==================== pipe_stage_skid
### src/rtl/pipe_stage_skid.sv
// pipe_stage_skid: elastic pipeline stage register with a 2-entry skid buffer.
// The main register drives the output side. The skid register absorbs the one
// beat that arrives in the same cycle downstream stalls. This keeps in_ready a
// pure flop decode and still sustains 1 beat/cycle. A flush inserts a bubble,
// which is an all-zero NOP payload.
// Optional feature: define PIPE_STAGE_STATS_EN to add the saturating
// stall_cnt / flush_cnt statistics ports.
module pipe_stage_skid #(
   parameter int DATA_W = 64,
   parameter int CNT_W  = 16
) (
   input  logic              clk,
   input  logic              reset,
   input  logic              flush,
   input  logic              in_valid,
   output logic              in_ready,
   input  logic [DATA_W-1:0] in_data,
   output logic              out_valid,
   input  logic              out_ready,
   output logic [DATA_W-1:0] out_data,
   output logic [1:0]        occupancy
`ifdef PIPE_STAGE_STATS_EN
   ,
   output logic [CNT_W-1:0]  stall_cnt,
   output logic [CNT_W-1:0]  flush_cnt
`endif
);

   // The state encoding equals the number of held entries, so occupancy is the state itself.
   typedef enum logic [1:0] {
      EMPTY = 2'd0,
      BUSY  = 2'd1,
      FULL  = 2'd2
   } state_e;

   state_e            state_q, state_d;
   logic [DATA_W-1:0] main_q, main_d;
   logic [DATA_W-1:0] skid_q, skid_d;
   logic              in_fire, out_fire;

   // The output side is driven straight from flops. Main is kept at zero while
   // EMPTY, so out_data reads 0 whenever out_valid is low.
   assign in_ready  = (state_q != FULL);
   assign out_valid = (state_q != EMPTY);
   assign out_data  = main_q;
   assign occupancy = state_q;
   assign in_fire   = in_valid & in_ready;
   assign out_fire  = out_valid & out_ready;

   // Next-state and storage update. A flush overrides every handshake.
   always_comb begin
      state_d = state_q;
      main_d  = main_q;
      skid_d  = skid_q;
      if (flush) begin
         state_d = EMPTY;
         main_d  = '0;
         skid_d  = '0;
      end else begin
         case (state_q)
            EMPTY: begin
               if (in_fire) begin
                  main_d  = in_data;
                  state_d = BUSY;
               end
            end
            BUSY: begin
               if (in_fire && out_fire) begin
                  main_d = in_data;
               end else if (in_fire) begin
                  skid_d  = in_data;
                  state_d = FULL;
               end else if (out_fire) begin
                  main_d  = '0;
                  state_d = EMPTY;
               end
            end
            FULL: begin
               // in_ready is low here, so only the output side can move.
               if (out_fire) begin
                  main_d  = skid_q;
                  skid_d  = '0;
                  state_d = BUSY;
               end
            end
            default: begin
               state_d = EMPTY;
               main_d  = '0;
               skid_d  = '0;
            end
         endcase
      end
   end

   // State and payload registers, cleared asynchronously.
   always_ff @(posedge clk or posedge reset) begin
      if (reset) begin
         state_q <= EMPTY;
         main_q  <= '0;
         skid_q  <= '0;
      end else begin
         state_q <= state_d;
         main_q  <= main_d;
         skid_q  <= skid_d;
      end
   end

`ifdef PIPE_STAGE_STATS_EN
   // Saturating statistics counters. Only reset clears them; a flush does not.
   always_ff @(posedge clk or posedge reset) begin
      if (reset) begin
         stall_cnt <= '0;
         flush_cnt <= '0;
      end else begin
         if (out_valid && !out_ready && (stall_cnt != {CNT_W{1'b1}}))
            stall_cnt <= stall_cnt + 1'b1;
         if (flush && (flush_cnt != {CNT_W{1'b1}}))
            flush_cnt <= flush_cnt + 1'b1;
      end
   end
`endif

endmodule

### config.mk
export PLATFORM = sky130hd
export DESIGN_NAME = pipe_stage_skid
export DESIGN_NICKNAME = d
export VERILOG_FILES = /design/src/rtl/pipe_stage_skid.sv
export SDC_FILE = /design/constraint.sdc
export NUM_CORES = 1
export LEC_CHECK = 0
export CAP_MARGIN = 20
export CORE_MARGIN = 2
export CORE_UTILIZATION = 40
export CTS_CLUSTER_DIAMETER = 120
export DETAILED_ROUTE_END_ITERATION = 6
export MAX_ROUTING_LAYER = met4
export PLACE_DENSITY_LB_ADDON = 0.12
export SLEW_MARGIN = 20
export SYNTH_ARGS = -nofsm -noshare
export SYNTH_HDL_FRONTEND = slang
export SYNTH_SLANG_ARGS = --single-unit
### constraint.sdc
create_clock -name clk -period 4.4 [get_ports clk]
set_input_delay 0.88 -clock clk [delete_from_list [all_inputs] [get_ports clk]]
set_output_delay 0.88 -clock clk [all_outputs]
set_load 0.005 [all_outputs]
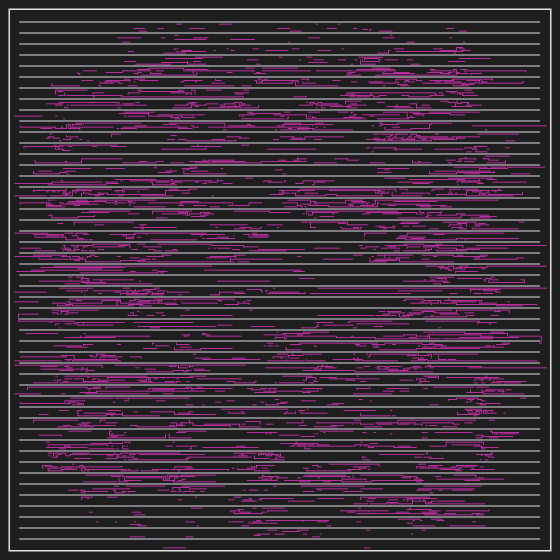
*Signal wires on met1, pipe_stage_skid*
Supply wires on this layer in grey.
- share of all routed wire: 47%
- main direction: horizontal

==> flow_metrics.py <==
# Physical implementation metrics
metrics = {
    "synthesis": {
        "netlist.top_cell.by_area": "dfrtp_1",
        "warning_count_from_the_yosys_run": 0,
        "synthFlopType": "dfrtp_1",
        "compound_area_share_pct": 17.2,
        "xor_xnor_fraction_of_synth_area_pct": 0,
        "ys_async_sr_fraction_pct": 100,
        "synth_sequential_area_ratio_pct": 48.5,
        "top_cell_area_share_pct": 48.5,
        "postSynthRegisterBits": 130,
        "yosysUniqueCellTypes": 24,
    },
    "final_timing": {
        "hold_viol_final": 0,
        "worstMarginPinSlew_ns": 1.03,
        "final.min_clock_period_ns": 2.98,
    },
    "pwr": {
        "seq_power_share_pct": 41.5,
        "p_clk_share_pct": 42.5,
        "peakVddDrop_uv": 275,
        "clockNetworkPower_uw": 1370,
        "power_frac_comb_pct": 16.0,
    },
    "setup_path": {
        "worst_path_largest_cell_delay_ns": 0.88,
        "endpoint": "out_valid",
        "timing.critical_path.from_type": "flop",
        "ordered_list_of_cells_on_the_worst_path": "or2_2 -> clkdlybuf4s50_1",
        "regToRegStartpoint": "occupancy[0]",
        "cp_num_buf_inv": 1,
        "cp.depth": 2,
    },
    "layout": {
        "finalCoreUtilization_pct": 52.7,
        "finish.cell_count_without_fillers": 936,
    },
    "global_route": {
        "use_met1_pct": 25.9,
        "global_route.peak_usage_layer": "met2",
        "grt_pass1_vias": 4999,
        "met3_routing_resource_usage_after_global_routing_pct": 4.79,
    },
    "clocking": {
        "cts_setup_buffers": 0,
        "cts_buffer_depth": 2,
        "tritoncts_num_sinks": 130,
        "cts-hold-fix-buffers": 0,
    },
    "die": {
        "die_w_um": 134,
        "core_mm2": 0.0165,
        "die-area_mm2": 0.0178,
        "tapcells": 220,
    },
    "placement": {
        "half_perimeter_wire_length_after_detailed_placement_um": 10000,
    },
    "route": {
        "detail_route_antenna_nets": 0,
        "drt-total-wl_um": 16600,
        "drt_first_pass_iters": 4,
    },
    "outcome": {
        "run_status": "finished, final reports clean",
    },
}

==================== tl_mem_master
### Sequential cells grouped by signal name, tl_mem_master

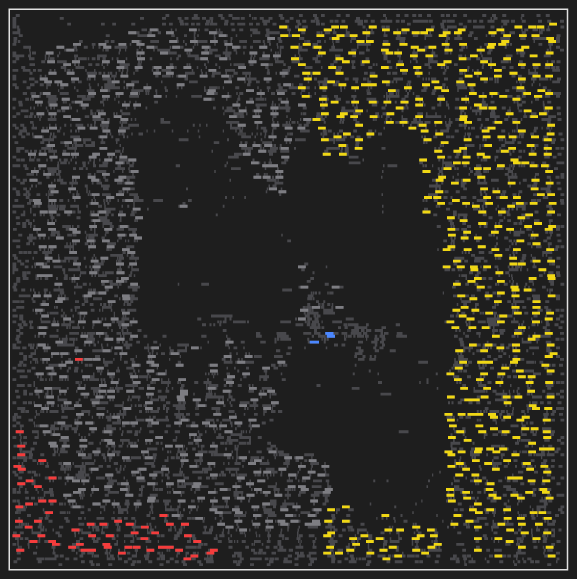
### Power grid, tl_mem_master

Pins as bars on the die edge.
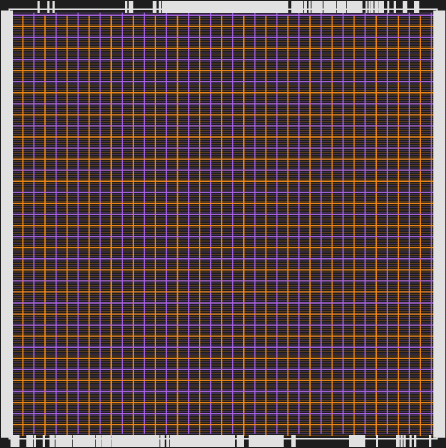
File: config.mk
export PLATFORM = sky130hd
export DESIGN_NAME = tl_mem_master
export DESIGN_NICKNAME = d
export VERILOG_FILES = /design/src/rtl/tl_mem_master.sv
export SDC_FILE = /design/constraint.sdc
export NUM_CORES = 2
export LEC_CHECK = 0
export CORE_AREA = 2 2 522 524
export CTS_CLUSTER_SIZE = 20
export DETAILED_ROUTE_END_ITERATION = 12
export DIE_AREA = 0 0 524 526
export GPL_TIMING_DRIVEN = 0
export PLACE_DENSITY_LB_ADDON = 0.1
export SLEW_MARGIN = 15
export SYNTH_ARGS = -nofsm -noshare
export SYNTH_HDL_FRONTEND = slang
export SYNTH_SLANG_ARGS = --single-unit
File: constraint.sdc
create_clock -name clk -period 3.9 [get_ports clk]
set_clock_uncertainty 0.1 [all_clocks]
set_input_delay 1.17 -clock clk [delete_from_list [all_inputs] [get_ports clk]]
set_output_delay 1.17 -clock clk [all_outputs]
set_load 0.02 [all_outputs]
File: src/rtl/tl_mem_master.sv
// TileLink-UL line initiator: refills are a single Get answered by a BEATS-beat AccessAckData,
// writebacks are a BEATS-beat PutFullData answered by one AccessAck.
module tl_mem_master #(
  parameter int unsigned ADDR_W    = 64,
  parameter int unsigned DATA_W    = 64,
  parameter int unsigned BEATS     = 8,
  parameter logic [3:0]  SOURCE_ID = 4'd0
) (
  input  logic                    clk,
  input  logic                    rst_n,
  input  logic                    req_valid,
  output logic                    req_ready,
  input  logic                    req_write,
  input  logic [ADDR_W-1:0]       req_addr,
  input  logic [BEATS*DATA_W-1:0] req_wdata,
  output logic                    rsp_valid,
  input  logic                    rsp_ready,
  output logic                    rsp_write,
  output logic [BEATS*DATA_W-1:0] rsp_rdata,
  output logic                    rsp_err,
  output logic [2:0]              mem_a_opcode,
  output logic [2:0]              mem_a_param,
  output logic [2:0]              mem_a_size,
  output logic [3:0]              mem_a_source,
  output logic [ADDR_W-1:0]       mem_a_address,
  output logic [7:0]              mem_a_mask,
  output logic [DATA_W-1:0]       mem_a_data,
  output logic                    mem_a_valid,
  input  logic                    mem_a_ready,
  input  logic [2:0]              mem_d_opcode,
  input  logic [1:0]              mem_d_param,
  input  logic [2:0]              mem_d_size,
  input  logic [3:0]              mem_d_source,
  input  logic [1:0]              mem_d_sink,
  input  logic                    mem_d_denied,
  input  logic [DATA_W-1:0]       mem_d_data,
  input  logic                    mem_d_corrupt,
  input  logic                    mem_d_valid,
  output logic                    mem_d_ready
);

  localparam int unsigned LineW = BEATS * DATA_W;
  localparam int unsigned CntW  = (BEATS > 1) ? $clog2(BEATS) : 1;
  localparam logic [CntW-1:0] LastBeat = CntW'(BEATS - 1);

  typedef enum logic [2:0] {StIdle, StGetA, StGetD, StPutA, StPutD, StRsp} state_e;

  state_e            state_q;
  logic [CntW-1:0]   cnt_q;
  logic              write_q;
  logic [ADDR_W-1:0] addr_q;
  logic [LineW-1:0]  wdata_q;
  logic [LineW-1:0]  rdata_q;
  logic              req_ready_q, a_valid_q, d_ready_q, rsp_valid_q, rsp_err_q;
  logic              d_fire, d_err;
  logic [2:0]        d_op_exp;
  logic              unused_in;

  always_comb begin
    d_fire   = mem_d_valid && d_ready_q;
    d_op_exp = write_q ? 3'd0 : 3'd1;
    d_err    = mem_d_denied || mem_d_corrupt || (mem_d_source != SOURCE_ID) ||
               (mem_d_size != 3'd6) || (mem_d_opcode != d_op_exp);
  end

  always_ff @(posedge clk) begin
    if (!rst_n) begin
      state_q     <= StIdle;
      cnt_q       <= '0;
      write_q     <= 1'b0;
      addr_q      <= '0;
      wdata_q     <= '0;
      rdata_q     <= '0;
      req_ready_q <= 1'b0;
      a_valid_q   <= 1'b0;
      d_ready_q   <= 1'b0;
      rsp_valid_q <= 1'b0;
      rsp_err_q   <= 1'b0;
    end else begin
      unique case (state_q)
        StIdle: begin
          req_ready_q <= 1'b1;
          if (req_valid && req_ready_q) begin
            req_ready_q <= 1'b0;
            write_q     <= req_write;
            addr_q      <= {req_addr[ADDR_W-1:6], 6'b0};
            wdata_q     <= req_wdata;
            cnt_q       <= '0;
            rsp_err_q   <= 1'b0;
            a_valid_q   <= 1'b1;
            state_q     <= req_write ? StPutA : StGetA;
          end
        end
        StGetA: begin
          if (mem_a_ready) begin
            a_valid_q <= 1'b0;
            d_ready_q <= 1'b1;
            state_q   <= StGetD;
          end
        end
        StGetD: begin
          // Errored beats still count so the whole burst is drained.
          if (d_fire) begin
            rdata_q[cnt_q*DATA_W +: DATA_W] <= mem_d_data;
            cnt_q <= cnt_q + 1'b1;
            if (d_err) rsp_err_q <= 1'b1;
            if (cnt_q == LastBeat) begin
              cnt_q       <= '0;
              d_ready_q   <= 1'b0;
              rsp_valid_q <= 1'b1;
              state_q     <= StRsp;
            end
          end
        end
        StPutA: begin
          if (mem_a_ready) begin
            cnt_q <= cnt_q + 1'b1;
            if (cnt_q == LastBeat) begin
              cnt_q     <= '0;
              a_valid_q <= 1'b0;
              d_ready_q <= 1'b1;
              state_q   <= StPutD;
            end
          end
        end
        StPutD: begin
          if (d_fire) begin
            if (d_err) rsp_err_q <= 1'b1;
            d_ready_q   <= 1'b0;
            rsp_valid_q <= 1'b1;
            state_q     <= StRsp;
          end
        end
        StRsp: begin
          if (rsp_ready) begin
            rsp_valid_q <= 1'b0;
            req_ready_q <= 1'b1;
            state_q     <= StIdle;
          end
        end
        default: state_q <= StIdle;
      endcase
    end
  end

  assign req_ready     = req_ready_q;
  assign rsp_valid     = rsp_valid_q;
  assign rsp_write     = write_q;
  assign rsp_rdata     = rdata_q;
  assign rsp_err       = rsp_err_q;
  assign mem_a_valid   = a_valid_q;
  assign mem_d_ready   = d_ready_q;
  assign mem_a_opcode  = write_q ? 3'd0 : 3'd4;
  assign mem_a_param   = 3'd0;
  assign mem_a_size    = 3'd6;
  assign mem_a_source  = SOURCE_ID;
  assign mem_a_mask    = 8'hFF;
  assign mem_a_address = addr_q;
  assign mem_a_data    = (state_q == StPutA) ? wdata_q[cnt_q*DATA_W +: DATA_W] : '0;
  assign unused_in     = ^{mem_d_param, mem_d_sink, req_addr[5:0]};

endmodule

==> flow_metrics.py <==
# Physical implementation metrics
metrics = {
    "synthesis": {
        "mux_share_pct": 11.5,
        "synthesis.instances": 4871,
    },
    "final_timing": {
        "fin_ws_ns": -0.0804,
        "setup_viol": 32,
    },
    "global_route": {
        "antenna_found_initial": 133,
        "grt_start_max_net_pins": 13,
        "grt_util_met2_pct": 37.6,
    },
    "die": {
        "initial_core_util_pct": 15.5,
    },
    "layout": {
        "portion_of_the_layout_cell_area_used_by_clock_cells_pct": 7.30,
        "num-nonclk-buffers": 1792,
        "dominant_cells": "sequential cells",
    },
    "outcome": {
        "run_status": "finished with violations",
        "violations": "setup timing",
    },
    "pwr": {
        "clockNetworkPower_uw": 14000,
        "power_dissipated_by_switching_net_loads_uw": 10600,
    },
    "clocking": {
        "htree_levels": 4,
    },
    "route": {
        "dr.max_layer_used": "met5",
    },
    "setup_path": {
        "crit_required_ns": 2.63,
    },
}
About 'Sequential cells grouped by signal name' of tl_mem_master:
- `mem_a_address`: red (placed flops 58; where south-west)
- `rsp_rdata`: yellow (placed flops 512)
- `cnt_q`: blue (placed flops 3)
- not coloured: 521
final core occ: 24.7%
power dissipated in sequential cells: 12800 uW
fraction of standard cell area that is sequential: 32.8%

About 'Power grid' of tl_mem_master:
- VSS: orange
- VDD: purple
- rows: 191
- signal pins: 1330


==================== lcd_refresh_ctrl
==> src/rtl/lcd_refresh_ctrl.sv <==
// HD44780 refresh controller: power-up wait, 4-command init, then an endless
// refresh of a 32-character buffer (line 1 at 0x80, line 2 at 0xC0).
module lcd_refresh_ctrl #(
  parameter int PWRUP_CYC = 750000,
  parameter int EN_CYC    = 25,
  parameter int CMD_CYC   = 2500,
  parameter int CLR_CYC   = 100000
) (
  input  logic       CLOCK_50,
  input  logic       RESET,
  input  logic       wr_en,
  input  logic [4:0] wr_addr,
  input  logic [7:0] wr_data,
  output logic       LCD_EN,
  output logic       LCD_RS,
  output logic       LCD_RW,
  output logic [7:0] LCD_DATA,
  output logic       init_done,
  output logic       frame_done,
  output logic [2:0] dbg_state,
  output logic [1:0] dbg_phase
);

  localparam int MAX_CYC = (PWRUP_CYC > CLR_CYC) ? PWRUP_CYC : CLR_CYC;
  localparam int CW      = $clog2(MAX_CYC + 1);

  localparam logic [CW-1:0] CNT_ONE    = CW'(1);
  localparam logic [CW-1:0] PWRUP_LAST = CW'(PWRUP_CYC - 1);
  localparam logic [CW-1:0] EN_LAST    = CW'(EN_CYC - 1);
  localparam logic [CW-1:0] CMD_LAST   = CW'(CMD_CYC - 1);
  localparam logic [CW-1:0] CLR_LAST   = CW'(CLR_CYC - 1);

  typedef enum logic [2:0] {
    ST_PWRUP = 3'd0,
    ST_INIT  = 3'd1,
    ST_ADDR1 = 3'd2,
    ST_LINE1 = 3'd3,
    ST_ADDR2 = 3'd4,
    ST_LINE2 = 3'd5
  } state_t;

  typedef enum logic [1:0] {
    PH_SETUP  = 2'd0,
    PH_STROBE = 2'd1,
    PH_WAIT   = 2'd2
  } phase_t;

  state_t        state_q, state_d;
  phase_t        phase_q, phase_d;
  logic [CW-1:0] cnt_q, cnt_d;
  logic [3:0]    idx_q, idx_d;
  logic          rs_q, rs_d;
  logic [7:0]    data_q, data_d;
  logic          init_done_q, init_done_d;
  logic [7:0]    char_q [32];
  logic [3:0]    idx_nx;
  logic [CW-1:0] wait_last;

  function automatic logic [7:0] init_cmd(input logic [1:0] step);
    logic [7:0] cmd;
    case (step)
      2'd0:    cmd = 8'h38;
      2'd1:    cmd = 8'h0C;
      2'd2:    cmd = 8'h06;
      default: cmd = 8'h01;
    endcase
    return cmd;
  endfunction

  assign idx_nx    = idx_q + 4'd1;
  // Only the clear command gets the long settle time.
  assign wait_last = (!rs_q && data_q == 8'h01) ? CLR_LAST : CMD_LAST;

  // Character reads below see pre-edge buffer contents, so a write landing
  // on the fetch edge shows up in the following frame.
  always_comb begin
    state_d     = state_q;
    phase_d     = phase_q;
    cnt_d       = cnt_q + CNT_ONE;
    idx_d       = idx_q;
    rs_d        = rs_q;
    data_d      = data_q;
    init_done_d = init_done_q;
    if (state_q == ST_PWRUP) begin
      if (cnt_q == PWRUP_LAST) begin
        state_d = ST_INIT;
        phase_d = PH_SETUP;
        cnt_d   = '0;
        idx_d   = '0;
        rs_d    = 1'b0;
        data_d  = init_cmd(2'd0);
      end
    end else begin
      case (phase_q)
        PH_SETUP: begin
          if (cnt_q == CNT_ONE) begin
            phase_d = PH_STROBE;
            cnt_d   = '0;
          end
        end
        PH_STROBE: begin
          if (cnt_q == EN_LAST) begin
            phase_d = PH_WAIT;
            cnt_d   = '0;
          end
        end
        PH_WAIT: begin
          if (cnt_q == wait_last) begin
            phase_d = PH_SETUP;
            cnt_d   = '0;
            idx_d   = idx_nx;
            case (state_q)
              ST_INIT: begin
                rs_d = 1'b0;
                if (idx_q == 4'd3) begin
                  state_d     = ST_ADDR1;
                  idx_d       = '0;
                  data_d      = 8'h80;
                  init_done_d = 1'b1;
                end else begin
                  data_d = init_cmd(idx_nx[1:0]);
                end
              end
              ST_ADDR1: begin
                state_d = ST_LINE1;
                idx_d   = '0;
                rs_d    = 1'b1;
                data_d  = char_q[5'd0];
              end
              ST_LINE1: begin
                if (idx_q == 4'd15) begin
                  state_d = ST_ADDR2;
                  idx_d   = '0;
                  rs_d    = 1'b0;
                  data_d  = 8'hC0;
                end else begin
                  data_d = char_q[{1'b0, idx_nx}];
                end
              end
              ST_ADDR2: begin
                state_d = ST_LINE2;
                idx_d   = '0;
                rs_d    = 1'b1;
                data_d  = char_q[5'd16];
              end
              ST_LINE2: begin
                if (idx_q == 4'd15) begin
                  state_d = ST_ADDR1;
                  idx_d   = '0;
                  rs_d    = 1'b0;
                  data_d  = 8'h80;
                end else begin
                  data_d = char_q[{1'b1, idx_nx}];
                end
              end
              default: state_d = ST_PWRUP;
            endcase
          end
        end
        default: phase_d = PH_SETUP;
      endcase
    end
  end

  always_ff @(posedge CLOCK_50 or posedge RESET) begin
    if (RESET) begin
      state_q     <= ST_PWRUP;
      phase_q     <= PH_SETUP;
      cnt_q       <= '0;
      idx_q       <= '0;
      rs_q        <= 1'b0;
      data_q      <= 8'h00;
      init_done_q <= 1'b0;
    end else begin
      state_q     <= state_d;
      phase_q     <= phase_d;
      cnt_q       <= cnt_d;
      idx_q       <= idx_d;
      rs_q        <= rs_d;
      data_q      <= data_d;
      init_done_q <= init_done_d;
    end
  end

  always_ff @(posedge CLOCK_50 or posedge RESET) begin
    if (RESET) begin
      for (int i = 0; i < 32; i++) char_q[i] <= 8'h20;
    end else if (wr_en) begin
      char_q[wr_addr] <= wr_data;
    end
  end

  // EN decodes straight from flops so an asynchronous reset drops it at once.
  assign LCD_EN     = (state_q != ST_PWRUP) && (phase_q == PH_STROBE);
  assign LCD_RS     = rs_q;
  assign LCD_RW     = 1'b0;
  assign LCD_DATA   = data_q;
  assign init_done  = init_done_q;
  assign frame_done = (state_q == ST_LINE2) && (phase_q == PH_WAIT) &&
                      (idx_q == 4'd15) && (cnt_q == wait_last);
  assign dbg_state  = state_q;
  assign dbg_phase  = phase_q;

endmodule

==> config.mk <==
export PLATFORM = sky130hd
export DESIGN_NAME = lcd_refresh_ctrl
export DESIGN_NICKNAME = d
export VERILOG_FILES = /design/src/rtl/lcd_refresh_ctrl.sv
export SDC_FILE = /design/constraint.sdc
export NUM_CORES = 1
export LEC_CHECK = 0
export CORE_MARGIN = 3
export CORE_UTILIZATION = 45
export CTS_BUF_LIST = sky130_fd_sc_hd__clkbuf_8 sky130_fd_sc_hd__clkbuf_16
export DETAILED_ROUTE_END_ITERATION = 8
export HOLD_SLACK_MARGIN = 0.05
export SETUP_SLACK_MARGIN = 0.15
export SLEW_MARGIN = 20
export SYNTH_ARGS = -nofsm -noshare
export SYNTH_HDL_FRONTEND = slang
export SYNTH_SLANG_ARGS = --single-unit
==> constraint.sdc <==
create_clock -name CLOCK_50 -period 11.3 [get_ports CLOCK_50]
set_input_delay 1.695 -clock CLOCK_50 [delete_from_list [all_inputs] [get_ports CLOCK_50]]
set_output_delay 1.695 -clock CLOCK_50 [all_outputs]
set_load 0.01 [all_outputs]
==> flow_metrics.py <==
# Physical implementation metrics
metrics = {
    "outcome": {
        "run_status": "finished, final reports clean",
    },
    "route": {
        "first_iter_violations": 707,
        "viasPerCell": 5.96,
        "drcViolationCount": 0,
    },
    "layout": {
        "largest_register_ff_count": 256,
        "final-seq-area_mm2": 0.00743,
        "largest_register": "char_q",
        "dominant_cells": "sequential cells",
        "drive_above_1_share_pct": 38.4,
        "seq_area_share_pct": 46.0,
    },
    "clocking": {
        "cts_made_buffers": 34,
        "cts-hold-fix-buffers": 0,
        "worst_skew_pair_later_pin_latency_ns": 0.51,
    },
    "final_timing": {
        "clock_skew_ns": 0.0184,
        "maxSlewHeadroom_pct": 32.5,
        "worstMarginPinSlew_ns": 1.01,
        "setup_viol": 0,
        "timing.setup.tns_ns": 0,
    },
    "global_route": {
        "grt_start_max_net_pins": 143,
    },
    "pwr": {
        "swShare_pct": 23.3,
        "peakVddDrop_uv": 122,
        "power_dissipated_in_sequential_cells_uw": 1340,
    },
    "setup_path": {
        "cp.depth": 6,
        "rrSetupSlack_ns": 7.22,
    },
    "synthesis": {
        "mux_share_pct": 31.0,
        "synth-area-yosys_mm2": 0.0143,
    },
    "placement": {
        "gp_routability_congestion": 0.896,
    },
    "worst_hold_path": {
        "hold_end": "char_q[99]",
    },
    "die": {
        "tapcells": 396,
        "floorplan.io_pins": 34,
        "std_cell_rows": 64,
    },
}
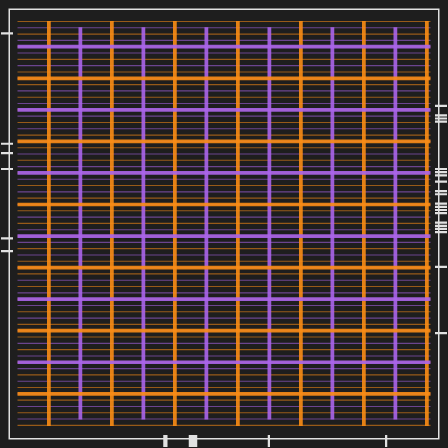
*Power grid, lcd_refresh_ctrl*
Pins as bars on the die edge.
- VDD: purple
- VSS: orange
- signal pins: 34
- met4 straps: 13
- rows: 64
- met1 rails: 65
y dimension of the die: 184 um
Core Region: 0.0310 mm2

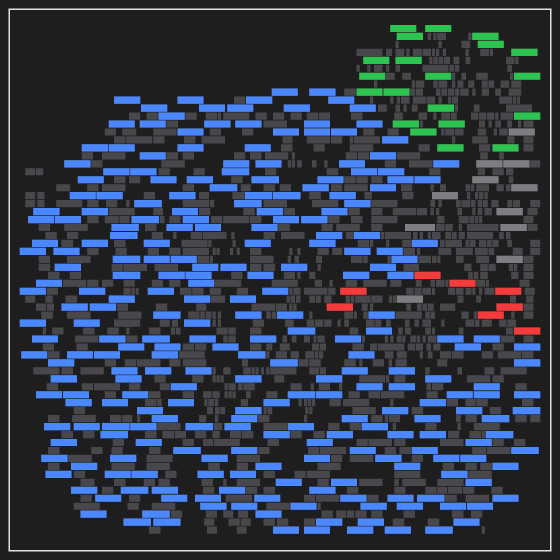
*Sequential cells grouped by signal name, lcd_refresh_ctrl*
- `cnt_q`: green (placed flops 20; where north-east)
- `char_q`: blue (placed flops 256; where widely spread)
- `LCD_DATA`: red (placed flops 8; where east)
- not coloured: 11


==================== pc_gen
### Sequential cells grouped by signal name, pc_gen

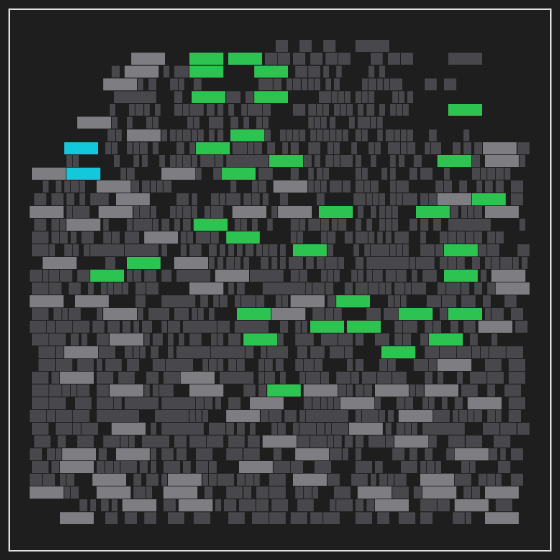
$ cat src/rtl/pc_gen.sv
// pc_gen: fetch-PC generator with a valid/ready request interface.
// Applies branch/jump redirects and trap vectors. A redirect that arrives
// while a request is outstanding is buffered. Each issued PC carries an
// epoch tag, and an ebreak halt drains the outstanding request first.
//
// Ports:
//   clk, rst                  clock, synchronous active-high reset
//   pc_valid/pc_ready/pc      fetch request handshake and address
//   pc_epoch                  epoch tag of pc
//   stall                     suppress new requests
//   redirect_valid/_pc        branch/jump redirect
//   trap_valid/trap_pc        trap/mret vector (priority over redirect)
//   halt_req / halted         drained stop until reset
//   misalign / misalign_addr  rejected misaligned redirect report
module pc_gen #(
    parameter int unsigned      WIDTH      = 32,
    parameter logic [WIDTH-1:0] RESET_VAL  = WIDTH'(32'h80000000),
    parameter int unsigned      ALIGN_BITS = 2,
    parameter int unsigned      EPOCH_W    = 2
) (
    input  logic               clk,
    input  logic               rst,
    output logic               pc_valid,
    input  logic               pc_ready,
    output logic [WIDTH-1:0]   pc,
    output logic [EPOCH_W-1:0] pc_epoch,
    input  logic               stall,
    input  logic               redirect_valid,
    input  logic [WIDTH-1:0]   redirect_pc,
    input  logic               trap_valid,
    input  logic [WIDTH-1:0]   trap_pc,
    input  logic               halt_req,
    output logic               halted,
    output logic               misalign,
    output logic [WIDTH-1:0]   misalign_addr
);

    localparam logic [WIDTH-1:0] INC        = WIDTH'(1) << ALIGN_BITS;
    localparam logic [WIDTH-1:0] ALIGN_MASK = INC - WIDTH'(1);

    typedef enum logic [1:0] {
        ST_BOOT  = 2'd0,
        ST_RUN   = 2'd1,
        ST_DRAIN = 2'd2,
        ST_HALT  = 2'd3
    } state_e;

    state_e               state_q, state_d;
    logic [WIDTH-1:0]     pc_q, pc_d;
    logic                 pc_valid_q, pc_valid_d;
    logic [EPOCH_W-1:0]   pc_epoch_q, pc_epoch_d;
    logic [EPOCH_W-1:0]   epoch_cnt_q, epoch_cnt_d;
    logic                 pend_valid_q, pend_valid_d;
    logic                 pend_trap_q, pend_trap_d;
    logic [WIDTH-1:0]     pend_tgt_q, pend_tgt_d;
    logic                 halted_q, halted_d;
    logic                 misalign_q, misalign_d;
    logic [WIDTH-1:0]     misalign_addr_q, misalign_addr_d;

    // Event decode: trap beats redirect; misaligned redirects are rejected.
    logic             redir_aligned;
    logic             redir_ok;
    logic             redir_bad;
    logic             evt;
    logic [WIDTH-1:0] evt_tgt;
    logic             hs;
    logic             outstanding;

    assign redir_aligned = ((redirect_pc & ALIGN_MASK) == '0);
    assign redir_ok      = redirect_valid & ~trap_valid & redir_aligned;
    assign redir_bad     = redirect_valid & ~trap_valid & ~redir_aligned;
    assign evt           = trap_valid | redir_ok;
    assign evt_tgt       = trap_valid ? (trap_pc & ~ALIGN_MASK) : redirect_pc;
    assign hs            = pc_valid_q & pc_ready;
    assign outstanding   = pc_valid_q & ~pc_ready;

    // Next-state and datapath
    always_comb begin
        state_d         = state_q;
        pc_d            = pc_q;
        pc_valid_d      = pc_valid_q;
        pc_epoch_d      = pc_epoch_q;
        epoch_cnt_d     = epoch_cnt_q;
        pend_valid_d    = pend_valid_q;
        pend_trap_d     = pend_trap_q;
        pend_tgt_d      = pend_tgt_q;
        halted_d        = halted_q;
        misalign_d      = 1'b0;
        misalign_addr_d = misalign_addr_q;

        // HALT freezes everything; only reset leaves it.
        if (state_q != ST_HALT) begin
            misalign_d = redir_bad;
            if (redir_bad) begin
                misalign_addr_d = redirect_pc;
            end
            if (evt) begin
                epoch_cnt_d = epoch_cnt_q + EPOCH_W'(1);
            end

            if (outstanding) begin
                // Request must stay stable: buffer the event. A pending
                // trap is only displaced by another trap.
                if (evt && (trap_valid || !(pend_valid_q && pend_trap_q))) begin
                    pend_valid_d = 1'b1;
                    pend_trap_d  = trap_valid;
                    pend_tgt_d   = evt_tgt;
                end
                if (state_q == ST_RUN && halt_req) begin
                    state_d = ST_DRAIN;
                end
            end else begin
                if (evt) begin
                    pc_d = evt_tgt;
                end else if (pend_valid_q) begin
                    pc_d = pend_tgt_q;
                end else if (hs) begin
                    pc_d = pc_q + INC;
                end
                pend_valid_d = 1'b0;
                pend_trap_d  = 1'b0;
                pc_epoch_d   = epoch_cnt_d;

                if (state_q == ST_DRAIN || (state_q == ST_RUN && halt_req)) begin
                    state_d    = ST_HALT;
                    pc_valid_d = 1'b0;
                    halted_d   = 1'b1;
                end else begin
                    state_d    = ST_RUN;
                    pc_valid_d = ~stall;
                end
            end
        end
    end

    // State registers
    always_ff @(posedge clk) begin
        if (rst) begin
            state_q         <= ST_BOOT;
            pc_q            <= RESET_VAL;
            pc_valid_q      <= 1'b0;
            pc_epoch_q      <= '0;
            epoch_cnt_q     <= '0;
            pend_valid_q    <= 1'b0;
            pend_trap_q     <= 1'b0;
            pend_tgt_q      <= '0;
            halted_q        <= 1'b0;
            misalign_q      <= 1'b0;
            misalign_addr_q <= '0;
        end else begin
            state_q         <= state_d;
            pc_q            <= pc_d;
            pc_valid_q      <= pc_valid_d;
            pc_epoch_q      <= pc_epoch_d;
            epoch_cnt_q     <= epoch_cnt_d;
            pend_valid_q    <= pend_valid_d;
            pend_trap_q     <= pend_trap_d;
            pend_tgt_q      <= pend_tgt_d;
            halted_q        <= halted_d;
            misalign_q      <= misalign_d;
            misalign_addr_q <= misalign_addr_d;
        end
    end

    assign pc_valid      = pc_valid_q;
    assign pc            = pc_q;
    assign pc_epoch      = pc_epoch_q;
    assign halted        = halted_q;
    assign misalign      = misalign_q;
    assign misalign_addr = misalign_addr_q;

endmodule

$ cat config.mk
export PLATFORM = sky130hd
export DESIGN_NAME = pc_gen
export DESIGN_NICKNAME = d
export VERILOG_FILES = /design/src/rtl/pc_gen.sv
export SDC_FILE = /design/constraint.sdc
export NUM_CORES = 1
export LEC_CHECK = 0
export ABC_AREA = 1
export CORE_MARGIN = 4
export CORE_UTILIZATION = 50
export CTS_CLUSTER_SIZE = 8
export DETAILED_ROUTE_END_ITERATION = 10
export GPL_TIMING_DRIVEN = 1
export HOLD_SLACK_MARGIN = 0.02
export PLACE_DENSITY_LB_ADDON = 0.25
export SYNTH_ARGS = -nofsm -noshare
export SYNTH_HDL_FRONTEND = slang
export SYNTH_SLANG_ARGS = --single-unit
$ cat constraint.sdc
create_clock -name clk -period 1.89 [get_ports clk]
set_input_delay 0.4725 -clock clk [delete_from_list [all_inputs] [get_ports clk]]
set_output_delay 0.4725 -clock clk [all_outputs]
set_load 0.05 [all_outputs]
==> flow_metrics.py <==
# Physical implementation metrics
metrics = {
    "clocking": {
        "htree_levels": 3,
        "path_clk_slew_ns": 0.07,
        "cts_tree": "built",
    },
    "synthesis": {
        "ys_async_sr_fraction_pct": 0,
        "synth_sequential_area_ratio_pct": 37.3,
        "yosys_stat_cell_total": 824,
        "synth.cellmix.adderShare_pct": 0.218,
        "yosysUniqueCellTypes": 39,
        "warning_count_from_the_yosys_run": 0,
        "syn_nets": 896,
        "top_cell_area_share_pct": 37.3,
        "synth-edff-count": 0,
        "mux_share_pct": 4.53,
    },
    "placement": {
        "dp_worst_setup_slack_ns": -0.148,
        "dp_cells": 1091,
        "gp_routability_congestion": 0.913,
        "placement.io_buffers": 137,
    },
    "final_timing": {
        "hold_viol_final": 0,
        "setup_viol": 0,
        "hold-worst-slack_ns": 0.441,
        "fin_crit_sh_pct": 88.3,
        "timing.setup.tns_ns": 0,
        "maxSlewHeadroom_pct": 72.3,
    },
    "die": {
        "initial_core_util_pct": 52.0,
        "std_cell_rows": 38,
        "die-area_mm2": 0.0133,
        "tapcells": 140,
    },
    "route": {
        "drcViolationCount": 0,
        "drt-wirelength-per-cell_um": 14.6,
        "drt-total-wl_um": 16100,
        "met3_length_um": 987,
    },
    "layout": {
        "final.fill_count": 966,
        "stdcell_area_mm2": 0.00759,
        "layout.buffer.nonclock.area_share_pct": 21.5,
        "clock_buffer_count": 11,
        "non_cts_inverters": 99,
        "nets": 1034,
        "layout_sequential_cell_count": 107,
        "number_of_inserted_diodes": 0,
    },
    "global_route": {
        "met3_routing_resource_usage_after_global_routing_pct": 6.53,
        "grt_start_max_net_pins": 41,
        "grtUsageTotal_pct": 24.6,
    },
    "setup_path": {
        "regToRegStartpoint": "pc[3]",
        "cp_slowest_cell": "clkdlybuf4s50_1",
        "crit_required_ns": 2.13,
        "cp_top_family": "buffers and inverters",
        "worst_path_largest_cell_delay_ns": 0.50,
    },
    "pwr": {
        "cellInternalPower_uw": 3990,
        "seq_power_share_pct": 42.3,
        "p_clk_share_pct": 29.0,
        "power_dissipated_by_switching_net_loads_uw": 2140,
        "comb_cell_power_uw": 1760,
    },
    "worst_hold_path": {
        "holdPathStages": 2,
        "hold_end": "pend_tgt_q[1]",
    },
    "outcome": {
        "run_status": "finished, final reports clean",
    },
}
Notes on 'Sequential cells grouped by signal name' of pc_gen above:
- `state_q`: cyan (placed flops 2)
- `pc`: green (placed flops 32)
storage element area: 0.00214 mm2
power dissipated in sequential cells: 2590 uW


==================== y86_regfile
### Power grid, y86_regfile

Pins as bars on the die edge.
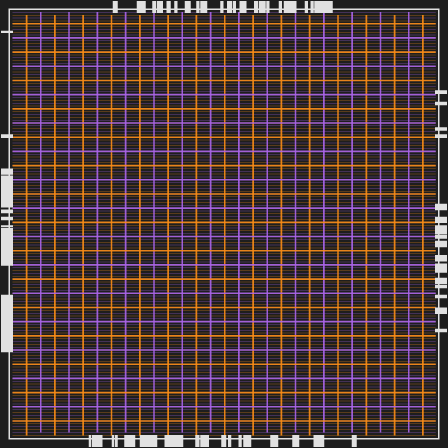
### Signal wires on met1, y86_regfile

Supply wires on this layer in grey.
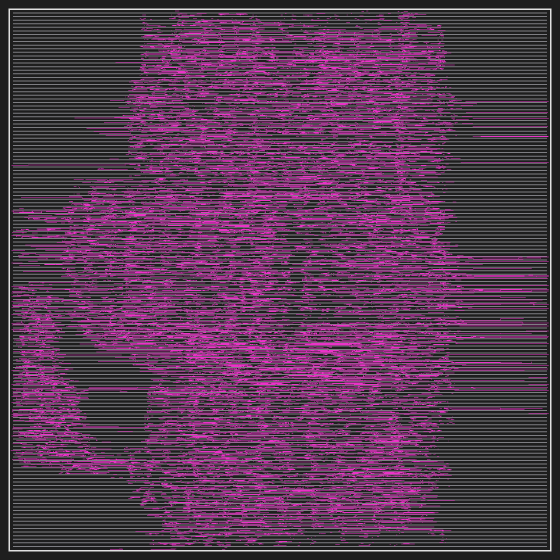
**src/rtl/y86_regfile.sv**
```systemverilog
// y86_regfile: Y86-64 architectural register file with commit-status latch and retire counter.
// Ports: clk_i/rst_i (sync, active-high); writeback wb_valid_i, stat_i, dstE_i/valE_i, dstM_i/valM_i;
// read ports srcA_i->valA_o, srcB_i->valB_o; status stat_o, halted_o; retired count instret_o.
// Define REGFILE_BYPASS_EN for same-cycle write-through on both read ports.
module y86_regfile #(
  parameter int NREGS = 15,
  parameter logic [3:0] RNONE = 4'hF
) (
  input  logic        clk_i,
  input  logic        rst_i,
  input  logic        wb_valid_i,
  input  logic [2:0]  stat_i,
  input  logic [3:0]  dstE_i,
  input  logic [63:0] valE_i,
  input  logic [3:0]  dstM_i,
  input  logic [63:0] valM_i,
  input  logic [3:0]  srcA_i,
  input  logic [3:0]  srcB_i,
  output logic [63:0] valA_o,
  output logic [63:0] valB_o,
  output logic [2:0]  stat_o,
  output logic        halted_o,
  output logic [63:0] instret_o
);
  localparam logic [2:0] AOK = 3'd1;
  localparam logic [2:0] INS = 3'd4;
  logic [63:0] regs [NREGS];
  logic run, commit;
  assign run = stat_o == AOK;
  assign halted_o = ~run;
  // reset wins over a simultaneous commit, so the reset cycle never commits
  assign commit = wb_valid_i & run & (stat_i == AOK) & ~rst_i;
  function automatic logic ok(input logic [3:0] id);
    return id != RNONE && 32'(id) < NREGS;
  endfunction
  function automatic logic [63:0] rd(input logic [3:0] id);
    return ok(id) ? regs[id] : '0;
  endfunction
`ifdef REGFILE_BYPASS_EN
  function automatic logic [63:0] port(input logic [3:0] id);
    return commit && ok(dstM_i) && id == dstM_i ? valM_i :
           commit && ok(dstE_i) && id == dstE_i ? valE_i : rd(id);
  endfunction
`else
  function automatic logic [63:0] port(input logic [3:0] id);
    return rd(id);
  endfunction
`endif
  always_comb begin
    valA_o = port(srcA_i);
    valB_o = port(srcB_i);
  end
  always_ff @(posedge clk_i)
    for (int r = 0; r < NREGS; r++)
      if (rst_i) regs[r] <= '0;
      else if (commit && ok(dstM_i) && dstM_i == 4'(r)) regs[r] <= valM_i;
      else if (commit && ok(dstE_i) && dstE_i == 4'(r)) regs[r] <= valE_i;
  // out-of-range status codes stop the machine as INS
  always_ff @(posedge clk_i)
    if (rst_i) begin
      stat_o <= AOK;
      instret_o <= '0;
    end else if (commit) instret_o <= instret_o + 64'd1;
    else if (wb_valid_i && run) stat_o <= (stat_i inside {3'd2, 3'd3, 3'd4}) ? stat_i : INS;
endmodule

```
**config.mk**
```make
export PLATFORM = sky130hd
export DESIGN_NAME = y86_regfile
export DESIGN_NICKNAME = d
export VERILOG_FILES = /design/src/rtl/y86_regfile.sv
export SDC_FILE = /design/constraint.sdc
export NUM_CORES = 2
export LEC_CHECK = 0
export CORE_MARGIN = 2
export CORE_UTILIZATION = 35
export CTS_BUF_LIST = sky130_fd_sc_hd__clkbuf_4 sky130_fd_sc_hd__clkbuf_8 sky130_fd_sc_hd__clkbuf_16
export CTS_CLUSTER_DIAMETER = 80
export CTS_CLUSTER_SIZE = 20
export DETAILED_ROUTE_END_ITERATION = 8
export GPL_TIMING_DRIVEN = 0
export SLEW_MARGIN = 25
export SYNTH_ARGS = -nofsm -noshare
export SYNTH_HDL_FRONTEND = slang
export SYNTH_SLANG_ARGS = --single-unit
```
**constraint.sdc**
```tcl
create_clock -name clk_i -period 19.3 [get_ports clk_i]
set_clock_uncertainty 0.15 [all_clocks]
set_input_delay 1.93 -clock clk_i [delete_from_list [all_inputs] [get_ports clk_i]]
set_output_delay 1.93 -clock clk_i [all_outputs]
set_load 0.02 [all_outputs]
```
==> flow_metrics.py <==
# Physical implementation metrics
metrics = {
    "setup_path": {
        "beginning_of_the_critical_path": "srcB_i[1]",
        "critical_path_start_end_classification": "in -> out",
        "cp.depth": 7,
        "timing.critical_path.from_type": "input port",
        "rrSetupSlack_ns": 14.30,
        "worst_r2r_path_depth": 12,
        "r2r_end": "regs[1][30]",
    },
    "layout": {
        "multi_input_comb_area_mm2": 0.0257,
        "number_of_inserted_diodes": 34,
        "seq_area_share_pct": 44.4,
        "final-seq-area_mm2": 0.0302,
        "final.fill_count": 15100,
        "portion_of_the_layout_cell_area_used_by_clock_cells_pct": 2.60,
        "num-nonclk-buffers": 950,
        "reg_top3": "regs (960), instret_o (64), stat_o (3)",
        "layout.buffer.nonclock.area_share_pct": 11.0,
        "area_growth_pct": 17.7,
    },
    "placement": {
        "dpl_cell_area_mm2": 0.0661,
        "dp_cells": 6544,
        "placement.io_buffers": 338,
    },
    "outcome": {
        "run_status": "finished, final reports clean",
    },
    "synthesis": {
        "netlist.top_cell.by_area": "edfxtp_1",
        "synthTopCellsByCount": "960 x a22o_1, 960 x edfxtp_1, 512 x mux4_2",
        "synthesis.instances": 3925,
        "yosysUniqueCellTypes": 48,
        "top_logic_kind": "multiplexers",
        "xor_xnor_fraction_of_synth_area_pct": 0.455,
        "top_cell_area_share_pct": 49.9,
        "yosys_stat_cell_total": 3925,
        "compound_area_share_pct": 16.5,
        "synthFlopType": "edfxtp_1",
        "postSynthRegisterBits": 1027,
        "yosys-top-cells-area": "edfxtp_1 50%, mux4_2 20%, a22o_1 15%",
    },
    "route": {
        "drt-wirelength-per-cell_um": 34.0,
        "dr.max_layer_used": "met5",
        "detail_route_antenna_nets": 0,
        "drt_first_pass_iters": 7,
        "detailroute.wirelength.met2_um": 105000,
        "first_iter_violations": 5373,
    },
    "clocking": {
        "htree_levels": 2,
        "cts-hold-fix-buffers": 0,
        "cts_resized": 0,
        "cts_setup_buffers": 0,
        "worst_skew_pair_later_pin_latency_ns": 0.73,
        "cts_buffer_depth": 3,
    },
    "pwr": {
        "power_top_consumer": "registers",
        "power_frac_comb_pct": 16.1,
        "leakage_power_summed_over_all_cells_uw": 0.0232,
        "clockNetworkPower_uw": 1420,
        "swShare_pct": 27.0,
        "peakVddDrop_uv": 77.8,
        "comb_cell_power_uw": 760,
        "seq_power_share_pct": 53.7,
        "power_dissipated_by_switching_net_loads_uw": 1270,
        "cellInternalPower_uw": 3440,
    },
    "final_timing": {
        "timing.setup.tns_ns": 0,
        "maxSlewViolCount": 0,
        "hold_viol_final": 0,
        "unrepaired_setup_endpoints_after_global_routing": "no",
        "fin_ws_ns": 11.32,
        "fin_crit_sh_pct": 41.4,
    },
    "die": {
        "std_cell_rows": 149,
        "core_mm2": 0.164,
        "tapcells": 2189,
        "floorplan.io_pins": 346,
    },
    "global_route": {
        "antenna_found_initial": 35,
        "globalRouteOverflowTotal": 0,
        "met3_routing_resource_usage_after_global_routing_pct": 6.52,
    },
}
About 'Power grid' of y86_regfile:
- VDD: purple
- VSS: orange
- rows: 149
- met4 straps: 29

About 'Signal wires on met1' of y86_regfile:
- longest straight run: 84.6 um
- main direction: horizontal
- nets with wire on the layer: 4416
- wire length on this layer: 83.4 mm
- share of all routed wire: 37%
final WL: 226000 um
GRT met1 Usage: 33.0%
number of vias in the routed layout: 43000


==================== ex_muldiv_unit
### Clock wiring as the flow saved it, ex_muldiv_unit

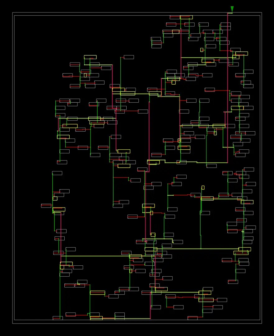
### Power grid, ex_muldiv_unit

Pins as bars on the die edge.
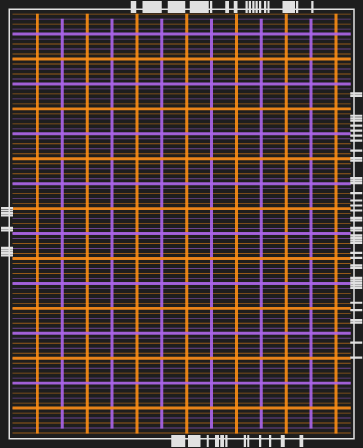
### Sequential cells grouped by signal name, ex_muldiv_unit

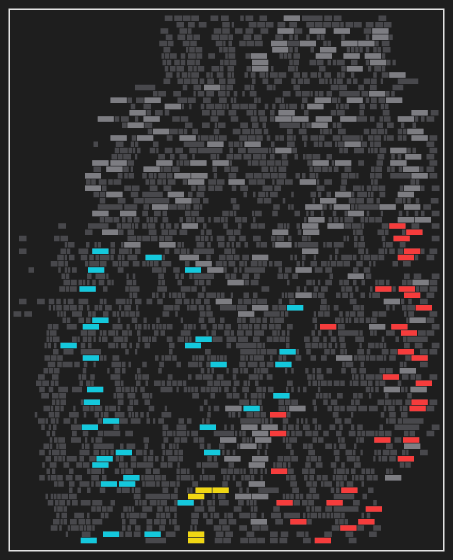
--- src/rtl/mips_pkg.sv ---
// Shared encodings for the multiply/divide path and the hazard unit.
package mips_pkg;

    typedef enum logic [1:0] {
        OP_MULTU = 2'b00,
        OP_MULT  = 2'b01,
        OP_DIVU  = 2'b10,
        OP_DIV   = 2'b11
    } op_e;

    typedef enum logic [1:0] {
        S_IDLE = 2'b00,
        S_RUN  = 2'b01,
        S_FIN  = 2'b10
    } state_e;

    // Bit 1 of the opcode selects divide, bit 0 selects signed.
    function automatic logic op_is_div(input op_e op);
        return op[1];
    endfunction

    function automatic logic op_is_signed(input op_e op);
        return op[0];
    endfunction

endpackage

--- src/rtl/muldiv_core.sv ---
// Iterate-only datapath: one shift-add (multiply) or one restoring
// subtract (divide) step per cycle on unsigned magnitudes, plus the
// iteration counter. Sign handling lives in the wrapper.
module muldiv_core
    import mips_pkg::*;
#(
    parameter int WIDTH = 32
) (
    input  logic             clk,
    input  logic             rst,
    input  logic             load,
    input  logic             step,
    input  logic             is_div,
    input  logic [WIDTH-1:0] opa,
    input  logic [WIDTH-1:0] opb,
    output logic [WIDTH-1:0] upper,
    output logic [WIDTH-1:0] lower,
    output logic             last
);

    localparam int CNT_W = $clog2(WIDTH);

    // acc_hi holds the running product upper half or the partial remainder;
    // acc_lo holds the multiplier being shifted out or the quotient shifted in.
    logic [WIDTH:0]   acc_hi_q, acc_hi_d;
    logic [WIDTH-1:0] acc_lo_q, acc_lo_d;
    logic [WIDTH-1:0] opb_q, opb_d;
    logic [CNT_W-1:0] cnt_q, cnt_d;

    logic [WIDTH:0]   mul_sum;
    logic [WIDTH:0]   div_shift;
    logic [WIDTH+1:0] div_diff;
    logic             div_ge;

    // One iteration of shift-add or restoring division, or an operand load.
    always_comb begin
        acc_hi_d  = acc_hi_q;
        acc_lo_d  = acc_lo_q;
        opb_d     = opb_q;
        cnt_d     = cnt_q;

        mul_sum   = acc_hi_q + (acc_lo_q[0] ? {1'b0, opb_q} : {(WIDTH+1){1'b0}});
        div_shift = {acc_hi_q[WIDTH-1:0], acc_lo_q[WIDTH-1]};
        div_diff  = {1'b0, div_shift} - {2'b00, opb_q};
        div_ge    = ~div_diff[WIDTH+1];

        if (load) begin
            acc_hi_d = '0;
            acc_lo_d = opa;
            opb_d    = opb;
            cnt_d    = '0;
        end else if (step) begin
            if (is_div) begin
                acc_hi_d = div_ge ? div_diff[WIDTH:0] : div_shift;
                acc_lo_d = {acc_lo_q[WIDTH-2:0], div_ge};
            end else begin
                acc_hi_d = {1'b0, mul_sum[WIDTH:1]};
                acc_lo_d = {mul_sum[0], acc_lo_q[WIDTH-1:1]};
            end
            cnt_d = cnt_q + 1'b1;
        end
    end

    // Datapath and counter registers; cleared by reset.
    always_ff @(posedge clk) begin
        if (!rst) begin
            acc_hi_q <= '0;
            acc_lo_q <= '0;
            opb_q    <= '0;
            cnt_q    <= '0;
        end else begin
            acc_hi_q <= acc_hi_d;
            acc_lo_q <= acc_lo_d;
            opb_q    <= opb_d;
            cnt_q    <= cnt_d;
        end
    end

    assign upper = acc_hi_q[WIDTH-1:0];
    assign lower = acc_lo_q;
    assign last  = (cnt_q == CNT_W'(WIDTH - 1));

endmodule

--- src/rtl/ex_muldiv_unit.sv ---
// EX-stage multiply/divide unit: FSM, operand sign handling, flush/reset
// policy and the architectural HI/LO registers around muldiv_core.
module ex_muldiv_unit
    import mips_pkg::*;
#(
    parameter int WIDTH = 32
) (
    input  logic             clk,
    input  logic             rst,
    input  logic             start,
    input  logic [1:0]       op,
    input  logic [WIDTH-1:0] data_r1,
    input  logic [WIDTH-1:0] data_r2,
    input  logic             flush,
    output logic             busy,
    output logic             done,
    output logic [WIDTH-1:0] hi,
    output logic [WIDTH-1:0] lo,
    output logic             div_by_zero
);

    // Magnitude of an operand: two's-complement absolute value when signed.
    function automatic logic [WIDTH-1:0] mag(input logic [WIDTH-1:0] x, input logic sgn);
        return (sgn && x[WIDTH-1]) ? (~x + 1'b1) : x;
    endfunction

    state_e           state_q, state_d;
    op_e              op_q, op_d;
    logic             negp_q, negp_d;
    logic             negr_q, negr_d;
    logic             dbz_q, dbz_d;
    logic [WIDTH-1:0] dvd_q, dvd_d;
    logic [WIDTH-1:0] hi_q, hi_d;
    logic [WIDTH-1:0] lo_q, lo_d;
    logic             done_q, done_d;
    logic             busy_q, busy_d;
    logic             dbzo_q, dbzo_d;

    op_e              op_in;
    logic             accept;
    logic             commit;
    logic [WIDTH-1:0] mag_a, mag_b;
    logic [WIDTH-1:0] core_a, core_b;
    logic [WIDTH-1:0] core_upper, core_lower;
    logic             core_last;

    logic [2*WIDTH-1:0] prod;
    logic [WIDTH-1:0]   quo;
    logic [WIDTH-1:0]   rem;

    assign op_in  = op_e'(op);
    assign accept = (state_q == S_IDLE) && start && !flush;
    assign mag_a  = mag(data_r1, op_is_signed(op_in));
    assign mag_b  = mag(data_r2, op_is_signed(op_in));
    // Divide iterates dividend through the low register; multiply shifts
    // the multiplier (rt) out of it and adds the multiplicand (rs).
    assign core_a = op_is_div(op_in) ? mag_a : mag_b;
    assign core_b = op_is_div(op_in) ? mag_b : mag_a;

    muldiv_core #(
        .WIDTH(WIDTH)
    ) u_core (
        .clk    (clk),
        .rst    (rst),
        .load   (accept),
        .step   (state_q == S_RUN),
        .is_div (op_is_div(op_q)),
        .opa    (core_a),
        .opb    (core_b),
        .upper  (core_upper),
        .lower  (core_lower),
        .last   (core_last)
    );

    // State register.
    always_ff @(posedge clk) begin
        if (!rst) begin
            state_q <= S_IDLE;
        end else begin
            state_q <= state_d;
        end
    end

    // Next-state logic; flush always returns to IDLE and blocks a start.
    always_comb begin
        state_d = state_q;
        case (state_q)
            S_IDLE: if (accept) state_d = S_RUN;
            S_RUN: begin
                if (flush) begin
                    state_d = S_IDLE;
                end else if (core_last) begin
                    state_d = S_FIN;
                end
            end
            S_FIN:   state_d = S_IDLE;
            default: state_d = S_IDLE;
        endcase
    end

    // Output/commit decode: commit only from FIN without a flush.
    always_comb begin
        commit = (state_q == S_FIN) && !flush;
        busy_d = (state_d != S_IDLE);
        done_d = commit;
    end

    // Operand capture on accept and sign-corrected result on commit.
    always_comb begin
        op_d   = op_q;
        negp_d = negp_q;
        negr_d = negr_q;
        dbz_d  = dbz_q;
        dvd_d  = dvd_q;
        hi_d   = hi_q;
        lo_d   = lo_q;
        dbzo_d = dbzo_q;

        prod = negp_q ? -{core_upper, core_lower} : {core_upper, core_lower};
        quo  = negp_q ? -core_lower : core_lower;
        rem  = negr_q ? -core_upper : core_upper;

        if (accept) begin
            op_d   = op_in;
            negp_d = op_is_signed(op_in) && (data_r1[WIDTH-1] ^ data_r2[WIDTH-1]);
            negr_d = op_is_signed(op_in) && op_is_div(op_in) && data_r1[WIDTH-1];
            dbz_d  = op_is_div(op_in) && (data_r2 == '0);
            dvd_d  = data_r1;
        end

        if (commit) begin
            if (!op_is_div(op_q)) begin
                hi_d   = prod[2*WIDTH-1:WIDTH];
                lo_d   = prod[WIDTH-1:0];
                dbzo_d = 1'b0;
            end else if (dbz_q) begin
                hi_d   = dvd_q;
                lo_d   = '1;
                dbzo_d = 1'b1;
            end else begin
                hi_d   = rem;
                lo_d   = quo;
                dbzo_d = 1'b0;
            end
        end
    end

    // Control, operand-side and architectural registers; all cleared by reset.
    always_ff @(posedge clk) begin
        if (!rst) begin
            op_q   <= OP_MULTU;
            negp_q <= 1'b0;
            negr_q <= 1'b0;
            dbz_q  <= 1'b0;
            dvd_q  <= '0;
            hi_q   <= '0;
            lo_q   <= '0;
            done_q <= 1'b0;
            busy_q <= 1'b0;
            dbzo_q <= 1'b0;
        end else begin
            op_q   <= op_d;
            negp_q <= negp_d;
            negr_q <= negr_d;
            dbz_q  <= dbz_d;
            dvd_q  <= dvd_d;
            hi_q   <= hi_d;
            lo_q   <= lo_d;
            done_q <= done_d;
            busy_q <= busy_d;
            dbzo_q <= dbzo_d;
        end
    end

    assign busy        = busy_q;
    assign done        = done_q;
    assign hi          = hi_q;
    assign lo          = lo_q;
    assign div_by_zero = dbzo_q;

endmodule

--- config.mk ---
export PLATFORM = sky130hd
export DESIGN_NAME = ex_muldiv_unit
export DESIGN_NICKNAME = d
export VERILOG_FILES = /design/src/rtl/mips_pkg.sv /design/src/rtl/muldiv_core.sv /design/src/rtl/ex_muldiv_unit.sv
export SDC_FILE = /design/constraint.sdc
export NUM_CORES = 1
export LEC_CHECK = 0
export CAP_MARGIN = 20
export CORE_ASPECT_RATIO = 1.25
export CORE_UTILIZATION = 40
export CTS_CLUSTER_SIZE = 14
export DETAILED_ROUTE_END_ITERATION = 10
export SLEW_MARGIN = 20
export SYNTH_ARGS = -nofsm -noshare
export SYNTH_HDL_FRONTEND = slang
export SYNTH_HIERARCHICAL = 1
export SYNTH_SLANG_ARGS = --single-unit
--- constraint.sdc ---
create_clock -name clk -period 4.1 [get_ports clk]
set_input_delay 0.82 -clock clk [delete_from_list [all_inputs] [get_ports clk]]
set_output_delay 0.82 -clock clk [all_outputs]
set_load 0.03 [all_outputs]
==> flow_metrics.py <==
# Physical implementation metrics
metrics = {
    "synthesis": {
        "synth.cellmix.adderShare_pct": 5.34,
        "synth-edff-count": 0,
        "mux_share_pct": 8.28,
        "netlist.top_cell.by_instances": "dfxtp_1",
        "yosys_stat_cell_total": 2249,
        "syn_area_mm2": 0.0171,
        "synthesis.instances": 2249,
        "ys_async_sr_fraction_pct": 0,
        "postSynthRegisterBits": 207,
    },
    "outcome": {
        "run_status": "finished, final reports clean",
    },
    "worst_hold_path": {
        "worstHoldPathType": "reg -> reg",
    },
    "route": {
        "dr.max_layer_used": "met4",
        "drt-wirelength-per-cell_um": 22.4,
        "drt_first_pass_iters": 5,
    },
    "clocking": {
        "cts-hold-fix-buffers": 0,
    },
    "global_route": {
        "grt_start_max_net_pins": 132,
        "grt_pass1_vias": 16400,
    },
    "pwr": {
        "leakage_power_summed_over_all_cells_uw": 0.00767,
        "p_clk_share_pct": 38.6,
        "power_top_consumer": "clock",
    },
    "die": {
        "die_height_um": 233,
        "std_cell_rows": 84,
        "tapcells": 559,
    },
    "layout": {
        "finish.cell_count_without_fillers": 2899,
        "drive_above_1_share_pct": 8.42,
        "final.fill_count": 4161,
    },
    "setup_path": {
        "cp.depth": 15,
        "crit_arrival_ns": 4.36,
        "cp_slowest_cell": "nor3_1",
    },
    "final_timing": {
        "hold_viol_final": 0,
        "maxSlewHeadroom_pct": 37.1,
        "setup_viol": 0,
    },
}
## Picture notes: 'Clock wiring as the flow saved it' of ex_muldiv_unit
layout sequential cell count: 207
clk sinks: 207
total CTS buffers: 25
worst-skew pair later-pin latency: 0.56 ns

## Picture notes: 'Power grid' of ex_muldiv_unit
- VDD: purple
- VSS: orange
- signal pins: 137
- met4 straps: 13
- met1 rails: 85

## Picture notes: 'Sequential cells grouped by signal name' of ex_muldiv_unit
- `u_core/acc_hi_q`: cyan (placed flops 33)
- `u_core/cnt_q`: yellow (placed flops 5; where south)
- `hi`: red (placed flops 32)
- not coloured: 137
fraction of standard cell area that is sequential: 20.7%
storage element area: 0.00415 mm2
power dissipated in sequential cells: 2220 uW
final core occ: 47.7%


==================== result_bcd
### Logic cells by family, result_bcd

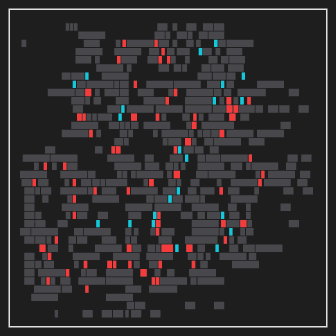
### Sequential cells grouped by signal name, result_bcd

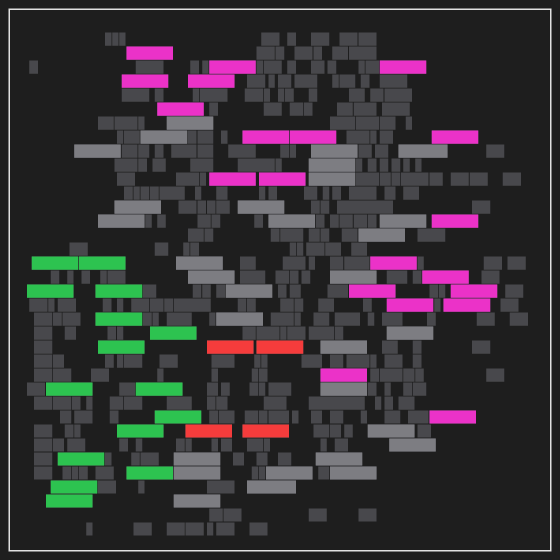
### Signal wires on met1, result_bcd

Supply wires on this layer in grey.
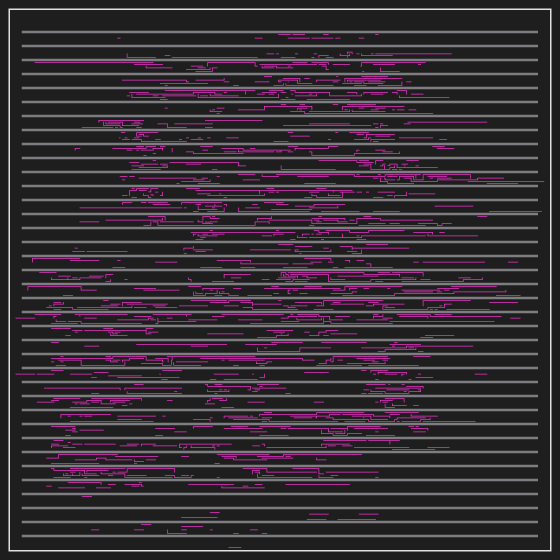
===== config.mk =====
export PLATFORM = sky130hd
export DESIGN_NAME = result_bcd
export DESIGN_NICKNAME = d
export VERILOG_FILES = /design/src/rtl/result_bcd.sv
export SDC_FILE = /design/constraint.sdc
export NUM_CORES = 1
export LEC_CHECK = 0
export ABC_AREA = 0
export CORE_MARGIN = 2
export CORE_UTILIZATION = 35
export DETAILED_ROUTE_END_ITERATION = 7
export PLACE_DENSITY = 0.62
export SETUP_SLACK_MARGIN = 0.3
export SYNTH_ARGS = -nofsm -noshare
export SYNTH_HDL_FRONTEND = slang
export SYNTH_SLANG_ARGS = --single-unit

===== constraint.sdc =====
create_clock -name clk -period 2.4 [get_ports clk]
set_input_delay 0.48 -clock clk [delete_from_list [all_inputs] [get_ports clk]]
set_output_delay 0.48 -clock clk [all_outputs]
set_load 0.005 [all_outputs]

===== src/rtl/result_bcd.sv =====
// result_bcd: converts a 16-bit sign-magnitude result into sign plus five BCD digits
// using a serial double-dabble, then streams the digits MSD first over valid/ready.
// Optional feature macro: RESULT_BCD_LZB_EN enables leading-zero blanking and skip.
module result_bcd #(
  parameter int unsigned NDIG = 5
) (
  input  logic                clk,
  input  logic                nRST,
  input  logic [15:0]         result_in,
  input  logic                complete,
  output logic                busy,
  output logic                bcd_valid,
  output logic                sign,
  output logic [4*NDIG-1:0]   bcd,
  output logic [NDIG-1:0]     blank,
  output logic                digit_valid,
  input  logic                digit_ready,
  output logic [3:0]          digit_data,
  output logic [2:0]          digit_idx,
  output logic                done
);

  typedef enum logic [1:0] {StIdle, StConv, StStream} state_e;

  state_e              state_q, state_d;
  logic                complete_q;
  logic [4*NDIG-1:0]   acc_q, acc_d;
  logic [14:0]         mag_q, mag_d;
  logic [3:0]          cnt_q, cnt_d;
  logic                sign_r_q, sign_r_d;
  logic [4*NDIG-1:0]   bcd_q, bcd_d;
  logic                sign_q, sign_d;
  logic [NDIG-1:0]     blank_q, blank_d;
  logic                valid_q, valid_d;
  logic [2:0]          idx_q, idx_d;
  logic                done_q, done_d;

  logic                start;
  logic [4*NDIG-1:0]   acc_adj;
  logic [4*NDIG-1:0]   acc_sh;
  logic [14:0]         mag_sh;
  logic [NDIG-1:0]     blank_n;
  logic [2:0]          first_idx;

  assign start = complete & ~complete_q;

  // Double-dabble step: add 3 to every nibble >= 5, then shift {acc, mag} left by one.
  always_comb begin
    acc_adj = acc_q;
    for (int i = 0; i < NDIG; i++) begin
      if (acc_q[4*i +: 4] >= 4'd5) acc_adj[4*i +: 4] = acc_q[4*i +: 4] + 4'd3;
    end
    acc_sh = {acc_adj[4*NDIG-2:0], mag_q[14]};
    mag_sh = {mag_q[13:0], 1'b0};
  end

  // Blank mask and first stream index derived from the final shifted accumulator.
  always_comb begin
    blank_n   = '0;
    first_idx = 3'(NDIG - 1);
`ifdef RESULT_BCD_LZB_EN
    blank_n[NDIG-1] = (acc_sh[4*NDIG-1 -: 4] == 4'd0);
    for (int i = NDIG - 2; i >= 1; i--) begin
      blank_n[i] = blank_n[i+1] & (acc_sh[4*i +: 4] == 4'd0);
    end
    blank_n[0] = 1'b0;
    // Ascending scan: the last unblanked index found is the highest one.
    first_idx = 3'd0;
    for (int i = 0; i < NDIG; i++) begin
      if (!blank_n[i]) first_idx = 3'(i);
    end
`endif
  end

  // FSM next-state and datapath updates.
  always_comb begin
    state_d  = state_q;
    acc_d    = acc_q;
    mag_d    = mag_q;
    cnt_d    = cnt_q;
    sign_r_d = sign_r_q;
    bcd_d    = bcd_q;
    sign_d   = sign_q;
    blank_d  = blank_q;
    valid_d  = valid_q;
    idx_d    = idx_q;
    done_d   = 1'b0;
    unique case (state_q)
      StIdle: begin
        if (start) begin
          mag_d    = result_in[14:0];
          sign_r_d = result_in[15] & (|result_in[14:0]);
          acc_d    = '0;
          valid_d  = 1'b0;
          cnt_d    = 4'd15;
          state_d  = StConv;
        end
      end
      StConv: begin
        acc_d = acc_sh;
        mag_d = mag_sh;
        cnt_d = cnt_q - 4'd1;
        if (cnt_q == 4'd1) begin
          bcd_d   = acc_sh;
          sign_d  = sign_r_q;
          blank_d = blank_n;
          idx_d   = first_idx;
          valid_d = 1'b1;
          state_d = StStream;
        end
      end
      StStream: begin
        if (digit_ready) begin
          if (idx_q == 3'd0) begin
            done_d  = 1'b1;
            state_d = StIdle;
          end else begin
            idx_d = idx_q - 3'd1;
          end
        end
      end
      default: state_d = StIdle;
    endcase
  end

  // State registers with asynchronous active-low reset.
  always_ff @(posedge clk or negedge nRST) begin
    if (!nRST) begin
      state_q    <= StIdle;
      complete_q <= 1'b0;
      acc_q      <= '0;
      mag_q      <= '0;
      cnt_q      <= '0;
      sign_r_q   <= 1'b0;
      bcd_q      <= '0;
      sign_q     <= 1'b0;
      blank_q    <= '0;
      valid_q    <= 1'b0;
      idx_q      <= '0;
      done_q     <= 1'b0;
    end else begin
      state_q    <= state_d;
      complete_q <= complete;
      acc_q      <= acc_d;
      mag_q      <= mag_d;
      cnt_q      <= cnt_d;
      sign_r_q   <= sign_r_d;
      bcd_q      <= bcd_d;
      sign_q     <= sign_d;
      blank_q    <= blank_d;
      valid_q    <= valid_d;
      idx_q      <= idx_d;
      done_q     <= done_d;
    end
  end

  // Stream digit select from the latched result.
  always_comb begin
    digit_data = 4'd0;
    for (int i = 0; i < NDIG; i++) begin
      if (idx_q == 3'(i)) digit_data = bcd_q[4*i +: 4];
    end
  end

  assign busy        = (state_q != StIdle);
  assign digit_valid = (state_q == StStream);
  assign bcd_valid   = valid_q;
  assign sign        = sign_q;
  assign bcd         = bcd_q;
  assign blank       = blank_q;
  assign digit_idx   = idx_q;
  assign done        = done_q;

endmodule


==> flow_metrics.py <==
# Physical implementation metrics
metrics = {
    "pwr": {
        "peakVddDrop_uv": 408,
        "swShare_pct": 37.7,
        "cellInternalPower_uw": 3600,
        "comb_cell_power_uw": 2630,
    },
    "synthesis": {
        "postSynthRegisterBits": 69,
        "synthFlopType": "dfrtp_1",
        "warning_count_from_the_yosys_run": 0,
        "syn_area_mm2": 0.00357,
        "xor_xnor_fraction_of_synth_area_pct": 1.72,
        "ys_async_sr_fraction_pct": 100,
        "yosys_stat_cell_total": 347,
        "synth.cellmix.adderShare_pct": 5.96,
        "mux_share_pct": 9.58,
        "synthesis.instances": 347,
        "compound_area_share_pct": 14.7,
        "yosys-top-cells-area": "dfrtp_1 48%, ha_1 6.0%, o21ai_0 5.5%",
        "synthTopCellsByCount": "69 x dfrtp_1, 43 x nand2_1, 39 x o21ai_0",
    },
    "layout": {
        "drive_above_1_share_pct": 15.3,
        "non_cts_inverters": 22,
        "layout_sequential_cell_count": 69,
        "number_of_inserted_diodes": 0,
    },
    "clocking": {
        "cts_resized": 25,
        "worst_skew_pair_later_pin_latency_ns": 0.34,
        "cts_tree": "built",
        "tritoncts_num_sinks": 69,
        "cts_made_buffers": 9,
    },
    "die": {
        "tapcells": 133,
        "core_mm2": 0.00982,
        "floorplan.io_pins": 57,
        "die_w_um": 105,
        "die_height_um": 105,
    },
    "global_route": {
        "global_route_wire_length_before_repair_um": 13500,
        "grt_pass1_vias": 2713,
    },
    "setup_path": {
        "cp-end-kind": "output pin",
        "cp.depth": 6,
        "ordered_list_of_cells_on_the_worst_path": "ha_2 -> and2b_2 -> a221oi_2 -> a211o_1 -> a22oi_1 -> buf_2",
        "endpoint": "digit_data[3]",
        "crit_arrival_ns": 1.86,
        "regToRegStartpoint": "cnt_q[1]",
        "worst_path_largest_cell_delay_ns": 0.42,
    },
    "placement": {
        "dpl_cell_area_mm2": 0.00425,
        "placement.io_buffers": 51,
    },
    "final_timing": {
        "fin_crit_sh_pct": 97.3,
        "hold_viol_final": 0,
        "hold-worst-slack_ns": 0.0587,
        "max_freq_ghz": 0.428,
        "maxSlewHeadroom_pct": 62.9,
        "setup_viol": 0,
        "maxSlewViolCount": 0,
    },
    "outcome": {
        "run_status": "finished, final reports clean",
    },
    "route": {
        "detail_route_antenna_nets": 0,
        "drt-wirelength-per-cell_um": 15.1,
        "drt-total-wl_um": 8220,
        "drt_first_pass_iters": 4,
        "detailroute.wirelength.met2_um": 3910,
    },
    "flow_run": {
        "max_cap_viol_count": 0,
    },
}
Notes on 'Logic cells by family' of result_bcd above:
- nand cells: red (cells 65)
- inv cells: cyan (cells 22)
logic gate fraction of the total cell area: 37.4%
non-filler cells, final: 545
commonest non-fill, non-tap cell in the layout: dfrtp_1

Notes on 'Sequential cells grouped by signal name' of result_bcd above:
- `cnt_q`: red (placed flops 4)
- `mag_q`: green (placed flops 15)
- `bcd`: magenta (placed flops 20)
- not coloured: 30
power dissipated in sequential cells: 2120 uW
storage element area: 0.00173 mm2

Notes on 'Signal wires on met1' of result_bcd above:
- longest straight run: 30.4 um
- main direction: horizontal
- share of all routed wire: 46%


==================== param_fifo
### Power grid, param_fifo

Pins as bars on the die edge.
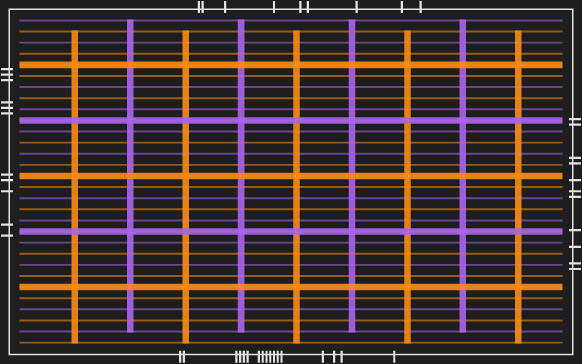
### Signal wires on met1, param_fifo

Supply wires on this layer in grey.
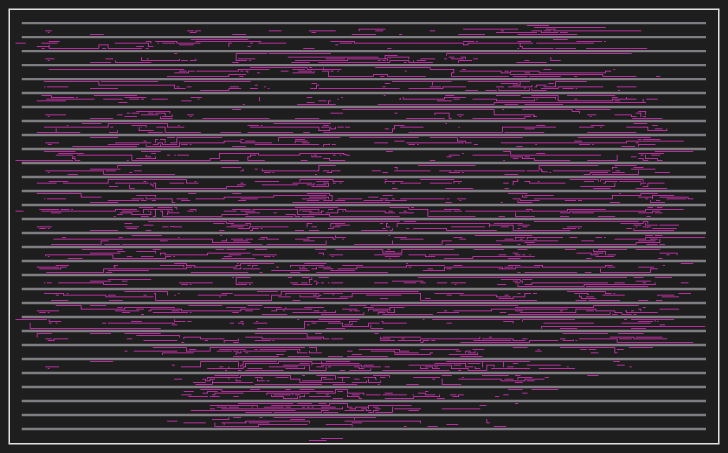
<file path="src/rtl/param_fifo.sv">
// Synchronous single-clock FIFO with registered status strobes and occupancy flags.
// Define PARAM_FIFO_FWFT_EN for first-word-fall-through reads; default is registered reads.
module param_fifo #(
  parameter int DATA_WIDTH = 16,
  parameter int DEPTH      = 8,
  parameter int AF_MARGIN  = 1,
  parameter int AE_MARGIN  = 1
) (
  input  logic                       clk,
  input  logic                       rst,
  input  logic                       wr_en,
  input  logic [DATA_WIDTH-1:0]      data_in,
  input  logic                       rd_en,
  output logic [DATA_WIDTH-1:0]      data_out,
  output logic                       rd_valid,
  output logic                       wr_ack,
  output logic                       overflow,
  output logic                       underflow,
  output logic                       full,
  output logic                       empty,
  output logic                       almostfull,
  output logic                       almostempty,
  output logic [$clog2(DEPTH+1)-1:0] count
);

  localparam int AW = $clog2(DEPTH);
  localparam int CW = $clog2(DEPTH + 1);
  localparam logic [CW-1:0] DEPTH_C  = CW'(DEPTH);
  localparam logic [CW-1:0] AF_LEVEL = CW'(DEPTH - AF_MARGIN);
  localparam logic [CW-1:0] AE_LEVEL = CW'(AE_MARGIN);

  logic [DATA_WIDTH-1:0] mem [DEPTH];
  logic [AW-1:0]         wr_ptr;
  logic [AW-1:0]         rd_ptr;
  logic                  wr_accept;
  logic                  rd_accept;

  // A read is judged on the current count only, so a same-cycle write cannot
  // rescue a read of an empty FIFO; a full FIFO accepts a write only alongside a read.
  always_comb begin
    rd_accept = rd_en && (count != '0);
    wr_accept = wr_en && ((count != DEPTH_C) || rd_accept);
  end

  always_comb begin
    full        = (count == DEPTH_C);
    empty       = (count == '0);
    almostfull  = (count >= AF_LEVEL) && !full;
    almostempty = (count <= AE_LEVEL) && !empty;
  end

  // Storage is deliberately left out of reset.
  always_ff @(posedge clk) begin
    if (!rst && wr_accept) begin
      mem[wr_ptr] <= data_in;
    end
  end

  always_ff @(posedge clk) begin
    if (rst) begin
      wr_ptr    <= '0;
      rd_ptr    <= '0;
      count     <= '0;
      wr_ack    <= 1'b0;
      overflow  <= 1'b0;
      underflow <= 1'b0;
    end else begin
      if (wr_accept) begin
        wr_ptr <= wr_ptr + AW'(1);
      end
      if (rd_accept) begin
        rd_ptr <= rd_ptr + AW'(1);
      end
      case ({wr_accept, rd_accept})
        2'b10:   count <= count + CW'(1);
        2'b01:   count <= count - CW'(1);
        default: count <= count;
      endcase
      wr_ack    <= wr_accept;
      overflow  <= wr_en && !wr_accept;
      underflow <= rd_en && !rd_accept;
    end
  end

`ifdef PARAM_FIFO_FWFT_EN
  always_comb begin
    data_out = mem[rd_ptr];
    rd_valid = !empty;
  end
`else
  always_ff @(posedge clk) begin
    if (rst) begin
      data_out <= '0;
      rd_valid <= 1'b0;
    end else begin
      rd_valid <= rd_accept;
      if (rd_accept) begin
        data_out <= mem[rd_ptr];
      end
    end
  end
`endif

endmodule

</file>
<file path="config.mk">
export PLATFORM = sky130hd
export DESIGN_NAME = param_fifo
export DESIGN_NICKNAME = d
export VERILOG_FILES = /design/src/rtl/param_fifo.sv
export SDC_FILE = /design/constraint.sdc
export NUM_CORES = 1
export LEC_CHECK = 0
export CAP_MARGIN = 0
export CORE_ASPECT_RATIO = 0.6
export CORE_MARGIN = 2
export CORE_UTILIZATION = 58
export CTS_CLUSTER_SIZE = 14
export DETAILED_ROUTE_END_ITERATION = 7
export PLACE_DENSITY = 0.86
export SETUP_SLACK_MARGIN = 0.3
export SYNTH_ARGS = -nofsm -noshare
export SYNTH_HDL_FRONTEND = slang
export SYNTH_SLANG_ARGS = --single-unit
</file>
<file path="constraint.sdc">
create_clock -name clk -period 3.75 [get_ports clk]
set_input_delay 0.9375 -clock clk [delete_from_list [all_inputs] [get_ports clk]]
set_output_delay 0.9375 -clock clk [all_outputs]
set_load 0.01 [all_outputs]
</file>
==> flow_metrics.py <==
# Physical implementation metrics
metrics = {
    "outcome": {
        "run_status": "finished, final reports clean",
    },
    "placement": {
        "dp_cells": 567,
        "placement.io_buffers": 47,
        "gp_routability_congestion": 0.887,
        "dp_worst_setup_slack_ns": 0.519,
    },
    "layout": {
        "combAreaFraction_pct": 21.6,
        "final-seq-area_mm2": 0.00445,
        "drive_above_1_share_pct": 13.0,
        "reg_top3": "mem (128), data_out (16), count (4)",
        "dominant_cells": "sequential cells",
        "layout.buffer.nonclock.area_share_pct": 7.84,
        "largest_register_ff_count": 128,
        "final.fill_count": 648,
        "clock_buffer_count": 17,
        "number_of_inserted_diodes": 0,
        "stdcell_area_mm2": 0.00743,
    },
    "die": {
        "std_cell_rows": 29,
        "die-area_mm2": 0.0116,
        "initial_core_util_pct": 59.2,
    },
    "route": {
        "first_iter_violations": 303,
        "detail_route_antenna_nets": 0,
        "dr.max_layer_used": "met4",
        "met1Wirelength_um": 5830,
        "drt_first_pass_iters": 5,
    },
    "flow_run": {
        "warning_count": 28,
        "max_cap_viol_count": 0,
    },
    "setup_path": {
        "critical_path_start_end_classification": "reg -> out",
        "crit_arrival_ns": 2.31,
        "cp-end-kind": "output pin",
        "beginning_of_the_critical_path": "count[1]",
        "rrSetupSlack_ns": 1.36,
        "r2r_end": "mem[6][2]",
        "cp_slowest_cell": "clkdlybuf4s50_1",
        "cp_num_buf_inv": 3,
        "cp.depth": 5,
        "endpoint": "empty",
        "timing.critical_path.from_type": "flop",
    },
    "synthesis": {
        "synth_area_per_cell_um2": 15.9,
        "synth-edff-count": 128,
        "synthesis.instances": 390,
        "ys_sh_simple_pct": 6.15,
        "postSynthRegisterBits": 158,
        "synth.cellmix.adderShare_pct": 1.01,
        "syn_nets": 415,
        "yosysUniqueCellTypes": 40,
        "ys_async_sr_fraction_pct": 0,
        "netlist.top_cell.by_area": "edfxtp_1",
    },
    "worst_hold_path": {
        "startpoint_of_the_tightest_hold_check_path": "data_out[9]",
    },
    "final_timing": {
        "clock_skew_ns": 0.00832,
        "worstMarginPinSlew_ns": 1.17,
        "unrepaired_setup_endpoints_after_global_routing": "no",
        "final.min_clock_period_ns": 3.25,
        "max_freq_ghz": 0.308,
    },
    "pwr": {
        "leakage_power_summed_over_all_cells_uw": 0.00243,
        "power_dissipated_by_switching_net_loads_uw": 1190,
        "swShare_pct": 26.4,
    },
    "global_route": {
        "grt_util_met2_pct": 36.6,
        "globalRouteOverflowTotal": 0,
        "global_route_wire_length_before_repair_um": 20200,
        "met3_routing_resource_usage_after_global_routing_pct": 6.88,
        "grtUsageTotal_pct": 24.5,
    },
    "clocking": {
        "cts_tree": "built",
        "tritoncts_num_sinks": 158,
        "htree_levels": 4,
        "clk_root_buffer_cell": "clkbuf_16",
        "path_clk_slew_ns": 0.06,
    },
}
About 'Power grid' of param_fifo:
- VDD: purple
- VSS: orange
- rows: 29
- signal pins: 48
- met5 straps: 5
- met4 straps: 9
Die Span X: 138 um
y dimension of the die: 84.2 um
IR Drop Worst-Case VDD: 372 uV
Core Region: 0.0105 mm2

About 'Signal wires on met1' of param_fifo:
- share of all routed wire: 45%
- main direction: horizontal
- nets with wire on the layer: 435
- wire length on this layer: 5830 um
number of vias in the routed layout: 3618
GRT met1 Usage: 34.5%
final WL: 13000 um


==================== ava_vram_arbiter
--- src/rtl/ava_pkg.sv ---
// ava_pkg -- shared constants and types for the AVA VRAM arbiter.
//   URGENT_LEVEL : display FIFO occupancy below which display fetches win outright
//   CPU_MAX_WAIT : cycles a CPU request may be held off before it is forced through
//   CPU_WAIT_W   : width of the CPU wait counter
//   tag_t        : owner of the VRAM read that is currently in flight
//   ptr_t        : round-robin pointer, names the most recently granted requester
package ava_pkg;

   localparam int URGENT_LEVEL = 8;
   localparam int CPU_MAX_WAIT = 7;
   localparam int CPU_WAIT_W   = $clog2(CPU_MAX_WAIT + 1);

   typedef enum logic [1:0] {
      NONE   = 2'd0,
      DISP   = 2'd1,
      CPU_RD = 2'd2,
      CPU_WR = 2'd3
   } tag_t;

   typedef enum logic {
      LAST_DISP = 1'b0,
      LAST_CPU  = 1'b1
   } ptr_t;

endpackage

--- src/rtl/ava_vram_arbiter.sv ---
// ava_vram_arbiter -- shares one single-port synchronous VRAM between the
// display fetch engine and the CPU.
//   clk, reset                 : clock, synchronous active-high reset
//   disp_req_*                 : display fetch request (valid/addr/ready)
//   disp_rdata_valid/disp_rdata: display read return, one cycle after grant
//   fifo_level                 : display FIFO occupancy, drives urgency
//   cpu_req_*                  : CPU request (valid/we/addr/wdata/be/ready)
//   cpu_rsp_valid/cpu_rsp_rdata: CPU response, one cycle after grant
//   vram_*                     : VRAM port, 1-cycle read latency
// Grant is combinational; priority is urgent display, then starved CPU, then
// round-robin, then the sole requester.
module ava_vram_arbiter
   import ava_pkg::*;
#(
   parameter int VRAM_ADDR_W = 16,
   parameter int FIFO_LVL_W  = 6
) (
   input  logic                   clk,
   input  logic                   reset,
   input  logic                   disp_req_valid,
   input  logic [VRAM_ADDR_W-1:0] disp_req_addr,
   output logic                   disp_req_ready,
   output logic                   disp_rdata_valid,
   output logic [31:0]            disp_rdata,
   input  logic [FIFO_LVL_W-1:0]  fifo_level,
   input  logic                   cpu_req_valid,
   input  logic                   cpu_req_we,
   input  logic [VRAM_ADDR_W-1:0] cpu_req_addr,
   input  logic [31:0]            cpu_req_wdata,
   input  logic [3:0]             cpu_req_be,
   output logic                   cpu_req_ready,
   output logic                   cpu_rsp_valid,
   output logic [31:0]            cpu_rsp_rdata,
   output logic                   vram_en,
   output logic [3:0]             vram_we,
   output logic [VRAM_ADDR_W-1:0] vram_addr,
   output logic [31:0]            vram_wdata,
   input  logic [31:0]            vram_rdata
);

   logic [CPU_WAIT_W-1:0] cpu_wait_cnt;
   ptr_t                  last_ptr;
   tag_t                  tag;

   logic disp_urgent;
   logic cpu_starved;
   logic grant_disp;
   logic grant_cpu;

   // NOTE: every signal assigned in always_comb gets a default first, so no
   // path through the if/else chain can leave it unassigned and infer a latch.
   always_comb begin
      grant_disp  = 1'b0;
      grant_cpu   = 1'b0;
      disp_urgent = disp_req_valid && (fifo_level < FIFO_LVL_W'(URGENT_LEVEL));
      cpu_starved = cpu_req_valid && (cpu_wait_cnt == CPU_WAIT_W'(CPU_MAX_WAIT));
      // No grants while in reset, so nothing is issued that would need a response.
      if (!reset) begin
         if (disp_urgent) begin
            grant_disp = 1'b1;
         end else if (cpu_starved) begin
            grant_cpu = 1'b1;
         end else if (disp_req_valid && cpu_req_valid) begin
            if (last_ptr == LAST_CPU) grant_disp = 1'b1;
            else                      grant_cpu  = 1'b1;
         end else if (disp_req_valid) begin
            grant_disp = 1'b1;
         end else if (cpu_req_valid) begin
            grant_cpu = 1'b1;
         end
      end
   end

   always_comb begin
      disp_req_ready = grant_disp;
      cpu_req_ready  = grant_cpu;
      vram_en        = grant_disp || grant_cpu;
      vram_addr      = '0;
      vram_wdata     = '0;
      vram_we        = 4'b0000;
      if (grant_disp) begin
         vram_addr = disp_req_addr;
      end else if (grant_cpu) begin
         vram_addr  = cpu_req_addr;
         vram_wdata = cpu_req_wdata;
         if (cpu_req_we) vram_we = cpu_req_be;
      end
   end

   // Responses come straight from the tag and the VRAM read port; masking with
   // reset drops the return of a grant issued just before reset went high.
   always_comb begin
      disp_rdata_valid = !reset && (tag == DISP);
      cpu_rsp_valid    = !reset && ((tag == CPU_RD) || (tag == CPU_WR));
      disp_rdata       = disp_rdata_valid ? vram_rdata : 32'h0;
      cpu_rsp_rdata    = (!reset && (tag == CPU_RD)) ? vram_rdata : 32'h0;
   end

   // NOTE: sequential state uses non-blocking assignments so every register
   // samples pre-edge values, independent of statement order.
   always_ff @(posedge clk) begin
      if (reset) begin
         tag          <= NONE;
         last_ptr     <= LAST_CPU;
         cpu_wait_cnt <= '0;
      end else begin
         if (grant_disp)     tag <= DISP;
         else if (grant_cpu) tag <= cpu_req_we ? CPU_WR : CPU_RD;
         else                tag <= NONE;

         if (grant_disp)     last_ptr <= LAST_DISP;
         else if (grant_cpu) last_ptr <= LAST_CPU;

         if (!cpu_req_valid || grant_cpu)
            cpu_wait_cnt <= '0;
         else if (cpu_wait_cnt != CPU_WAIT_W'(CPU_MAX_WAIT))
            cpu_wait_cnt <= cpu_wait_cnt + 1'b1;
      end
   end

endmodule

--- config.mk ---
export PLATFORM = sky130hd
export DESIGN_NAME = ava_vram_arbiter
export DESIGN_NICKNAME = d
export VERILOG_FILES = /design/src/rtl/ava_pkg.sv /design/src/rtl/ava_vram_arbiter.sv
export SDC_FILE = /design/constraint.sdc
export NUM_CORES = 1
export LEC_CHECK = 0
export CORE_MARGIN = 10
export CORE_UTILIZATION = 19
export CTS_CLUSTER_SIZE = 24
export DETAILED_ROUTE_END_ITERATION = 16
export HOLD_SLACK_MARGIN = 0.12
export PLACE_DENSITY = 0.77
export SKIP_CTS_REPAIR_TIMING = 1
export SYNTH_ARGS = -nofsm -noshare
export SYNTH_HDL_FRONTEND = slang
export SYNTH_SLANG_ARGS = --single-unit
--- constraint.sdc ---
create_clock -name clk -period 1.8 [get_ports clk]
set_input_delay 0.27 -clock clk [delete_from_list [all_inputs] [get_ports clk]]
set_output_delay 0.27 -clock clk [all_outputs]
set_load 0.01 [all_outputs]
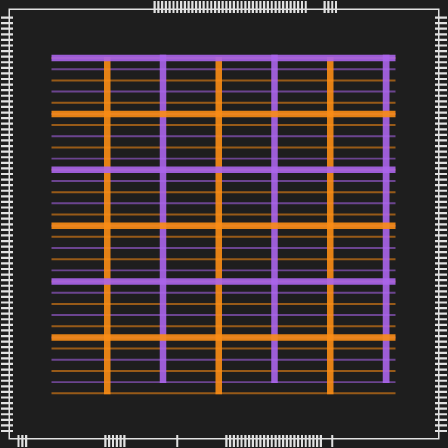
*Power grid, ava_vram_arbiter*
Pins as bars on the die edge.
- VSS: orange
- VDD: purple
- rows: 30
- met4 straps: 6
- met1 rails: 31
- met5 straps: 6
- signal pins: 232
y dimension of the die: 104 um
Die Span X: 104 um
Core Region: 0.00683 mm2
IR Drop Worst-Case VDD: 244 uV

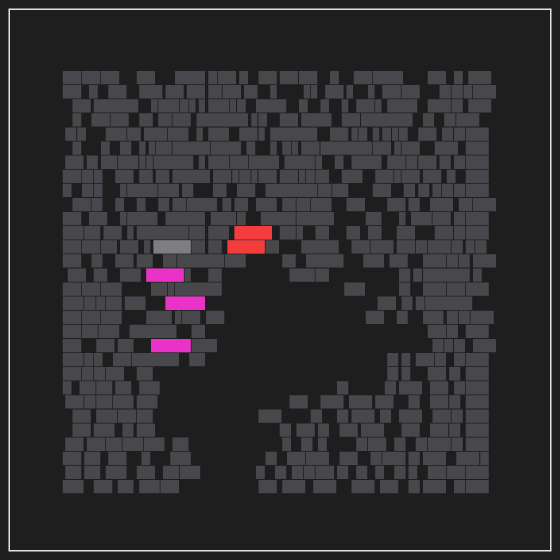
*Sequential cells grouped by signal name, ava_vram_arbiter*
- `tag`: red (placed flops 2)
- `cpu_wait_cnt`: magenta (placed flops 3)
- not coloured: 1

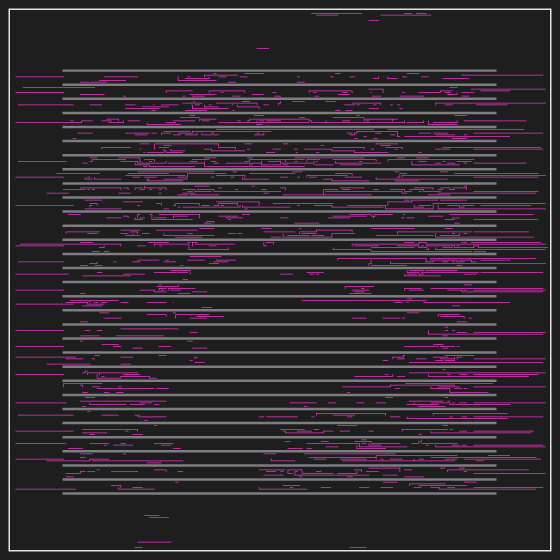
*Signal wires on met1, ava_vram_arbiter*
Supply wires on this layer in grey.
- longest straight run: 30.4 um
- wire length on this layer: 3790 um
final WL: 10700 um
GRT met1 Usage: 14.9%
number of vias in the routed layout: 2480

==> flow_metrics.py <==
# Physical implementation metrics
metrics = {
    "synthesis": {
        "postSynthRegisterBits": 6,
        "netlist.top_cell.by_area": "and2_1",
        "yosys-top-cells-area": "and2_1 45%, o32ai_1 10%, dfxtp_1 8.9%",
        "netlist.top_cell.by_instances": "and2_1",
        "top_cell_area_share_pct": 44.6,
        "synthFlopType": "dfxtp_1",
        "synthesis.instances": 200,
        "yosys_stat_cell_total": 200,
        "mux_share_pct": 1.49,
        "warning_count_from_the_yosys_run": 0,
    },
    "route": {
        "met3_length_um": 1310,
        "dr.max_layer_used": "met4",
        "drcViolationCount": 0,
        "detail_route_antenna_nets": 0,
        "drt_first_pass_iters": 4,
        "detailroute.wirelength.met2_um": 5510,
        "viasPerCell": 4.44,
    },
    "worst_hold_path": {
        "worstHoldPathType": "reg -> reg",
    },
    "pwr": {
        "leakage_power_summed_over_all_cells_uw": 0.00281,
        "p_clk_share_pct": 17.0,
        "swShare_pct": 31.9,
        "seq_power_share_pct": 12.2,
        "comb_cell_power_uw": 839,
        "power.density_cell_area_mw_per_mm2": 265,
        "power_top_consumer": "combinational logic",
        "power_dissipated_in_sequential_cells_uw": 145,
        "cellInternalPower_uw": 808,
    },
    "layout": {
        "stdcell_area_mm2": 0.00447,
        "combAreaFraction_pct": 30.9,
        "clock_buffer_count": 3,
        "multiInputCombCellCount": 160,
        "seq_area_share_pct": 2.74,
        "portion_of_the_layout_cell_area_used_by_clock_cells_pct": 0.923,
        "dominant_cells": "non-clock buffers",
        "multi_input_comb_area_mm2": 0.00138,
        "finish.cell_count_without_fillers": 558,
        "largest_register_ff_count": 3,
        "num-nonclk-buffers": 275,
    },
    "setup_path": {
        "cpMostUsedCell": "buf_6",
        "beginning_of_the_critical_path": "cpu_wait_cnt[1]",
        "cp_top_family": "simple AND/OR/NAND/NOR gates",
        "critical_path_start_end_classification": "reg -> out",
        "rrSetupSlack_ns": 0.26,
        "crit_required_ns": 1.53,
        "cp_slowest_cell": "dfxtp_2",
        "timing.critical_path.from_type": "flop",
    },
    "flow_run": {
        "max_cap_viol_count": 0,
    },
    "final_timing": {
        "hold_viol_final": 0,
        "maxSlewHeadroom_pct": 75.9,
        "fin_ws_ns": -0.458,
        "setup_viol": 54,
        "final.min_clock_period_ns": 2.26,
        "fin_crit_sh_pct": 125,
    },
    "die": {
        "std_cell_rows": 30,
    },
    "outcome": {
        "violations": "setup timing",
        "run_status": "finished with violations",
    },
    "global_route": {
        "grt_util_met2_pct": 29.1,
        "met3_routing_resource_usage_after_global_routing_pct": 9.36,
        "global_route.peak_usage_layer": "met2",
        "grt_start_max_net_pins": 34,
        "antenna_found_initial": 0,
    },
    "placement": {
        "gp_routability_congestion": 0.797,
    },
    "clocking": {
        "cts_made_buffers": 3,
        "htree_levels": 1,
        "cts_tree": "built",
        "clk_root_buffer_cell": "clkbuf_8",
    },
}

==================== mips_mc_ctrl
### Power grid, mips_mc_ctrl

Pins as bars on the die edge.
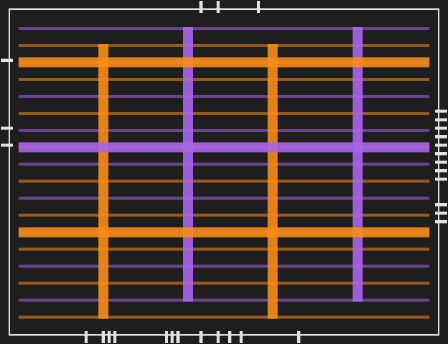
### Sequential cells grouped by signal name, mips_mc_ctrl

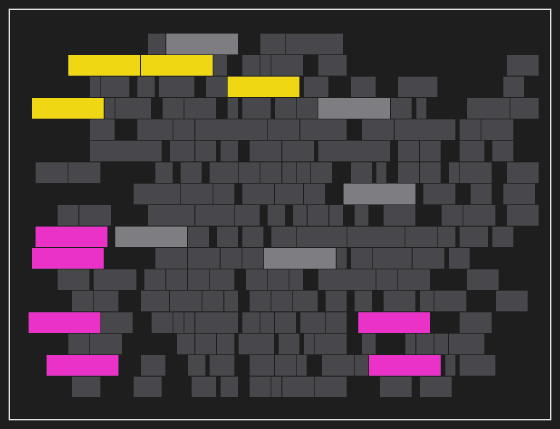
### src/rtl/mips_mc_pkg.sv
`default_nettype none
// ============================================================================
//  Module   : mips_mc_pkg
//  Purpose  : Shared types for the multicycle MIPS main controller: the ALU
//             operation class handed to the ALU decoder and the FSM states.
//  Revision : 1.0  initial release
// ============================================================================
package mips_mc_pkg;

  // Operation class seen by the ALU decoder
  typedef enum logic [2:0] {
    alu_ADD     = 3'd0,
    alu_SUB     = 3'd1,
    alu_regtype = 3'd2,
    alu_SLT     = 3'd3,
    alu_AND     = 3'd4,
    alu_OR      = 3'd5,
    alu_XOR     = 3'd6,
    alu_LU      = 3'd7
  } alu_t;

  // Main controller states
  typedef enum logic [3:0] {
    S_FETCH   = 4'd0,
    S_DECODE  = 4'd1,
    S_MEMADR  = 4'd2,
    S_MEMRD   = 4'd3,
    S_MEMWR   = 4'd4,
    S_MEMWB   = 4'd5,
    S_RTYPEEX = 4'd6,
    S_RTYPEWB = 4'd7,
    S_BEQEX   = 4'd8,
    S_IMMEX   = 4'd9,
    S_IMMWB   = 4'd10,
    S_JEX     = 4'd11
  } state_t;

endpackage
`default_nettype wire

### src/rtl/mips_mc_ctrl.sv
`default_nettype none
// ============================================================================
//  Module   : mips_mc_ctrl
//  Purpose  : Multicycle main control FSM for the MIPS datapath. Sequences
//             fetch/decode/execute/memory/writeback, drives all datapath mux
//             selects, write enables and the ALU operation class. Memory
//             states stall on mem_ready and a stall watchdog flags
//             mem_timeout (sticky until reset).
//  Revision : 1.0  initial release
// ============================================================================
module mips_mc_ctrl
  import mips_mc_pkg::*;
#(
  parameter state_t RESET_STATE  = S_FETCH,
  parameter int     MEM_WAIT_MAX = 15
) (
  input  logic       clk,
  input  logic       rst_n,
  input  logic [5:0] op,
  input  logic       zero,
  input  logic       mem_ready,
  output logic       mem_req,
  output logic       pcwrite,
  output logic       pcen,
  output logic       branch,
  output logic       iord,
  output logic       memwrite,
  output logic       irwrite,
  output logic       regwrite,
  output logic       regdst,
  output logic       memtoreg,
  output logic       alusrca,
  output logic [1:0] alusrcb,
  output logic [1:0] pcsrc,
  output alu_t       aluop,
  output logic       illegal_op,
  output logic       mem_timeout
);

  // Opcodes understood by the controller
  localparam logic [5:0] c_op_rtype = 6'b000000;
  localparam logic [5:0] c_op_j     = 6'b000010;
  localparam logic [5:0] c_op_beq   = 6'b000100;
  localparam logic [5:0] c_op_addi  = 6'b001000;
  localparam logic [5:0] c_op_slti  = 6'b001010;
  localparam logic [5:0] c_op_andi  = 6'b001100;
  localparam logic [5:0] c_op_ori   = 6'b001101;
  localparam logic [5:0] c_op_xori  = 6'b001110;
  localparam logic [5:0] c_op_lui   = 6'b001111;
  localparam logic [5:0] c_op_lw    = 6'b100011;
  localparam logic [5:0] c_op_sw    = 6'b101011;

  localparam logic [3:0] c_wait_max = 4'(MEM_WAIT_MAX);
  localparam logic [3:0] c_wait_sat = 4'hF;

  state_t     r_state;
  state_t     w_next_state;
  logic [5:0] r_op;
  logic [3:0] r_wait_cnt;
  logic       r_mem_timeout;
  logic       w_in_mem;

  // States that hold a memory transaction open and may stall
  assign w_in_mem = (r_state == S_FETCH) || (r_state == S_MEMRD) ||
                    (r_state == S_MEMWR);

  assign pcen        = pcwrite | (branch & zero);
  assign mem_timeout = r_mem_timeout;

  // State register; reset aborts any instruction in flight
  always_ff @(posedge clk or negedge rst_n) begin
    if (!rst_n) begin
      r_state <= RESET_STATE;
    end else begin
      r_state <= w_next_state;
    end
  end

  // Opcode snapshot taken in DECODE so later states ignore IR/op changes
  always_ff @(posedge clk or negedge rst_n) begin
    if (!rst_n) begin
      r_op <= 6'd0;
    end else if (r_state == S_DECODE) begin
      r_op <= op;
    end
  end

  // Stall counter: cleared on every state change, counts stalled memory cycles
  always_ff @(posedge clk or negedge rst_n) begin
    if (!rst_n) begin
      r_wait_cnt <= 4'd0;
    end else if (w_next_state != r_state) begin
      r_wait_cnt <= 4'd0;
    end else if (w_in_mem && !mem_ready && (r_wait_cnt != c_wait_sat)) begin
      r_wait_cnt <= r_wait_cnt + 4'd1;
    end
  end

  // Sticky watchdog flag; a transfer finishing in the limit cycle still flags
  always_ff @(posedge clk or negedge rst_n) begin
    if (!rst_n) begin
      r_mem_timeout <= 1'b0;
    end else if (w_in_mem && (r_wait_cnt >= c_wait_max)) begin
      r_mem_timeout <= 1'b1;
    end
  end

  // Next-state logic and Moore output decode (FETCH/MEMWR qualify on mem_ready)
  always_comb begin
    w_next_state = r_state;
    mem_req      = 1'b0;
    pcwrite      = 1'b0;
    branch       = 1'b0;
    iord         = 1'b0;
    memwrite     = 1'b0;
    irwrite      = 1'b0;
    regwrite     = 1'b0;
    regdst       = 1'b0;
    memtoreg     = 1'b0;
    alusrca      = 1'b0;
    alusrcb      = 2'b00;
    pcsrc        = 2'b00;
    aluop        = alu_ADD;
    illegal_op   = 1'b0;

    case (r_state)
      S_FETCH: begin
        mem_req = 1'b1;
        alusrcb = 2'b01;
        if (mem_ready) begin
          irwrite      = 1'b1;
          pcwrite      = 1'b1;
          w_next_state = S_DECODE;
        end
      end

      S_DECODE: begin
        // Branch target precomputed while the opcode is examined
        alusrcb = 2'b11;
        case (op)
          c_op_lw, c_op_sw:          w_next_state = S_MEMADR;
          c_op_rtype:                w_next_state = S_RTYPEEX;
          c_op_beq:                  w_next_state = S_BEQEX;
          c_op_j:                    w_next_state = S_JEX;
          c_op_addi, c_op_slti, c_op_andi,
          c_op_ori, c_op_xori, c_op_lui: w_next_state = S_IMMEX;
          default: begin
            illegal_op   = 1'b1;
            w_next_state = S_FETCH;
          end
        endcase
      end

      S_MEMADR: begin
        alusrca      = 1'b1;
        alusrcb      = 2'b10;
        w_next_state = (r_op == c_op_sw) ? S_MEMWR : S_MEMRD;
      end

      S_MEMRD: begin
        mem_req = 1'b1;
        iord    = 1'b1;
        if (mem_ready) begin
          w_next_state = S_MEMWB;
        end
      end

      S_MEMWR: begin
        mem_req = 1'b1;
        iord    = 1'b1;
        if (mem_ready) begin
          memwrite     = 1'b1;
          w_next_state = S_FETCH;
        end
      end

      S_MEMWB: begin
        regwrite     = 1'b1;
        memtoreg     = 1'b1;
        w_next_state = S_FETCH;
      end

      S_RTYPEEX: begin
        alusrca      = 1'b1;
        aluop        = alu_regtype;
        w_next_state = S_RTYPEWB;
      end

      S_RTYPEWB: begin
        regwrite     = 1'b1;
        regdst       = 1'b1;
        w_next_state = S_FETCH;
      end

      S_BEQEX: begin
        alusrca      = 1'b1;
        aluop        = alu_SUB;
        branch       = 1'b1;
        pcsrc        = 2'b01;
        w_next_state = S_FETCH;
      end

      S_IMMEX: begin
        alusrca = 1'b1;
        alusrcb = 2'b10;
        case (r_op)
          c_op_slti: aluop = alu_SLT;
          c_op_andi: aluop = alu_AND;
          c_op_ori:  aluop = alu_OR;
          c_op_xori: aluop = alu_XOR;
          c_op_lui:  aluop = alu_LU;
          default:   aluop = alu_ADD;
        endcase
        w_next_state = S_IMMWB;
      end

      S_IMMWB: begin
        regwrite     = 1'b1;
        w_next_state = S_FETCH;
      end

      S_JEX: begin
        pcwrite      = 1'b1;
        pcsrc        = 2'b10;
        w_next_state = S_FETCH;
      end

      default: begin
        w_next_state = S_FETCH;
      end
    endcase
  end

endmodule
`default_nettype wire

### config.mk
export PLATFORM = sky130hd
export DESIGN_NAME = mips_mc_ctrl
export DESIGN_NICKNAME = d
export VERILOG_FILES = /design/src/rtl/mips_mc_pkg.sv /design/src/rtl/mips_mc_ctrl.sv
export SDC_FILE = /design/constraint.sdc
export NUM_CORES = 1
export LEC_CHECK = 0
export CAP_MARGIN = 20
export CELL_PAD_IN_SITES_DETAIL_PLACEMENT = 0
export CELL_PAD_IN_SITES_GLOBAL_PLACEMENT = 1
export CORE_ASPECT_RATIO = 0.75
export CORE_UTILIZATION = 31
export CTS_BUF_LIST = sky130_fd_sc_hd__clkbuf_16
export DETAILED_ROUTE_END_ITERATION = 12
export PLACE_DENSITY = 0.79
export SYNTH_ARGS = -nofsm -noshare
export SYNTH_HDL_FRONTEND = slang
export SYNTH_SLANG_ARGS = --single-unit
### constraint.sdc
create_clock -name clk -period 1.59 [get_ports clk]
set_clock_uncertainty 0.15 [all_clocks]
set_input_delay 0.159 -clock clk [delete_from_list [all_inputs] [get_ports clk]]
set_output_delay 0.159 -clock clk [all_outputs]
set_load 0.03 [all_outputs]
==> flow_metrics.py <==
# Physical implementation metrics
metrics = {
    "setup_path": {
        "cp_top_family": "buffers and inverters",
        "crit_required_ns": 1.28,
        "worst-path-max-fanout": 4,
    },
    "synthesis": {
        "synthesis.instances": 118,
        "synthTopCellsByCount": "15 x dfrtp_1, 13 x nor2_1, 7 x nand2_1",
        "yosys_stat_cell_total": 118,
        "top_cell_area_share_pct": 36.5,
        "ys_async_sr_fraction_pct": 100,
    },
    "route": {
        "met3_length_um": 175,
        "detailroute.wirelength.met2_um": 1750,
        "vias": 1242,
        "met1Wirelength_um": 1720,
    },
    "layout": {
        "final-seq-area_um2": 375,
        "layout_sequential_cell_count": 15,
    },
    "final_timing": {
        "fin_ws_ns": -0.280,
        "setup_viol": 22,
        "final.min_clock_period_ns": 1.87,
        "maxSlewViolCount": 0,
        "max_freq_ghz": 0.535,
    },
    "global_route": {
        "global_route.peak_usage_layer": "met2",
    },
    "outcome": {
        "run_status": "finished with violations",
        "violations": "setup timing",
    },
    "die": {
        "std_cell_rows": 17,
        "die_w_um": 68.6,
    },
    "placement": {
        "dpl_cell_area_mm2": 0.00163,
        "dp_worst_setup_slack_ns": -0.274,
    },
    "flow_run": {
        "max_cap_viol_count": 0,
        "warning_count": 29,
    },
    "pwr": {
        "leakage_power_summed_over_all_cells_uw": 0.000957,
        "power.density_cell_area_mw_per_mm2": 1910,
        "total_power_uw": 4010,
    },
}
Notes on 'Power grid' of mips_mc_ctrl above:
- VDD: purple
- VSS: orange
- met4 straps: 4
- met1 rails: 18

Notes on 'Sequential cells grouped by signal name' of mips_mc_ctrl above:
- `r_wait_cnt`: yellow (placed flops 4; where north-west)
- `r_op`: magenta (placed flops 6)
- not coloured: 5


==================== uart_rx
### Signal wires on met1, uart_rx

Supply wires on this layer in grey.
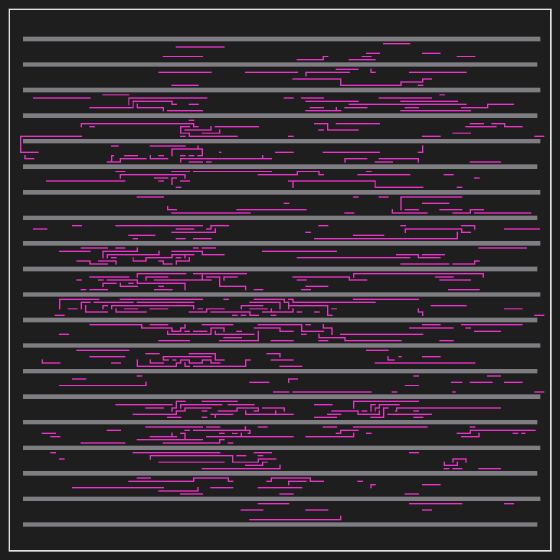
### Sequential cells grouped by signal name, uart_rx

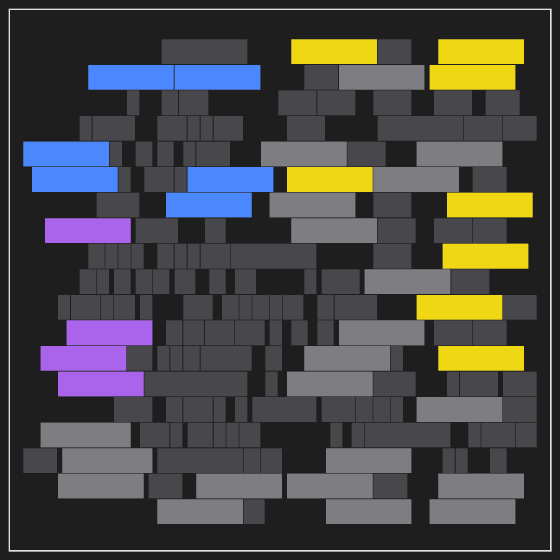
File: config.mk
export PLATFORM = sky130hd
export DESIGN_NAME = uart_rx
export DESIGN_NICKNAME = d
export VERILOG_FILES = /design/src/rtl/uart_pkg.sv /design/src/rtl/uart_rx_tick.sv /design/src/rtl/uart_rx.sv
export SDC_FILE = /design/constraint.sdc
export NUM_CORES = 1
export LEC_CHECK = 0
export CAP_MARGIN = 20
export CORE_UTILIZATION = 55
export CTS_BUF_LIST = sky130_fd_sc_hd__clkbuf_16
export CTS_CLUSTER_SIZE = 8
export DETAILED_ROUTE_END_ITERATION = 8
export PLACE_DENSITY = 0.75
export SLEW_MARGIN = 20
export SYNTH_ARGS = -nofsm -noshare
export SYNTH_HDL_FRONTEND = slang
export SYNTH_SLANG_ARGS = --single-unit
File: constraint.sdc
create_clock -name clk -period 2.15 [get_ports clk]
set_input_delay 0.43 -clock clk [delete_from_list [all_inputs] [get_ports clk]]
set_output_delay 0.43 -clock clk [all_outputs]
set_load 0.02 [all_outputs]
File: src/rtl/uart_pkg.sv
// uart_pkg: shared receiver state encoding, baud divider helper and line idle level.
package uart_pkg;
  typedef enum logic [2:0] {IDLE, START, DATA, PARITY, STOP, WAIT_IDLE} rx_state_t;
  localparam logic IDLE_LEVEL = 1'b1;
  function automatic int calc_div(input int clk_freq, input int baud, input int os);
    int d;
    d = clk_freq / (baud * os);
    return d < 1 ? 1 : d;
  endfunction
endpackage

File: src/rtl/uart_rx_tick.sv
// uart_rx_tick: oversample tick divider, one-cycle tick every DIV clocks, synchronous clear.
module uart_rx_tick #(
  parameter int DIV = 1
) (
  input  logic clk,
  input  logic rst_n,
  input  logic clr,
  output logic tick
);
  localparam int CW = DIV > 1 ? $clog2(DIV) : 1;
  logic [CW-1:0] cnt;
  assign tick = cnt == CW'(DIV - 1);
  always_ff @(posedge clk or negedge rst_n)
    if (!rst_n) cnt <= '0;
    else cnt <= (clr || tick) ? '0 : cnt + 1'b1;
endmodule

File: src/rtl/uart_rx.sv
// uart_rx: oversampling serial receiver with valid/ready output and error pulses.
// Define UART_RX_PARITY_EN to receive and check a parity bit (PARITY_ODD selects odd).
module uart_rx import uart_pkg::*; #(
  parameter int CLK_FREQ   = 100000000,
  parameter int BAUD       = 115200,
  parameter int OVERSAMPLE = 16,
  parameter int DATA_BITS  = 8
`ifdef UART_RX_PARITY_EN
  , parameter bit PARITY_ODD = 1'b0
`endif
) (
  input  logic                 clk,
  input  logic                 rst_n,
  input  logic                 rx_i,
  output logic [DATA_BITS-1:0] data_o,
  output logic                 valid_o,
  input  logic                 ready_i,
  output logic                 busy_o,
  output logic                 frame_err_o,
  output logic                 overrun_o
`ifdef UART_RX_PARITY_EN
  , output logic               parity_err_o
`endif
);
  localparam int DIV = calc_div(CLK_FREQ, BAUD, OVERSAMPLE);
  localparam int SW  = $clog2(OVERSAMPLE);
  localparam int BW  = DATA_BITS > 1 ? $clog2(DATA_BITS) : 1;
  rx_state_t            state;
  logic [1:0]           sync;
  logic [SW-1:0]        sample;
  logic [BW-1:0]        bit_idx;
  logic [DATA_BITS-1:0] shift;
  logic                 deliver;
  logic                 rxs;
  logic                 tick;
  logic                 at_end;
  logic                 at_mid;
`ifdef UART_RX_PARITY_EN
  logic                 bad;
`endif
  assign rxs    = sync[1];
  assign at_end = sample == SW'(OVERSAMPLE - 1);
  assign at_mid = sample == SW'(OVERSAMPLE / 2 - 1);
  // Restarting the divider on the start edge keeps every sample point phase-locked to that edge.
  uart_rx_tick #(.DIV(DIV)) u_tick (
    .clk  (clk),
    .rst_n(rst_n),
    .clr  (state == IDLE && !rxs),
    .tick (tick)
  );
  always_ff @(posedge clk or negedge rst_n)
    if (!rst_n) begin
      sync        <= {2{IDLE_LEVEL}};
      state       <= IDLE;
      sample      <= '0;
      bit_idx     <= '0;
      shift       <= '0;
      deliver     <= 1'b0;
      busy_o      <= 1'b0;
      frame_err_o <= 1'b0;
`ifdef UART_RX_PARITY_EN
      bad          <= 1'b0;
      parity_err_o <= 1'b0;
`endif
    end else begin
      sync        <= {sync[0], rx_i};
      deliver     <= 1'b0;
      frame_err_o <= 1'b0;
`ifdef UART_RX_PARITY_EN
      parity_err_o <= 1'b0;
`endif
      if (tick) sample <= at_end ? '0 : sample + 1'b1;
      case (state)
        IDLE: if (!rxs) begin
          state  <= START;
          busy_o <= 1'b1;
          sample <= '0;
        end
        START: if (tick && at_mid) begin
          state   <= rxs ? IDLE : DATA;
          busy_o  <= !rxs;
          sample  <= '0;
          bit_idx <= '0;
`ifdef UART_RX_PARITY_EN
          bad     <= 1'b0;
`endif
        end
        DATA: if (tick && at_end) begin
          shift   <= {rxs, shift[DATA_BITS-1:1]};
          bit_idx <= bit_idx + 1'b1;
`ifdef UART_RX_PARITY_EN
          if (bit_idx == BW'(DATA_BITS - 1)) state <= PARITY;
`else
          if (bit_idx == BW'(DATA_BITS - 1)) state <= STOP;
`endif
        end
`ifdef UART_RX_PARITY_EN
        PARITY: if (tick && at_end) begin
          bad          <= (^shift ^ rxs) != PARITY_ODD;
          parity_err_o <= (^shift ^ rxs) != PARITY_ODD;
          state        <= STOP;
        end
`endif
        STOP: if (tick && at_end) begin
          state       <= rxs ? IDLE : WAIT_IDLE;
          busy_o      <= !rxs;
          frame_err_o <= !rxs;
`ifdef UART_RX_PARITY_EN
          deliver     <= rxs && !bad;
`else
          deliver     <= rxs;
`endif
        end
        WAIT_IDLE: if (rxs) begin
          state  <= IDLE;
          busy_o <= 1'b0;
        end
        default: begin
          state  <= IDLE;
          busy_o <= 1'b0;
        end
      endcase
    end
  // A held byte is never overwritten; the newcomer is dropped and flagged instead.
  always_ff @(posedge clk or negedge rst_n)
    if (!rst_n) begin
      data_o    <= '0;
      valid_o   <= 1'b0;
      overrun_o <= 1'b0;
    end else begin
      overrun_o <= deliver && valid_o && !ready_i;
      if (deliver && (!valid_o || ready_i)) begin
        data_o  <= shift;
        valid_o <= 1'b1;
      end else if (valid_o && ready_i) valid_o <= 1'b0;
    end
endmodule

==> flow_metrics.py <==
# Physical implementation metrics
metrics = {
    "setup_path": {
        "beginning_of_the_critical_path": "sample[0]",
        "regToRegStartpoint": "sample[0]",
        "worst-path-max-fanout": 5,
        "endpoint": "state[0]",
        "timing.critical_path.from_type": "flop",
        "ordered_list_of_cells_on_the_worst_path": "ha_1 -> and3_1 -> nand3_1 -> o21ai_1 -> nand2_1 -> mux2_1",
    },
    "layout": {
        "portion_of_the_layout_cell_area_used_by_clock_cells_pct": 8.05,
        "layout.buffer.nonclock.area_share_pct": 7.13,
        "reg_top3": "data_o (8), shift (8), u_tick.cnt (6)",
        "multi_input_comb_area_um2": 688,
        "layout.cells.most_common": "dfrtp_1",
        "layout_sequential_cell_count": 39,
        "stdcell_area_mm2": 0.00204,
        "area_growth_pct": 20.3,
        "dominant_cells": "sequential cells",
        "multiInputCombCellCount": 99,
    },
    "pwr": {
        "comb_cell_power_uw": 20.6,
        "leakage_power_summed_over_all_cells_uw": 0.000935,
        "cellInternalPower_uw": 1280,
        "clockNetworkPower_uw": 808,
        "total_power_uw": 1570,
        "seq_power_share_pct": 47.2,
        "power_frac_comb_pct": 1.3,
    },
    "synthesis": {
        "yosysUniqueCellTypes": 34,
        "compound_area_share_pct": 7.69,
        "synth_sequential_area_ratio_pct": 57.8,
        "synthesis.instances": 145,
        "synthFlopType": "dfrtp_1",
        "netlist.top_cell.by_area": "dfrtp_1",
        "yosys_stat_cell_total": 145,
        "mux_share_pct": 11.2,
        "top_logic_kind": "simple AND/OR/NAND/NOR gates",
        "netlist.top_cell.by_instances": "dfrtp_1",
        "warning_count_from_the_yosys_run": 0,
        "synth-area-yosys_mm2": 0.00169,
    },
    "clocking": {
        "tritoncts_num_sinks": 39,
        "cts_tree": "built",
        "cts-hold-fix-buffers": 0,
    },
    "route": {
        "drcViolationCount": 2,
        "first_iter_violations": 33,
        "drt_first_pass_iters": 6,
        "viasPerCell": 5.60,
        "dr.max_layer_used": "met4",
        "drt-wirelength-per-cell_um": 13.8,
        "drt-total-wl_um": 2720,
        "vias": 1108,
        "met1Wirelength_um": 1230,
        "met3_length_um": 104,
    },
    "final_timing": {
        "unrepaired_setup_endpoints_after_global_routing": "no",
        "clock_skew_ns": 0.00562,
        "setup_viol": 0,
        "max_freq_ghz": 0.553,
        "worstMarginPinSlew_ns": 0.811,
        "maxSlewViolCount": 0,
        "final.min_clock_period_ns": 1.81,
    },
    "placement": {
        "dpl_cell_area_mm2": 0.00187,
        "half_perimeter_wire_length_after_detailed_placement_um": 1930,
    },
    "flow_run": {
        "max_cap_viol_count": 0,
        "warning_count": 27,
    },
    "global_route": {
        "grt_util_met2_pct": 32.7,
        "grt_start_max_net_pins": 40,
        "grtUsageTotal_pct": 20.0,
        "global_route_wire_length_before_repair_um": 4840,
        "grt_pass1_vias": 1130,
    },
    "outcome": {
        "run_status": "finished with violations",
        "violations": "DRC",
    },
    "die": {
        "initial_core_util_pct": 59.8,
        "die_w_um": 57.5,
    },
}
About 'Signal wires on met1' of uart_rx:
- share of all routed wire: 45%
- longest straight run: 15.2 um
- wire length on this layer: 1240 um
- main direction: horizontal

About 'Sequential cells grouped by signal name' of uart_rx:
- `sample`: purple (placed flops 4)
- `u_tick.cnt`: blue (placed flops 6)
- `data_o`: yellow (placed flops 8)
final core occ: 72.0%
power dissipated in sequential cells: 740 uW
fraction of standard cell area that is sequential: 48.0%
storage element area: 978 um2


==================== instr_fetch_flat
### Logic cells by family, instr_fetch_flat

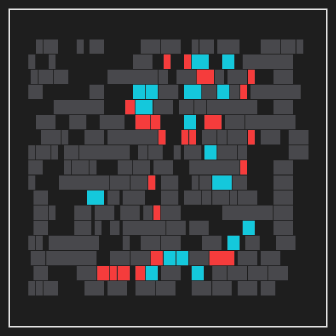
### Clock wiring as the flow saved it, instr_fetch_flat

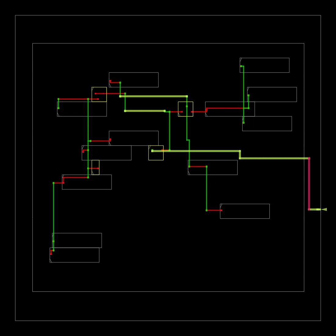
## src/rtl/cpu_pkg.sv

```systemverilog
// Shared CPU definitions: datapath widths, opcode constants, HALT word and fetch FSM states.
package cpu_pkg;

  localparam int unsigned PC_W    = 10;
  localparam int unsigned INSTR_W = 9;
  localparam int unsigned CNT_W   = 16;

  localparam logic [2:0] OP_RXOR    = 3'b000;
  localparam logic [2:0] OP_SHIFT   = 3'b001;
  localparam logic [2:0] OP_MEM     = 3'b010;
  localparam logic [2:0] OP_BNEQ    = 3'b011;
  localparam logic [2:0] OP_HALFSET = 3'b100;
  localparam logic [2:0] OP_AND     = 3'b101;
  localparam logic [2:0] OP_BLT     = 3'b110;
  localparam logic [2:0] OP_NOP     = 3'b111;

  localparam logic [INSTR_W-1:0] HALT_INSTR = 9'h1FF;

  typedef enum logic [1:0] {
    IDLE = 2'd0,
    RUN  = 2'd1,
    DONE = 2'd2
  } fetch_state_t;

endpackage

```

## src/rtl/instr_fetch_if.sv

```systemverilog
// Bus between the fetch stage and its surroundings (run control, ROM, decoder, branch resolution).
interface instr_fetch_if;
  import cpu_pkg::*;

  logic               Start;
  logic               Done;
  logic [PC_W-1:0]    InstrAddr;
  logic [INSTR_W-1:0] InstrIn;
  logic [2:0]         Instr;
  logic [2:0]         TypeSelect;
  logic [5:0]         Operand;
  logic               Valid;
  logic               Branch;
  logic               BranchTaken;
  logic [PC_W-1:0]    Target;
  logic [CNT_W-1:0]   CycleCount;

  modport master (
    input  Start, InstrIn, Branch, BranchTaken, Target,
    output Done, InstrAddr, Instr, TypeSelect, Operand, Valid, CycleCount
  );

  modport slave (
    output Start, InstrIn, Branch, BranchTaken, Target,
    input  Done, InstrAddr, Instr, TypeSelect, Operand, Valid, CycleCount
  );

endinterface

```

## src/rtl/prog_counter.sv

```systemverilog
// Program counter register: clear beats load beats increment; otherwise hold.
module prog_counter
  import cpu_pkg::*;
(
  input  logic            clk,
  input  logic            rst_n,
  input  logic            clr,
  input  logic            load,
  input  logic            inc,
  input  logic [PC_W-1:0] load_val,
  output logic [PC_W-1:0] pc
);

  logic [PC_W-1:0] pc_q;
  logic [PC_W-1:0] pc_d;

  always_comb begin
    pc_d = pc_q;
    if (clr) begin
      pc_d = '0;
    end else if (load) begin
      pc_d = load_val;
    end else if (inc) begin
      pc_d = pc_q + PC_W'(1);  // wraps silently at the top of the address space
    end
  end

  always_ff @(posedge clk or negedge rst_n) begin
    if (!rst_n) begin
      pc_q <= '0;
    end else begin
      pc_q <= pc_d;
    end
  end

  assign pc = pc_q;

endmodule

```

## src/rtl/instr_fetch.sv

```systemverilog
// Fetch stage: IDLE/RUN/DONE run control, PC sequencing with absolute branches, decoder field gating.
// Optional cycle counter compiled in with FETCH_CYCLE_CNT_EN.
module instr_fetch
  import cpu_pkg::*;
(
  input  logic          Clk,
  input  logic          Reset_n,
  instr_fetch_if.master bus
);

  fetch_state_t    state_q;
  fetch_state_t    state_d;
  logic            done_q;
  logic            done_d;
  logic            pc_clr;
  logic            pc_load;
  logic            pc_inc;
  logic [PC_W-1:0] pc;
  logic            run;

  always_ff @(posedge Clk or negedge Reset_n) begin
    if (!Reset_n) begin
      state_q <= IDLE;
      done_q  <= 1'b0;
    end else begin
      state_q <= state_d;
      done_q  <= done_d;
    end
  end

  // HALT wins over a taken branch; Start only matters outside RUN.
  always_comb begin
    state_d = state_q;
    pc_clr  = 1'b0;
    pc_load = 1'b0;
    pc_inc  = 1'b0;
    unique case (state_q)
      IDLE, DONE: begin
        if (bus.Start) begin
          state_d = RUN;
          pc_clr  = 1'b1;
        end
      end
      RUN: begin
        if (bus.InstrIn == HALT_INSTR) begin
          state_d = DONE;
        end else if (bus.Branch && bus.BranchTaken) begin
          pc_load = 1'b1;
        end else begin
          pc_inc = 1'b1;
        end
      end
      default: state_d = IDLE;
    endcase
    done_d = (state_d == DONE);
  end

  prog_counter u_pc (
    .clk      (Clk),
    .rst_n    (Reset_n),
    .clr      (pc_clr),
    .load     (pc_load),
    .inc      (pc_inc),
    .load_val (bus.Target),
    .pc       (pc)
  );

  assign run            = (state_q == RUN);
  assign bus.InstrAddr  = pc;
  assign bus.Done       = done_q;
  assign bus.Valid      = run;
  assign bus.Instr      = run ? bus.InstrIn[8:6] : OP_NOP;
  assign bus.TypeSelect = run ? bus.InstrIn[2:0] : 3'b000;
  assign bus.Operand    = run ? bus.InstrIn[5:0] : 6'b000000;

`ifdef FETCH_CYCLE_CNT_EN
  logic [CNT_W-1:0] cnt_q;
  logic [CNT_W-1:0] cnt_d;

  // Cleared on the start edge, counts every RUN cycle including HALT, saturates.
  always_comb begin
    cnt_d = cnt_q;
    if (!run && bus.Start) begin
      cnt_d = '0;
    end else if (run && (cnt_q != '1)) begin
      cnt_d = cnt_q + CNT_W'(1);
    end
  end

  always_ff @(posedge Clk or negedge Reset_n) begin
    if (!Reset_n) begin
      cnt_q <= '0;
    end else begin
      cnt_q <= cnt_d;
    end
  end

  assign bus.CycleCount = cnt_q;
`else
  assign bus.CycleCount = '0;
`endif

endmodule

```

## src/flat_wrapper.sv

```systemverilog
// flat-port wrapper written by rule: the top's interface ports become plain ports
module instr_fetch_flat import cpu_pkg::*;
  (Clk, Reset_n, bus_Start, bus_InstrIn, bus_Branch, bus_BranchTaken, bus_Target, bus_Done, bus_InstrAddr, bus_Instr, bus_TypeSelect, bus_Operand, bus_Valid, bus_CycleCount);
  instr_fetch_if bus_i ();
  input  logic Clk;
  input  logic Reset_n;
  input wire logic [$bits(bus_i.Start)-1:0] bus_Start;
  input wire logic [$bits(bus_i.InstrIn)-1:0] bus_InstrIn;
  input wire logic [$bits(bus_i.Branch)-1:0] bus_Branch;
  input wire logic [$bits(bus_i.BranchTaken)-1:0] bus_BranchTaken;
  input wire logic [$bits(bus_i.Target)-1:0] bus_Target;
  output wire logic [$bits(bus_i.Done)-1:0] bus_Done;
  output wire logic [$bits(bus_i.InstrAddr)-1:0] bus_InstrAddr;
  output wire logic [$bits(bus_i.Instr)-1:0] bus_Instr;
  output wire logic [$bits(bus_i.TypeSelect)-1:0] bus_TypeSelect;
  output wire logic [$bits(bus_i.Operand)-1:0] bus_Operand;
  output wire logic [$bits(bus_i.Valid)-1:0] bus_Valid;
  output wire logic [$bits(bus_i.CycleCount)-1:0] bus_CycleCount;
  assign bus_i.Start = bus_Start;
  assign bus_i.InstrIn = bus_InstrIn;
  assign bus_i.Branch = bus_Branch;
  assign bus_i.BranchTaken = bus_BranchTaken;
  assign bus_i.Target = bus_Target;
  assign bus_Done = bus_i.Done;
  assign bus_InstrAddr = bus_i.InstrAddr;
  assign bus_Instr = bus_i.Instr;
  assign bus_TypeSelect = bus_i.TypeSelect;
  assign bus_Operand = bus_i.Operand;
  assign bus_Valid = bus_i.Valid;
  assign bus_CycleCount = bus_i.CycleCount;
  instr_fetch u_core (.Clk(Clk), .Reset_n(Reset_n), .bus(bus_i));
endmodule
```

## config.mk

```make
export PLATFORM = sky130hd
export DESIGN_NAME = instr_fetch_flat
export DESIGN_NICKNAME = d
export VERILOG_FILES = /design/src/rtl/cpu_pkg.sv /design/src/rtl/instr_fetch_if.sv /design/src/rtl/prog_counter.sv /design/src/rtl/instr_fetch.sv /design/src/flat_wrapper.sv
export SDC_FILE = /design/constraint.sdc
export NUM_CORES = 1
export LEC_CHECK = 0
export CORE_MARGIN = 3
export CORE_UTILIZATION = 40
export CTS_CLUSTER_DIAMETER = 30
export DETAILED_ROUTE_END_ITERATION = 8
export GPL_TIMING_DRIVEN = 0
export HOLD_SLACK_MARGIN = 0.15
export PLACE_DENSITY = 0.86
export SLEW_MARGIN = 20
export SYNTH_ARGS = -nofsm -noshare
export SYNTH_HDL_FRONTEND = slang
export SYNTH_SLANG_ARGS = --single-unit
```

## constraint.sdc

```tcl
create_clock -name Clk -period 3.7 [get_ports Clk]
set_input_delay 1.11 -clock Clk [delete_from_list [all_inputs] [get_ports Clk]]
set_output_delay 1.11 -clock Clk [all_outputs]
set_load 0.03 [all_outputs]
```

==> flow_metrics.py <==
# Physical implementation metrics
metrics = {
    "global_route": {
        "grtUsageTotal_pct": 18.1,
        "global_route.peak_usage_layer": "met2",
    },
    "die": {
        "die_height_um": 56.9,
        "initial_core_util_pct": 44.3,
        "core_mm2": 0.00234,
        "std_cell_rows": 17,
        "die_w_um": 56.9,
    },
    "placement": {
        "dpl_cell_area_mm2": 0.00160,
        "dp_worst_setup_slack_ns": 0.0732,
        "gp_routability_congestion": 0.776,
        "placement.io_buffers": 47,
    },
    "synthesis": {
        "xor_xnor_fraction_of_synth_area_pct": 0,
        "mux_share_pct": 0.965,
        "top_logic_kind": "simple AND/OR/NAND/NOR gates",
        "synth.cellmix.adderShare_pct": 1.21,
        "postSynthRegisterBits": 13,
    },
    "final_timing": {
        "final.min_clock_period_ns": 3.62,
        "clock_skew_ns": 0.00456,
        "worstMarginPinSlew_ns": 0.616,
        "max_freq_ghz": 0.276,
        "unrepaired_setup_endpoints_after_global_routing": "no",
        "fin_crit_sh_pct": 97.8,
        "hold-worst-slack_ns": 0.519,
    },
    "setup_path": {
        "crit_arrival_ns": 2.51,
        "rrSetupSlack_ns": 1.98,
    },
    "layout": {
        "dominant_cells": "non-clock buffers",
        "seq_area_share_pct": 20.0,
        "multiInputCombCellCount": 94,
        "drive_above_1_share_pct": 16.0,
        "final-seq-area_um2": 325,
        "num-nonclk-buffers": 69,
    },
    "clocking": {
        "cts-hold-fix-buffers": 0,
        "clk_root_buffer_cell": "clkbuf_4",
        "cts_resized": 0,
        "cts_tree": "built",
        "cts_made_buffers": 3,
    },
    "outcome": {
        "run_status": "finished, final reports clean",
    },
    "pwr": {
        "cellInternalPower_uw": 495,
        "peakVddDrop_uv": 411,
        "p_clk_share_pct": 9.5,
        "power_dissipated_by_switching_net_loads_uw": 431,
        "comb_cell_power_uw": 574,
    },
    "route": {
        "dr.max_layer_used": "met4",
        "drcViolationCount": 0,
    },
    "worst_hold_path": {
        "hold_end": "u_core.u_pc.pc[9]",
    },
}
Notes on 'Logic cells by family' of instr_fetch_flat above:
- nand cells: red (cells 22)
- and/or cells: cyan (cells 17)
logic gate fraction of the total cell area: 37.1%
commonest non-fill, non-tap cell in the layout: clkdlybuf4s50_1
non-filler cells, final: 209

Notes on 'Clock wiring as the flow saved it' of instr_fetch_flat above:
clock-net power: 88.0 uW
layout sequential cell count: 13


==================== div_unit
### Sequential cells grouped by signal name, div_unit

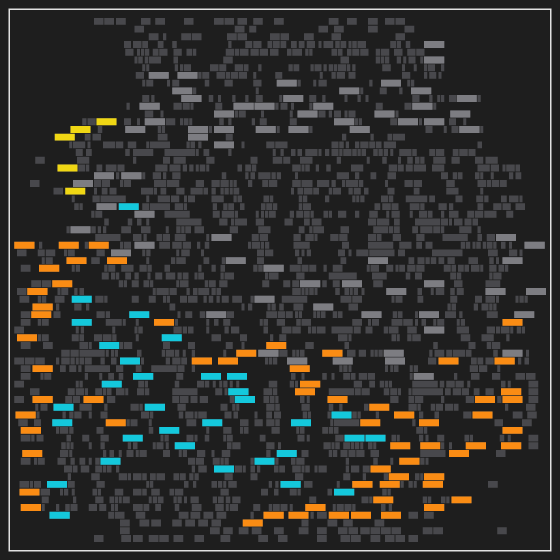
### Logic cells by family, div_unit

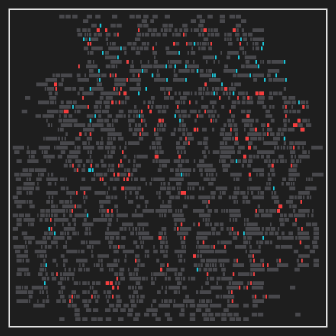
<file path="config.mk">
export PLATFORM = sky130hd
export DESIGN_NAME = div_unit
export DESIGN_NICKNAME = d
export VERILOG_FILES = /design/src/rtl/div_unit_pkg.sv /design/src/rtl/div_unit.sv
export SDC_FILE = /design/constraint.sdc
export NUM_CORES = 1
export LEC_CHECK = 0
export CAP_MARGIN = 20
export CORE_UTILIZATION = 33
export CTS_CLUSTER_DIAMETER = 120
export DETAILED_ROUTE_END_ITERATION = 16
export PLACE_DENSITY_LB_ADDON = 0.1
export SLEW_MARGIN = 5
export SYNTH_ARGS = -nofsm -noshare
export SYNTH_HDL_FRONTEND = slang
export SYNTH_SLANG_ARGS = --single-unit
</file>
<file path="constraint.sdc">
create_clock -name clk -period 5.02 [get_ports clk]
set_input_delay 1.255 -clock clk [delete_from_list [all_inputs] [get_ports clk]]
set_output_delay 1.255 -clock clk [all_outputs]
set_load 0.005 [all_outputs]
</file>
<file path="src/rtl/div_unit_pkg.sv">
// ============================================================================
//  Module  : div_unit_pkg
//  Purpose : Shared types and constants for the iterative divider.
//  Contents: div_state_t (FSM encoding), datapath widths, step count.
//  Revision: 1.0  initial release
// ============================================================================
`default_nettype none

package div_unit_pkg;

  localparam int DATA_W     = 32;
  localparam int DBL_W      = 64;
  localparam int DIV_CYCLES = 32;

  // Value of the step counter on the final quotient bit.
  localparam logic [4:0] DIV_LAST = 5'(DIV_CYCLES - 1);

  typedef enum logic [1:0] {
    DIV_IDLE = 2'd0,
    DIV_BUSY = 2'd1,
    DIV_DONE = 2'd2
  } div_state_t;

endpackage : div_unit_pkg

`default_nettype wire

</file>
<file path="src/rtl/div_unit.sv">
// ============================================================================
//  Module  : div_unit
//  Purpose : Iterative radix-2 restoring divider for DIV / DIVU.
//            One quotient bit per cycle; a zero divisor finishes immediately.
//  Ports   : clk        - clock
//            rst        - synchronous active-high reset
//            start      - request, held until ready is seen
//            signed_div - 1 = two's complement divide, 0 = unsigned
//            opr1       - dividend
//            opr2       - divisor
//            cancel     - pipeline flush / exception abort
//            res        - {remainder, quotient}
//            ready      - one-cycle result-valid pulse
//  Revision: 1.0  initial release
// ============================================================================
`default_nettype none

module div_unit
  import div_unit_pkg::*;
(
  input  logic              clk,
  input  logic              rst,
  input  logic              start,
  input  logic              signed_div,
  input  logic [DATA_W-1:0] opr1,
  input  logic [DATA_W-1:0] opr2,
  input  logic              cancel,
  output logic [DBL_W-1:0]  res,
  output logic              ready
);

  div_state_t        r_state;
  logic [4:0]        r_cnt;
  logic [DATA_W-1:0] r_rem;      // partial remainder
  logic [DATA_W-1:0] r_dvd;      // dividend bits shift out, quotient bits shift in
  logic [DATA_W-1:0] r_dvs;      // |divisor|
  logic              r_signed;
  logic              r_sdvd;     // dividend sign: remainder follows it
  logic              r_sdiff;    // operand signs differ: quotient is negated
  logic [DBL_W-1:0]  r_res;

  logic [DATA_W-1:0] w_abs1;
  logic [DATA_W-1:0] w_abs2;
  logic [DATA_W:0]   w_shift;
  logic [DATA_W:0]   w_trial;
  logic              w_qbit;
  logic [DATA_W-1:0] w_rem_nx;
  logic [DATA_W-1:0] w_quo_nx;
  logic [DATA_W-1:0] w_quo_fix;
  logic [DATA_W-1:0] w_rem_fix;

  always_comb begin
    w_abs1 = (signed_div && opr1[DATA_W-1]) ? (~opr1 + 1'b1) : opr1;
    w_abs2 = (signed_div && opr2[DATA_W-1]) ? (~opr2 + 1'b1) : opr2;

    // Shift {rem, dvd} left by one, then try to subtract the divisor.
    w_shift  = {r_rem, r_dvd[DATA_W-1]};
    w_trial  = w_shift - {1'b0, r_dvs};
    w_qbit   = ~w_trial[DATA_W];
    // A non-negative trial is always below the divisor, so 32 bits suffice.
    w_rem_nx = w_qbit ? w_trial[DATA_W-1:0] : w_shift[DATA_W-1:0];
    w_quo_nx = {r_dvd[DATA_W-2:0], w_qbit};

    // 0x80000000 / -1 yields 0x80000000 naturally: its negation wraps to itself.
    w_quo_fix = (r_signed && r_sdiff) ? (~w_quo_nx + 1'b1) : w_quo_nx;
    w_rem_fix = (r_signed && r_sdvd)  ? (~w_rem_nx + 1'b1) : w_rem_nx;
  end

  always_ff @(posedge clk) begin
    if (rst) begin
      r_state  <= DIV_IDLE;
      r_cnt    <= '0;
      r_rem    <= '0;
      r_dvd    <= '0;
      r_dvs    <= '0;
      r_signed <= 1'b0;
      r_sdvd   <= 1'b0;
      r_sdiff  <= 1'b0;
      r_res    <= '0;
    end else if (cancel) begin
      // Abort from any state; the last result is left untouched.
      r_state <= DIV_IDLE;
    end else begin
      case (r_state)
        DIV_IDLE: begin
          if (start) begin
            if (opr2 == '0) begin
              r_res   <= '0;
              r_state <= DIV_DONE;
            end else begin
              r_dvd    <= w_abs1;
              r_dvs    <= w_abs2;
              r_signed <= signed_div;
              r_sdvd   <= opr1[DATA_W-1];
              r_sdiff  <= opr1[DATA_W-1] ^ opr2[DATA_W-1];
              r_rem    <= '0;
              r_cnt    <= '0;
              r_state  <= DIV_BUSY;
            end
          end
        end
        DIV_BUSY: begin
          r_rem <= w_rem_nx;
          r_dvd <= w_quo_nx;
          r_cnt <= r_cnt + 5'd1;
          if (r_cnt == DIV_LAST) begin
            r_res   <= {w_rem_fix, w_quo_fix};
            r_state <= DIV_DONE;
          end
        end
        // Always return through IDLE so back-to-back ops see ready drop.
        DIV_DONE: r_state <= DIV_IDLE;
        default:  r_state <= DIV_IDLE;
      endcase
    end
  end

  assign res   = r_res;
  assign ready = (r_state == DIV_DONE) && !cancel;

endmodule : div_unit

`default_nettype wire
</file>
==> flow_metrics.py <==
# Physical implementation metrics
metrics = {
    "setup_path": {
        "worst_r2r_path_depth": 21,
        "cp.depth": 21,
        "cp_slowest_cell": "or4_1",
        "endpoint": "res[60]",
        "crit_arrival_ns": 4.76,
    },
    "global_route": {
        "global_route_wire_length_before_repair_um": 59200,
        "met3_routing_resource_usage_after_global_routing_pct": 2.72,
        "grt_util_met2_pct": 34.6,
    },
    "pwr": {
        "leakage_power_summed_over_all_cells_uw": 0.00519,
        "power_top_consumer": "registers",
        "comb_cell_power_uw": 771,
        "p_clk_share_pct": 38.9,
    },
    "final_timing": {
        "clock_skew_ns": 0.0180,
    },
    "synthesis": {
        "yosys-top-cells-area": "dfxtp_1 29%, nor2_1 8.5%, a21oi_1 5.9%",
        "yosys_stat_cell_total": 1547,
        "xor_xnor_fraction_of_synth_area_pct": 10.2,
        "netlist.top_cell.by_instances": "nor2_1",
        "compound_area_share_pct": 26.7,
        "yosysUniqueCellTypes": 88,
        "synthTopCellsByCount": "266 x nor2_1, 170 x dfxtp_1, 138 x a21oi_1",
        "top_logic_kind": "AND-OR/OR-AND gates",
        "syn_nets": 1655,
        "synth-area-yosys_mm2": 0.0117,
    },
    "clocking": {
        "worst_skew_pair_later_pin_latency_ns": 0.45,
        "cts_tree": "built",
        "cts_resized": 0,
    },
    "placement": {
        "placement.io_buffers": 133,
    },
    "outcome": {
        "run_status": "finished, final reports clean",
    },
    "route": {
        "drt-wirelength-per-cell_um": 18.2,
        "detailroute.wirelength.met2_um": 18200,
    },
    "die": {
        "die_w_um": 190,
        "die_height_um": 190,
    },
    "layout": {
        "final.fill_count": 3653,
        "nets": 1748,
        "layout_sequential_cell_count": 170,
        "final_layout_top_logic_cells": "266 x nor2_1, 170 x dfxtp_1, 138 x a21oi_1, 132 x clkdlybuf4s50_1, 106 x nand2_1",
        "final-seq-area_mm2": 0.00340,
        "multiInputCombCellCount": 1225,
    },
    "worst_hold_path": {
        "worstHoldPathType": "reg -> reg",
    },
}
## Picture notes: 'Sequential cells grouped by signal name' of div_unit
- `r_cnt`: yellow (placed flops 5; where north-west)
- `res`: orange (placed flops 64)
- `r_dvd`: cyan (placed flops 32)
- not coloured: 69
fraction of standard cell area that is sequential: 24.1%
final core occ: 40.6%

## Picture notes: 'Logic cells by family' of div_unit
- inv cells: cyan (cells 60)
- nand cells: red (cells 154; where widely spread)
commonest non-fill, non-tap cell in the layout: nor2_1
logic gate fraction of the total cell area: 54.6%
non-filler cells, final: 2108


==================== if_fetch_unit
### Clock wiring as the flow saved it, if_fetch_unit

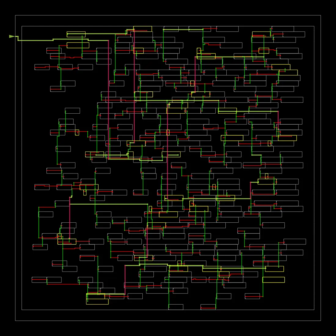
[src/rtl/if_fetch_unit_pkg.sv]
// Shared CPU constants and the fetch-stage buffer entry type.
// Imported by the instruction fetch unit and its buffer.
package if_fetch_unit_pkg;

    localparam int XLEN            = 32;
    localparam int INSN_W          = 32;
    localparam int FETCH_BUF_DEPTH = 2;
    localparam int FETCH_CNT_W     = 2;

    localparam logic [XLEN-1:0]   CPU_RESET_VECTOR = 32'h0000_0000;
    localparam logic [INSN_W-1:0] CPU_NOP_INSN     = 32'h0000_0013;

    typedef struct packed {
        logic [XLEN-1:0]   pc;
        logic [INSN_W-1:0] insn;
    } fetch_entry_t;

    function automatic logic [XLEN-1:0] align_word(input logic [XLEN-1:0] addr);
        return {addr[XLEN-1:2], 2'b00};
    endfunction

endpackage

[src/rtl/if_fetch_buffer.sv]
// Two-entry in-order {pc, insn} queue between instruction memory and decode.
// Flush wins over push and pop; push and pop together are legal at any occupancy.
module if_fetch_buffer
    import if_fetch_unit_pkg::*;
(
    input  logic                   clk,
    input  logic                   rst_n,
    input  logic                   push,
    input  fetch_entry_t           push_entry,
    input  logic                   pop,
    input  logic                   flush,
    output fetch_entry_t           head,
    output logic [FETCH_CNT_W-1:0] count
);

    localparam logic [FETCH_CNT_W-1:0] CNT_ONE  = FETCH_CNT_W'(1);
    localparam logic [FETCH_CNT_W-1:0] CNT_FULL = FETCH_CNT_W'(FETCH_BUF_DEPTH);

    fetch_entry_t           entry0;
    fetch_entry_t           entry1;
    logic [FETCH_CNT_W-1:0] count_q;
    logic                   do_pop;
    logic                   do_push;

    assign do_pop  = pop && (count_q != '0);
    assign do_push = push && ((count_q != CNT_FULL) || do_pop);

    always_ff @(posedge clk) begin
        if (!rst_n || flush) begin
            count_q <= '0;
        end else begin
            count_q <= count_q + FETCH_CNT_W'(do_push) - FETCH_CNT_W'(do_pop);
        end
    end

    // entry0 is always the head; a pop shifts entry1 forward unless the new word lands there directly
    always_ff @(posedge clk) begin
        if (do_pop) begin
            entry0 <= (do_push && (count_q == CNT_ONE)) ? push_entry : entry1;
        end else if (do_push && (count_q == '0)) begin
            entry0 <= push_entry;
        end
        if (do_push && (((count_q == CNT_ONE) && !do_pop) || ((count_q == CNT_FULL) && do_pop))) begin
            entry1 <= push_entry;
        end
    end

    assign head  = entry0;
    assign count = count_q;

endmodule

[src/rtl/if_fetch_unit.sv]
// Instruction fetch stage: issues word-aligned requests under a two-credit limit,
// buffers in-order responses for decode and discards responses made stale by a redirect.
module if_fetch_unit
    import if_fetch_unit_pkg::*;
#(
    parameter logic [XLEN-1:0]   RESET_PC = CPU_RESET_VECTOR,
    parameter logic [INSN_W-1:0] NOP_INSN = CPU_NOP_INSN
) (
    input  logic              clk,
    input  logic              rst_n,
    output logic              imem_req_valid,
    input  logic              imem_req_ready,
    output logic [XLEN-1:0]   imem_req_addr,
    input  logic              imem_rsp_valid,
    input  logic [INSN_W-1:0] imem_rsp_data,
    input  logic              stall_id,
    input  logic              redirect_valid,
    input  logic [XLEN-1:0]   redirect_pc,
    output logic              valid_if,
    output logic [XLEN-1:0]   pc_if,
    output logic [INSN_W-1:0] instruction_if
);

    logic [XLEN-1:0]        fetch_pc;
    logic [1:0]             outstanding;
    logic [1:0]             drop_cnt;
    logic [XLEN-1:0]        tag0;
    logic [XLEN-1:0]        tag1;
    logic [XLEN-1:0]        pc_hold;
    logic [2:0]             credit_used;
    logic                   req_fire;
    logic                   rsp_ok;
    logic                   rsp_keep;
    logic                   pop;
    fetch_entry_t           head;
    fetch_entry_t           push_entry;
    logic [FETCH_CNT_W-1:0] buf_count;

    // Every credit is either a word in flight or a word sitting in the buffer, so the buffer cannot overflow
    assign credit_used    = {1'b0, outstanding} + {1'b0, buf_count};
    assign imem_req_valid = rst_n && !redirect_valid && (credit_used < 3'd2);
    assign imem_req_addr  = fetch_pc;
    assign req_fire       = imem_req_valid && imem_req_ready;

    assign rsp_ok   = imem_rsp_valid && (outstanding != 2'd0);
    assign rsp_keep = rsp_ok && (drop_cnt == 2'd0) && !redirect_valid;

    assign valid_if       = rst_n && (buf_count != '0);
    assign pop            = valid_if && !stall_id;
    assign instruction_if = valid_if ? head.insn : NOP_INSN;
    assign pc_if          = valid_if ? head.pc : pc_hold;

    assign push_entry.pc   = tag0;
    assign push_entry.insn = imem_rsp_data;

    if_fetch_buffer u_buffer (
        .clk        (clk),
        .rst_n      (rst_n),
        .push       (rsp_keep),
        .push_entry (push_entry),
        .pop        (pop),
        .flush      (redirect_valid),
        .head       (head),
        .count      (buf_count)
    );

    // drop_cnt counts requests still in flight that belong to the path abandoned by the last redirect
    always_ff @(posedge clk) begin
        if (!rst_n) begin
            fetch_pc    <= RESET_PC;
            outstanding <= 2'd0;
            drop_cnt    <= 2'd0;
        end else begin
            outstanding <= outstanding + {1'b0, req_fire} - {1'b0, rsp_ok};
            if (redirect_valid) begin
                fetch_pc <= align_word(redirect_pc);
                drop_cnt <= outstanding - {1'b0, rsp_ok};
            end else begin
                if (req_fire) begin
                    fetch_pc <= fetch_pc + 32'd4;
                end
                if (rsp_ok && (drop_cnt != 2'd0)) begin
                    drop_cnt <= drop_cnt - 2'd1;
                end
            end
        end
    end

    // Request pcs in issue order; tag0 belongs to the oldest in-flight request.
    // When a request and a response coincide exactly one was in flight, so the new pc becomes the head.
    always_ff @(posedge clk) begin
        if (!rst_n) begin
            tag0 <= '0;
            tag1 <= '0;
        end else if (req_fire && rsp_ok) begin
            tag0 <= fetch_pc;
        end else if (rsp_ok) begin
            tag0 <= tag1;
        end else if (req_fire) begin
            if (outstanding == 2'd0) begin
                tag0 <= fetch_pc;
            end else begin
                tag1 <= fetch_pc;
            end
        end
    end

    always_ff @(posedge clk) begin
        if (!rst_n) begin
            pc_hold <= RESET_PC;
        end else if (valid_if) begin
            pc_hold <= head.pc;
        end
    end

endmodule

[config.mk]
export PLATFORM = sky130hd
export DESIGN_NAME = if_fetch_unit
export DESIGN_NICKNAME = d
export VERILOG_FILES = /design/src/rtl/if_fetch_unit_pkg.sv /design/src/rtl/if_fetch_buffer.sv /design/src/rtl/if_fetch_unit.sv
export SDC_FILE = /design/constraint.sdc
export NUM_CORES = 1
export LEC_CHECK = 0
export ABC_AREA = 1
export CORE_MARGIN = 3
export CORE_UTILIZATION = 55
export DETAILED_ROUTE_END_ITERATION = 10
export GPL_ROUTABILITY_DRIVEN = 0
export PLACE_DENSITY = 0.8
export SETUP_SLACK_MARGIN = 0.4
export SLEW_MARGIN = 30
export SYNTH_ARGS = -nofsm -noshare
export SYNTH_HDL_FRONTEND = slang
export SYNTH_HIERARCHICAL = 1
export SYNTH_SLANG_ARGS = --single-unit
[constraint.sdc]
create_clock -name clk -period 8.97 [get_ports clk]
set_input_delay 2.2425 -clock clk [delete_from_list [all_inputs] [get_ports clk]]
set_output_delay 2.2425 -clock clk [all_outputs]
set_load 0.01 [all_outputs]
==> flow_metrics.py <==
# Physical implementation metrics
metrics = {
    "final_timing": {
        "maxSlewHeadroom_pct": 33.7,
        "fin_ws_ns": 2.63,
        "fin_crit_sh_pct": 70.6,
        "timing.setup.tns_ns": 0,
        "clock_skew_ns": 0.0136,
    },
    "synthesis": {
        "synth-area-yosys_mm2": 0.0118,
        "synthesis.instances": 1363,
        "synthTopCellsByCount": "313 x nand2_1, 160 x nor2_1, 139 x inv_1",
        "synth.cellmix.adderShare_pct": 1.13,
        "ys_sh_simple_pct": 26.6,
        "compound_area_share_pct": 8.52,
        "top_logic_kind": "simple AND/OR/NAND/NOR gates",
        "yosys-top-cells-area": "edfxtp_1 33%, dfxtp_1 22%, nand2_1 10%",
        "top_cell_area_share_pct": 32.6,
        "yosysUniqueCellTypes": 42,
    },
    "flow_run": {
        "max_cap_viol_count": 0,
    },
    "pwr": {
        "seq_power_share_pct": 48.0,
        "power_dissipated_in_sequential_cells_uw": 1480,
        "cellInternalPower_uw": 2280,
        "peakVddDrop_uv": 158,
        "swShare_pct": 26.2,
        "power_dissipated_by_switching_net_loads_uw": 812,
        "power_top_consumer": "registers",
        "power.density_cell_area_mw_per_mm2": 216,
        "p_clk_share_pct": 36.9,
    },
    "route": {
        "drt_first_pass_iters": 6,
        "detail_route_antenna_nets": 0,
        "vias": 9494,
        "drt-total-wl_um": 27000,
        "detailroute.wirelength.met2_um": 12400,
        "met3_length_um": 2190,
        "viasPerCell": 5.32,
        "dr.max_layer_used": "met4",
    },
    "layout": {
        "drive_above_1_share_pct": 10.9,
        "seq_area_share_pct": 44.8,
        "finish.cell_count_without_fillers": 1786,
        "finalCoreUtilization_pct": 69.4,
        "layout.buffer.nonclock.area_share_pct": 11.9,
        "non_cts_inverters": 145,
        "nets": 1576,
        "final_layout_top_logic_cells": "313 x nand2_1, 162 x clkdlybuf4s50_1, 160 x nor2_1, 138 x inv_1",
        "final.fill_count": 1592,
        "multi_input_comb_area_mm2": 0.00439,
        "multiInputCombCellCount": 894,
    },
    "setup_path": {
        "cp_top_family": "buffers and inverters",
        "crit_required_ns": 6.73,
        "crit_arrival_ns": 4.09,
        "cp-end-kind": "output pin",
        "worst_path_largest_cell_delay_ns": 0.62,
        "timing.critical_path.from_type": "input port",
        "worst-path-max-fanout": 33,
    },
    "clocking": {
        "tritoncts_num_sinks": 256,
        "cts_resized": 0,
        "cts-hold-fix-buffers": 0,
        "cts_made_buffers": 26,
        "htree_levels": 1,
        "cts_setup_buffers": 0,
    },
    "global_route": {
        "met3_routing_resource_usage_after_global_routing_pct": 2.95,
        "globalRouteOverflowTotal": 0,
    },
    "die": {
        "die_w_um": 152,
        "die_height_um": 152,
        "tapcells": 270,
    },
    "worst_hold_path": {
        "holdPathStages": 0,
        "hold_end": "u_buffer/entry1[42]",
    },
    "outcome": {
        "run_status": "finished, final reports clean",
    },
    "placement": {
        "dpl_cell_area_mm2": 0.0134,
    },
}
## Picture notes: 'Clock wiring as the flow saved it' of if_fetch_unit
layout sequential cell count: 256
worst-skew pair later-pin latency: 0.52 ns
count of clock buffers in the final design: 36


==================== sb_ms_timer
==> src/rtl/usb4_timer_pkg.sv <==
// ----------------------------------------------------------------------------
// usb4_timer_pkg
//   Shared definitions for the sideband millisecond timer and the lane-training
//   FSM that drives it: timer state names, default counter width and the
//   default preset limits (in ms ticks).
// ----------------------------------------------------------------------------
package usb4_timer_pkg;

    // Timer state; encoding 2'b11 is unused and recovers to IDLE.
    typedef enum logic [1:0] {
        IDLE = 2'd0,
        RUN  = 2'd1,
        EXPD = 2'd2
    } tmr_state_t;

    localparam int unsigned CNT_W_DEF = 10;
    localparam int unsigned T0_MS_DEF = 10;
    localparam int unsigned T1_MS_DEF = 50;
    localparam int unsigned T2_MS_DEF = 100;
    localparam int unsigned T3_MS_DEF = 500;

endpackage

==> src/rtl/ms_tick_det.sv <==
// ----------------------------------------------------------------------------
// ms_tick_det
//   Turns every edge (rising or falling) of the divided ms clock into a
//   one-cycle tick in the sideband clock domain. ms_clk is already synchronous
//   to i_clk, so the tick is the XOR of ms_clk with its registered copy.
// Ports
//   i_clk     sideband clock
//   i_rst_n   asynchronous active-low reset
//   i_ms_clk  divided ms clock (synchronous to i_clk)
//   o_tick    high for one cycle after each ms_clk edge
// ----------------------------------------------------------------------------
module ms_tick_det (
    input  logic i_clk,
    input  logic i_rst_n,
    input  logic i_ms_clk,
    output logic o_tick
);

    logic r_ms_prev;

    always_ff @(posedge i_clk or negedge i_rst_n) begin
        if (!i_rst_n) begin
            r_ms_prev <= 1'b0;
        end else begin
            r_ms_prev <= i_ms_clk;
        end
    end

    assign o_tick = i_ms_clk ^ r_ms_prev;

endmodule

==> src/rtl/sb_ms_timer.sv <==
// ----------------------------------------------------------------------------
// sb_ms_timer
//   Millisecond timeout timer for the sideband / lane-training control path.
//   Counts ms ticks (both edges of ms_clk) after a start request and reports
//   expiry when the selected preset limit is reached.
// Ports
//   sb_clk       sideband clock, the only clock
//   rst          asynchronous active-low reset
//   ms_clk       divided ms clock; each edge is one tick
//   tmr_start    1-cycle request: load preset tmr_sel and (re)start
//   tmr_stop     1-cycle request: abort and return to IDLE
//   tmr_sel      preset select, sampled with tmr_start
//   tmr_busy     high while running
//   tmr_expired  1-cycle expiry pulse
//   tmr_timeout  sticky expiry flag, cleared by tmr_start or reset
//   tmr_elapsed  ticks counted since the last start (saturating)
// ----------------------------------------------------------------------------
module sb_ms_timer
    import usb4_timer_pkg::*;
#(
    parameter int unsigned CNT_W = CNT_W_DEF,
    parameter int unsigned T0_MS = T0_MS_DEF,
    parameter int unsigned T1_MS = T1_MS_DEF,
    parameter int unsigned T2_MS = T2_MS_DEF,
    parameter int unsigned T3_MS = T3_MS_DEF
) (
    input  logic             sb_clk,
    input  logic             rst,
    input  logic             ms_clk,
    input  logic             tmr_start,
    input  logic             tmr_stop,
    input  logic [1:0]       tmr_sel,
    output logic             tmr_busy,
    output logic             tmr_expired,
    output logic             tmr_timeout,
    output logic [CNT_W-1:0] tmr_elapsed
);

    localparam int unsigned      MAX_LIM = (1 << CNT_W) - 1;
    localparam logic [CNT_W-1:0] L_T0    = CNT_W'(T0_MS);
    localparam logic [CNT_W-1:0] L_T1    = CNT_W'(T1_MS);
    localparam logic [CNT_W-1:0] L_T2    = CNT_W'(T2_MS);
    localparam logic [CNT_W-1:0] L_T3    = CNT_W'(T3_MS);
    localparam logic [CNT_W-1:0] L_ONE   = CNT_W'(1);
    localparam logic [CNT_W-1:0] L_SAT   = '1;

    // Preset limits must be representable and non-zero.
    if ((T0_MS < 1) || (T0_MS > MAX_LIM)) begin : g_bad_t0
        $error("sb_ms_timer: T0_MS out of range 1..2**CNT_W-1");
    end
    if ((T1_MS < 1) || (T1_MS > MAX_LIM)) begin : g_bad_t1
        $error("sb_ms_timer: T1_MS out of range 1..2**CNT_W-1");
    end
    if ((T2_MS < 1) || (T2_MS > MAX_LIM)) begin : g_bad_t2
        $error("sb_ms_timer: T2_MS out of range 1..2**CNT_W-1");
    end
    if ((T3_MS < 1) || (T3_MS > MAX_LIM)) begin : g_bad_t3
        $error("sb_ms_timer: T3_MS out of range 1..2**CNT_W-1");
    end

    tmr_state_t       r_state;
    logic [CNT_W-1:0] r_limit;
    logic [CNT_W-1:0] r_elapsed;
    logic             r_busy;
    logic             r_expired;
    logic             r_timeout;

    logic             w_tick;
    logic [CNT_W-1:0] w_sel_limit;
    logic [CNT_W-1:0] w_limit_eff;
    logic [CNT_W-1:0] w_elapsed_inc;
    logic             w_hit;

    ms_tick_det u_tick_det (
        .i_clk    (sb_clk),
        .i_rst_n  (rst),
        .i_ms_clk (ms_clk),
        .o_tick   (w_tick)
    );

    always_comb begin
        w_sel_limit = L_T0;
        case (tmr_sel)
            2'b00:   w_sel_limit = L_T0;
            2'b01:   w_sel_limit = L_T1;
            2'b10:   w_sel_limit = L_T2;
            default: w_sel_limit = L_T3;
        endcase
    end

    // A zero limit (only reachable out of reset) behaves as a 1-tick timeout.
    assign w_limit_eff   = (r_limit == '0) ? L_ONE : r_limit;
    assign w_elapsed_inc = (r_elapsed == L_SAT) ? L_SAT : (r_elapsed + L_ONE);
    // A saturated count must not alias onto a limit of all-ones.
    assign w_hit         = (r_elapsed != L_SAT) && (w_elapsed_inc == w_limit_eff);

    // Start has top priority in every state; in EXPD the pulse already on the
    // output still completes while the timer reloads.
    always_ff @(posedge sb_clk or negedge rst) begin
        if (!rst) begin
            r_state   <= IDLE;
            r_limit   <= '0;
            r_elapsed <= '0;
            r_busy    <= 1'b0;
            r_expired <= 1'b0;
            r_timeout <= 1'b0;
        end else begin
            r_expired <= 1'b0;
            case (r_state)
                IDLE: begin
                    if (tmr_start) begin
                        r_state   <= RUN;
                        r_busy    <= 1'b1;
                        r_limit   <= w_sel_limit;
                        r_elapsed <= '0;
                        r_timeout <= 1'b0;
                    end
                end
                RUN: begin
                    if (tmr_start) begin
                        r_state   <= RUN;
                        r_busy    <= 1'b1;
                        r_limit   <= w_sel_limit;
                        r_elapsed <= '0;
                        r_timeout <= 1'b0;
                    end else if (tmr_stop) begin
                        r_state <= IDLE;
                        r_busy  <= 1'b0;
                    end else if (w_tick) begin
                        r_elapsed <= w_elapsed_inc;
                        if (w_hit) begin
                            r_state   <= EXPD;
                            r_busy    <= 1'b0;
                            r_expired <= 1'b1;
                            r_timeout <= 1'b1;
                        end
                    end
                end
                EXPD: begin
                    if (tmr_start) begin
                        r_state   <= RUN;
                        r_busy    <= 1'b1;
                        r_limit   <= w_sel_limit;
                        r_elapsed <= '0;
                        r_timeout <= 1'b0;
                    end else begin
                        r_state   <= IDLE;
                        r_timeout <= 1'b1;
                    end
                end
                default: begin
                    r_state <= IDLE;
                    r_busy  <= 1'b0;
                end
            endcase
        end
    end

    assign tmr_busy    = r_busy;
    assign tmr_expired = r_expired;
    assign tmr_timeout = r_timeout;
    assign tmr_elapsed = r_elapsed;

endmodule

==> config.mk <==
export PLATFORM = sky130hd
export DESIGN_NAME = sb_ms_timer
export DESIGN_NICKNAME = d
export VERILOG_FILES = /design/src/rtl/usb4_timer_pkg.sv /design/src/rtl/ms_tick_det.sv /design/src/rtl/sb_ms_timer.sv
export SDC_FILE = /design/constraint.sdc
export NUM_CORES = 1
export LEC_CHECK = 0
export CAP_MARGIN = 20
export CORE_ASPECT_RATIO = 1.2
export CORE_MARGIN = 4
export CORE_UTILIZATION = 35
export CTS_BUF_LIST = sky130_fd_sc_hd__clkbuf_16
export DETAILED_ROUTE_END_ITERATION = 6
export GPL_ROUTABILITY_DRIVEN = 0
export PLACE_DENSITY_LB_ADDON = 0.12
export SLEW_MARGIN = 20
export SYNTH_ARGS = -nofsm -noshare
export SYNTH_HDL_FRONTEND = slang
export SYNTH_SLANG_ARGS = --single-unit
==> constraint.sdc <==
create_clock -name sb_clk -period 6.1 [get_ports sb_clk]
set_input_delay 0.61 -clock sb_clk [delete_from_list [all_inputs] [get_ports sb_clk]]
set_output_delay 0.61 -clock sb_clk [all_outputs]
set_load 0.01 [all_outputs]
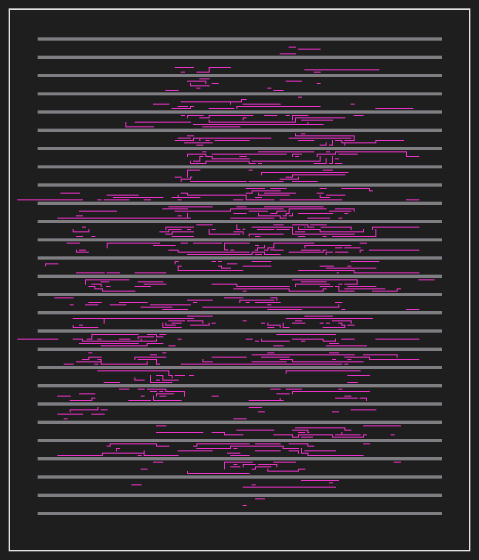
*Signal wires on met1, sb_ms_timer*
Supply wires on this layer in grey.
- longest straight run: 23.9 um
- wire length on this layer: 1630 um
- main direction: horizontal

==> flow_metrics.py <==
# Physical implementation metrics
metrics = {
    "layout": {
        "multi_input_comb_area_um2": 918,
        "non_cts_inverters": 6,
        "num-nonclk-buffers": 19,
        "drive_above_1_share_pct": 9.78,
    },
    "route": {
        "drt-wirelength-per-cell_um": 16.1,
        "met3_length_um": 152,
    },
    "global_route": {
        "grt_util_met2_pct": 26.7,
        "grtUsageTotal_pct": 15.4,
        "global_route_wire_length_before_repair_um": 6360,
        "antenna_found_initial": 0,
    },
    "setup_path": {
        "cpMostUsedCell": "nand3_1",
        "rrSetupSlack_ns": 3.12,
    },
    "die": {
        "die-area_mm2": 0.00551,
    },
    "clocking": {
        "clk_root_buffer_cell": "clkbuf_16",
        "path_clk_slew_ns": 0.06,
    },
    "synthesis": {
        "synth.cellmix.adderShare_pct": 4.90,
        "xor_xnor_fraction_of_synth_area_pct": 5.47,
        "netlist.top_cell.by_area": "dfrtp_1",
        "top_logic_kind": "AND-OR/OR-AND gates",
        "mux_share_pct": 3.59,
        "yosysUniqueCellTypes": 50,
        "netlist.top_cell.by_instances": "dfrtp_1",
    },
    "final_timing": {
        "setup_viol": 0,
        "hold_viol_final": 0,
    },
    "pwr": {
        "swShare_pct": 26.6,
        "comb_cell_power_uw": 88.7,
    },
    "outcome": {
        "run_status": "finished, final reports clean",
    },
    "placement": {
        "placement.io_buffers": 19,
    },
}
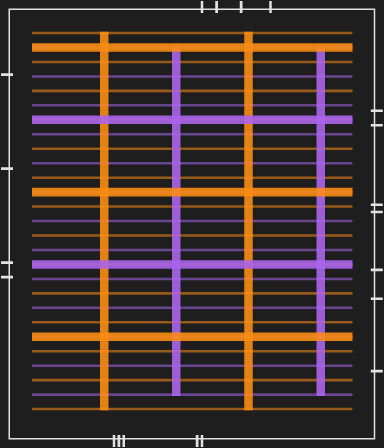
*Power grid, sb_ms_timer*
Pins as bars on the die edge.
- VDD: purple
- VSS: orange
- met4 straps: 4
- met1 rails: 27
Core Region: 0.00426 mm2
IR Drop Worst-Case VDD: 103 uV
Die Span X: 68.4 um
y dimension of the die: 80.5 um


==================== mmu_req_merge_sink
### Logic cells by family, mmu_req_merge_sink

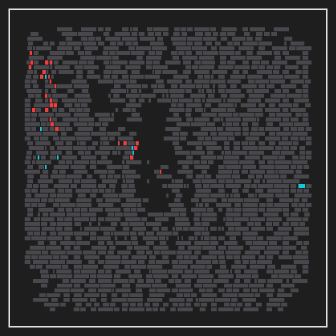
### Sequential cells grouped by signal name, mmu_req_merge_sink

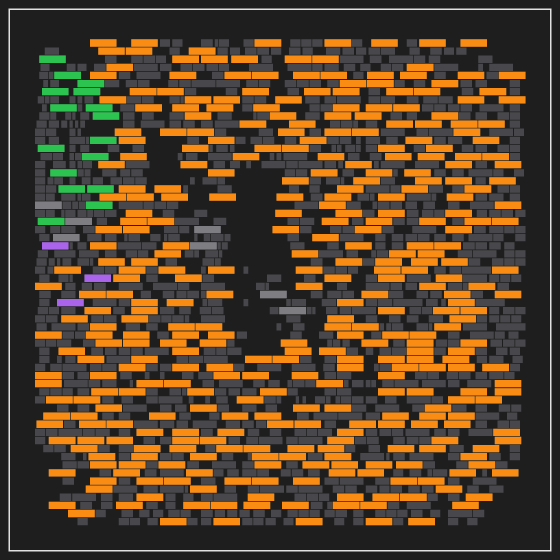
$ cat config.mk
export PLATFORM = sky130hd
export DESIGN_NAME = mmu_req_merge_sink
export DESIGN_NICKNAME = d
export VERILOG_FILES = /design/src/rtl/mmu_req_merge_sink.sv
export SDC_FILE = /design/constraint.sdc
export NUM_CORES = 1
export LEC_CHECK = 0
export CORE_MARGIN = 8
export CORE_UTILIZATION = 60
export CTS_BUF_LIST = sky130_fd_sc_hd__clkbuf_8
export DETAILED_ROUTE_END_ITERATION = 6
export GPL_TIMING_DRIVEN = 0
export PLACE_DENSITY = 0.85
export SETUP_SLACK_MARGIN = 0.05
export SLEW_MARGIN = 20
export SYNTH_ARGS = -nofsm -noshare
export SYNTH_HDL_FRONTEND = slang
export SYNTH_SLANG_ARGS = --single-unit
$ cat constraint.sdc
create_clock -name clk -period 34.2 [get_ports clk]
set_clock_uncertainty 0.05 [all_clocks]
set_input_delay 3.42 -clock clk [delete_from_list [all_inputs] [get_ports clk]]
set_output_delay 3.42 -clock clk [all_outputs]
set_load 0.02 [all_outputs]
$ cat src/rtl/mmu_req_merge_sink.sv
// rtl/mmu_req_merge_sink.sv - clocked sink for the async MMU request merge: toggle sync, FIFO, valid/ready out
module mmu_req_merge_sink #(
    parameter int DATA_WIDTH  = 88,
    parameter int DEPTH       = 4,
    parameter int SYNC_STAGES = 2
) (
    input  logic                         clk,
    input  logic                         rst,
    input  logic                         i_drive,
    input  logic [DATA_WIDTH-1:0]        i_data,
    output logic                         o_free,
    output logic                         o_valid,
    output logic [DATA_WIDTH-1:0]        o_data,
    input  logic                         i_ready,
    output logic [$clog2(DEPTH+1)-1:0]   o_level,
    output logic [15:0]                  o_stall_cnt
);

    localparam int PTR_W   = $clog2(DEPTH);
    localparam int LEVEL_W = $clog2(DEPTH+1);
    localparam logic [LEVEL_W-1:0] DEPTH_L = LEVEL_W'(DEPTH);

    logic [SYNC_STAGES-1:0] sync_q;
    logic                   phase;
    logic [PTR_W-1:0]       wr_ptr;
    logic [PTR_W-1:0]       rd_ptr;
    logic [LEVEL_W-1:0]     level;
    logic [15:0]            stall_cnt;
    logic [DATA_WIDTH-1:0]  mem [DEPTH];

    logic drv_s;
    logic pending;
    logic full;
    logic accept;
    logic pop;

    // A request is outstanding while the synchronised toggle disagrees with our ack phase.
    assign drv_s   = sync_q[SYNC_STAGES-1];
    assign pending = drv_s ^ phase;
    assign full    = (level == DEPTH_L);
    assign accept  = pending && !full;
    assign pop     = o_valid && i_ready;

    assign o_free      = phase;
    assign o_valid     = (level != '0);
    assign o_data      = mem[rd_ptr];
    assign o_level     = level;
    assign o_stall_cnt = stall_cnt;

    always_ff @(posedge clk or posedge rst) begin
        if (rst) begin
            sync_q    <= '0;
            phase     <= 1'b0;
            wr_ptr    <= '0;
            rd_ptr    <= '0;
            level     <= '0;
            stall_cnt <= '0;
            for (int i = 0; i < DEPTH; i++) begin
                mem[i] <= '0;
            end
        end else begin
            sync_q <= {sync_q[SYNC_STAGES-2:0], i_drive};

            if (accept) begin
                mem[wr_ptr] <= i_data;
                wr_ptr      <= wr_ptr + PTR_W'(1);
                phase       <= ~phase;
            end

            if (pop) begin
                rd_ptr <= rd_ptr + PTR_W'(1);
            end

            case ({accept, pop})
                2'b10:   level <= level + LEVEL_W'(1);
                2'b01:   level <= level - LEVEL_W'(1);
                default: level <= level;
            endcase

            // Full-FIFO wait uses the pre-pop level, so a same-cycle pop still counts as a stall.
            if (pending && full && (stall_cnt != 16'hFFFF)) begin
                stall_cnt <= stall_cnt + 16'd1;
            end
        end
    end

endmodule

==> flow_metrics.py <==
# Physical implementation metrics
metrics = {
    "route": {
        "vias": 9272,
        "met1Wirelength_um": 15200,
        "drt_first_pass_iters": 4,
        "drt-total-wl_um": 35400,
        "dr.max_layer_used": "met5",
    },
    "setup_path": {
        "worst-path-max-fanout": 10,
        "worst_path_largest_cell_delay_ns": 0.57,
        "critical_path_start_end_classification": "reg -> out",
        "r2r_end": "o_level[2]",
        "cp.depth": 5,
    },
    "pwr": {
        "clockNetworkPower_uw": 387,
        "swShare_pct": 33.5,
        "leakage_power_summed_over_all_cells_uw": 0.00847,
        "power.density_cell_area_mw_per_mm2": 112,
        "total_power_uw": 2260,
    },
    "final_timing": {
        "unrepaired_setup_endpoints_after_global_routing": "no",
        "hold_viol_final": 0,
        "setup_viol": 0,
        "final.min_clock_period_ns": 6.53,
    },
    "layout": {
        "stdcell_area_mm2": 0.0201,
        "multiInputCombCellCount": 514,
        "non_cts_inverters": 8,
        "number_of_inserted_diodes": 0,
        "largest_register": "mem",
        "largest_register_ff_count": 352,
        "layout.buffer.nonclock.area_share_pct": 12.1,
        "clock_buffer_count": 83,
        "nets": 1320,
    },
    "worst_hold_path": {
        "hold_end": "sync_q[1]",
    },
    "clocking": {
        "cts_resized": 0,
        "cts-hold-fix-buffers": 0,
    },
    "placement": {
        "dpl_cell_area_mm2": 0.0189,
        "dp_worst_setup_slack_ns": 28.23,
        "gp_routability_congestion": 0.733,
    },
    "global_route": {
        "grtUsageTotal_pct": 22.2,
        "met3_routing_resource_usage_after_global_routing_pct": 5.70,
        "global_route_wire_length_before_repair_um": 58200,
    },
    "flow_run": {
        "max_cap_viol_count": 0,
    },
    "die": {
        "die-area_mm2": 0.0328,
        "std_cell_rows": 60,
        "core_mm2": 0.0269,
    },
    "synthesis": {
        "compound_area_share_pct": 0.0306,
        "xor_xnor_fraction_of_synth_area_pct": 1.18,
        "synth_area_per_cell_um2": 17.1,
        "top_cell_area_share_pct": 57.9,
        "syn_nets": 1055,
        "postSynthRegisterBits": 378,
    },
    "outcome": {
        "run_status": "finished, final reports clean",
    },
}
## Picture notes: 'Logic cells by family' of mmu_req_merge_sink
- inv cells: cyan (cells 8)
- nand cells: red (cells 25)
logic gate fraction of the total cell area: 32.4%
non-filler cells, final: 1609
commonest non-fill, non-tap cell in the layout: dfrtp_1

## Picture notes: 'Sequential cells grouped by signal name' of mmu_req_merge_sink
- `mem`: orange (placed flops 352; where widely spread)
- `o_level`: purple (placed flops 3)
- `o_stall_cnt`: green (placed flops 16; where north-west)


==================== ring_phase_monitor
### Clock wiring as the flow saved it, ring_phase_monitor

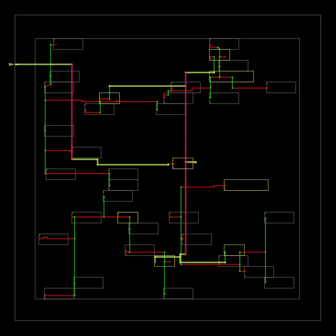
### Logic cells by family, ring_phase_monitor

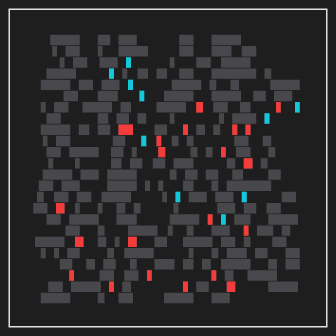
--- config.mk ---
export PLATFORM = sky130hd
export DESIGN_NAME = ring_phase_monitor
export DESIGN_NICKNAME = d
export VERILOG_FILES = /design/src/rtl/ring_phase_monitor.sv
export SDC_FILE = /design/constraint.sdc
export NUM_CORES = 1
export LEC_CHECK = 0
export CAP_MARGIN = 15
export CELL_PAD_IN_SITES_DETAIL_PLACEMENT = 2
export CELL_PAD_IN_SITES_GLOBAL_PLACEMENT = 2
export CORE_MARGIN = 5
export CORE_UTILIZATION = 35
export CTS_BUF_LIST = sky130_fd_sc_hd__clkbuf_8 sky130_fd_sc_hd__clkbuf_16
export CTS_CLUSTER_DIAMETER = 80
export DETAILED_ROUTE_END_ITERATION = 7
export GPL_ROUTABILITY_DRIVEN = 0
export GPL_TIMING_DRIVEN = 0
export PLACE_DENSITY_LB_ADDON = 0.08
export SYNTH_ARGS = -nofsm -noshare
export SYNTH_HDL_FRONTEND = slang
export SYNTH_SLANG_ARGS = --single-unit
--- constraint.sdc ---
create_clock -name clk -period 6.15 [get_ports clk]
set_input_delay 0.615 -clock clk [delete_from_list [all_inputs] [get_ports clk]]
set_output_delay 0.615 -clock clk [all_outputs]
set_load 0.02 [all_outputs]
--- src/rtl/ring_phase_monitor.sv ---
// rtl/ring_phase_monitor.sv - one-hot ring phase checker, phase encoder and revolution counter
//
// Samples an N-bit one-hot ring state. It checks that the hot bit advances one
// position per enabled sample, and reports the binary phase of the hot bit.
// It counts completed revolutions. Persistent corruption while locked raises a
// fault and a one-cycle resync request.
//
// Ports:
//   clk         in   rising-edge clock, shared with the ring counter
//   reset       in   synchronous active-low reset
//   en          in   sample/evaluate enable, 0 holds all state
//   ring_q      in   [N-1:0] ring counter state
//   fault_clr   in   leave FAULT and return to HUNT
//   phase       out  [PW-1:0] binary index of the hot bit
//   phase_valid out  phase is valid this cycle
//   rev_tick    out  one-cycle pulse per completed revolution
//   rev_count   out  [REV_W-1:0] wrapping revolution count
//   locked      out  monitor is LOCKED
//   fault       out  monitor is in FAULT
//   resync_req  out  one-cycle pulse on entry to FAULT
module ring_phase_monitor #(
    parameter int N         = 4,
    parameter int REV_W     = 8,
    parameter int LOCK_CNT  = 4,
    parameter int ERR_LIMIT = 2,
    localparam int PW       = $clog2(N)
) (
    input  logic             clk,
    input  logic             reset,
    input  logic             en,
    input  logic [N-1:0]     ring_q,
    input  logic             fault_clr,
    output logic [PW-1:0]    phase,
    output logic             phase_valid,
    output logic             rev_tick,
    output logic [REV_W-1:0] rev_count,
    output logic             locked,
    output logic             fault,
    output logic             resync_req
);

    localparam int CW = $clog2(N + 1);
    localparam int GW = $clog2(LOCK_CNT + 1);
    localparam int MW = $clog2(ERR_LIMIT + 1);

    // The counters never exceed LIMIT-1 before a transition, so comparing
    // against LIMIT-1 avoids widening the increment.
    localparam logic [GW-1:0] LOCK_LAST = GW'(LOCK_CNT - 1);
    localparam logic [MW-1:0] ERR_LAST  = MW'(ERR_LIMIT - 1);

    typedef enum logic [1:0] {
        ST_HUNT   = 2'd0,
        ST_LOCKED = 2'd1,
        ST_FAULT  = 2'd2
    } state_t;

    state_t            state_q, state_d;
    logic [N-1:0]      s_q, s_d;
    logic [N-1:0]      exp_q, exp_d;
    logic [GW-1:0]     good_q, good_d;
    logic [MW-1:0]     miss_q, miss_d;
    logic [PW-1:0]     phase_q, phase_d;
    logic              pv_q, pv_d;
    logic              rt_q, rt_d;
    logic [REV_W-1:0]  rev_q, rev_d;
    logic              locked_q, locked_d;
    logic              fault_q, fault_d;
    logic              rr_q, rr_d;

    logic [CW-1:0]     ones;
    logic              oh;
    logic              match;
    logic [PW-1:0]     hot_idx;

    function automatic logic [N-1:0] rotl(input logic [N-1:0] x);
        return {x[N-2:0], x[N-1]};
    endfunction

    // Population count and hot-bit index of the sampled ring value.
    always_comb begin
        ones    = '0;
        hot_idx = '0;
        for (int i = 0; i < N; i++) begin
            ones = ones + CW'(s_q[i]);
            if (s_q[i]) begin
                hot_idx = PW'(i);
            end
        end
    end

    assign oh    = (ones == CW'(1));
    assign match = oh && (s_q == exp_q);

    always_comb begin
        state_d = state_q;
        s_d     = s_q;
        exp_d   = exp_q;
        good_d  = good_q;
        miss_d  = miss_q;
        phase_d = phase_q;
        pv_d    = pv_q;
        rt_d    = 1'b0;
        rev_d   = rev_q;
        rr_d    = 1'b0;

        if (en) begin
            s_d  = ring_q;
            pv_d = 1'b0;
            unique case (state_q)
                ST_HUNT: begin
                    exp_d = oh ? rotl(s_q) : '0;
                    if (match) begin
                        if (good_q == LOCK_LAST) begin
                            state_d = ST_LOCKED;
                            good_d  = '0;
                            miss_d  = '0;
                        end else begin
                            good_d = good_q + GW'(1);
                        end
                    end else begin
                        good_d = '0;
                    end
                end
                ST_LOCKED: begin
                    if (match) begin
                        pv_d    = 1'b1;
                        phase_d = hot_idx;
                        rt_d    = s_q[0];
                        miss_d  = '0;
                        exp_d   = rotl(s_q);
                    end else begin
                        // Flywheel: keep predicting so a single glitch does not lose phase.
                        exp_d = rotl(exp_q);
                        if (miss_q == ERR_LAST) begin
                            state_d = ST_FAULT;
                            rr_d    = 1'b1;
                        end else begin
                            miss_d = miss_q + MW'(1);
                        end
                    end
                end
                ST_FAULT: begin
                    if (fault_clr) begin
                        state_d = ST_HUNT;
                        good_d  = '0;
                        miss_d  = '0;
                        exp_d   = '0;
                    end
                end
                default: begin
                    state_d = ST_HUNT;
                end
            endcase
            rev_d = rev_q + REV_W'(rt_d);
        end

        locked_d = (state_d == ST_LOCKED);
        fault_d  = (state_d == ST_FAULT);
    end

    always_ff @(posedge clk) begin
        if (!reset) begin
            state_q  <= ST_HUNT;
            s_q      <= '0;
            exp_q    <= '0;
            good_q   <= '0;
            miss_q   <= '0;
            phase_q  <= '0;
            pv_q     <= 1'b0;
            rt_q     <= 1'b0;
            rev_q    <= '0;
            locked_q <= 1'b0;
            fault_q  <= 1'b0;
            rr_q     <= 1'b0;
        end else begin
            state_q  <= state_d;
            s_q      <= s_d;
            exp_q    <= exp_d;
            good_q   <= good_d;
            miss_q   <= miss_d;
            phase_q  <= phase_d;
            pv_q     <= pv_d;
            rt_q     <= rt_d;
            rev_q    <= rev_d;
            locked_q <= locked_d;
            fault_q  <= fault_d;
            rr_q     <= rr_d;
        end
    end

    assign phase       = phase_q;
    assign phase_valid = pv_q;
    assign rev_tick    = rt_q;
    assign rev_count   = rev_q;
    assign locked      = locked_q;
    assign fault       = fault_q;
    assign resync_req  = rr_q;

endmodule
==> flow_metrics.py <==
# Physical implementation metrics
metrics = {
    "setup_path": {
        "timing.critical_path.from_type": "flop",
        "rrSetupSlack_ns": 2.57,
        "crit_arrival_ns": 3.80,
        "regToRegStartpoint": "s_q[0]",
        "crit_required_ns": 6.37,
    },
    "route": {
        "met1Wirelength_um": 2040,
        "met3_length_um": 148,
    },
    "pwr": {
        "power.density_cell_area_mw_per_mm2": 253,
        "power_frac_comb_pct": 8.8,
        "swShare_pct": 22.4,
    },
    "placement": {
        "placement.io_buffers": 21,
    },
    "synthesis": {
        "syn_nets": 191,
        "synthFlopType": "dfxtp_1",
    },
    "final_timing": {
        "hold-worst-slack_ns": 0.484,
    },
    "die": {
        "die_w_um": 76.6,
    },
    "outcome": {
        "run_status": "finished, final reports clean",
    },
    "global_route": {
        "globalRouteOverflowTotal": 0,
    },
    "clocking": {
        "clk_root_buffer_cell": "clkbuf_8",
        "htree_levels": 2,
    },
}
## Picture notes: 'Clock wiring as the flow saved it' of ring_phase_monitor
clk sinks: 30
Worst Skew: 0.00883 ns

## Picture notes: 'Logic cells by family' of ring_phase_monitor
- nand cells: red (cells 21)
- inv cells: cyan (cells 10)
logic gate fraction of the total cell area: 44.5%
commonest non-fill, non-tap cell in the layout: dfxtp_1
non-filler cells, final: 253


==================== hazard_ctrl
### Logic cells by family, hazard_ctrl

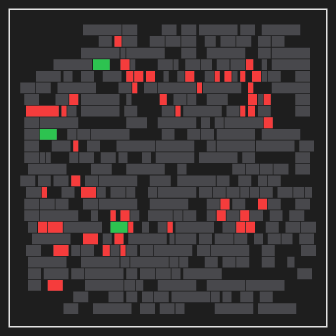
### Clock wiring as the flow saved it, hazard_ctrl

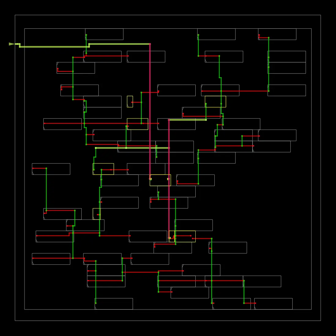
## config.mk

```make
export PLATFORM = sky130hd
export DESIGN_NAME = hazard_ctrl
export DESIGN_NICKNAME = d
export VERILOG_FILES = /design/src/rtl/hazard_pkg.sv /design/src/rtl/hazard_scoreboard.sv /design/src/rtl/hazard_ctrl.sv
export SDC_FILE = /design/constraint.sdc
export NUM_CORES = 1
export LEC_CHECK = 0
export CAP_MARGIN = 20
export CORE_MARGIN = 2
export CORE_UTILIZATION = 54
export CTS_CLUSTER_DIAMETER = 30
export DETAILED_ROUTE_END_ITERATION = 10
export GPL_ROUTABILITY_DRIVEN = 0
export PLACE_DENSITY = 0.85
export RECOVER_POWER = 50
export SYNTH_ARGS = -nofsm -noshare
export SYNTH_HDL_FRONTEND = slang
export SYNTH_SLANG_ARGS = --single-unit
```

## constraint.sdc

```tcl
create_clock -name clk -period 5.2 [get_ports clk]
set_input_delay 1.04 -clock clk [delete_from_list [all_inputs] [get_ports clk]]
set_output_delay 1.04 -clock clk [all_outputs]
set_load 0.1 [all_outputs]
```

## src/rtl/hazard_pkg.sv

```systemverilog
// Shared types for the pipeline interlock: FSM state encoding and the
// scoreboard entry describing one in-flight register writer.
package hazard_pkg;

  typedef enum logic [1:0] {
    ST_RUN   = 2'd0,
    ST_STALL = 2'd1,
    ST_FLUSH = 2'd2
  } state_e;

  typedef struct packed {
    logic       valid;
    logic [4:0] rd;
    logic       we;
  } sb_entry_t;

  localparam sb_entry_t SB_NOP = '{valid: 1'b0, rd: 5'd0, we: 1'b0};

  localparam int unsigned SB_DEPTH = 3;

endpackage

```

## src/rtl/hazard_scoreboard.sv

```systemverilog
// Three-deep shift register of in-flight writers (EX, MEM, WB) and the
// two register lookup ports used for RAW detection in ID.
module hazard_scoreboard
  import hazard_pkg::*;
#(
  parameter bit WB_BYPASS       = 1'b0,
  parameter bit ZERO_REG_IGNORE = 1'b1
) (
  input  logic       clk_i,
  input  logic       rst_i,
  input  logic       flush_i,
  input  logic       stall_i,
  input  logic       id_valid_i,
  input  logic [4:0] id_rd_i,
  input  logic       id_regwrite_i,
  input  logic [4:0] rs_i,
  input  logic [4:0] rt_i,
  output logic       match_rs_o,
  output logic       match_rt_o
);

  sb_entry_t sb_q [SB_DEPTH];
  sb_entry_t sb_d [SB_DEPTH];

  function automatic logic sb_hit(input sb_entry_t e, input logic [4:0] r);
    return e.valid & e.we & (e.rd == r) & ((r != 5'd0) | ~ZERO_REG_IGNORE);
  endfunction

  // A write-first register file lets the WB writer satisfy the reader itself.
  always_comb begin
    match_rs_o = sb_hit(sb_q[0], rs_i) | sb_hit(sb_q[1], rs_i) |
                 (~WB_BYPASS & sb_hit(sb_q[2], rs_i));
    match_rt_o = sb_hit(sb_q[0], rt_i) | sb_hit(sb_q[1], rt_i) |
                 (~WB_BYPASS & sb_hit(sb_q[2], rt_i));
  end

  // A taken branch kills EX and the branch slot; a stall shifts in a bubble.
  always_comb begin
    sb_d[2] = sb_q[1];
    sb_d[1] = sb_q[0];
    sb_d[0] = SB_NOP;
    if (flush_i) begin
      sb_d[1] = SB_NOP;
      sb_d[0] = SB_NOP;
    end else begin
      sb_d[1] = sb_q[0];
      sb_d[0] = '{valid: id_valid_i & ~stall_i, rd: id_rd_i, we: id_regwrite_i};
    end
  end

  always_ff @(posedge clk_i or posedge rst_i) begin
    if (rst_i) begin
      for (int i = 0; i < SB_DEPTH; i++) sb_q[i] <= SB_NOP;
    end else begin
      for (int i = 0; i < SB_DEPTH; i++) sb_q[i] <= sb_d[i];
    end
  end

endmodule

```

## src/rtl/hazard_ctrl.sv

```systemverilog
// Interlock and flush sequencer: stalls PC/IF-ID on RAW hazards, flushes
// younger stages on a taken branch, and counts stall and flush cycles.
module hazard_ctrl
  import hazard_pkg::*;
#(
  parameter bit          WB_BYPASS       = 1'b0,
  parameter int unsigned CNT_W           = 16,
  parameter bit          ZERO_REG_IGNORE = 1'b1
) (
  input  logic             clk,
  input  logic             rst,
  input  logic             id_valid,
  input  logic [4:0]       id_rs,
  input  logic [4:0]       id_rt,
  input  logic             id_use_rs,
  input  logic             id_use_rt,
  input  logic [4:0]       id_rd,
  input  logic             id_regwrite,
  input  logic             br_taken_mem,
  output logic             pc_write,
  output logic             ifid_write,
  output logic             ifid_flush,
  output logic             idex_flush,
  output logic             exmem_flush,
  output logic [1:0]       state,
  output logic [CNT_W-1:0] stall_cnt,
  output logic [CNT_W-1:0] flush_cnt
);

  logic             match_rs;
  logic             match_rt;
  logic             stall_c;
  logic             flush_c;
  state_e           state_q;
  state_e           state_d;
  logic [CNT_W-1:0] stall_cnt_q;
  logic [CNT_W-1:0] stall_cnt_d;
  logic [CNT_W-1:0] flush_cnt_q;
  logic [CNT_W-1:0] flush_cnt_d;

  hazard_scoreboard #(
    .WB_BYPASS       (WB_BYPASS),
    .ZERO_REG_IGNORE (ZERO_REG_IGNORE)
  ) u_sb (
    .clk_i         (clk),
    .rst_i         (rst),
    .flush_i       (flush_c),
    .stall_i       (stall_c),
    .id_valid_i    (id_valid),
    .id_rd_i       (id_rd),
    .id_regwrite_i (id_regwrite),
    .rs_i          (id_rs),
    .rt_i          (id_rt),
    .match_rs_o    (match_rs),
    .match_rt_o    (match_rt)
  );

  assign stall_c = id_valid & ((id_use_rs & match_rs) | (id_use_rt & match_rt));
  assign flush_c = br_taken_mem;

  // Flush outranks stall: the stalled instruction is on the wrong path anyway.
  always_comb begin
    pc_write    = 1'b1;
    ifid_write  = 1'b1;
    ifid_flush  = 1'b0;
    idex_flush  = 1'b0;
    exmem_flush = 1'b0;
    if (flush_c) begin
      ifid_flush  = 1'b1;
      idex_flush  = 1'b1;
      exmem_flush = 1'b1;
    end else if (stall_c) begin
      pc_write   = 1'b0;
      ifid_write = 1'b0;
      idex_flush = 1'b1;
    end else begin
      pc_write   = 1'b1;
      ifid_write = 1'b1;
    end
  end

  always_comb begin
    state_d = ST_RUN;
    case (state_q)
      ST_RUN, ST_STALL, ST_FLUSH: begin
        if (flush_c) begin
          state_d = ST_FLUSH;
        end else if (stall_c) begin
          state_d = ST_STALL;
        end else begin
          state_d = ST_RUN;
        end
      end
      default: state_d = ST_RUN;
    endcase
  end

  // Saturating event counters.
  always_comb begin
    stall_cnt_d = stall_cnt_q;
    flush_cnt_d = flush_cnt_q;
    if (stall_c & ~flush_c & (stall_cnt_q != {CNT_W{1'b1}})) begin
      stall_cnt_d = stall_cnt_q + CNT_W'(1);
    end else begin
      stall_cnt_d = stall_cnt_q;
    end
    if (flush_c & (flush_cnt_q != {CNT_W{1'b1}})) begin
      flush_cnt_d = flush_cnt_q + CNT_W'(1);
    end else begin
      flush_cnt_d = flush_cnt_q;
    end
  end

  always_ff @(posedge clk or posedge rst) begin
    if (rst) begin
      state_q     <= ST_RUN;
      stall_cnt_q <= '0;
      flush_cnt_q <= '0;
    end else begin
      state_q     <= state_d;
      stall_cnt_q <= stall_cnt_d;
      flush_cnt_q <= flush_cnt_d;
    end
  end

  assign state     = state_q;
  assign stall_cnt = stall_cnt_q;
  assign flush_cnt = flush_cnt_q;

endmodule

```

==> flow_metrics.py <==
# Physical implementation metrics
metrics = {
    "die": {
        "core_mm2": 0.00472,
        "die-area_mm2": 0.00548,
        "floorplan.io_pins": 61,
    },
    "global_route": {
        "grt_pass1_vias": 1836,
        "antenna_found_initial": 0,
        "grtUsageTotal_pct": 20.8,
        "use_met1_pct": 28.4,
        "grt_util_met2_pct": 32.3,
        "grt_start_max_net_pins": 56,
        "global_route_wire_length_before_repair_um": 8670,
    },
    "route": {
        "drcViolationCount": 0,
        "viasPerCell": 5.25,
        "dr.max_layer_used": "met4",
    },
    "clocking": {
        "cts_tree": "built",
        "clk_root_buffer_cell": "clkbuf_8",
        "cts_resized": 0,
        "cts_setup_buffers": 0,
        "htree_levels": 2,
    },
    "synthesis": {
        "syn_nets": 253,
        "postSynthRegisterBits": 55,
        "mux_share_pct": 1.28,
        "synthTopCellsByCount": "55 x dfrtp_1, 28 x xnor2_1, 28 x xor2_1",
        "synth_area_per_cell_um2": 11.6,
        "ys_sh_simple_pct": 20.7,
        "xor_xnor_fraction_of_synth_area_pct": 19.8,
        "top_logic_kind": "simple AND/OR/NAND/NOR gates",
    },
    "final_timing": {
        "hold-worst-slack_ns": 0.420,
        "maxSlewViolCount": 56,
        "final.min_clock_period_ns": 4.14,
        "fin_crit_sh_pct": 79.6,
        "maxSlewHeadroom_pct": -87.7,
        "hold_viol_final": 0,
    },
    "pwr": {
        "power_dissipated_in_sequential_cells_uw": 508,
        "comb_cell_power_uw": 364,
        "power.density_cell_area_mw_per_mm2": 326,
        "peakVddDrop_uv": 236,
        "leakage_power_summed_over_all_cells_uw": 0.00148,
    },
    "layout": {
        "final_layout_top_logic_cells": "55 x dfrtp_1, 53 x clkdlybuf4s50_1, 28 x xnor2_1, 28 x xor2_1, 18 x nand4_1",
        "finish.cell_count_without_fillers": 358,
        "nets": 314,
        "multiInputCombCellCount": 164,
        "stdcell_area_mm2": 0.00336,
        "portion_of_the_layout_cell_area_used_by_clock_cells_pct": 2.42,
        "drive_above_1_share_pct": 8.93,
    },
    "setup_path": {
        "ordered_list_of_cells_on_the_worst_path": "clkdlybuf4s50_1 -> or4_1 -> o21ai_0 -> a31o_2 -> nand2_1 -> nand2_1 -> buf_4",
        "cp_num_buf_inv": 2,
        "cp_slowest_cell": "or4_1",
        "endpoint": "ifid_write",
        "worst_r2r_path_depth": 6,
        "beginning_of_the_critical_path": "id_rt[1]",
        "regToRegStartpoint": "u_sb.sb_q[19]",
        "timing.critical_path.from_type": "input port",
        "crit_required_ns": 4.16,
        "cp.depth": 7,
    },
    "flow_run": {
        "warning_count": 26,
        "max_cap_viol_count": 1,
    },
    "placement": {
        "half_perimeter_wire_length_after_detailed_placement_um": 3970,
        "dpl_cell_area_mm2": 0.00328,
        "placement.io_buffers": 60,
    },
    "outcome": {
        "run_status": "finished with violations",
        "violations": "capacitance limit, slew limit",
    },
}
Notes on 'Logic cells by family' of hazard_ctrl above:
- nand cells: red (cells 46)
- mux cells: green (cells 3)
commonest non-fill, non-tap cell in the layout: dfrtp_1
logic gate fraction of the total cell area: 36.1%

Notes on 'Clock wiring as the flow saved it' of hazard_ctrl above:
worst-skew pair later-pin latency: 0.30 ns
layout sequential cell count: 55
clk sinks: 55
count of clock buffers in the final design: 7
clock-net power: 223 uW


==================== elevator_ctrl
### Clock wiring as the flow saved it, elevator_ctrl

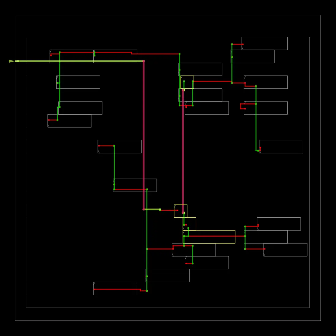
### Power grid, elevator_ctrl

Pins as bars on the die edge.
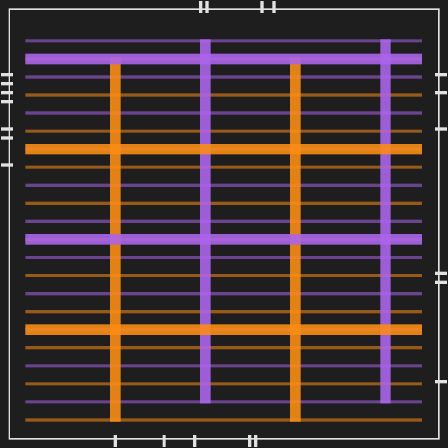
### config.mk
export PLATFORM = sky130hd
export DESIGN_NAME = elevator_ctrl
export DESIGN_NICKNAME = d
export VERILOG_FILES = /design/src/rtl/elevator_pkg.sv /design/src/rtl/elevator_req_reg.sv /design/src/rtl/elevator_ctrl.sv
export SDC_FILE = /design/constraint.sdc
export NUM_CORES = 1
export LEC_CHECK = 0
export CAP_MARGIN = 5
export CORE_MARGIN = 2
export CORE_UTILIZATION = 45
export CTS_CLUSTER_SIZE = 12
export DETAILED_ROUTE_END_ITERATION = 12
export PLACE_DENSITY_LB_ADDON = 0.05
export SYNTH_ARGS = -nofsm -noshare
export SYNTH_HDL_FRONTEND = slang
export SYNTH_SLANG_ARGS = --single-unit
### constraint.sdc
create_clock -name i_clk -period 4.3 [get_ports i_clk]
set_clock_uncertainty 0.15 [all_clocks]
set_input_delay 0.86 -clock i_clk [delete_from_list [all_inputs] [get_ports i_clk]]
set_output_delay 0.86 -clock i_clk [all_outputs]
set_load 0.01 [all_outputs]
### src/rtl/elevator_pkg.sv
// Shared types and encodings for the SCAN elevator controller.
package elevator_pkg;

  typedef enum logic [1:0] {
    StIdle,
    StMoveUp,
    StMoveDown,
    StDoorOpen
  } state_e;

  localparam logic [1:0] DIR_IDLE = 2'b00;
  localparam logic [1:0] DIR_UP   = 2'b01;
  localparam logic [1:0] DIR_DOWN = 2'b10;

endpackage

### src/rtl/elevator_req_reg.sv
// Pending-request bitmask: range check, set/clear, and above/below summary
// relative to the car's current floor.
module elevator_req_reg
  import elevator_pkg::*;
#(
  parameter int unsigned  NUM_FLOORS = 8,
  localparam int unsigned FLOOR_W    = $clog2(NUM_FLOORS)
) (
  input  logic                  i_clk,
  input  logic                  i_rst_n,
  input  logic                  i_req_valid,
  input  logic [FLOOR_W-1:0]    i_req_floor,
  input  logic [FLOOR_W-1:0]    i_cur_floor,
  input  logic                  i_suppress_cur,
  input  logic                  i_clr_en,
  input  logic [FLOOR_W-1:0]    i_clr_floor,
  output logic [NUM_FLOORS-1:0] o_pending,
  output logic                  o_req_err,
  output logic                  o_cur_hit,
  output logic                  o_any_above,
  output logic                  o_any_below
);

  localparam logic [NUM_FLOORS-1:0] OneHot0 = {{(NUM_FLOORS - 1){1'b0}}, 1'b1};

  logic [NUM_FLOORS-1:0] pending_q, pending_d;
  logic [NUM_FLOORS-1:0] set_mask, clr_mask, cur_mask, below_mask, above_mask;
  logic                  req_err_q, in_range;

  // Decode the incoming request and the arrival clear into masks; clear wins.
  always_comb begin
    in_range  = 32'(i_req_floor) < NUM_FLOORS;
    o_cur_hit = i_req_valid && in_range && (i_req_floor == i_cur_floor) && i_suppress_cur;
    set_mask  = (i_req_valid && in_range && !o_cur_hit) ? (OneHot0 << i_req_floor) : '0;
    clr_mask  = i_clr_en ? (OneHot0 << i_clr_floor) : '0;
    pending_d = (pending_q | set_mask) & ~clr_mask;
  end

  // Floors strictly below / strictly above the car, as masks.
  always_comb begin
    cur_mask    = OneHot0 << i_cur_floor;
    below_mask  = cur_mask - OneHot0;
    above_mask  = ~(below_mask | cur_mask);
    o_any_below = |(pending_q & below_mask);
    o_any_above = |(pending_q & above_mask);
  end

  // Pending mask and the one-cycle range-error pulse.
  always_ff @(posedge i_clk or negedge i_rst_n) begin
    if (!i_rst_n) begin
      pending_q <= '0;
      req_err_q <= 1'b0;
    end else begin
      pending_q <= pending_d;
      req_err_q <= i_req_valid && !in_range;
    end
  end

  assign o_pending = pending_q;
  assign o_req_err = req_err_q;

endmodule

### src/rtl/elevator_ctrl.sv
// Single-car SCAN elevator controller: FSM, travel/dwell counters, last_dir.
module elevator_ctrl
  import elevator_pkg::*;
#(
  parameter int unsigned  NUM_FLOORS    = 8,
  parameter int unsigned  TRAVEL_CYCLES = 4,
  parameter int unsigned  DOOR_CYCLES   = 3,
  localparam int unsigned FLOOR_W       = $clog2(NUM_FLOORS)
) (
  input  logic                  i_clk,
  input  logic                  i_rst_n,
  input  logic                  i_req_valid,
  input  logic [FLOOR_W-1:0]    i_req_floor,
  output logic [FLOOR_W-1:0]    o_floor,
  output logic [1:0]            o_dir,
  output logic                  o_moving,
  output logic                  o_door_open,
  output logic [NUM_FLOORS-1:0] o_pending,
  output logic                  o_req_err
);

  localparam int unsigned TRAVEL_W = $clog2(TRAVEL_CYCLES + 1);
  localparam int unsigned DOOR_W   = $clog2(DOOR_CYCLES + 1);

  localparam logic [TRAVEL_W-1:0] TravelLoad = TRAVEL_W'(TRAVEL_CYCLES - 1);
  localparam logic [TRAVEL_W-1:0] TravelOne  = TRAVEL_W'(1);
  localparam logic [DOOR_W-1:0]   DoorLoad   = DOOR_W'(DOOR_CYCLES - 1);
  localparam logic [DOOR_W-1:0]   DoorOne    = DOOR_W'(1);
  localparam logic [FLOOR_W-1:0]  FloorOne   = FLOOR_W'(1);

  state_e                state_q, state_d;
  logic [FLOOR_W-1:0]    floor_q, floor_d, step_floor;
  logic [1:0]            dir_q, dir_d, last_dir_q, last_dir_d;
  logic [TRAVEL_W-1:0]   tcnt_q, tcnt_d;
  logic [DOOR_W-1:0]     dcnt_q, dcnt_d;
  logic [NUM_FLOORS-1:0] pending;
  logic                  suppress_cur, cur_hit, any_above, any_below, clr_en;
  logic                  go_up, go_down, go_idle;

  // A current-floor request only matters while the car is parked.
  assign suppress_cur = (state_q == StIdle) || (state_q == StDoorOpen);
  assign step_floor   = (state_q == StMoveDown) ? floor_q - FloorOne : floor_q + FloorOne;

  elevator_req_reg #(
    .NUM_FLOORS(NUM_FLOORS)
  ) u_req_reg (
    .i_clk         (i_clk),
    .i_rst_n       (i_rst_n),
    .i_req_valid   (i_req_valid),
    .i_req_floor   (i_req_floor),
    .i_cur_floor   (floor_q),
    .i_suppress_cur(suppress_cur),
    .i_clr_en      (clr_en),
    .i_clr_floor   (step_floor),
    .o_pending     (pending),
    .o_req_err     (o_req_err),
    .o_cur_hit     (cur_hit),
    .o_any_above   (any_above),
    .o_any_below   (any_below)
  );

  // Next-state logic: SCAN scheduling, floor stepping and dwell handling.
  always_comb begin
    state_d    = state_q;
    floor_d    = floor_q;
    dir_d      = dir_q;
    last_dir_d = last_dir_q;
    tcnt_d     = tcnt_q;
    dcnt_d     = dcnt_q;
    clr_en     = 1'b0;
    go_up      = 1'b0;
    go_down    = 1'b0;
    go_idle    = 1'b0;

    unique case (state_q)
      StIdle: begin
        if (cur_hit) begin
          state_d = StDoorOpen;
          dcnt_d  = DoorLoad;
        end else if (any_above && any_below) begin
          go_up   = (last_dir_q == DIR_UP);
          go_down = (last_dir_q != DIR_UP);
        end else if (any_above) begin
          go_up = 1'b1;
        end else if (any_below) begin
          go_down = 1'b1;
        end
      end
      StMoveUp, StMoveDown: begin
        if (tcnt_q == '0) begin
          floor_d = step_floor;
          // Stop decision uses the registered mask; the same-edge set is cleared anyway.
          if (pending[step_floor]) begin
            clr_en  = 1'b1;
            state_d = StDoorOpen;
            dcnt_d  = DoorLoad;
          end else begin
            tcnt_d = TravelLoad;
          end
        end else begin
          tcnt_d = tcnt_q - TravelOne;
        end
      end
      StDoorOpen: begin
        if (cur_hit) begin
          dcnt_d = DoorLoad;
        end else if (dcnt_q != '0) begin
          dcnt_d = dcnt_q - DoorOne;
        end else if (last_dir_q == DIR_UP) begin
          go_up   = any_above;
          go_down = !any_above && any_below;
          go_idle = !any_above && !any_below;
        end else begin
          go_down = any_below;
          go_up   = !any_below && any_above;
          go_idle = !any_above && !any_below;
        end
      end
      default: state_d = StIdle;
    endcase

    if (go_up) begin
      state_d    = StMoveUp;
      dir_d      = DIR_UP;
      last_dir_d = DIR_UP;
      tcnt_d     = TravelLoad;
    end
    if (go_down) begin
      state_d    = StMoveDown;
      dir_d      = DIR_DOWN;
      last_dir_d = DIR_DOWN;
      tcnt_d     = TravelLoad;
    end
    if (go_idle) begin
      state_d = StIdle;
      dir_d   = DIR_IDLE;
    end
  end

  // State, position, direction and counter registers.
  always_ff @(posedge i_clk or negedge i_rst_n) begin
    if (!i_rst_n) begin
      state_q    <= StIdle;
      floor_q    <= '0;
      dir_q      <= DIR_IDLE;
      last_dir_q <= DIR_UP;
      tcnt_q     <= '0;
      dcnt_q     <= '0;
    end else begin
      state_q    <= state_d;
      floor_q    <= floor_d;
      dir_q      <= dir_d;
      last_dir_q <= last_dir_d;
      tcnt_q     <= tcnt_d;
      dcnt_q     <= dcnt_d;
    end
  end

  assign o_floor     = floor_q;
  assign o_dir       = dir_q;
  assign o_moving    = (state_q == StMoveUp) || (state_q == StMoveDown);
  assign o_door_open = (state_q == StDoorOpen);
  assign o_pending   = pending;

endmodule

==> flow_metrics.py <==
# Physical implementation metrics
metrics = {
    "layout": {
        "drive_above_1_share_pct": 7.37,
        "dominant_cells": "combinational gates",
        "multiInputCombCellCount": 128,
        "area_growth_pct": 17.1,
    },
    "setup_path": {
        "regToRegStartpoint": "o_floor[2]",
        "crit_required_ns": 4.35,
        "cp_slowest_cell": "dfrtp_1",
        "cp_num_buf_inv": 0,
    },
    "clocking": {
        "clk_root_buffer_cell": "clkbuf_4",
        "cts_tree": "built",
    },
    "synthesis": {
        "mux_share_pct": 5.78,
        "postSynthRegisterBits": 22,
        "syn_area_mm2": 0.00165,
        "synthFlopType": "dfrtp_1",
        "synth-edff-count": 0,
        "synth-area-yosys_mm2": 0.00165,
    },
    "final_timing": {
        "unrepaired_setup_endpoints_after_global_routing": "no",
        "fin_ws_ns": 1.12,
        "maxSlewHeadroom_pct": 34.0,
    },
    "outcome": {
        "run_status": "finished, final reports clean",
    },
    "pwr": {
        "power_dissipated_by_switching_net_loads_uw": 610,
        "leakage_power_summed_over_all_cells_uw": 0.000873,
    },
    "worst_hold_path": {
        "worstHoldPathType": "reg -> reg",
        "holdPathStages": 1,
    },
    "global_route": {
        "met3_routing_resource_usage_after_global_routing_pct": 3.82,
        "use_met1_pct": 23.3,
        "grt_start_max_net_pins": 23,
        "global_route.peak_usage_layer": "met2",
    },
    "die": {
        "initial_core_util_pct": 48.2,
    },
}
## Picture notes: 'Clock wiring as the flow saved it' of elevator_ctrl
layout sequential cell count: 22
clock-net power: 161 uW
worst-skew pair later-pin latency: 0.32 ns
count of clock buffers in the final design: 3

## Picture notes: 'Power grid' of elevator_ctrl
- VDD: purple
- VSS: orange
- met4 straps: 4
- signal pins: 22
- rows: 21
- met5 straps: 4
IR Drop Worst-Case VDD: 325 uV
Die Span X: 64.5 um


==================== wdg_cfg_arb
### Sequential cells grouped by signal name, wdg_cfg_arb

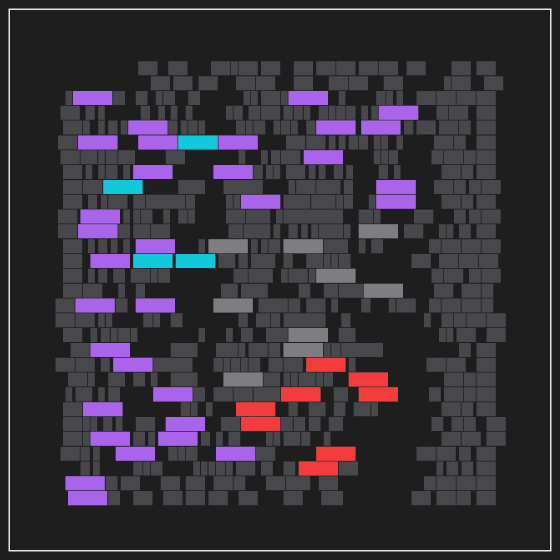
[config.mk]
export PLATFORM = sky130hd
export DESIGN_NAME = wdg_cfg_arb
export DESIGN_NICKNAME = d
export VERILOG_FILES = /design/src/rtl/wdg_cfg_arb.sv
export SDC_FILE = /design/constraint.sdc
export NUM_CORES = 1
export LEC_CHECK = 0
export ABC_CLOCK_PERIOD_IN_PS = 4100
export CORE_MARGIN = 8
export CORE_UTILIZATION = 40
export DETAILED_ROUTE_END_ITERATION = 6
export GPL_TIMING_DRIVEN = 0
export PLACE_DENSITY = 0.82
export SLEW_MARGIN = 30
export SYNTH_ARGS = -nofsm -noshare
export SYNTH_HDL_FRONTEND = slang
export SYNTH_SLANG_ARGS = --single-unit
[constraint.sdc]
create_clock -name clk -period 4.1 [get_ports clk]
set_input_delay 0.82 -clock clk [delete_from_list [all_inputs] [get_ports clk]]
set_output_delay 0.82 -clock clk [all_outputs]
set_load 0.01 [all_outputs]
[src/rtl/wdg_cfg_arb.sv]
// Watchdog config arbiter: CPU pass-through plus an autonomous prescaler/timeout/control write sequence.
// Latency: wdg_req one cycle after cpu_req or pending trigger; cpu_ack combinational with wdg_ack.
// Backpressure: CPU stalled while sequencing; an unacked request is dropped after ACK_TIMEOUT cycles. Optional macro WDG_CFG_LOCK_EN.
module wdg_cfg_arb #(
    parameter logic [3:0]  PRE_ADDR    = 4'h0,
    parameter logic [31:0] PRE_VAL     = 32'd99,
    parameter logic [3:0]  TO_ADDR     = 4'h1,
    parameter logic [31:0] TO_VAL      = 32'd1000,
    parameter logic [3:0]  CTRL_ADDR   = 4'h2,
    parameter logic [31:0] CTRL_VAL    = 32'h1,
    parameter int          ACK_TIMEOUT = 16
) (
    input  logic        clk,
    input  logic        sys_res,
    input  logic        wdg_res_n,
    input  logic        seq_start,
    input  logic        cpu_req,
    input  logic        cpu_we,
    input  logic [3:0]  cpu_addr,
    input  logic [31:0] cpu_wdata,
    output logic        cpu_ack,
    output logic        cpu_err,
    output logic [31:0] cpu_rdata,
    output logic        wdg_req,
    output logic        wdg_we,
    output logic [3:0]  wdg_addr,
    output logic [31:0] wdg_wdata,
    input  logic        wdg_ack,
    input  logic [31:0] wdg_rdata,
    output logic        seq_busy,
    output logic        seq_done,
    output logic        seq_err
);

`ifdef WDG_CFG_LOCK_EN
    typedef enum logic [1:0] {S_IDLE, S_CPU, S_SEQ, S_LOCKERR} state_t;
`else
    typedef enum logic [1:0] {S_IDLE, S_CPU, S_SEQ} state_t;
`endif

    localparam logic [7:0] TMO_MAX = 8'(ACK_TIMEOUT - 1);

    state_t      state_q, state_d;
    logic        pend_q;
    logic        res_q;
    logic [1:0]  idx_q;
    logic [7:0]  cnt_q;
    logic        lat_we_q;
    logic [3:0]  lat_addr_q;
    logic [31:0] lat_wdata_q;
    logic        done_q, err_q;

    logic trig, tmo_hit, go_seq, go_cpu, seq_fin, seq_tmo;

    assign trig    = seq_start | (wdg_res_n & ~res_q);
    assign tmo_hit = (cnt_q == TMO_MAX) && !wdg_ack;

    always_comb begin
        state_d   = state_q;
        go_seq    = 1'b0;
        go_cpu    = 1'b0;
        seq_fin   = 1'b0;
        seq_tmo   = 1'b0;
        wdg_req   = 1'b0;
        wdg_we    = 1'b0;
        wdg_addr  = 4'h0;
        wdg_wdata = 32'h0;
        cpu_ack   = 1'b0;
        cpu_err   = 1'b0;
        cpu_rdata = 32'h0;
        case (state_q)
            S_IDLE: begin
                if (pend_q && wdg_res_n) begin
                    state_d = S_SEQ;
                    go_seq  = 1'b1;
                end else if (cpu_req) begin
`ifdef WDG_CFG_LOCK_EN
                    if (cpu_we && (cpu_addr == CTRL_ADDR) && done_q) begin
                        state_d = S_LOCKERR;
                    end else begin
                        state_d = S_CPU;
                        go_cpu  = 1'b1;
                    end
`else
                    state_d = S_CPU;
                    go_cpu  = 1'b1;
`endif
                end
            end
            S_CPU: begin
                wdg_req   = 1'b1;
                wdg_we    = lat_we_q;
                wdg_addr  = lat_addr_q;
                wdg_wdata = lat_wdata_q;
                cpu_ack   = wdg_ack | tmo_hit;
                cpu_err   = tmo_hit;
                cpu_rdata = wdg_ack ? wdg_rdata : 32'h0;
                if (wdg_ack || tmo_hit)
                    state_d = S_IDLE;
            end
            S_SEQ: begin
                // Watchdog held in reset: abandon silently, the release edge restarts it.
                if (!wdg_res_n) begin
                    state_d = S_IDLE;
                end else begin
                    wdg_req = 1'b1;
                    wdg_we  = 1'b1;
                    case (idx_q)
                        2'd0:    begin wdg_addr = PRE_ADDR;  wdg_wdata = PRE_VAL;  end
                        2'd1:    begin wdg_addr = TO_ADDR;   wdg_wdata = TO_VAL;   end
                        default: begin wdg_addr = CTRL_ADDR; wdg_wdata = CTRL_VAL; end
                    endcase
                    if (wdg_ack) begin
                        if (idx_q == 2'd2) begin
                            state_d = S_IDLE;
                            seq_fin = 1'b1;
                        end
                    end else if (tmo_hit) begin
                        state_d = S_IDLE;
                        seq_tmo = 1'b1;
                    end
                end
            end
`ifdef WDG_CFG_LOCK_EN
            S_LOCKERR: begin
                cpu_ack = 1'b1;
                cpu_err = 1'b1;
                state_d = S_IDLE;
            end
`endif
            default: state_d = S_IDLE;
        endcase
        if (sys_res) begin
            wdg_req   = 1'b0;
            wdg_we    = 1'b0;
            wdg_addr  = 4'h0;
            wdg_wdata = 32'h0;
            cpu_ack   = 1'b0;
            cpu_err   = 1'b0;
            cpu_rdata = 32'h0;
        end
    end

    always_ff @(posedge clk) begin
        if (sys_res) begin
            state_q     <= S_IDLE;
            pend_q      <= 1'b0;
            res_q       <= 1'b1;
            idx_q       <= 2'd0;
            cnt_q       <= 8'd0;
            lat_we_q    <= 1'b0;
            lat_addr_q  <= 4'h0;
            lat_wdata_q <= 32'h0;
            done_q      <= 1'b0;
            err_q       <= 1'b0;
        end else begin
            state_q <= state_d;
            res_q   <= wdg_res_n;

            if (!wdg_req || wdg_ack || tmo_hit)
                cnt_q <= 8'd0;
            else
                cnt_q <= cnt_q + 8'd1;

            if (go_seq)
                pend_q <= 1'b0;
            else if (state_q != S_SEQ && trig)
                pend_q <= 1'b1;

            if (go_cpu) begin
                lat_we_q    <= cpu_we;
                lat_addr_q  <= cpu_addr;
                lat_wdata_q <= cpu_wdata;
            end

            if (go_seq)
                idx_q <= 2'd0;
            else if (state_q == S_SEQ && wdg_req && wdg_ack)
                idx_q <= idx_q + 2'd1;

            if (go_seq) begin
                done_q <= 1'b0;
                err_q  <= 1'b0;
            end else begin
                if (seq_fin) done_q <= 1'b1;
                if (seq_tmo) err_q  <= 1'b1;
            end
        end
    end

    assign seq_busy = (state_q == S_SEQ) && !sys_res;
    assign seq_done = done_q;
    assign seq_err  = err_q;

endmodule

==> flow_metrics.py <==
# Physical implementation metrics
metrics = {
    "global_route": {
        "grtUsageTotal_pct": 17.7,
        "grt_util_met2_pct": 31.2,
        "met3_routing_resource_usage_after_global_routing_pct": 5.45,
    },
    "synthesis": {
        "top_logic_kind": "simple AND/OR/NAND/NOR gates",
        "netlist.top_cell.by_instances": "nand2_1",
        "synth_sequential_area_ratio_pct": 38.4,
        "synth_area_per_cell_um2": 7.89,
        "xor_xnor_fraction_of_synth_area_pct": 2.22,
        "synth-edff-count": 0,
    },
    "final_timing": {
        "hold-worst-slack_ns": 0.450,
        "fin_crit_sh_pct": 86.2,
        "unrepaired_setup_endpoints_after_global_routing": "no",
        "worstMarginPinSlew_ns": 0.543,
    },
    "outcome": {
        "run_status": "finished, final reports clean",
    },
    "die": {
        "initial_core_util_pct": 40.9,
        "floorplan.io_pins": 150,
        "die_height_um": 99.1,
        "die-area_mm2": 0.00982,
    },
    "layout": {
        "layout_sequential_cell_count": 53,
        "multi_input_comb_area_mm2": 0.00152,
        "dominant_cells": "non-clock buffers",
        "reg_top3": "lat_wdata_q (32), cnt_q (8), lat_addr_q (4)",
        "area_growth_pct": 60.9,
    },
    "setup_path": {
        "regToRegStartpoint": "state_q[0]",
        "cp_top_family": "buffers and inverters",
        "r2r_end": "lat_wdata_q[2]",
        "critical_path_start_end_classification": "in -> out",
        "cp_num_buf_inv": 3,
        "timing.critical_path.from_type": "input port",
        "worst_r2r_path_depth": 7,
        "crit_required_ns": 3.28,
        "ordered_list_of_cells_on_the_worst_path": "clkbuf_1 -> nor2b_1 -> clkbuf_1 -> and3_2 -> clkdlybuf4s50_1",
    },
    "worst_hold_path": {
        "hold_end": "seq_err",
    },
    "route": {
        "met1Wirelength_um": 3920,
        "drcViolationCount": 0,
        "detail_route_antenna_nets": 0,
        "dr.max_layer_used": "met4",
    },
    "flow_run": {
        "max_cap_viol_count": 0,
    },
    "clocking": {
        "cts_buffer_depth": 2,
        "cts_resized": 0,
        "clk_root_buffer_cell": "clkbuf_8",
    },
    "pwr": {
        "swShare_pct": 27.6,
    },
}
Notes on 'Sequential cells grouped by signal name' of wdg_cfg_arb above:
- `lat_wdata_q`: purple (placed flops 32)
- `cnt_q`: red (placed flops 8; where south)
- `lat_addr_q`: cyan (placed flops 4)
- not coloured: 9
power dissipated in sequential cells: 571 uW
storage element area: 0.00106 mm2
fraction of standard cell area that is sequential: 23.9%
final core occ: 65.8%


==================== reset_sequencer
### Signal wires on met1, reset_sequencer

Supply wires on this layer in grey.
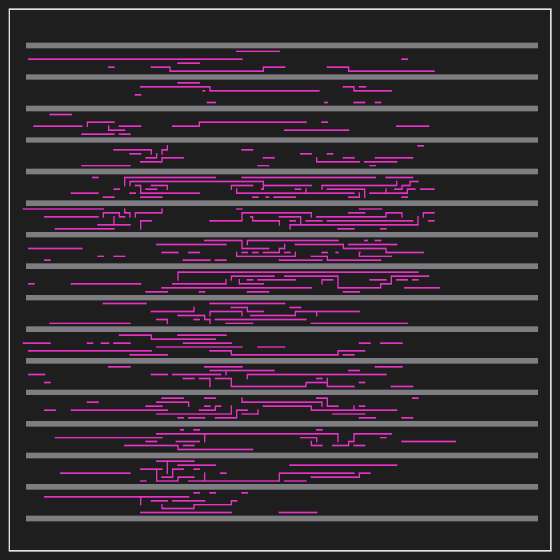
### Sequential cells grouped by signal name, reset_sequencer

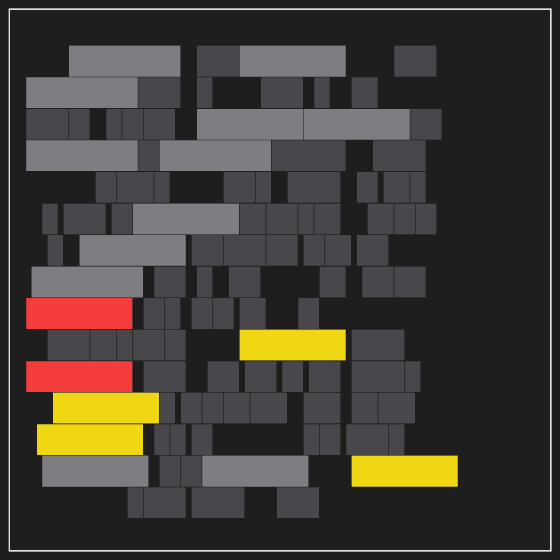
## src/rtl/reset_sequencer.sv

```systemverilog
// reset_sequencer: synchronizes the board reset, holds all domains in reset,
// then releases them one by one (lowest index first) with a fixed gap.
`timescale 1ns/1ps
module reset_sequencer #(
   parameter int NUM_DOMAINS = 4,
   parameter int STAGES      = 2,
   parameter int HOLD_CYCLES = 8,
   parameter int GAP_CYCLES  = 4
) (
   input  logic                   clk,
   input  logic                   async_rst_ni,
   input  logic                   sw_rst_req_i,
   output logic [NUM_DOMAINS-1:0] dom_rst_o,
   output logic                   busy_o,
   output logic                   done_o
);

   localparam int M1 = (HOLD_CYCLES > GAP_CYCLES) ? HOLD_CYCLES : GAP_CYCLES;
   localparam int M2 = (M1 > NUM_DOMAINS) ? M1 : NUM_DOMAINS;
   localparam int CW = $clog2(M2) + 1;

   localparam logic [CW-1:0] HOLD_LAST = CW'(HOLD_CYCLES - 1);
   localparam logic [CW-1:0] GAP_LAST  = CW'(GAP_CYCLES - 1);
   localparam logic [CW-1:0] DOM_LAST  = CW'(NUM_DOMAINS - 1);

   typedef enum logic [1:0] {
      S_ASSERT,
      S_RELEASE,
      S_DONE
   } state_t;

   logic [STAGES-1:0]      r_sync;
   state_t                 r_state;
   logic [CW-1:0]          r_cnt;
   logic [CW-1:0]          r_idx;
   logic [NUM_DOMAINS-1:0] r_dom;
   logic                   r_busy;
   logic                   r_done;

   logic                   w_srst_n;
   state_t                 w_state_nxt;
   logic [CW-1:0]          w_cnt_nxt;
   logic [CW-1:0]          w_idx_nxt;
   logic [NUM_DOMAINS-1:0] w_dom_nxt;
   logic                   w_busy_nxt;
   logic                   w_done_nxt;

   // Assertion is immediate; only the deassertion travels through the chain.
   always_ff @(posedge clk or negedge async_rst_ni) begin
      if (!async_rst_ni) begin
         r_sync <= '0;
      end else begin
         r_sync <= {r_sync[STAGES-2:0], 1'b1};
      end
   end

   assign w_srst_n = r_sync[STAGES-1];

   always_ff @(posedge clk or negedge async_rst_ni) begin
      if (!async_rst_ni) begin
         r_state <= S_ASSERT;
         r_cnt   <= '0;
         r_idx   <= '0;
         r_dom   <= '1;
         r_busy  <= 1'b1;
         r_done  <= 1'b0;
      end else begin
         r_state <= w_state_nxt;
         r_cnt   <= w_cnt_nxt;
         r_idx   <= w_idx_nxt;
         r_dom   <= w_dom_nxt;
         r_busy  <= w_busy_nxt;
         r_done  <= w_done_nxt;
      end
   end

   always_comb begin
      w_state_nxt = r_state;
      w_cnt_nxt   = r_cnt;
      w_idx_nxt   = r_idx;
      if (!w_srst_n || sw_rst_req_i) begin
         w_state_nxt = S_ASSERT;
         w_cnt_nxt   = '0;
         w_idx_nxt   = '0;
      end else begin
         unique case (r_state)
            S_ASSERT: begin
               if (r_cnt == HOLD_LAST) begin
                  w_cnt_nxt = '0;
                  w_idx_nxt = CW'(1);
                  w_state_nxt = (NUM_DOMAINS == 1) ? S_DONE : S_RELEASE;
               end else begin
                  w_cnt_nxt = r_cnt + CW'(1);
               end
            end
            S_RELEASE: begin
               if (r_cnt == GAP_LAST) begin
                  w_cnt_nxt = '0;
                  w_idx_nxt = r_idx + CW'(1);
                  if (r_idx == DOM_LAST) begin
                     w_state_nxt = S_DONE;
                  end
               end else begin
                  w_cnt_nxt = r_cnt + CW'(1);
               end
            end
            S_DONE: begin
               w_state_nxt = S_DONE;
            end
            default: begin
               w_state_nxt = S_ASSERT;
               w_cnt_nxt   = '0;
               w_idx_nxt   = '0;
            end
         endcase
      end
   end

   // Domains at or above the next index are still held in reset.
   always_comb begin
      w_dom_nxt = '0;
      for (int k = 0; k < NUM_DOMAINS; k++) begin
         w_dom_nxt[k] = (w_state_nxt == S_ASSERT) ||
                        ((w_state_nxt == S_RELEASE) && (CW'(k) >= w_idx_nxt));
      end
      w_busy_nxt = (w_state_nxt != S_DONE);
      w_done_nxt = (w_state_nxt == S_DONE);
   end

   assign dom_rst_o = r_dom;
   assign busy_o    = r_busy;
   assign done_o    = r_done;

endmodule
```

## config.mk

```make
export PLATFORM = sky130hd
export DESIGN_NAME = reset_sequencer
export DESIGN_NICKNAME = d
export VERILOG_FILES = /design/src/rtl/reset_sequencer.sv
export SDC_FILE = /design/constraint.sdc
export NUM_CORES = 1
export LEC_CHECK = 0
export CAP_MARGIN = 15
export CORE_UTILIZATION = 50
export CTS_CLUSTER_SIZE = 14
export DETAILED_ROUTE_END_ITERATION = 16
export GPL_TIMING_DRIVEN = 0
export HOLD_SLACK_MARGIN = 0.06
export PLACE_DENSITY = 0.82
export RECOVER_POWER = 100
export SLEW_MARGIN = 20
export SYNTH_ARGS = -nofsm -noshare
export SYNTH_HDL_FRONTEND = slang
export SYNTH_SLANG_ARGS = --single-unit
```

## constraint.sdc

```tcl
create_clock -name clk -period 5.6 [get_ports clk]
set_input_delay 1.12 -clock clk [delete_from_list [all_inputs] [get_ports clk]]
set_output_delay 1.12 -clock clk [all_outputs]
set_load 0.03 [all_outputs]
```

==> flow_metrics.py <==
# Physical implementation metrics
metrics = {
    "layout": {
        "seq_area_share_pct": 42.2,
        "final-seq-area_um2": 457,
        "multi_input_comb_area_um2": 445,
        "dominant_cells": "sequential cells",
    },
    "final_timing": {
        "fin_ws_ns": 2.93,
        "setup_viol": 0,
        "maxSlewViolCount": 0,
        "worstMarginPinSlew_ns": 0.770,
        "timing.setup.tns_ns": 0,
        "unrepaired_setup_endpoints_after_global_routing": "no",
    },
    "die": {
        "die-area_mm2": 0.00217,
        "core_mm2": 0.00180,
        "die_w_um": 46.6,
    },
    "setup_path": {
        "ordered_list_of_cells_on_the_worst_path": "dlygate4sd3_1",
        "rrSetupSlack_ns": 3.02,
        "crit_required_ns": 4.48,
        "timing.critical_path.from_type": "flop",
    },
    "global_route": {
        "met3_routing_resource_usage_after_global_routing_pct": 4.31,
        "global_route_wire_length_before_repair_um": 3190,
        "grtUsageTotal_pct": 21.6,
        "global_route.peak_usage_layer": "met2",
        "grt_util_met2_pct": 31.9,
    },
    "route": {
        "vias": 756,
        "first_iter_violations": 7,
        "met1Wirelength_um": 856,
    },
    "clocking": {
        "cts_setup_buffers": 0,
        "path_clk_slew_ns": 0.10,
        "worst_skew_pair_later_pin_latency_ns": 0.29,
        "clk_root_buffer_cell": "clkbuf_4",
    },
    "pwr": {
        "power_dissipated_in_sequential_cells_uw": 133,
        "power_top_consumer": "registers",
        "cellInternalPower_uw": 164,
        "power_frac_comb_pct": 5.8,
    },
    "synthesis": {
        "warning_count_from_the_yosys_run": 0,
        "xor_xnor_fraction_of_synth_area_pct": 0.882,
        "synth.cellmix.adderShare_pct": 2.52,
        "synth_area_per_cell_um2": 10.6,
        "yosys_stat_cell_total": 94,
    },
    "worst_hold_path": {
        "holdPathStages": 0,
    },
    "placement": {
        "placement.io_buffers": 8,
        "dpl_cell_area_mm2": 0.00110,
    },
    "outcome": {
        "run_status": "finished, final reports clean",
    },
    "flow_run": {
        "warning_count": 26,
    },
}
## Picture notes: 'Signal wires on met1' of reset_sequencer
- wire length on this layer: 857 um
- nets with wire on the layer: 102
- main direction: horizontal
- longest straight run: 20.7 um
- share of all routed wire: 47%

## Picture notes: 'Sequential cells grouped by signal name' of reset_sequencer
- `r_sync`: red (placed flops 2)
- `r_cnt`: yellow (placed flops 4)
- not coloured: 12


==================== hazard_scoreboard
### Power grid, hazard_scoreboard

Pins as bars on the die edge.
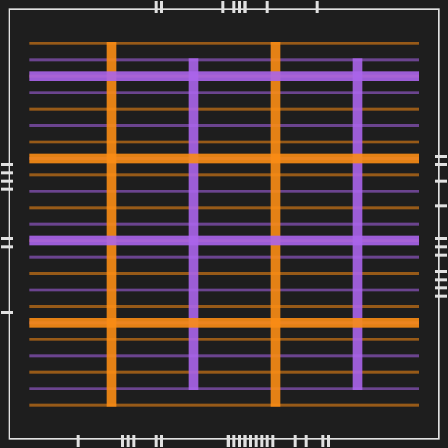
### Logic cells by family, hazard_scoreboard

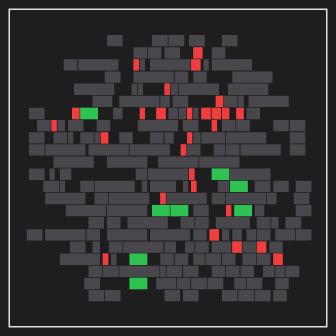
### Signal wires on met1, hazard_scoreboard

Supply wires on this layer in grey.
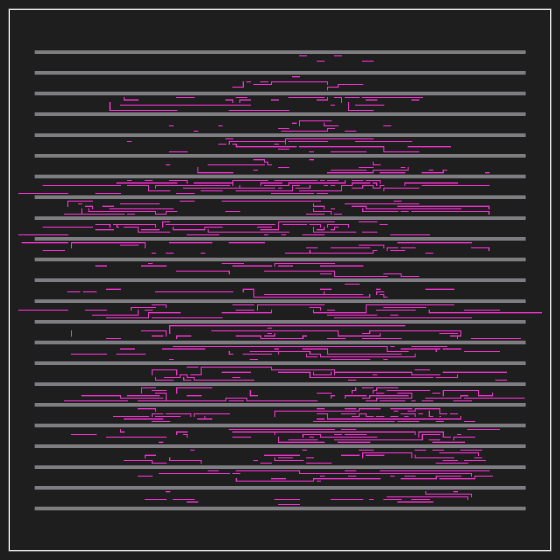
[src/rtl/hazard_scoreboard.sv]
// -----------------------------------------------------------------------------
// hazard_scoreboard
//
// Hazard / forwarding unit for the pipelined RV32 core. The destination
// registers of the DEPTH instructions in flight after decode are kept in a
// shift-register scoreboard (entry 0 = stage right after decode,
// entry DEPTH-1 = writeback). From that scoreboard and the decode-slot
// operands it produces the operand bypass selects, the load-use stall and a
// saturating count of stall cycles.
//
// Ports
//   clk           clock
//   reset         asynchronous active-high reset
//   id_valid      decode slot holds a real instruction
//   id_rs1/rs2    decode source registers
//   id_use_rs1/2  instruction actually reads rs1 / rs2
//   id_rd         decode destination register
//   id_reg_wr     instruction writes rd
//   id_is_load    instruction is a load
//   flush         kill the decode instruction (taken branch)
//   ext_stall     freeze the whole pipeline (memory wait)
//   fwd_sel_a/b   0 = register file, k+1 = forward from scoreboard entry k
//   hazard_stall  hold fetch/decode and bubble entry 0 (combinational)
//   stall_cnt     saturating count of cycles hazard_stall took effect
// -----------------------------------------------------------------------------
module hazard_scoreboard #(
   parameter int DEPTH    = 2,
   parameter int LOAD_LAT = 1,
   parameter int REG_AW   = 5,
   parameter int CNT_W    = 16
) (
   input  logic                         clk,
   input  logic                         reset,
   input  logic                         id_valid,
   input  logic [REG_AW-1:0]            id_rs1,
   input  logic [REG_AW-1:0]            id_rs2,
   input  logic                         id_use_rs1,
   input  logic                         id_use_rs2,
   input  logic [REG_AW-1:0]            id_rd,
   input  logic                         id_reg_wr,
   input  logic                         id_is_load,
   input  logic                         flush,
   input  logic                         ext_stall,
   output logic [$clog2(DEPTH+1)-1:0]   fwd_sel_a,
   output logic [$clog2(DEPTH+1)-1:0]   fwd_sel_b,
   output logic                         hazard_stall,
   output logic [CNT_W-1:0]             stall_cnt
);

   localparam int SEL_W = $clog2(DEPTH+1);

   // Scoreboard entries: valid, destination, writes-rd, is-load.
   logic              ent_v_r  [DEPTH];
   logic [REG_AW-1:0] ent_rd_r [DEPTH];
   logic              ent_wr_r [DEPTH];
   logic              ent_ld_r [DEPTH];

   logic [SEL_W-1:0]  sel_a_s;
   logic [SEL_W-1:0]  sel_b_s;
   logic              raw_a_s;
   logic              raw_b_s;
   logic              qual_a_s;
   logic              qual_b_s;
   logic              bubble_s;

   // An operand can only match when it is really read and is not x0.
   assign qual_a_s = id_valid & id_use_rs1 & (id_rs1 != {REG_AW{1'b0}});
   assign qual_b_s = id_valid & id_use_rs2 & (id_rs2 != {REG_AW{1'b0}});

   // Operand lookup: scan oldest to youngest so the youngest match is the one
   // left standing. A load that has not yet reached LOAD_LAT cannot forward,
   // so it turns into a RAW hazard with select 0.
   always_comb begin
      sel_a_s = {SEL_W{1'b0}};
      sel_b_s = {SEL_W{1'b0}};
      raw_a_s = 1'b0;
      raw_b_s = 1'b0;
      for (int k = DEPTH-1; k >= 0; k--) begin
         if (qual_a_s && ent_v_r[k] && ent_wr_r[k] && (ent_rd_r[k] == id_rs1)) begin
            if (ent_ld_r[k] && (k < LOAD_LAT)) begin
               raw_a_s = 1'b1;
               sel_a_s = {SEL_W{1'b0}};
            end else begin
               raw_a_s = 1'b0;
               sel_a_s = SEL_W'(k + 1);
            end
         end else begin
            raw_a_s = raw_a_s;
            sel_a_s = sel_a_s;
         end
         if (qual_b_s && ent_v_r[k] && ent_wr_r[k] && (ent_rd_r[k] == id_rs2)) begin
            if (ent_ld_r[k] && (k < LOAD_LAT)) begin
               raw_b_s = 1'b1;
               sel_b_s = {SEL_W{1'b0}};
            end else begin
               raw_b_s = 1'b0;
               sel_b_s = SEL_W'(k + 1);
            end
         end else begin
            raw_b_s = raw_b_s;
            sel_b_s = sel_b_s;
         end
      end
   end

   // Output drive: a flush kills the decode instruction, so it cannot stall.
   always_comb begin
      fwd_sel_a = sel_a_s;
      fwd_sel_b = sel_b_s;
      if (flush) begin
         hazard_stall = 1'b0;
      end else begin
         hazard_stall = raw_a_s | raw_b_s;
      end
   end

   assign bubble_s = flush | hazard_stall | ~id_valid;

   // Scoreboard shift: freeze on ext_stall, otherwise advance one stage and
   // load entry 0 with the decode instruction or a bubble.
   always_ff @(posedge clk or posedge reset) begin
      if (reset) begin
         for (int k = 0; k < DEPTH; k++) begin
            ent_v_r[k]  <= 1'b0;
            ent_rd_r[k] <= {REG_AW{1'b0}};
            ent_wr_r[k] <= 1'b0;
            ent_ld_r[k] <= 1'b0;
         end
      end else if (!ext_stall) begin
         for (int k = DEPTH-1; k > 0; k--) begin
            ent_v_r[k]  <= ent_v_r[k-1];
            ent_rd_r[k] <= ent_rd_r[k-1];
            ent_wr_r[k] <= ent_wr_r[k-1];
            ent_ld_r[k] <= ent_ld_r[k-1];
         end
         if (bubble_s) begin
            ent_v_r[0]  <= 1'b0;
            ent_rd_r[0] <= {REG_AW{1'b0}};
            ent_wr_r[0] <= 1'b0;
            ent_ld_r[0] <= 1'b0;
         end else begin
            ent_v_r[0]  <= 1'b1;
            ent_rd_r[0] <= id_rd;
            // x0 is never recorded as a writer, so it can never match.
            ent_wr_r[0] <= id_reg_wr & (id_rd != {REG_AW{1'b0}});
            ent_ld_r[0] <= id_is_load;
         end
      end
   end

   // Stall counter: counts stall cycles that actually advanced, saturating.
   always_ff @(posedge clk or posedge reset) begin
      if (reset) begin
         stall_cnt <= {CNT_W{1'b0}};
      end else if (hazard_stall && !ext_stall && (stall_cnt != {CNT_W{1'b1}})) begin
         stall_cnt <= stall_cnt + CNT_W'(1);
      end
   end

endmodule

[config.mk]
export PLATFORM = sky130hd
export DESIGN_NAME = hazard_scoreboard
export DESIGN_NICKNAME = d
export VERILOG_FILES = /design/src/rtl/hazard_scoreboard.sv
export SDC_FILE = /design/constraint.sdc
export NUM_CORES = 1
export LEC_CHECK = 0
export CAP_MARGIN = 20
export CORE_MARGIN = 3
export CORE_UTILIZATION = 40
export CTS_BUF_LIST = sky130_fd_sc_hd__clkbuf_16
export DETAILED_ROUTE_END_ITERATION = 10
export HOLD_SLACK_MARGIN = 0.03
export PLACE_DENSITY = 0.78
export SYNTH_ARGS = -nofsm -noshare
export SYNTH_HDL_FRONTEND = slang
export SYNTH_SLANG_ARGS = --single-unit
export TNS_END_PERCENT = 100
[constraint.sdc]
create_clock -name clk -period 2.96 [get_ports clk]
set_input_delay 0.296 -clock clk [delete_from_list [all_inputs] [get_ports clk]]
set_output_delay 0.296 -clock clk [all_outputs]
set_load 0.02 [all_outputs]
==> flow_metrics.py <==
# Physical implementation metrics
metrics = {
    "setup_path": {
        "crit_arrival_ns": 2.53,
        "cp_top_family": "buffers and inverters",
        "cp-end-kind": "output pin",
        "worst-path-max-fanout": 3,
        "crit_required_ns": 2.66,
        "cp_num_buf_inv": 3,
        "beginning_of_the_critical_path": "id_rs2[2]",
        "timing.critical_path.from_type": "input port",
    },
    "pwr": {
        "seq_power_share_pct": 44.8,
        "comb_cell_power_uw": 103,
        "cellInternalPower_uw": 800,
        "power_dissipated_in_sequential_cells_uw": 459,
        "power.density_cell_area_mw_per_mm2": 438,
        "power_top_consumer": "clock",
        "total_power_uw": 1020,
        "leakage_power_summed_over_all_cells_uw": 0.00106,
    },
    "synthesis": {
        "yosysUniqueCellTypes": 32,
        "syn_nets": 179,
        "synthesis.instances": 154,
        "synth_area_per_cell_um2": 10.9,
        "ys_async_sr_fraction_pct": 100,
        "netlist.top_cell.by_area": "dfrtp_1",
        "yosys_stat_cell_total": 154,
        "synth.cellmix.adderShare_pct": 0.745,
        "synthTopCellsByCount": "31 x dfrtp_1, 20 x xor2_1, 15 x xnor2_1",
        "synthFlopType": "dfrtp_1",
        "compound_area_share_pct": 8.05,
    },
    "final_timing": {
        "unrepaired_setup_endpoints_after_global_routing": "no",
        "fin_crit_sh_pct": 95.4,
        "hold-worst-slack_ns": 0.399,
        "worstMarginPinSlew_ns": 0.478,
        "max_freq_ghz": 0.354,
        "setup_viol": 0,
        "hold_viol_final": 0,
        "fin_ws_ns": 0.138,
    },
    "die": {
        "tapcells": 48,
        "std_cell_rows": 22,
        "initial_core_util_pct": 43.6,
    },
    "layout": {
        "dominant_cells": "combinational gates",
        "layout.buffer.nonclock.area_share_pct": 20.2,
        "layout_sequential_cell_count": 31,
        "stdcell_area_mm2": 0.00234,
        "largest_register_ff_count": 16,
        "area_growth_pct": 39.3,
        "final.fill_count": 331,
        "multiInputCombCellCount": 119,
        "largest_register": "stall_cnt",
        "number_of_inserted_diodes": 0,
        "final_layout_top_logic_cells": "43 x clkdlybuf4s50_1, 31 x dfrtp_1, 20 x xor2_1, 15 x xnor2_1, 13 x nand2_1",
        "drive_above_1_share_pct": 9.66,
    },
    "outcome": {
        "run_status": "finished, final reports clean",
    },
    "route": {
        "drt-wirelength-per-cell_um": 14.9,
        "met1Wirelength_um": 1860,
        "first_iter_violations": 73,
        "met3_length_um": 164,
        "drt-total-wl_um": 3810,
    },
    "placement": {
        "gp_routability_congestion": 0.968,
        "placement.io_buffers": 44,
        "dp_worst_setup_slack_ns": 0.128,
        "dp_cells": 247,
    },
    "clocking": {
        "cts-hold-fix-buffers": 0,
        "tritoncts_num_sinks": 31,
        "htree_levels": 2,
        "cts_setup_buffers": 0,
        "cts_tree": "built",
        "clk_root_buffer_cell": "clkbuf_16",
    },
    "global_route": {
        "globalRouteOverflowTotal": 0,
        "grt_start_max_net_pins": 32,
    },
}
## Picture notes: 'Power grid' of hazard_scoreboard
- VSS: orange
- VDD: purple
- signal pins: 45
- met4 straps: 4
- rows: 22
- met5 straps: 4
IR Drop Worst-Case VDD: 397 uV
Die Span X: 70.8 um
Core Region: 0.00385 mm2

## Picture notes: 'Logic cells by family' of hazard_scoreboard
- mux cells: green (cells 8)
- nand cells: red (cells 27)
non-filler cells, final: 255
logic gate fraction of the total cell area: 38.0%
commonest non-fill, non-tap cell in the layout: clkdlybuf4s50_1

## Picture notes: 'Signal wires on met1' of hazard_scoreboard
- share of all routed wire: 49%
- nets with wire on the layer: 205
- wire length on this layer: 1860 um
- main direction: horizontal


==================== fetch_unit
## src/rtl/fetch_unit_pkg.sv

```systemverilog
// fetch_unit_pkg: shared fetch FSM state, widths and reset PC for the fetch unit
package fetch_unit_pkg;
   localparam int XLEN = 32;
   localparam int INSTR_BYTES = 4;
   localparam int QUEUE_DEPTH = 2;
   localparam logic [XLEN-1:0] DEFAULT_RESET_PC = 32'h0000_0000;
   typedef enum logic [1:0] {FETCH, WAIT, DROP} fetch_state_t;
   typedef struct packed {
      logic [XLEN-1:0] instr;
      logic [XLEN-1:0] pc;
   } fetch_entry_t;
endpackage

```

## src/rtl/fetch_queue.sv

```systemverilog
// fetch_queue: small FIFO of {instr, pc} entries between fetch and decode
//   clk, rst_n          : clock, asynchronous active-low reset
//   push, push_data     : enqueue one entry
//   pop                 : dequeue the head (ignored when empty)
//   flush               : drop all entries; wins over push
//   full, empty, count  : occupancy
//   head                : oldest entry
module fetch_queue #(
   parameter int DEPTH = 2,
   parameter int WIDTH = 64
) (
   input  logic                         clk,
   input  logic                         rst_n,
   input  logic                         push,
   input  logic [WIDTH-1:0]             push_data,
   input  logic                         pop,
   input  logic                         flush,
   output logic                         full,
   output logic                         empty,
   output logic [$clog2(DEPTH+1)-1:0]   count,
   output logic [WIDTH-1:0]             head
);
   localparam int PW = (DEPTH > 1) ? $clog2(DEPTH) : 1;
   localparam int CW = $clog2(DEPTH+1);
   logic [WIDTH-1:0] mem [DEPTH];
   logic [PW-1:0] rd_ptr, wr_ptr;
   logic do_push, do_pop;
   function automatic logic [PW-1:0] inc(input logic [PW-1:0] p);
      return (p == PW'(DEPTH-1)) ? '0 : p + 1'b1;
   endfunction
   assign empty = count == '0;
   assign full = count == CW'(DEPTH);
   assign do_pop = pop & ~empty;
   // a full queue can still accept a push when the head leaves in the same cycle
   assign do_push = push & (~full | do_pop);
   assign head = mem[rd_ptr];
   always_ff @(posedge clk or negedge rst_n)
      if (!rst_n) begin
         rd_ptr <= '0;
         wr_ptr <= '0;
         count <= '0;
      end else if (flush) begin
         rd_ptr <= '0;
         wr_ptr <= '0;
         count <= '0;
      end else begin
         if (do_push) wr_ptr <= inc(wr_ptr);
         if (do_pop) rd_ptr <= inc(rd_ptr);
         count <= count + CW'(do_push) - CW'(do_pop);
      end
   always_ff @(posedge clk)
      if (do_push & ~flush) mem[wr_ptr] <= push_data;
endmodule

```

## src/rtl/fetch_unit.sv

```systemverilog
// fetch_unit: single-outstanding instruction fetcher feeding a 2-entry queue
//   clk, rst_n                      : clock, asynchronous active-low reset
//   imem_req_valid/ready/addr       : fetch request toward instruction memory
//   imem_rsp_valid/data             : returned instruction word
//   instr_valid/ready, instr, instr_pc : queue head toward the decoder
//   redirect_valid, redirect_pc     : taken branch/jump from execute
module fetch_unit
   import fetch_unit_pkg::*;
#(
   parameter logic [31:0] RESET_PC = DEFAULT_RESET_PC
) (
   input  logic        clk,
   input  logic        rst_n,
   output logic        imem_req_valid,
   input  logic        imem_req_ready,
   output logic [31:0] imem_req_addr,
   input  logic        imem_rsp_valid,
   input  logic [31:0] imem_rsp_data,
   output logic        instr_valid,
   input  logic        instr_ready,
   output logic [31:0] instr,
   output logic [31:0] instr_pc,
   input  logic        redirect_valid,
   input  logic [31:0] redirect_pc
);
   fetch_state_t state, state_nxt;
   logic [XLEN-1:0] pc, pc_nxt;
   logic req_fire, push, pop, full, empty;
   logic [1:0] count;
   fetch_entry_t head;
   assign req_fire = imem_req_valid & imem_req_ready;
   always_ff @(posedge clk or negedge rst_n)
      if (!rst_n) begin
         state <= FETCH;
         pc <= RESET_PC;
      end else begin
         state <= state_nxt;
         pc <= pc_nxt;
      end
   // a redirect while a request is in flight parks in DROP until its response is swallowed
   always_comb begin
      state_nxt = state;
      case (state)
         FETCH:   state_nxt = req_fire ? (redirect_valid ? DROP : WAIT) : FETCH;
         WAIT:    state_nxt = imem_rsp_valid ? FETCH : (redirect_valid ? DROP : WAIT);
         DROP:    state_nxt = imem_rsp_valid ? FETCH : DROP;
         default: state_nxt = FETCH;
      endcase
   end
   always_comb begin
      // rst_n keeps the request low while reset is held, since state alone already reads FETCH
      imem_req_valid = rst_n & (state == FETCH) & ~full;
      push = (state == WAIT) & imem_rsp_valid & ~redirect_valid;
      pop = instr_ready & ~empty;
      instr_valid = count != '0;
      pc_nxt = redirect_valid ? {redirect_pc[31:2], 2'b00} : push ? pc + XLEN'(INSTR_BYTES) : pc;
   end
   assign imem_req_addr = pc;
   assign instr = head.instr;
   assign instr_pc = head.pc;
   fetch_queue #(.DEPTH(QUEUE_DEPTH), .WIDTH(2*XLEN)) u_queue (
      .clk(clk),
      .rst_n(rst_n),
      .push(push),
      .push_data({imem_rsp_data, pc}),
      .pop(pop),
      .flush(redirect_valid),
      .full(full),
      .empty(empty),
      .count(count),
      .head(head)
   );
endmodule

```

## config.mk

```make
export PLATFORM = sky130hd
export DESIGN_NAME = fetch_unit
export DESIGN_NICKNAME = d
export VERILOG_FILES = /design/src/rtl/fetch_unit_pkg.sv /design/src/rtl/fetch_queue.sv /design/src/rtl/fetch_unit.sv
export SDC_FILE = /design/constraint.sdc
export NUM_CORES = 1
export LEC_CHECK = 0
export CORE_UTILIZATION = 45
export DETAILED_ROUTE_END_ITERATION = 10
export PLACE_DENSITY_LB_ADDON = 0.2
export SYNTH_ARGS = -nofsm -noshare
export SYNTH_HDL_FRONTEND = slang
export SYNTH_HIERARCHICAL = 1
export SYNTH_SLANG_ARGS = --single-unit
export TNS_END_PERCENT = 10
```

## constraint.sdc

```tcl
create_clock -name clk -period 6.4 [get_ports clk]
set_input_delay 1.28 -clock clk [delete_from_list [all_inputs] [get_ports clk]]
set_output_delay 1.28 -clock clk [all_outputs]
set_load 0.1 [all_outputs]
```

==> flow_metrics.py <==
# Physical implementation metrics
metrics = {
    "pwr": {
        "total_power_uw": 2450,
        "cellInternalPower_uw": 1790,
        "power_frac_comb_pct": 12.8,
        "power_dissipated_by_switching_net_loads_uw": 652,
    },
    "synthesis": {
        "synth.cellmix.adderShare_pct": 0.361,
        "synth_sequential_area_ratio_pct": 68.5,
        "netlist.top_cell.by_area": "edfxtp_1",
        "yosys-top-cells-area": "edfxtp_1 55%, dfrtp_1 13%, mux2_1 8.3%",
        "xor_xnor_fraction_of_synth_area_pct": 1.90,
        "synthFlopType": "edfxtp_1",
        "top_cell_area_share_pct": 55.5,
    },
    "outcome": {
        "run_status": "finished, final reports clean",
    },
    "layout": {
        "num-nonclk-buffers": 169,
        "multiInputCombCellCount": 275,
        "finalCoreUtilization_pct": 62.8,
        "multi_input_comb_area_mm2": 0.00206,
        "final.fill_count": 1133,
        "seq_area_share_pct": 51.2,
        "largest_register": "u_queue/mem",
    },
    "route": {
        "detailroute.wirelength.met2_um": 7520,
        "viasPerCell": 5.44,
        "drcViolationCount": 0,
        "vias": 4507,
        "drt-total-wl_um": 15000,
    },
    "final_timing": {
        "max_freq_ghz": 0.238,
        "fin_crit_sh_pct": 65.7,
        "worstMarginPinSlew_ns": 1.05,
        "hold_viol_final": 0,
    },
    "clocking": {
        "cts-hold-fix-buffers": 0,
        "path_clk_slew_ns": 0.06,
        "worst_skew_pair_later_pin_latency_ns": 0.42,
        "cts_setup_buffers": 0,
        "cts_resized": 0,
    },
    "setup_path": {
        "crit_required_ns": 5.12,
        "crit_arrival_ns": 2.93,
        "cp.depth": 2,
        "cp_num_buf_inv": 1,
        "ordered_list_of_cells_on_the_worst_path": "mux2_1 -> clkdlybuf4s50_1",
        "regToRegStartpoint": "state[0]",
        "rrSetupSlack_ns": 3.58,
    },
    "global_route": {
        "grtUsageTotal_pct": 20.0,
        "grt_pass1_vias": 4714,
        "global_route.peak_usage_layer": "met2",
    },
    "placement": {
        "half_perimeter_wire_length_after_detailed_placement_um": 9900,
        "dp_worst_setup_slack_ns": 2.14,
        "dp_cells": 798,
    },
    "flow_run": {
        "max_cap_viol_count": 0,
    },
    "worst_hold_path": {
        "hold_end": "u_queue/mem[1][17]",
        "worstHoldPathType": "reg -> reg",
        "holdPathStages": 0,
    },
    "die": {
        "core_mm2": 0.0148,
        "floorplan.io_pins": 168,
    },
}
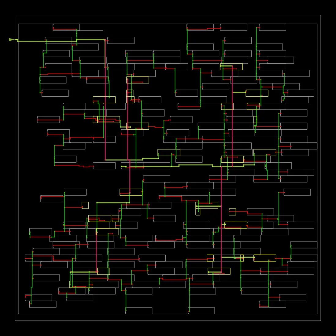
*Clock wiring as the flow saved it, fetch_unit*
clock-net power: 911 uW
clk sinks: 164
count of clock buffers in the final design: 22

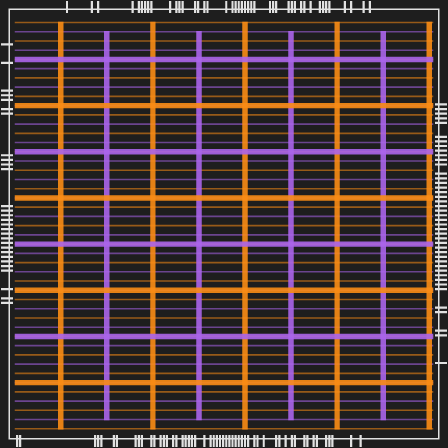
*Power grid, fetch_unit*
Pins as bars on the die edge.
- VSS: orange
- VDD: purple
- met4 straps: 9
- met5 straps: 8
- rows: 44
- met1 rails: 45
Die Span X: 126 um
IR Drop Worst-Case VDD: 186 uV


==================== pd_mode_ctrl_flat
### Signal wires on met1, pd_mode_ctrl_flat

Supply wires on this layer in grey.
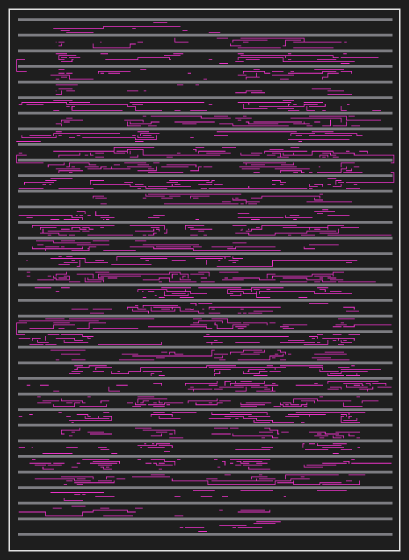
### Clock wiring as the flow saved it, pd_mode_ctrl_flat

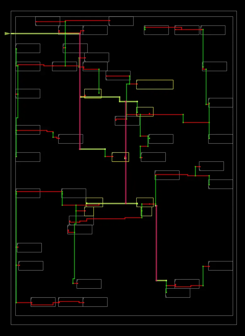
### Logic cells by family, pd_mode_ctrl_flat

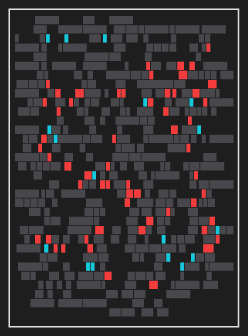
File: config.mk
export PLATFORM = sky130hd
export DESIGN_NAME = pd_mode_ctrl_flat
export DESIGN_NICKNAME = d
export VERILOG_FILES = /design/src/rtl/pd_mode_ctrl_if.sv /design/src/rtl/pd_mode_ctrl.sv /design/src/flat_wrapper.sv
export SDC_FILE = /design/constraint.sdc
export NUM_CORES = 1
export LEC_CHECK = 0
export ABC_AREA = 0
export CAP_MARGIN = 20
export CORE_ASPECT_RATIO = 1.4
export CORE_MARGIN = 1
export CORE_UTILIZATION = 45
export DETAILED_ROUTE_END_ITERATION = 7
export GPL_TIMING_DRIVEN = 0
export HOLD_SLACK_MARGIN = 0.15
export SLEW_MARGIN = 25
export SYNTH_ARGS = -nofsm -noshare
export SYNTH_HDL_FRONTEND = slang
export SYNTH_SLANG_ARGS = --single-unit
File: constraint.sdc
create_clock -name refclk -period 7.25 [get_ports refclk]
set_clock_uncertainty 0.2 [all_clocks]
set_input_delay 0.725 -clock refclk [delete_from_list [all_inputs] [get_ports refclk]]
set_output_delay 0.725 -clock refclk [all_outputs]
set_load 0.02 [all_outputs]
File: src/rtl/pd_mode_ctrl_if.sv
// rtl/pd_mode_ctrl_if.sv - detector/loop-filter side signals of the phase-detector mode sequencer
interface pd_mode_ctrl_if #(
  parameter int OUT_W = 8
);
  logic                    enable;
  logic signed [OUT_W-1:0] pd_out;
  logic                    bb_sel;
  logic [1:0]              gain_sel;
  logic                    locked;
  logic                    lock_lost;
  logic                    acq_timeout;
  logic [2:0]              state;

  modport master (
    output enable, pd_out,
    input  bb_sel, gain_sel, locked, lock_lost, acq_timeout, state
  );

  modport slave (
    input  enable, pd_out,
    output bb_sel, gain_sel, locked, lock_lost, acq_timeout, state
  );
endinterface

File: src/rtl/pd_mode_ctrl.sv
// rtl/pd_mode_ctrl.sv - acquisition/tracking sequencer selecting detector mode and loop gain
module pd_mode_ctrl #(
  parameter int OUT_W       = 8,
  parameter int TDC_RANGE   = 64,
  parameter int LOCK_WIN    = 4,
  parameter int LOCK_CNT    = 32,
  parameter int FINE_CNT    = 64,
  parameter int SAT_CNT     = 4,
  parameter int BB_RUN      = 16,
  parameter int BLANK       = 2,
  parameter int ACQ_TIMEOUT = 4096
) (
  input  logic           refclk,
  input  logic           resetn,
  pd_mode_ctrl_if.slave  bus
);

  localparam int WIN_MAX = (LOCK_CNT > FINE_CNT) ? LOCK_CNT : FINE_CNT;
  localparam int WIN_W   = $clog2(WIN_MAX + 1);
  localparam int SAT_W   = $clog2(SAT_CNT + 1);
  localparam int RUN_W   = $clog2(BB_RUN + 1);
  localparam int BLK_W   = $clog2(BLANK + 1);
  localparam int TMR_W   = $clog2(ACQ_TIMEOUT);
  localparam int MAG_W   = OUT_W + 1;

  typedef enum logic [2:0] {
    S_IDLE  = 3'd0,
    S_ACQ   = 3'd1,
    S_TRACK = 3'd2,
    S_FINE  = 3'd3
  } state_t;

  state_t             r_state, w_state_nxt;
  logic [WIN_W-1:0]   r_win_cnt, w_win_nxt, w_win_inc;
  logic [SAT_W-1:0]   r_sat_cnt, w_sat_nxt, w_sat_inc;
  logic [RUN_W-1:0]   r_run_cnt, w_run_nxt, w_run_inc;
  logic [BLK_W-1:0]   r_blank_cnt, w_blank_nxt;
  logic [TMR_W-1:0]   r_acq_tmr, w_tmr_nxt;
  logic               r_sign_vld, w_sign_vld_nxt;
  logic               r_sign_neg, w_sign_neg_nxt;
  logic               r_acq_timeout, w_timeout_nxt;
  logic               w_lost_nxt;
  logic               w_enter;
  logic               r_bb_sel, r_locked, r_lock_lost;
  logic [1:0]         r_gain_sel;

  logic signed [MAG_W-1:0] w_ext;
  logic [MAG_W-1:0]        w_mag;
  logic                    w_in_win, w_is_sat, w_neg, w_blanked;

  // Sign-extend by one bit so the most negative sample has a representable magnitude.
  assign w_ext     = {bus.pd_out[OUT_W-1], bus.pd_out};
  assign w_mag     = w_ext[MAG_W-1] ? MAG_W'(-w_ext) : MAG_W'(w_ext);
  assign w_in_win  = (w_mag <= MAG_W'(LOCK_WIN));
  assign w_is_sat  = (w_mag >= MAG_W'(TDC_RANGE));
  assign w_neg     = bus.pd_out[OUT_W-1];
  assign w_blanked = (r_blank_cnt != '0);

  assign w_win_inc = (r_win_cnt == WIN_W'(WIN_MAX)) ? r_win_cnt : r_win_cnt + WIN_W'(1);
  assign w_sat_inc = (r_sat_cnt == SAT_W'(SAT_CNT)) ? r_sat_cnt : r_sat_cnt + SAT_W'(1);
  assign w_run_inc = (r_run_cnt == RUN_W'(BB_RUN))  ? r_run_cnt : r_run_cnt + RUN_W'(1);

  always_comb begin
    w_state_nxt    = r_state;
    w_win_nxt      = r_win_cnt;
    w_sat_nxt      = r_sat_cnt;
    w_run_nxt      = r_run_cnt;
    w_sign_vld_nxt = r_sign_vld;
    w_sign_neg_nxt = r_sign_neg;
    w_blank_nxt    = r_blank_cnt;
    w_tmr_nxt      = r_acq_tmr;
    w_timeout_nxt  = r_acq_timeout;
    w_lost_nxt     = 1'b0;
    w_enter        = 1'b0;

    if (!bus.enable) begin
      w_state_nxt    = S_IDLE;
      w_win_nxt      = '0;
      w_sat_nxt      = '0;
      w_run_nxt      = '0;
      w_sign_vld_nxt = 1'b0;
      w_blank_nxt    = '0;
    end else begin
      case (r_state)
        S_IDLE: begin
          w_state_nxt = S_ACQ;
          w_tmr_nxt   = '0;
          w_enter     = 1'b1;
        end
        S_ACQ: begin
          if (w_blanked) begin
            w_blank_nxt = r_blank_cnt - BLK_W'(1);
          end else begin
            w_win_nxt = w_in_win ? w_win_inc : '0;
          end
          // A lock on the same sample as the timeout takes precedence.
          if (!w_blanked && w_in_win && (w_win_inc == WIN_W'(LOCK_CNT))) begin
            w_state_nxt = S_TRACK;
            w_enter     = 1'b1;
          end else if (r_acq_tmr == TMR_W'(ACQ_TIMEOUT - 1)) begin
            w_timeout_nxt = 1'b1;
            w_tmr_nxt     = '0;
            w_enter       = 1'b1;
          end else begin
            w_tmr_nxt = r_acq_tmr + TMR_W'(1);
          end
        end
        S_TRACK: begin
          if (w_blanked) begin
            w_blank_nxt = r_blank_cnt - BLK_W'(1);
          end else begin
            w_sat_nxt = w_is_sat ? w_sat_inc : '0;
            w_win_nxt = w_in_win ? w_win_inc : '0;
            if (w_is_sat && (w_sat_inc == SAT_W'(SAT_CNT))) begin
              w_state_nxt = S_ACQ;
              w_lost_nxt  = 1'b1;
              w_tmr_nxt   = '0;
              w_enter     = 1'b1;
            end else if (w_in_win && (w_win_inc == WIN_W'(FINE_CNT))) begin
              w_state_nxt = S_FINE;
              w_enter     = 1'b1;
            end
          end
        end
        S_FINE: begin
          if (w_blanked) begin
            w_blank_nxt = r_blank_cnt - BLK_W'(1);
          end else if (w_mag > MAG_W'(1)) begin
            w_state_nxt = S_ACQ;
            w_lost_nxt  = 1'b1;
            w_tmr_nxt   = '0;
            w_enter     = 1'b1;
          end else begin
            if (w_mag == '0) begin
              w_run_nxt      = '0;
              w_sign_vld_nxt = 1'b0;
            end else begin
              w_run_nxt      = (r_sign_vld && (r_sign_neg == w_neg)) ? w_run_inc : RUN_W'(1);
              w_sign_vld_nxt = 1'b1;
              w_sign_neg_nxt = w_neg;
            end
            if (w_run_nxt == RUN_W'(BB_RUN)) begin
              w_state_nxt = S_TRACK;
              w_enter     = 1'b1;
            end
          end
        end
        default: w_state_nxt = S_IDLE;
      endcase

      // Every mode/gain change (including a timeout re-arm) restarts counting behind a blanking window.
      if (w_enter) begin
        w_win_nxt      = '0;
        w_sat_nxt      = '0;
        w_run_nxt      = '0;
        w_sign_vld_nxt = 1'b0;
        w_sign_neg_nxt = 1'b0;
        w_blank_nxt    = BLK_W'(BLANK);
      end
    end
  end

  always_ff @(posedge refclk) begin
    if (!resetn) begin
      r_state       <= S_IDLE;
      r_win_cnt     <= '0;
      r_sat_cnt     <= '0;
      r_run_cnt     <= '0;
      r_blank_cnt   <= '0;
      r_acq_tmr     <= '0;
      r_sign_vld    <= 1'b0;
      r_sign_neg    <= 1'b0;
      r_acq_timeout <= 1'b0;
      r_lock_lost   <= 1'b0;
      r_bb_sel      <= 1'b0;
      r_gain_sel    <= 2'd2;
      r_locked      <= 1'b0;
    end else begin
      r_state       <= w_state_nxt;
      r_win_cnt     <= w_win_nxt;
      r_sat_cnt     <= w_sat_nxt;
      r_run_cnt     <= w_run_nxt;
      r_blank_cnt   <= w_blank_nxt;
      r_acq_tmr     <= w_tmr_nxt;
      r_sign_vld    <= w_sign_vld_nxt;
      r_sign_neg    <= w_sign_neg_nxt;
      r_acq_timeout <= w_timeout_nxt;
      r_lock_lost   <= w_lost_nxt;
      r_bb_sel      <= (w_state_nxt == S_FINE);
      r_locked      <= (w_state_nxt == S_TRACK) || (w_state_nxt == S_FINE);
      case (w_state_nxt)
        S_TRACK: r_gain_sel <= 2'd1;
        S_FINE:  r_gain_sel <= 2'd0;
        default: r_gain_sel <= 2'd2;
      endcase
    end
  end

  assign bus.state       = r_state;
  assign bus.bb_sel      = r_bb_sel;
  assign bus.gain_sel    = r_gain_sel;
  assign bus.locked      = r_locked;
  assign bus.lock_lost   = r_lock_lost;
  assign bus.acq_timeout = r_acq_timeout;

endmodule

File: src/flat_wrapper.sv
// flat-port wrapper written by rule: the top's interface ports become plain ports
module pd_mode_ctrl_flat 
#(
  parameter int OUT_W       = 8,
  parameter int TDC_RANGE   = 64,
  parameter int LOCK_WIN    = 4,
  parameter int LOCK_CNT    = 32,
  parameter int FINE_CNT    = 64,
  parameter int SAT_CNT     = 4,
  parameter int BB_RUN      = 16,
  parameter int BLANK       = 2,
  parameter int ACQ_TIMEOUT = 4096
)
  (refclk, resetn, bus_enable, bus_pd_out, bus_bb_sel, bus_gain_sel, bus_locked, bus_lock_lost, bus_acq_timeout, bus_state);
  pd_mode_ctrl_if #(.OUT_W(OUT_W)) bus_i ();
  input  logic refclk;
  input  logic resetn;
  input wire logic [$bits(bus_i.enable)-1:0] bus_enable;
  input wire logic [$bits(bus_i.pd_out)-1:0] bus_pd_out;
  output wire logic [$bits(bus_i.bb_sel)-1:0] bus_bb_sel;
  output wire logic [$bits(bus_i.gain_sel)-1:0] bus_gain_sel;
  output wire logic [$bits(bus_i.locked)-1:0] bus_locked;
  output wire logic [$bits(bus_i.lock_lost)-1:0] bus_lock_lost;
  output wire logic [$bits(bus_i.acq_timeout)-1:0] bus_acq_timeout;
  output wire logic [$bits(bus_i.state)-1:0] bus_state;
  assign bus_i.enable = bus_enable;
  assign bus_i.pd_out = bus_pd_out;
  assign bus_bb_sel = bus_i.bb_sel;
  assign bus_gain_sel = bus_i.gain_sel;
  assign bus_locked = bus_i.locked;
  assign bus_lock_lost = bus_i.lock_lost;
  assign bus_acq_timeout = bus_i.acq_timeout;
  assign bus_state = bus_i.state;
  pd_mode_ctrl #(.OUT_W(OUT_W), .TDC_RANGE(TDC_RANGE), .LOCK_WIN(LOCK_WIN), .LOCK_CNT(LOCK_CNT), .FINE_CNT(FINE_CNT), .SAT_CNT(SAT_CNT), .BB_RUN(BB_RUN), .BLANK(BLANK), .ACQ_TIMEOUT(ACQ_TIMEOUT)) u_core (.refclk(refclk), .resetn(resetn), .bus(bus_i));
endmodule
==> flow_metrics.py <==
# Physical implementation metrics
metrics = {
    "outcome": {
        "run_status": "finished, final reports clean",
    },
    "layout": {
        "area_growth_pct": 14.0,
        "largest_register_ff_count": 12,
        "clock_buffer_count": 5,
        "multiInputCombCellCount": 274,
        "dominant_cells": "combinational gates",
        "num-nonclk-buffers": 32,
        "number_of_inserted_diodes": 0,
        "seq_area_share_pct": 25.7,
        "reg_top3": "u_core.r_acq_tmr (12), u_core.r_win_cnt (7), u_core.r_run_cnt (5)",
        "largest_register": "u_core.r_acq_tmr",
        "final-seq-area_um2": 801,
        "drive_above_1_share_pct": 10.8,
        "final.fill_count": 572,
        "multi_input_comb_area_mm2": 0.00178,
        "final_layout_top_logic_cells": "40 x dfxtp_1, 27 x nand2_1, 27 x o21ai_0, 21 x a21oi_1, 19 x nor2_1",
    },
    "pwr": {
        "power.density_cell_area_mw_per_mm2": 147,
        "power_dissipated_in_sequential_cells_uw": 222,
        "p_clk_share_pct": 42.8,
        "peakVddDrop_uv": 99.5,
    },
    "flow_run": {
        "warning_count": 29,
    },
    "synthesis": {
        "synth-area-yosys_mm2": 0.00273,
        "synth.cellmix.adderShare_pct": 3.67,
        "warning_count_from_the_yosys_run": 0,
        "synth-edff-count": 0,
        "postSynthRegisterBits": 40,
        "yosysUniqueCellTypes": 67,
        "xor_xnor_fraction_of_synth_area_pct": 2.89,
        "synth_area_per_cell_um2": 7.91,
        "yosys-top-cells-area": "dfxtp_1 29%, o21ai_0 4.9%, a21oi_1 3.8%",
        "synthesis.instances": 345,
        "netlist.top_cell.by_area": "dfxtp_1",
    },
    "final_timing": {
        "maxSlewViolCount": 0,
        "fin_ws_ns": 3.24,
        "timing.setup.tns_ns": 0,
        "fin_crit_sh_pct": 55.3,
        "hold-worst-slack_ns": 0.279,
    },
    "worst_hold_path": {
        "startpoint_of_the_tightest_hold_check_path": "u_core.r_sat_cnt[1]",
        "worstHoldPathType": "reg -> reg",
    },
    "setup_path": {
        "worst_path_largest_cell_delay_ns": 0.66,
        "rrSetupSlack_ns": 3.87,
        "timing.critical_path.from_type": "input port",
        "regToRegStartpoint": "u_core.r_win_cnt[1]",
        "cp_top_family": "AND-OR/OR-AND gates",
        "critical_path_start_end_classification": "in -> reg",
        "worst-path-max-fanout": 10,
        "cp_num_buf_inv": 3,
    },
    "route": {
        "viasPerCell": 5.95,
        "met3_length_um": 126,
        "first_iter_violations": 104,
    },
    "placement": {
        "half_perimeter_wire_length_after_detailed_placement_um": 5150,
        "placement.io_buffers": 18,
        "dp_worst_setup_slack_ns": 2.92,
        "gp_routability_congestion": 0.800,
    },
    "global_route": {
        "global_route_wire_length_before_repair_um": 11600,
        "grt_util_met2_pct": 44.1,
        "antenna_found_initial": 0,
        "grt_pass1_vias": 2529,
        "met3_routing_resource_usage_after_global_routing_pct": 3.64,
    },
    "clocking": {
        "path_clk_slew_ns": 0.08,
        "cts-hold-fix-buffers": 0,
        "tritoncts_num_sinks": 40,
        "cts_resized": 0,
    },
}
## Picture notes: 'Signal wires on met1' of pd_mode_ctrl_flat
- nets with wire on the layer: 366
- longest straight run: 19.8 um
- wire length on this layer: 2890 um
- main direction: horizontal
GRT met1 Usage: 26.0%
number of vias in the routed layout: 2626
final WL: 6900 um

## Picture notes: 'Clock wiring as the flow saved it' of pd_mode_ctrl_flat
worst-skew pair later-pin latency: 0.30 ns
layout sequential cell count: 40

## Picture notes: 'Logic cells by family' of pd_mode_ctrl_flat
- inv cells: cyan (cells 17; where widely spread)
- nand cells: red (cells 57)



==> gallery <==
Signal wires on met1.
Supply wires on this layer in grey.
image #1
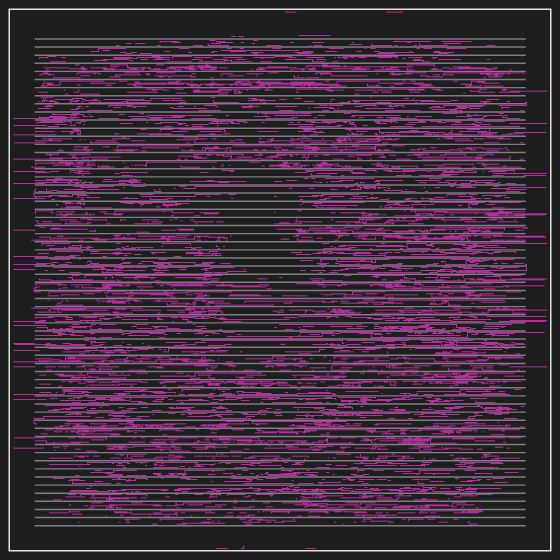
image #2
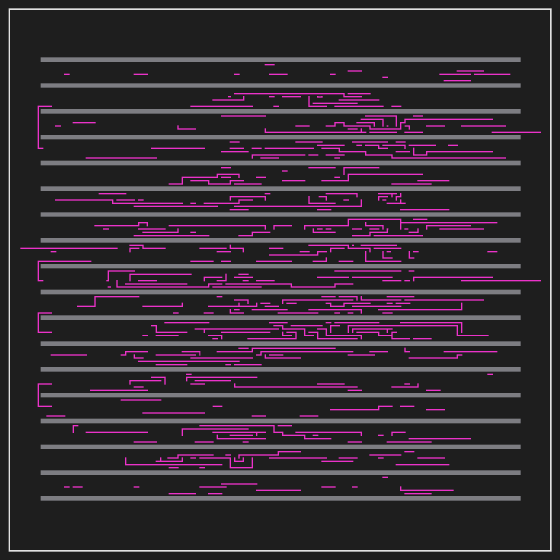
image #3
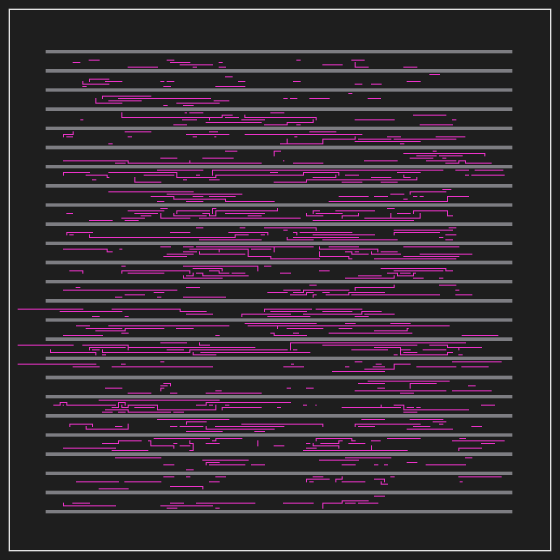
image #4
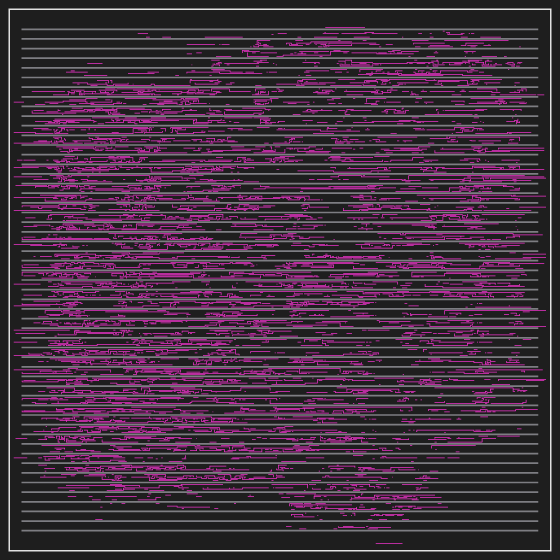
image #5
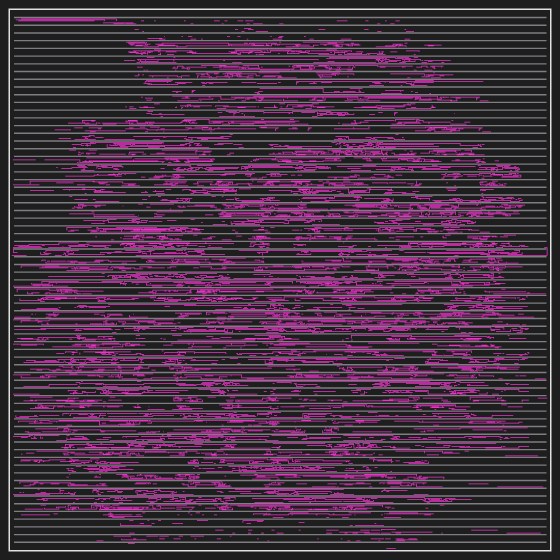
image #6
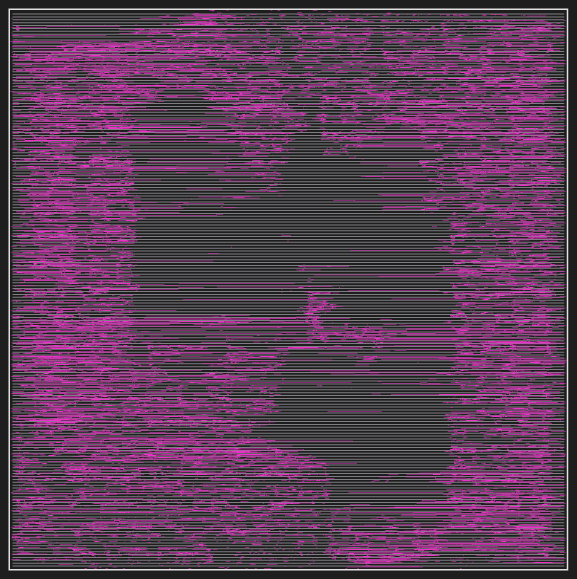
Image #3 is ring_phase_monitor.
Image #6 is tl_mem_master.
Image #2 is instr_fetch_flat.
Image #4 is if_fetch_unit.
Image #5 is div_unit.
Image #1 is mmu_req_merge_sink.


==> notes/layouts.md <==
Pictures saved along the way, in no particular order.

Signal wires on met1.
Supply wires on this layer in grey.
picture 1
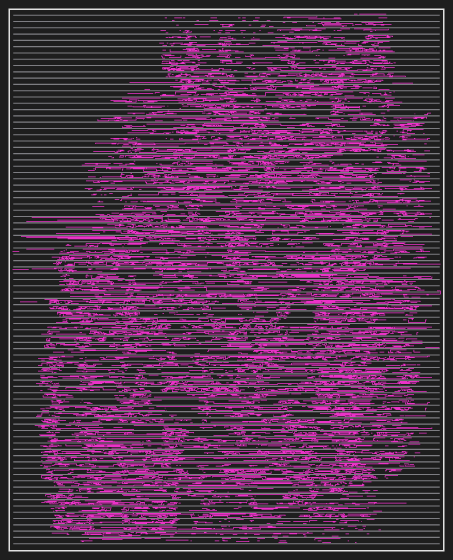
picture 2
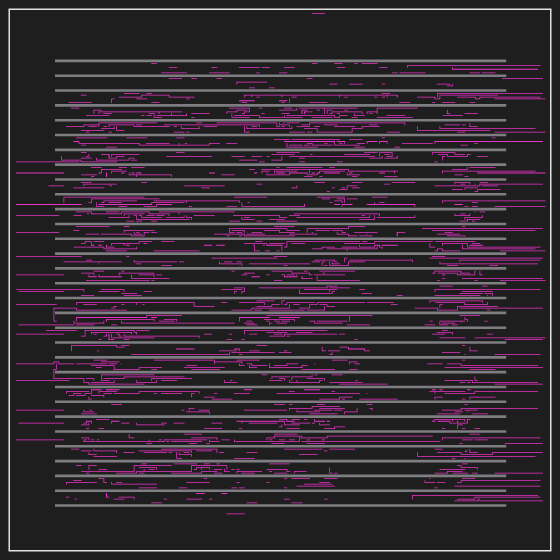
picture 3
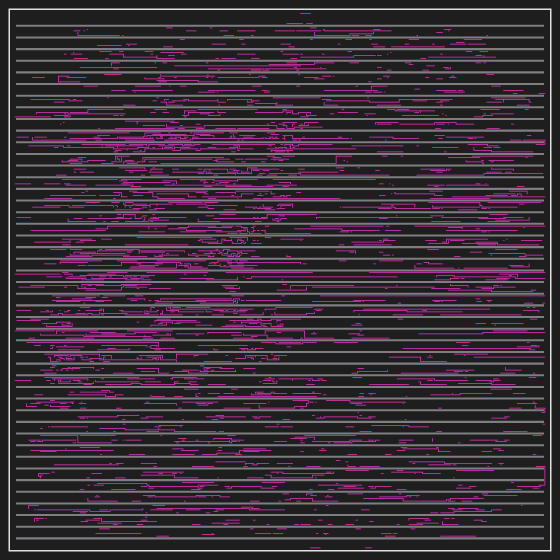
picture 4
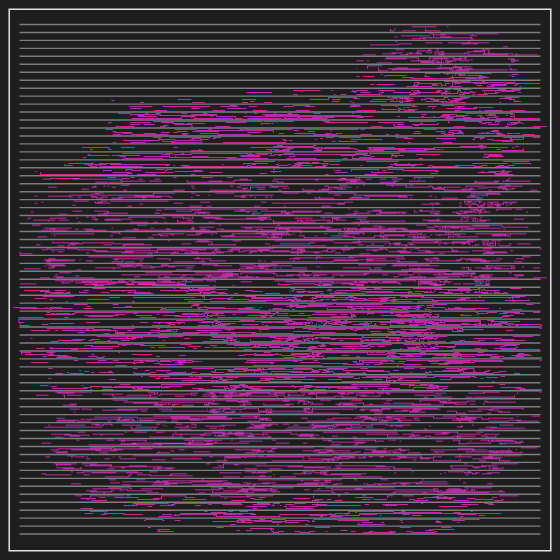
picture 5
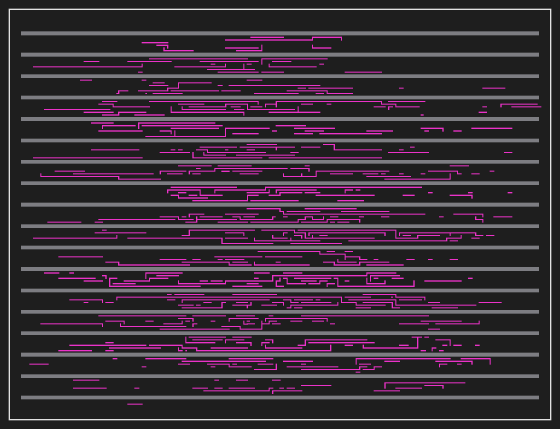
picture 6
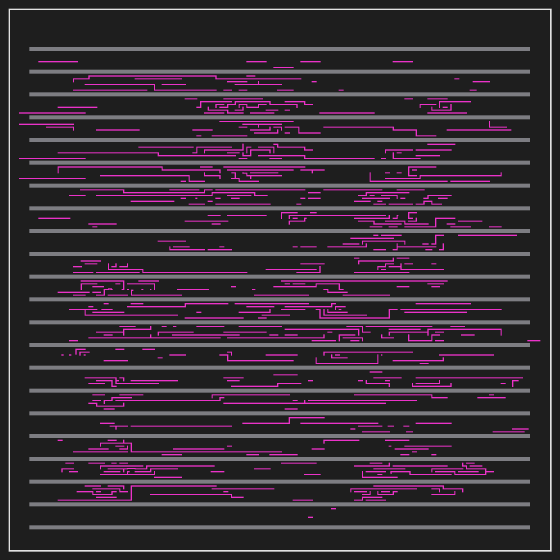
| picture | from |
|---|---|
| picture 5 | mips_mc_ctrl |
| picture 3 | fetch_unit |
| picture 6 | elevator_ctrl |
| picture 1 | ex_muldiv_unit |
| picture 2 | wdg_cfg_arb |
| picture 4 | lcd_refresh_ctrl |

Key to picture 6:
- main direction: horizontal
- nets with wire on the layer: 190
- wire length on this layer: 1640 um
- longest straight run: 19.8 um

Power is estimated from default activity; no workload was simulated.
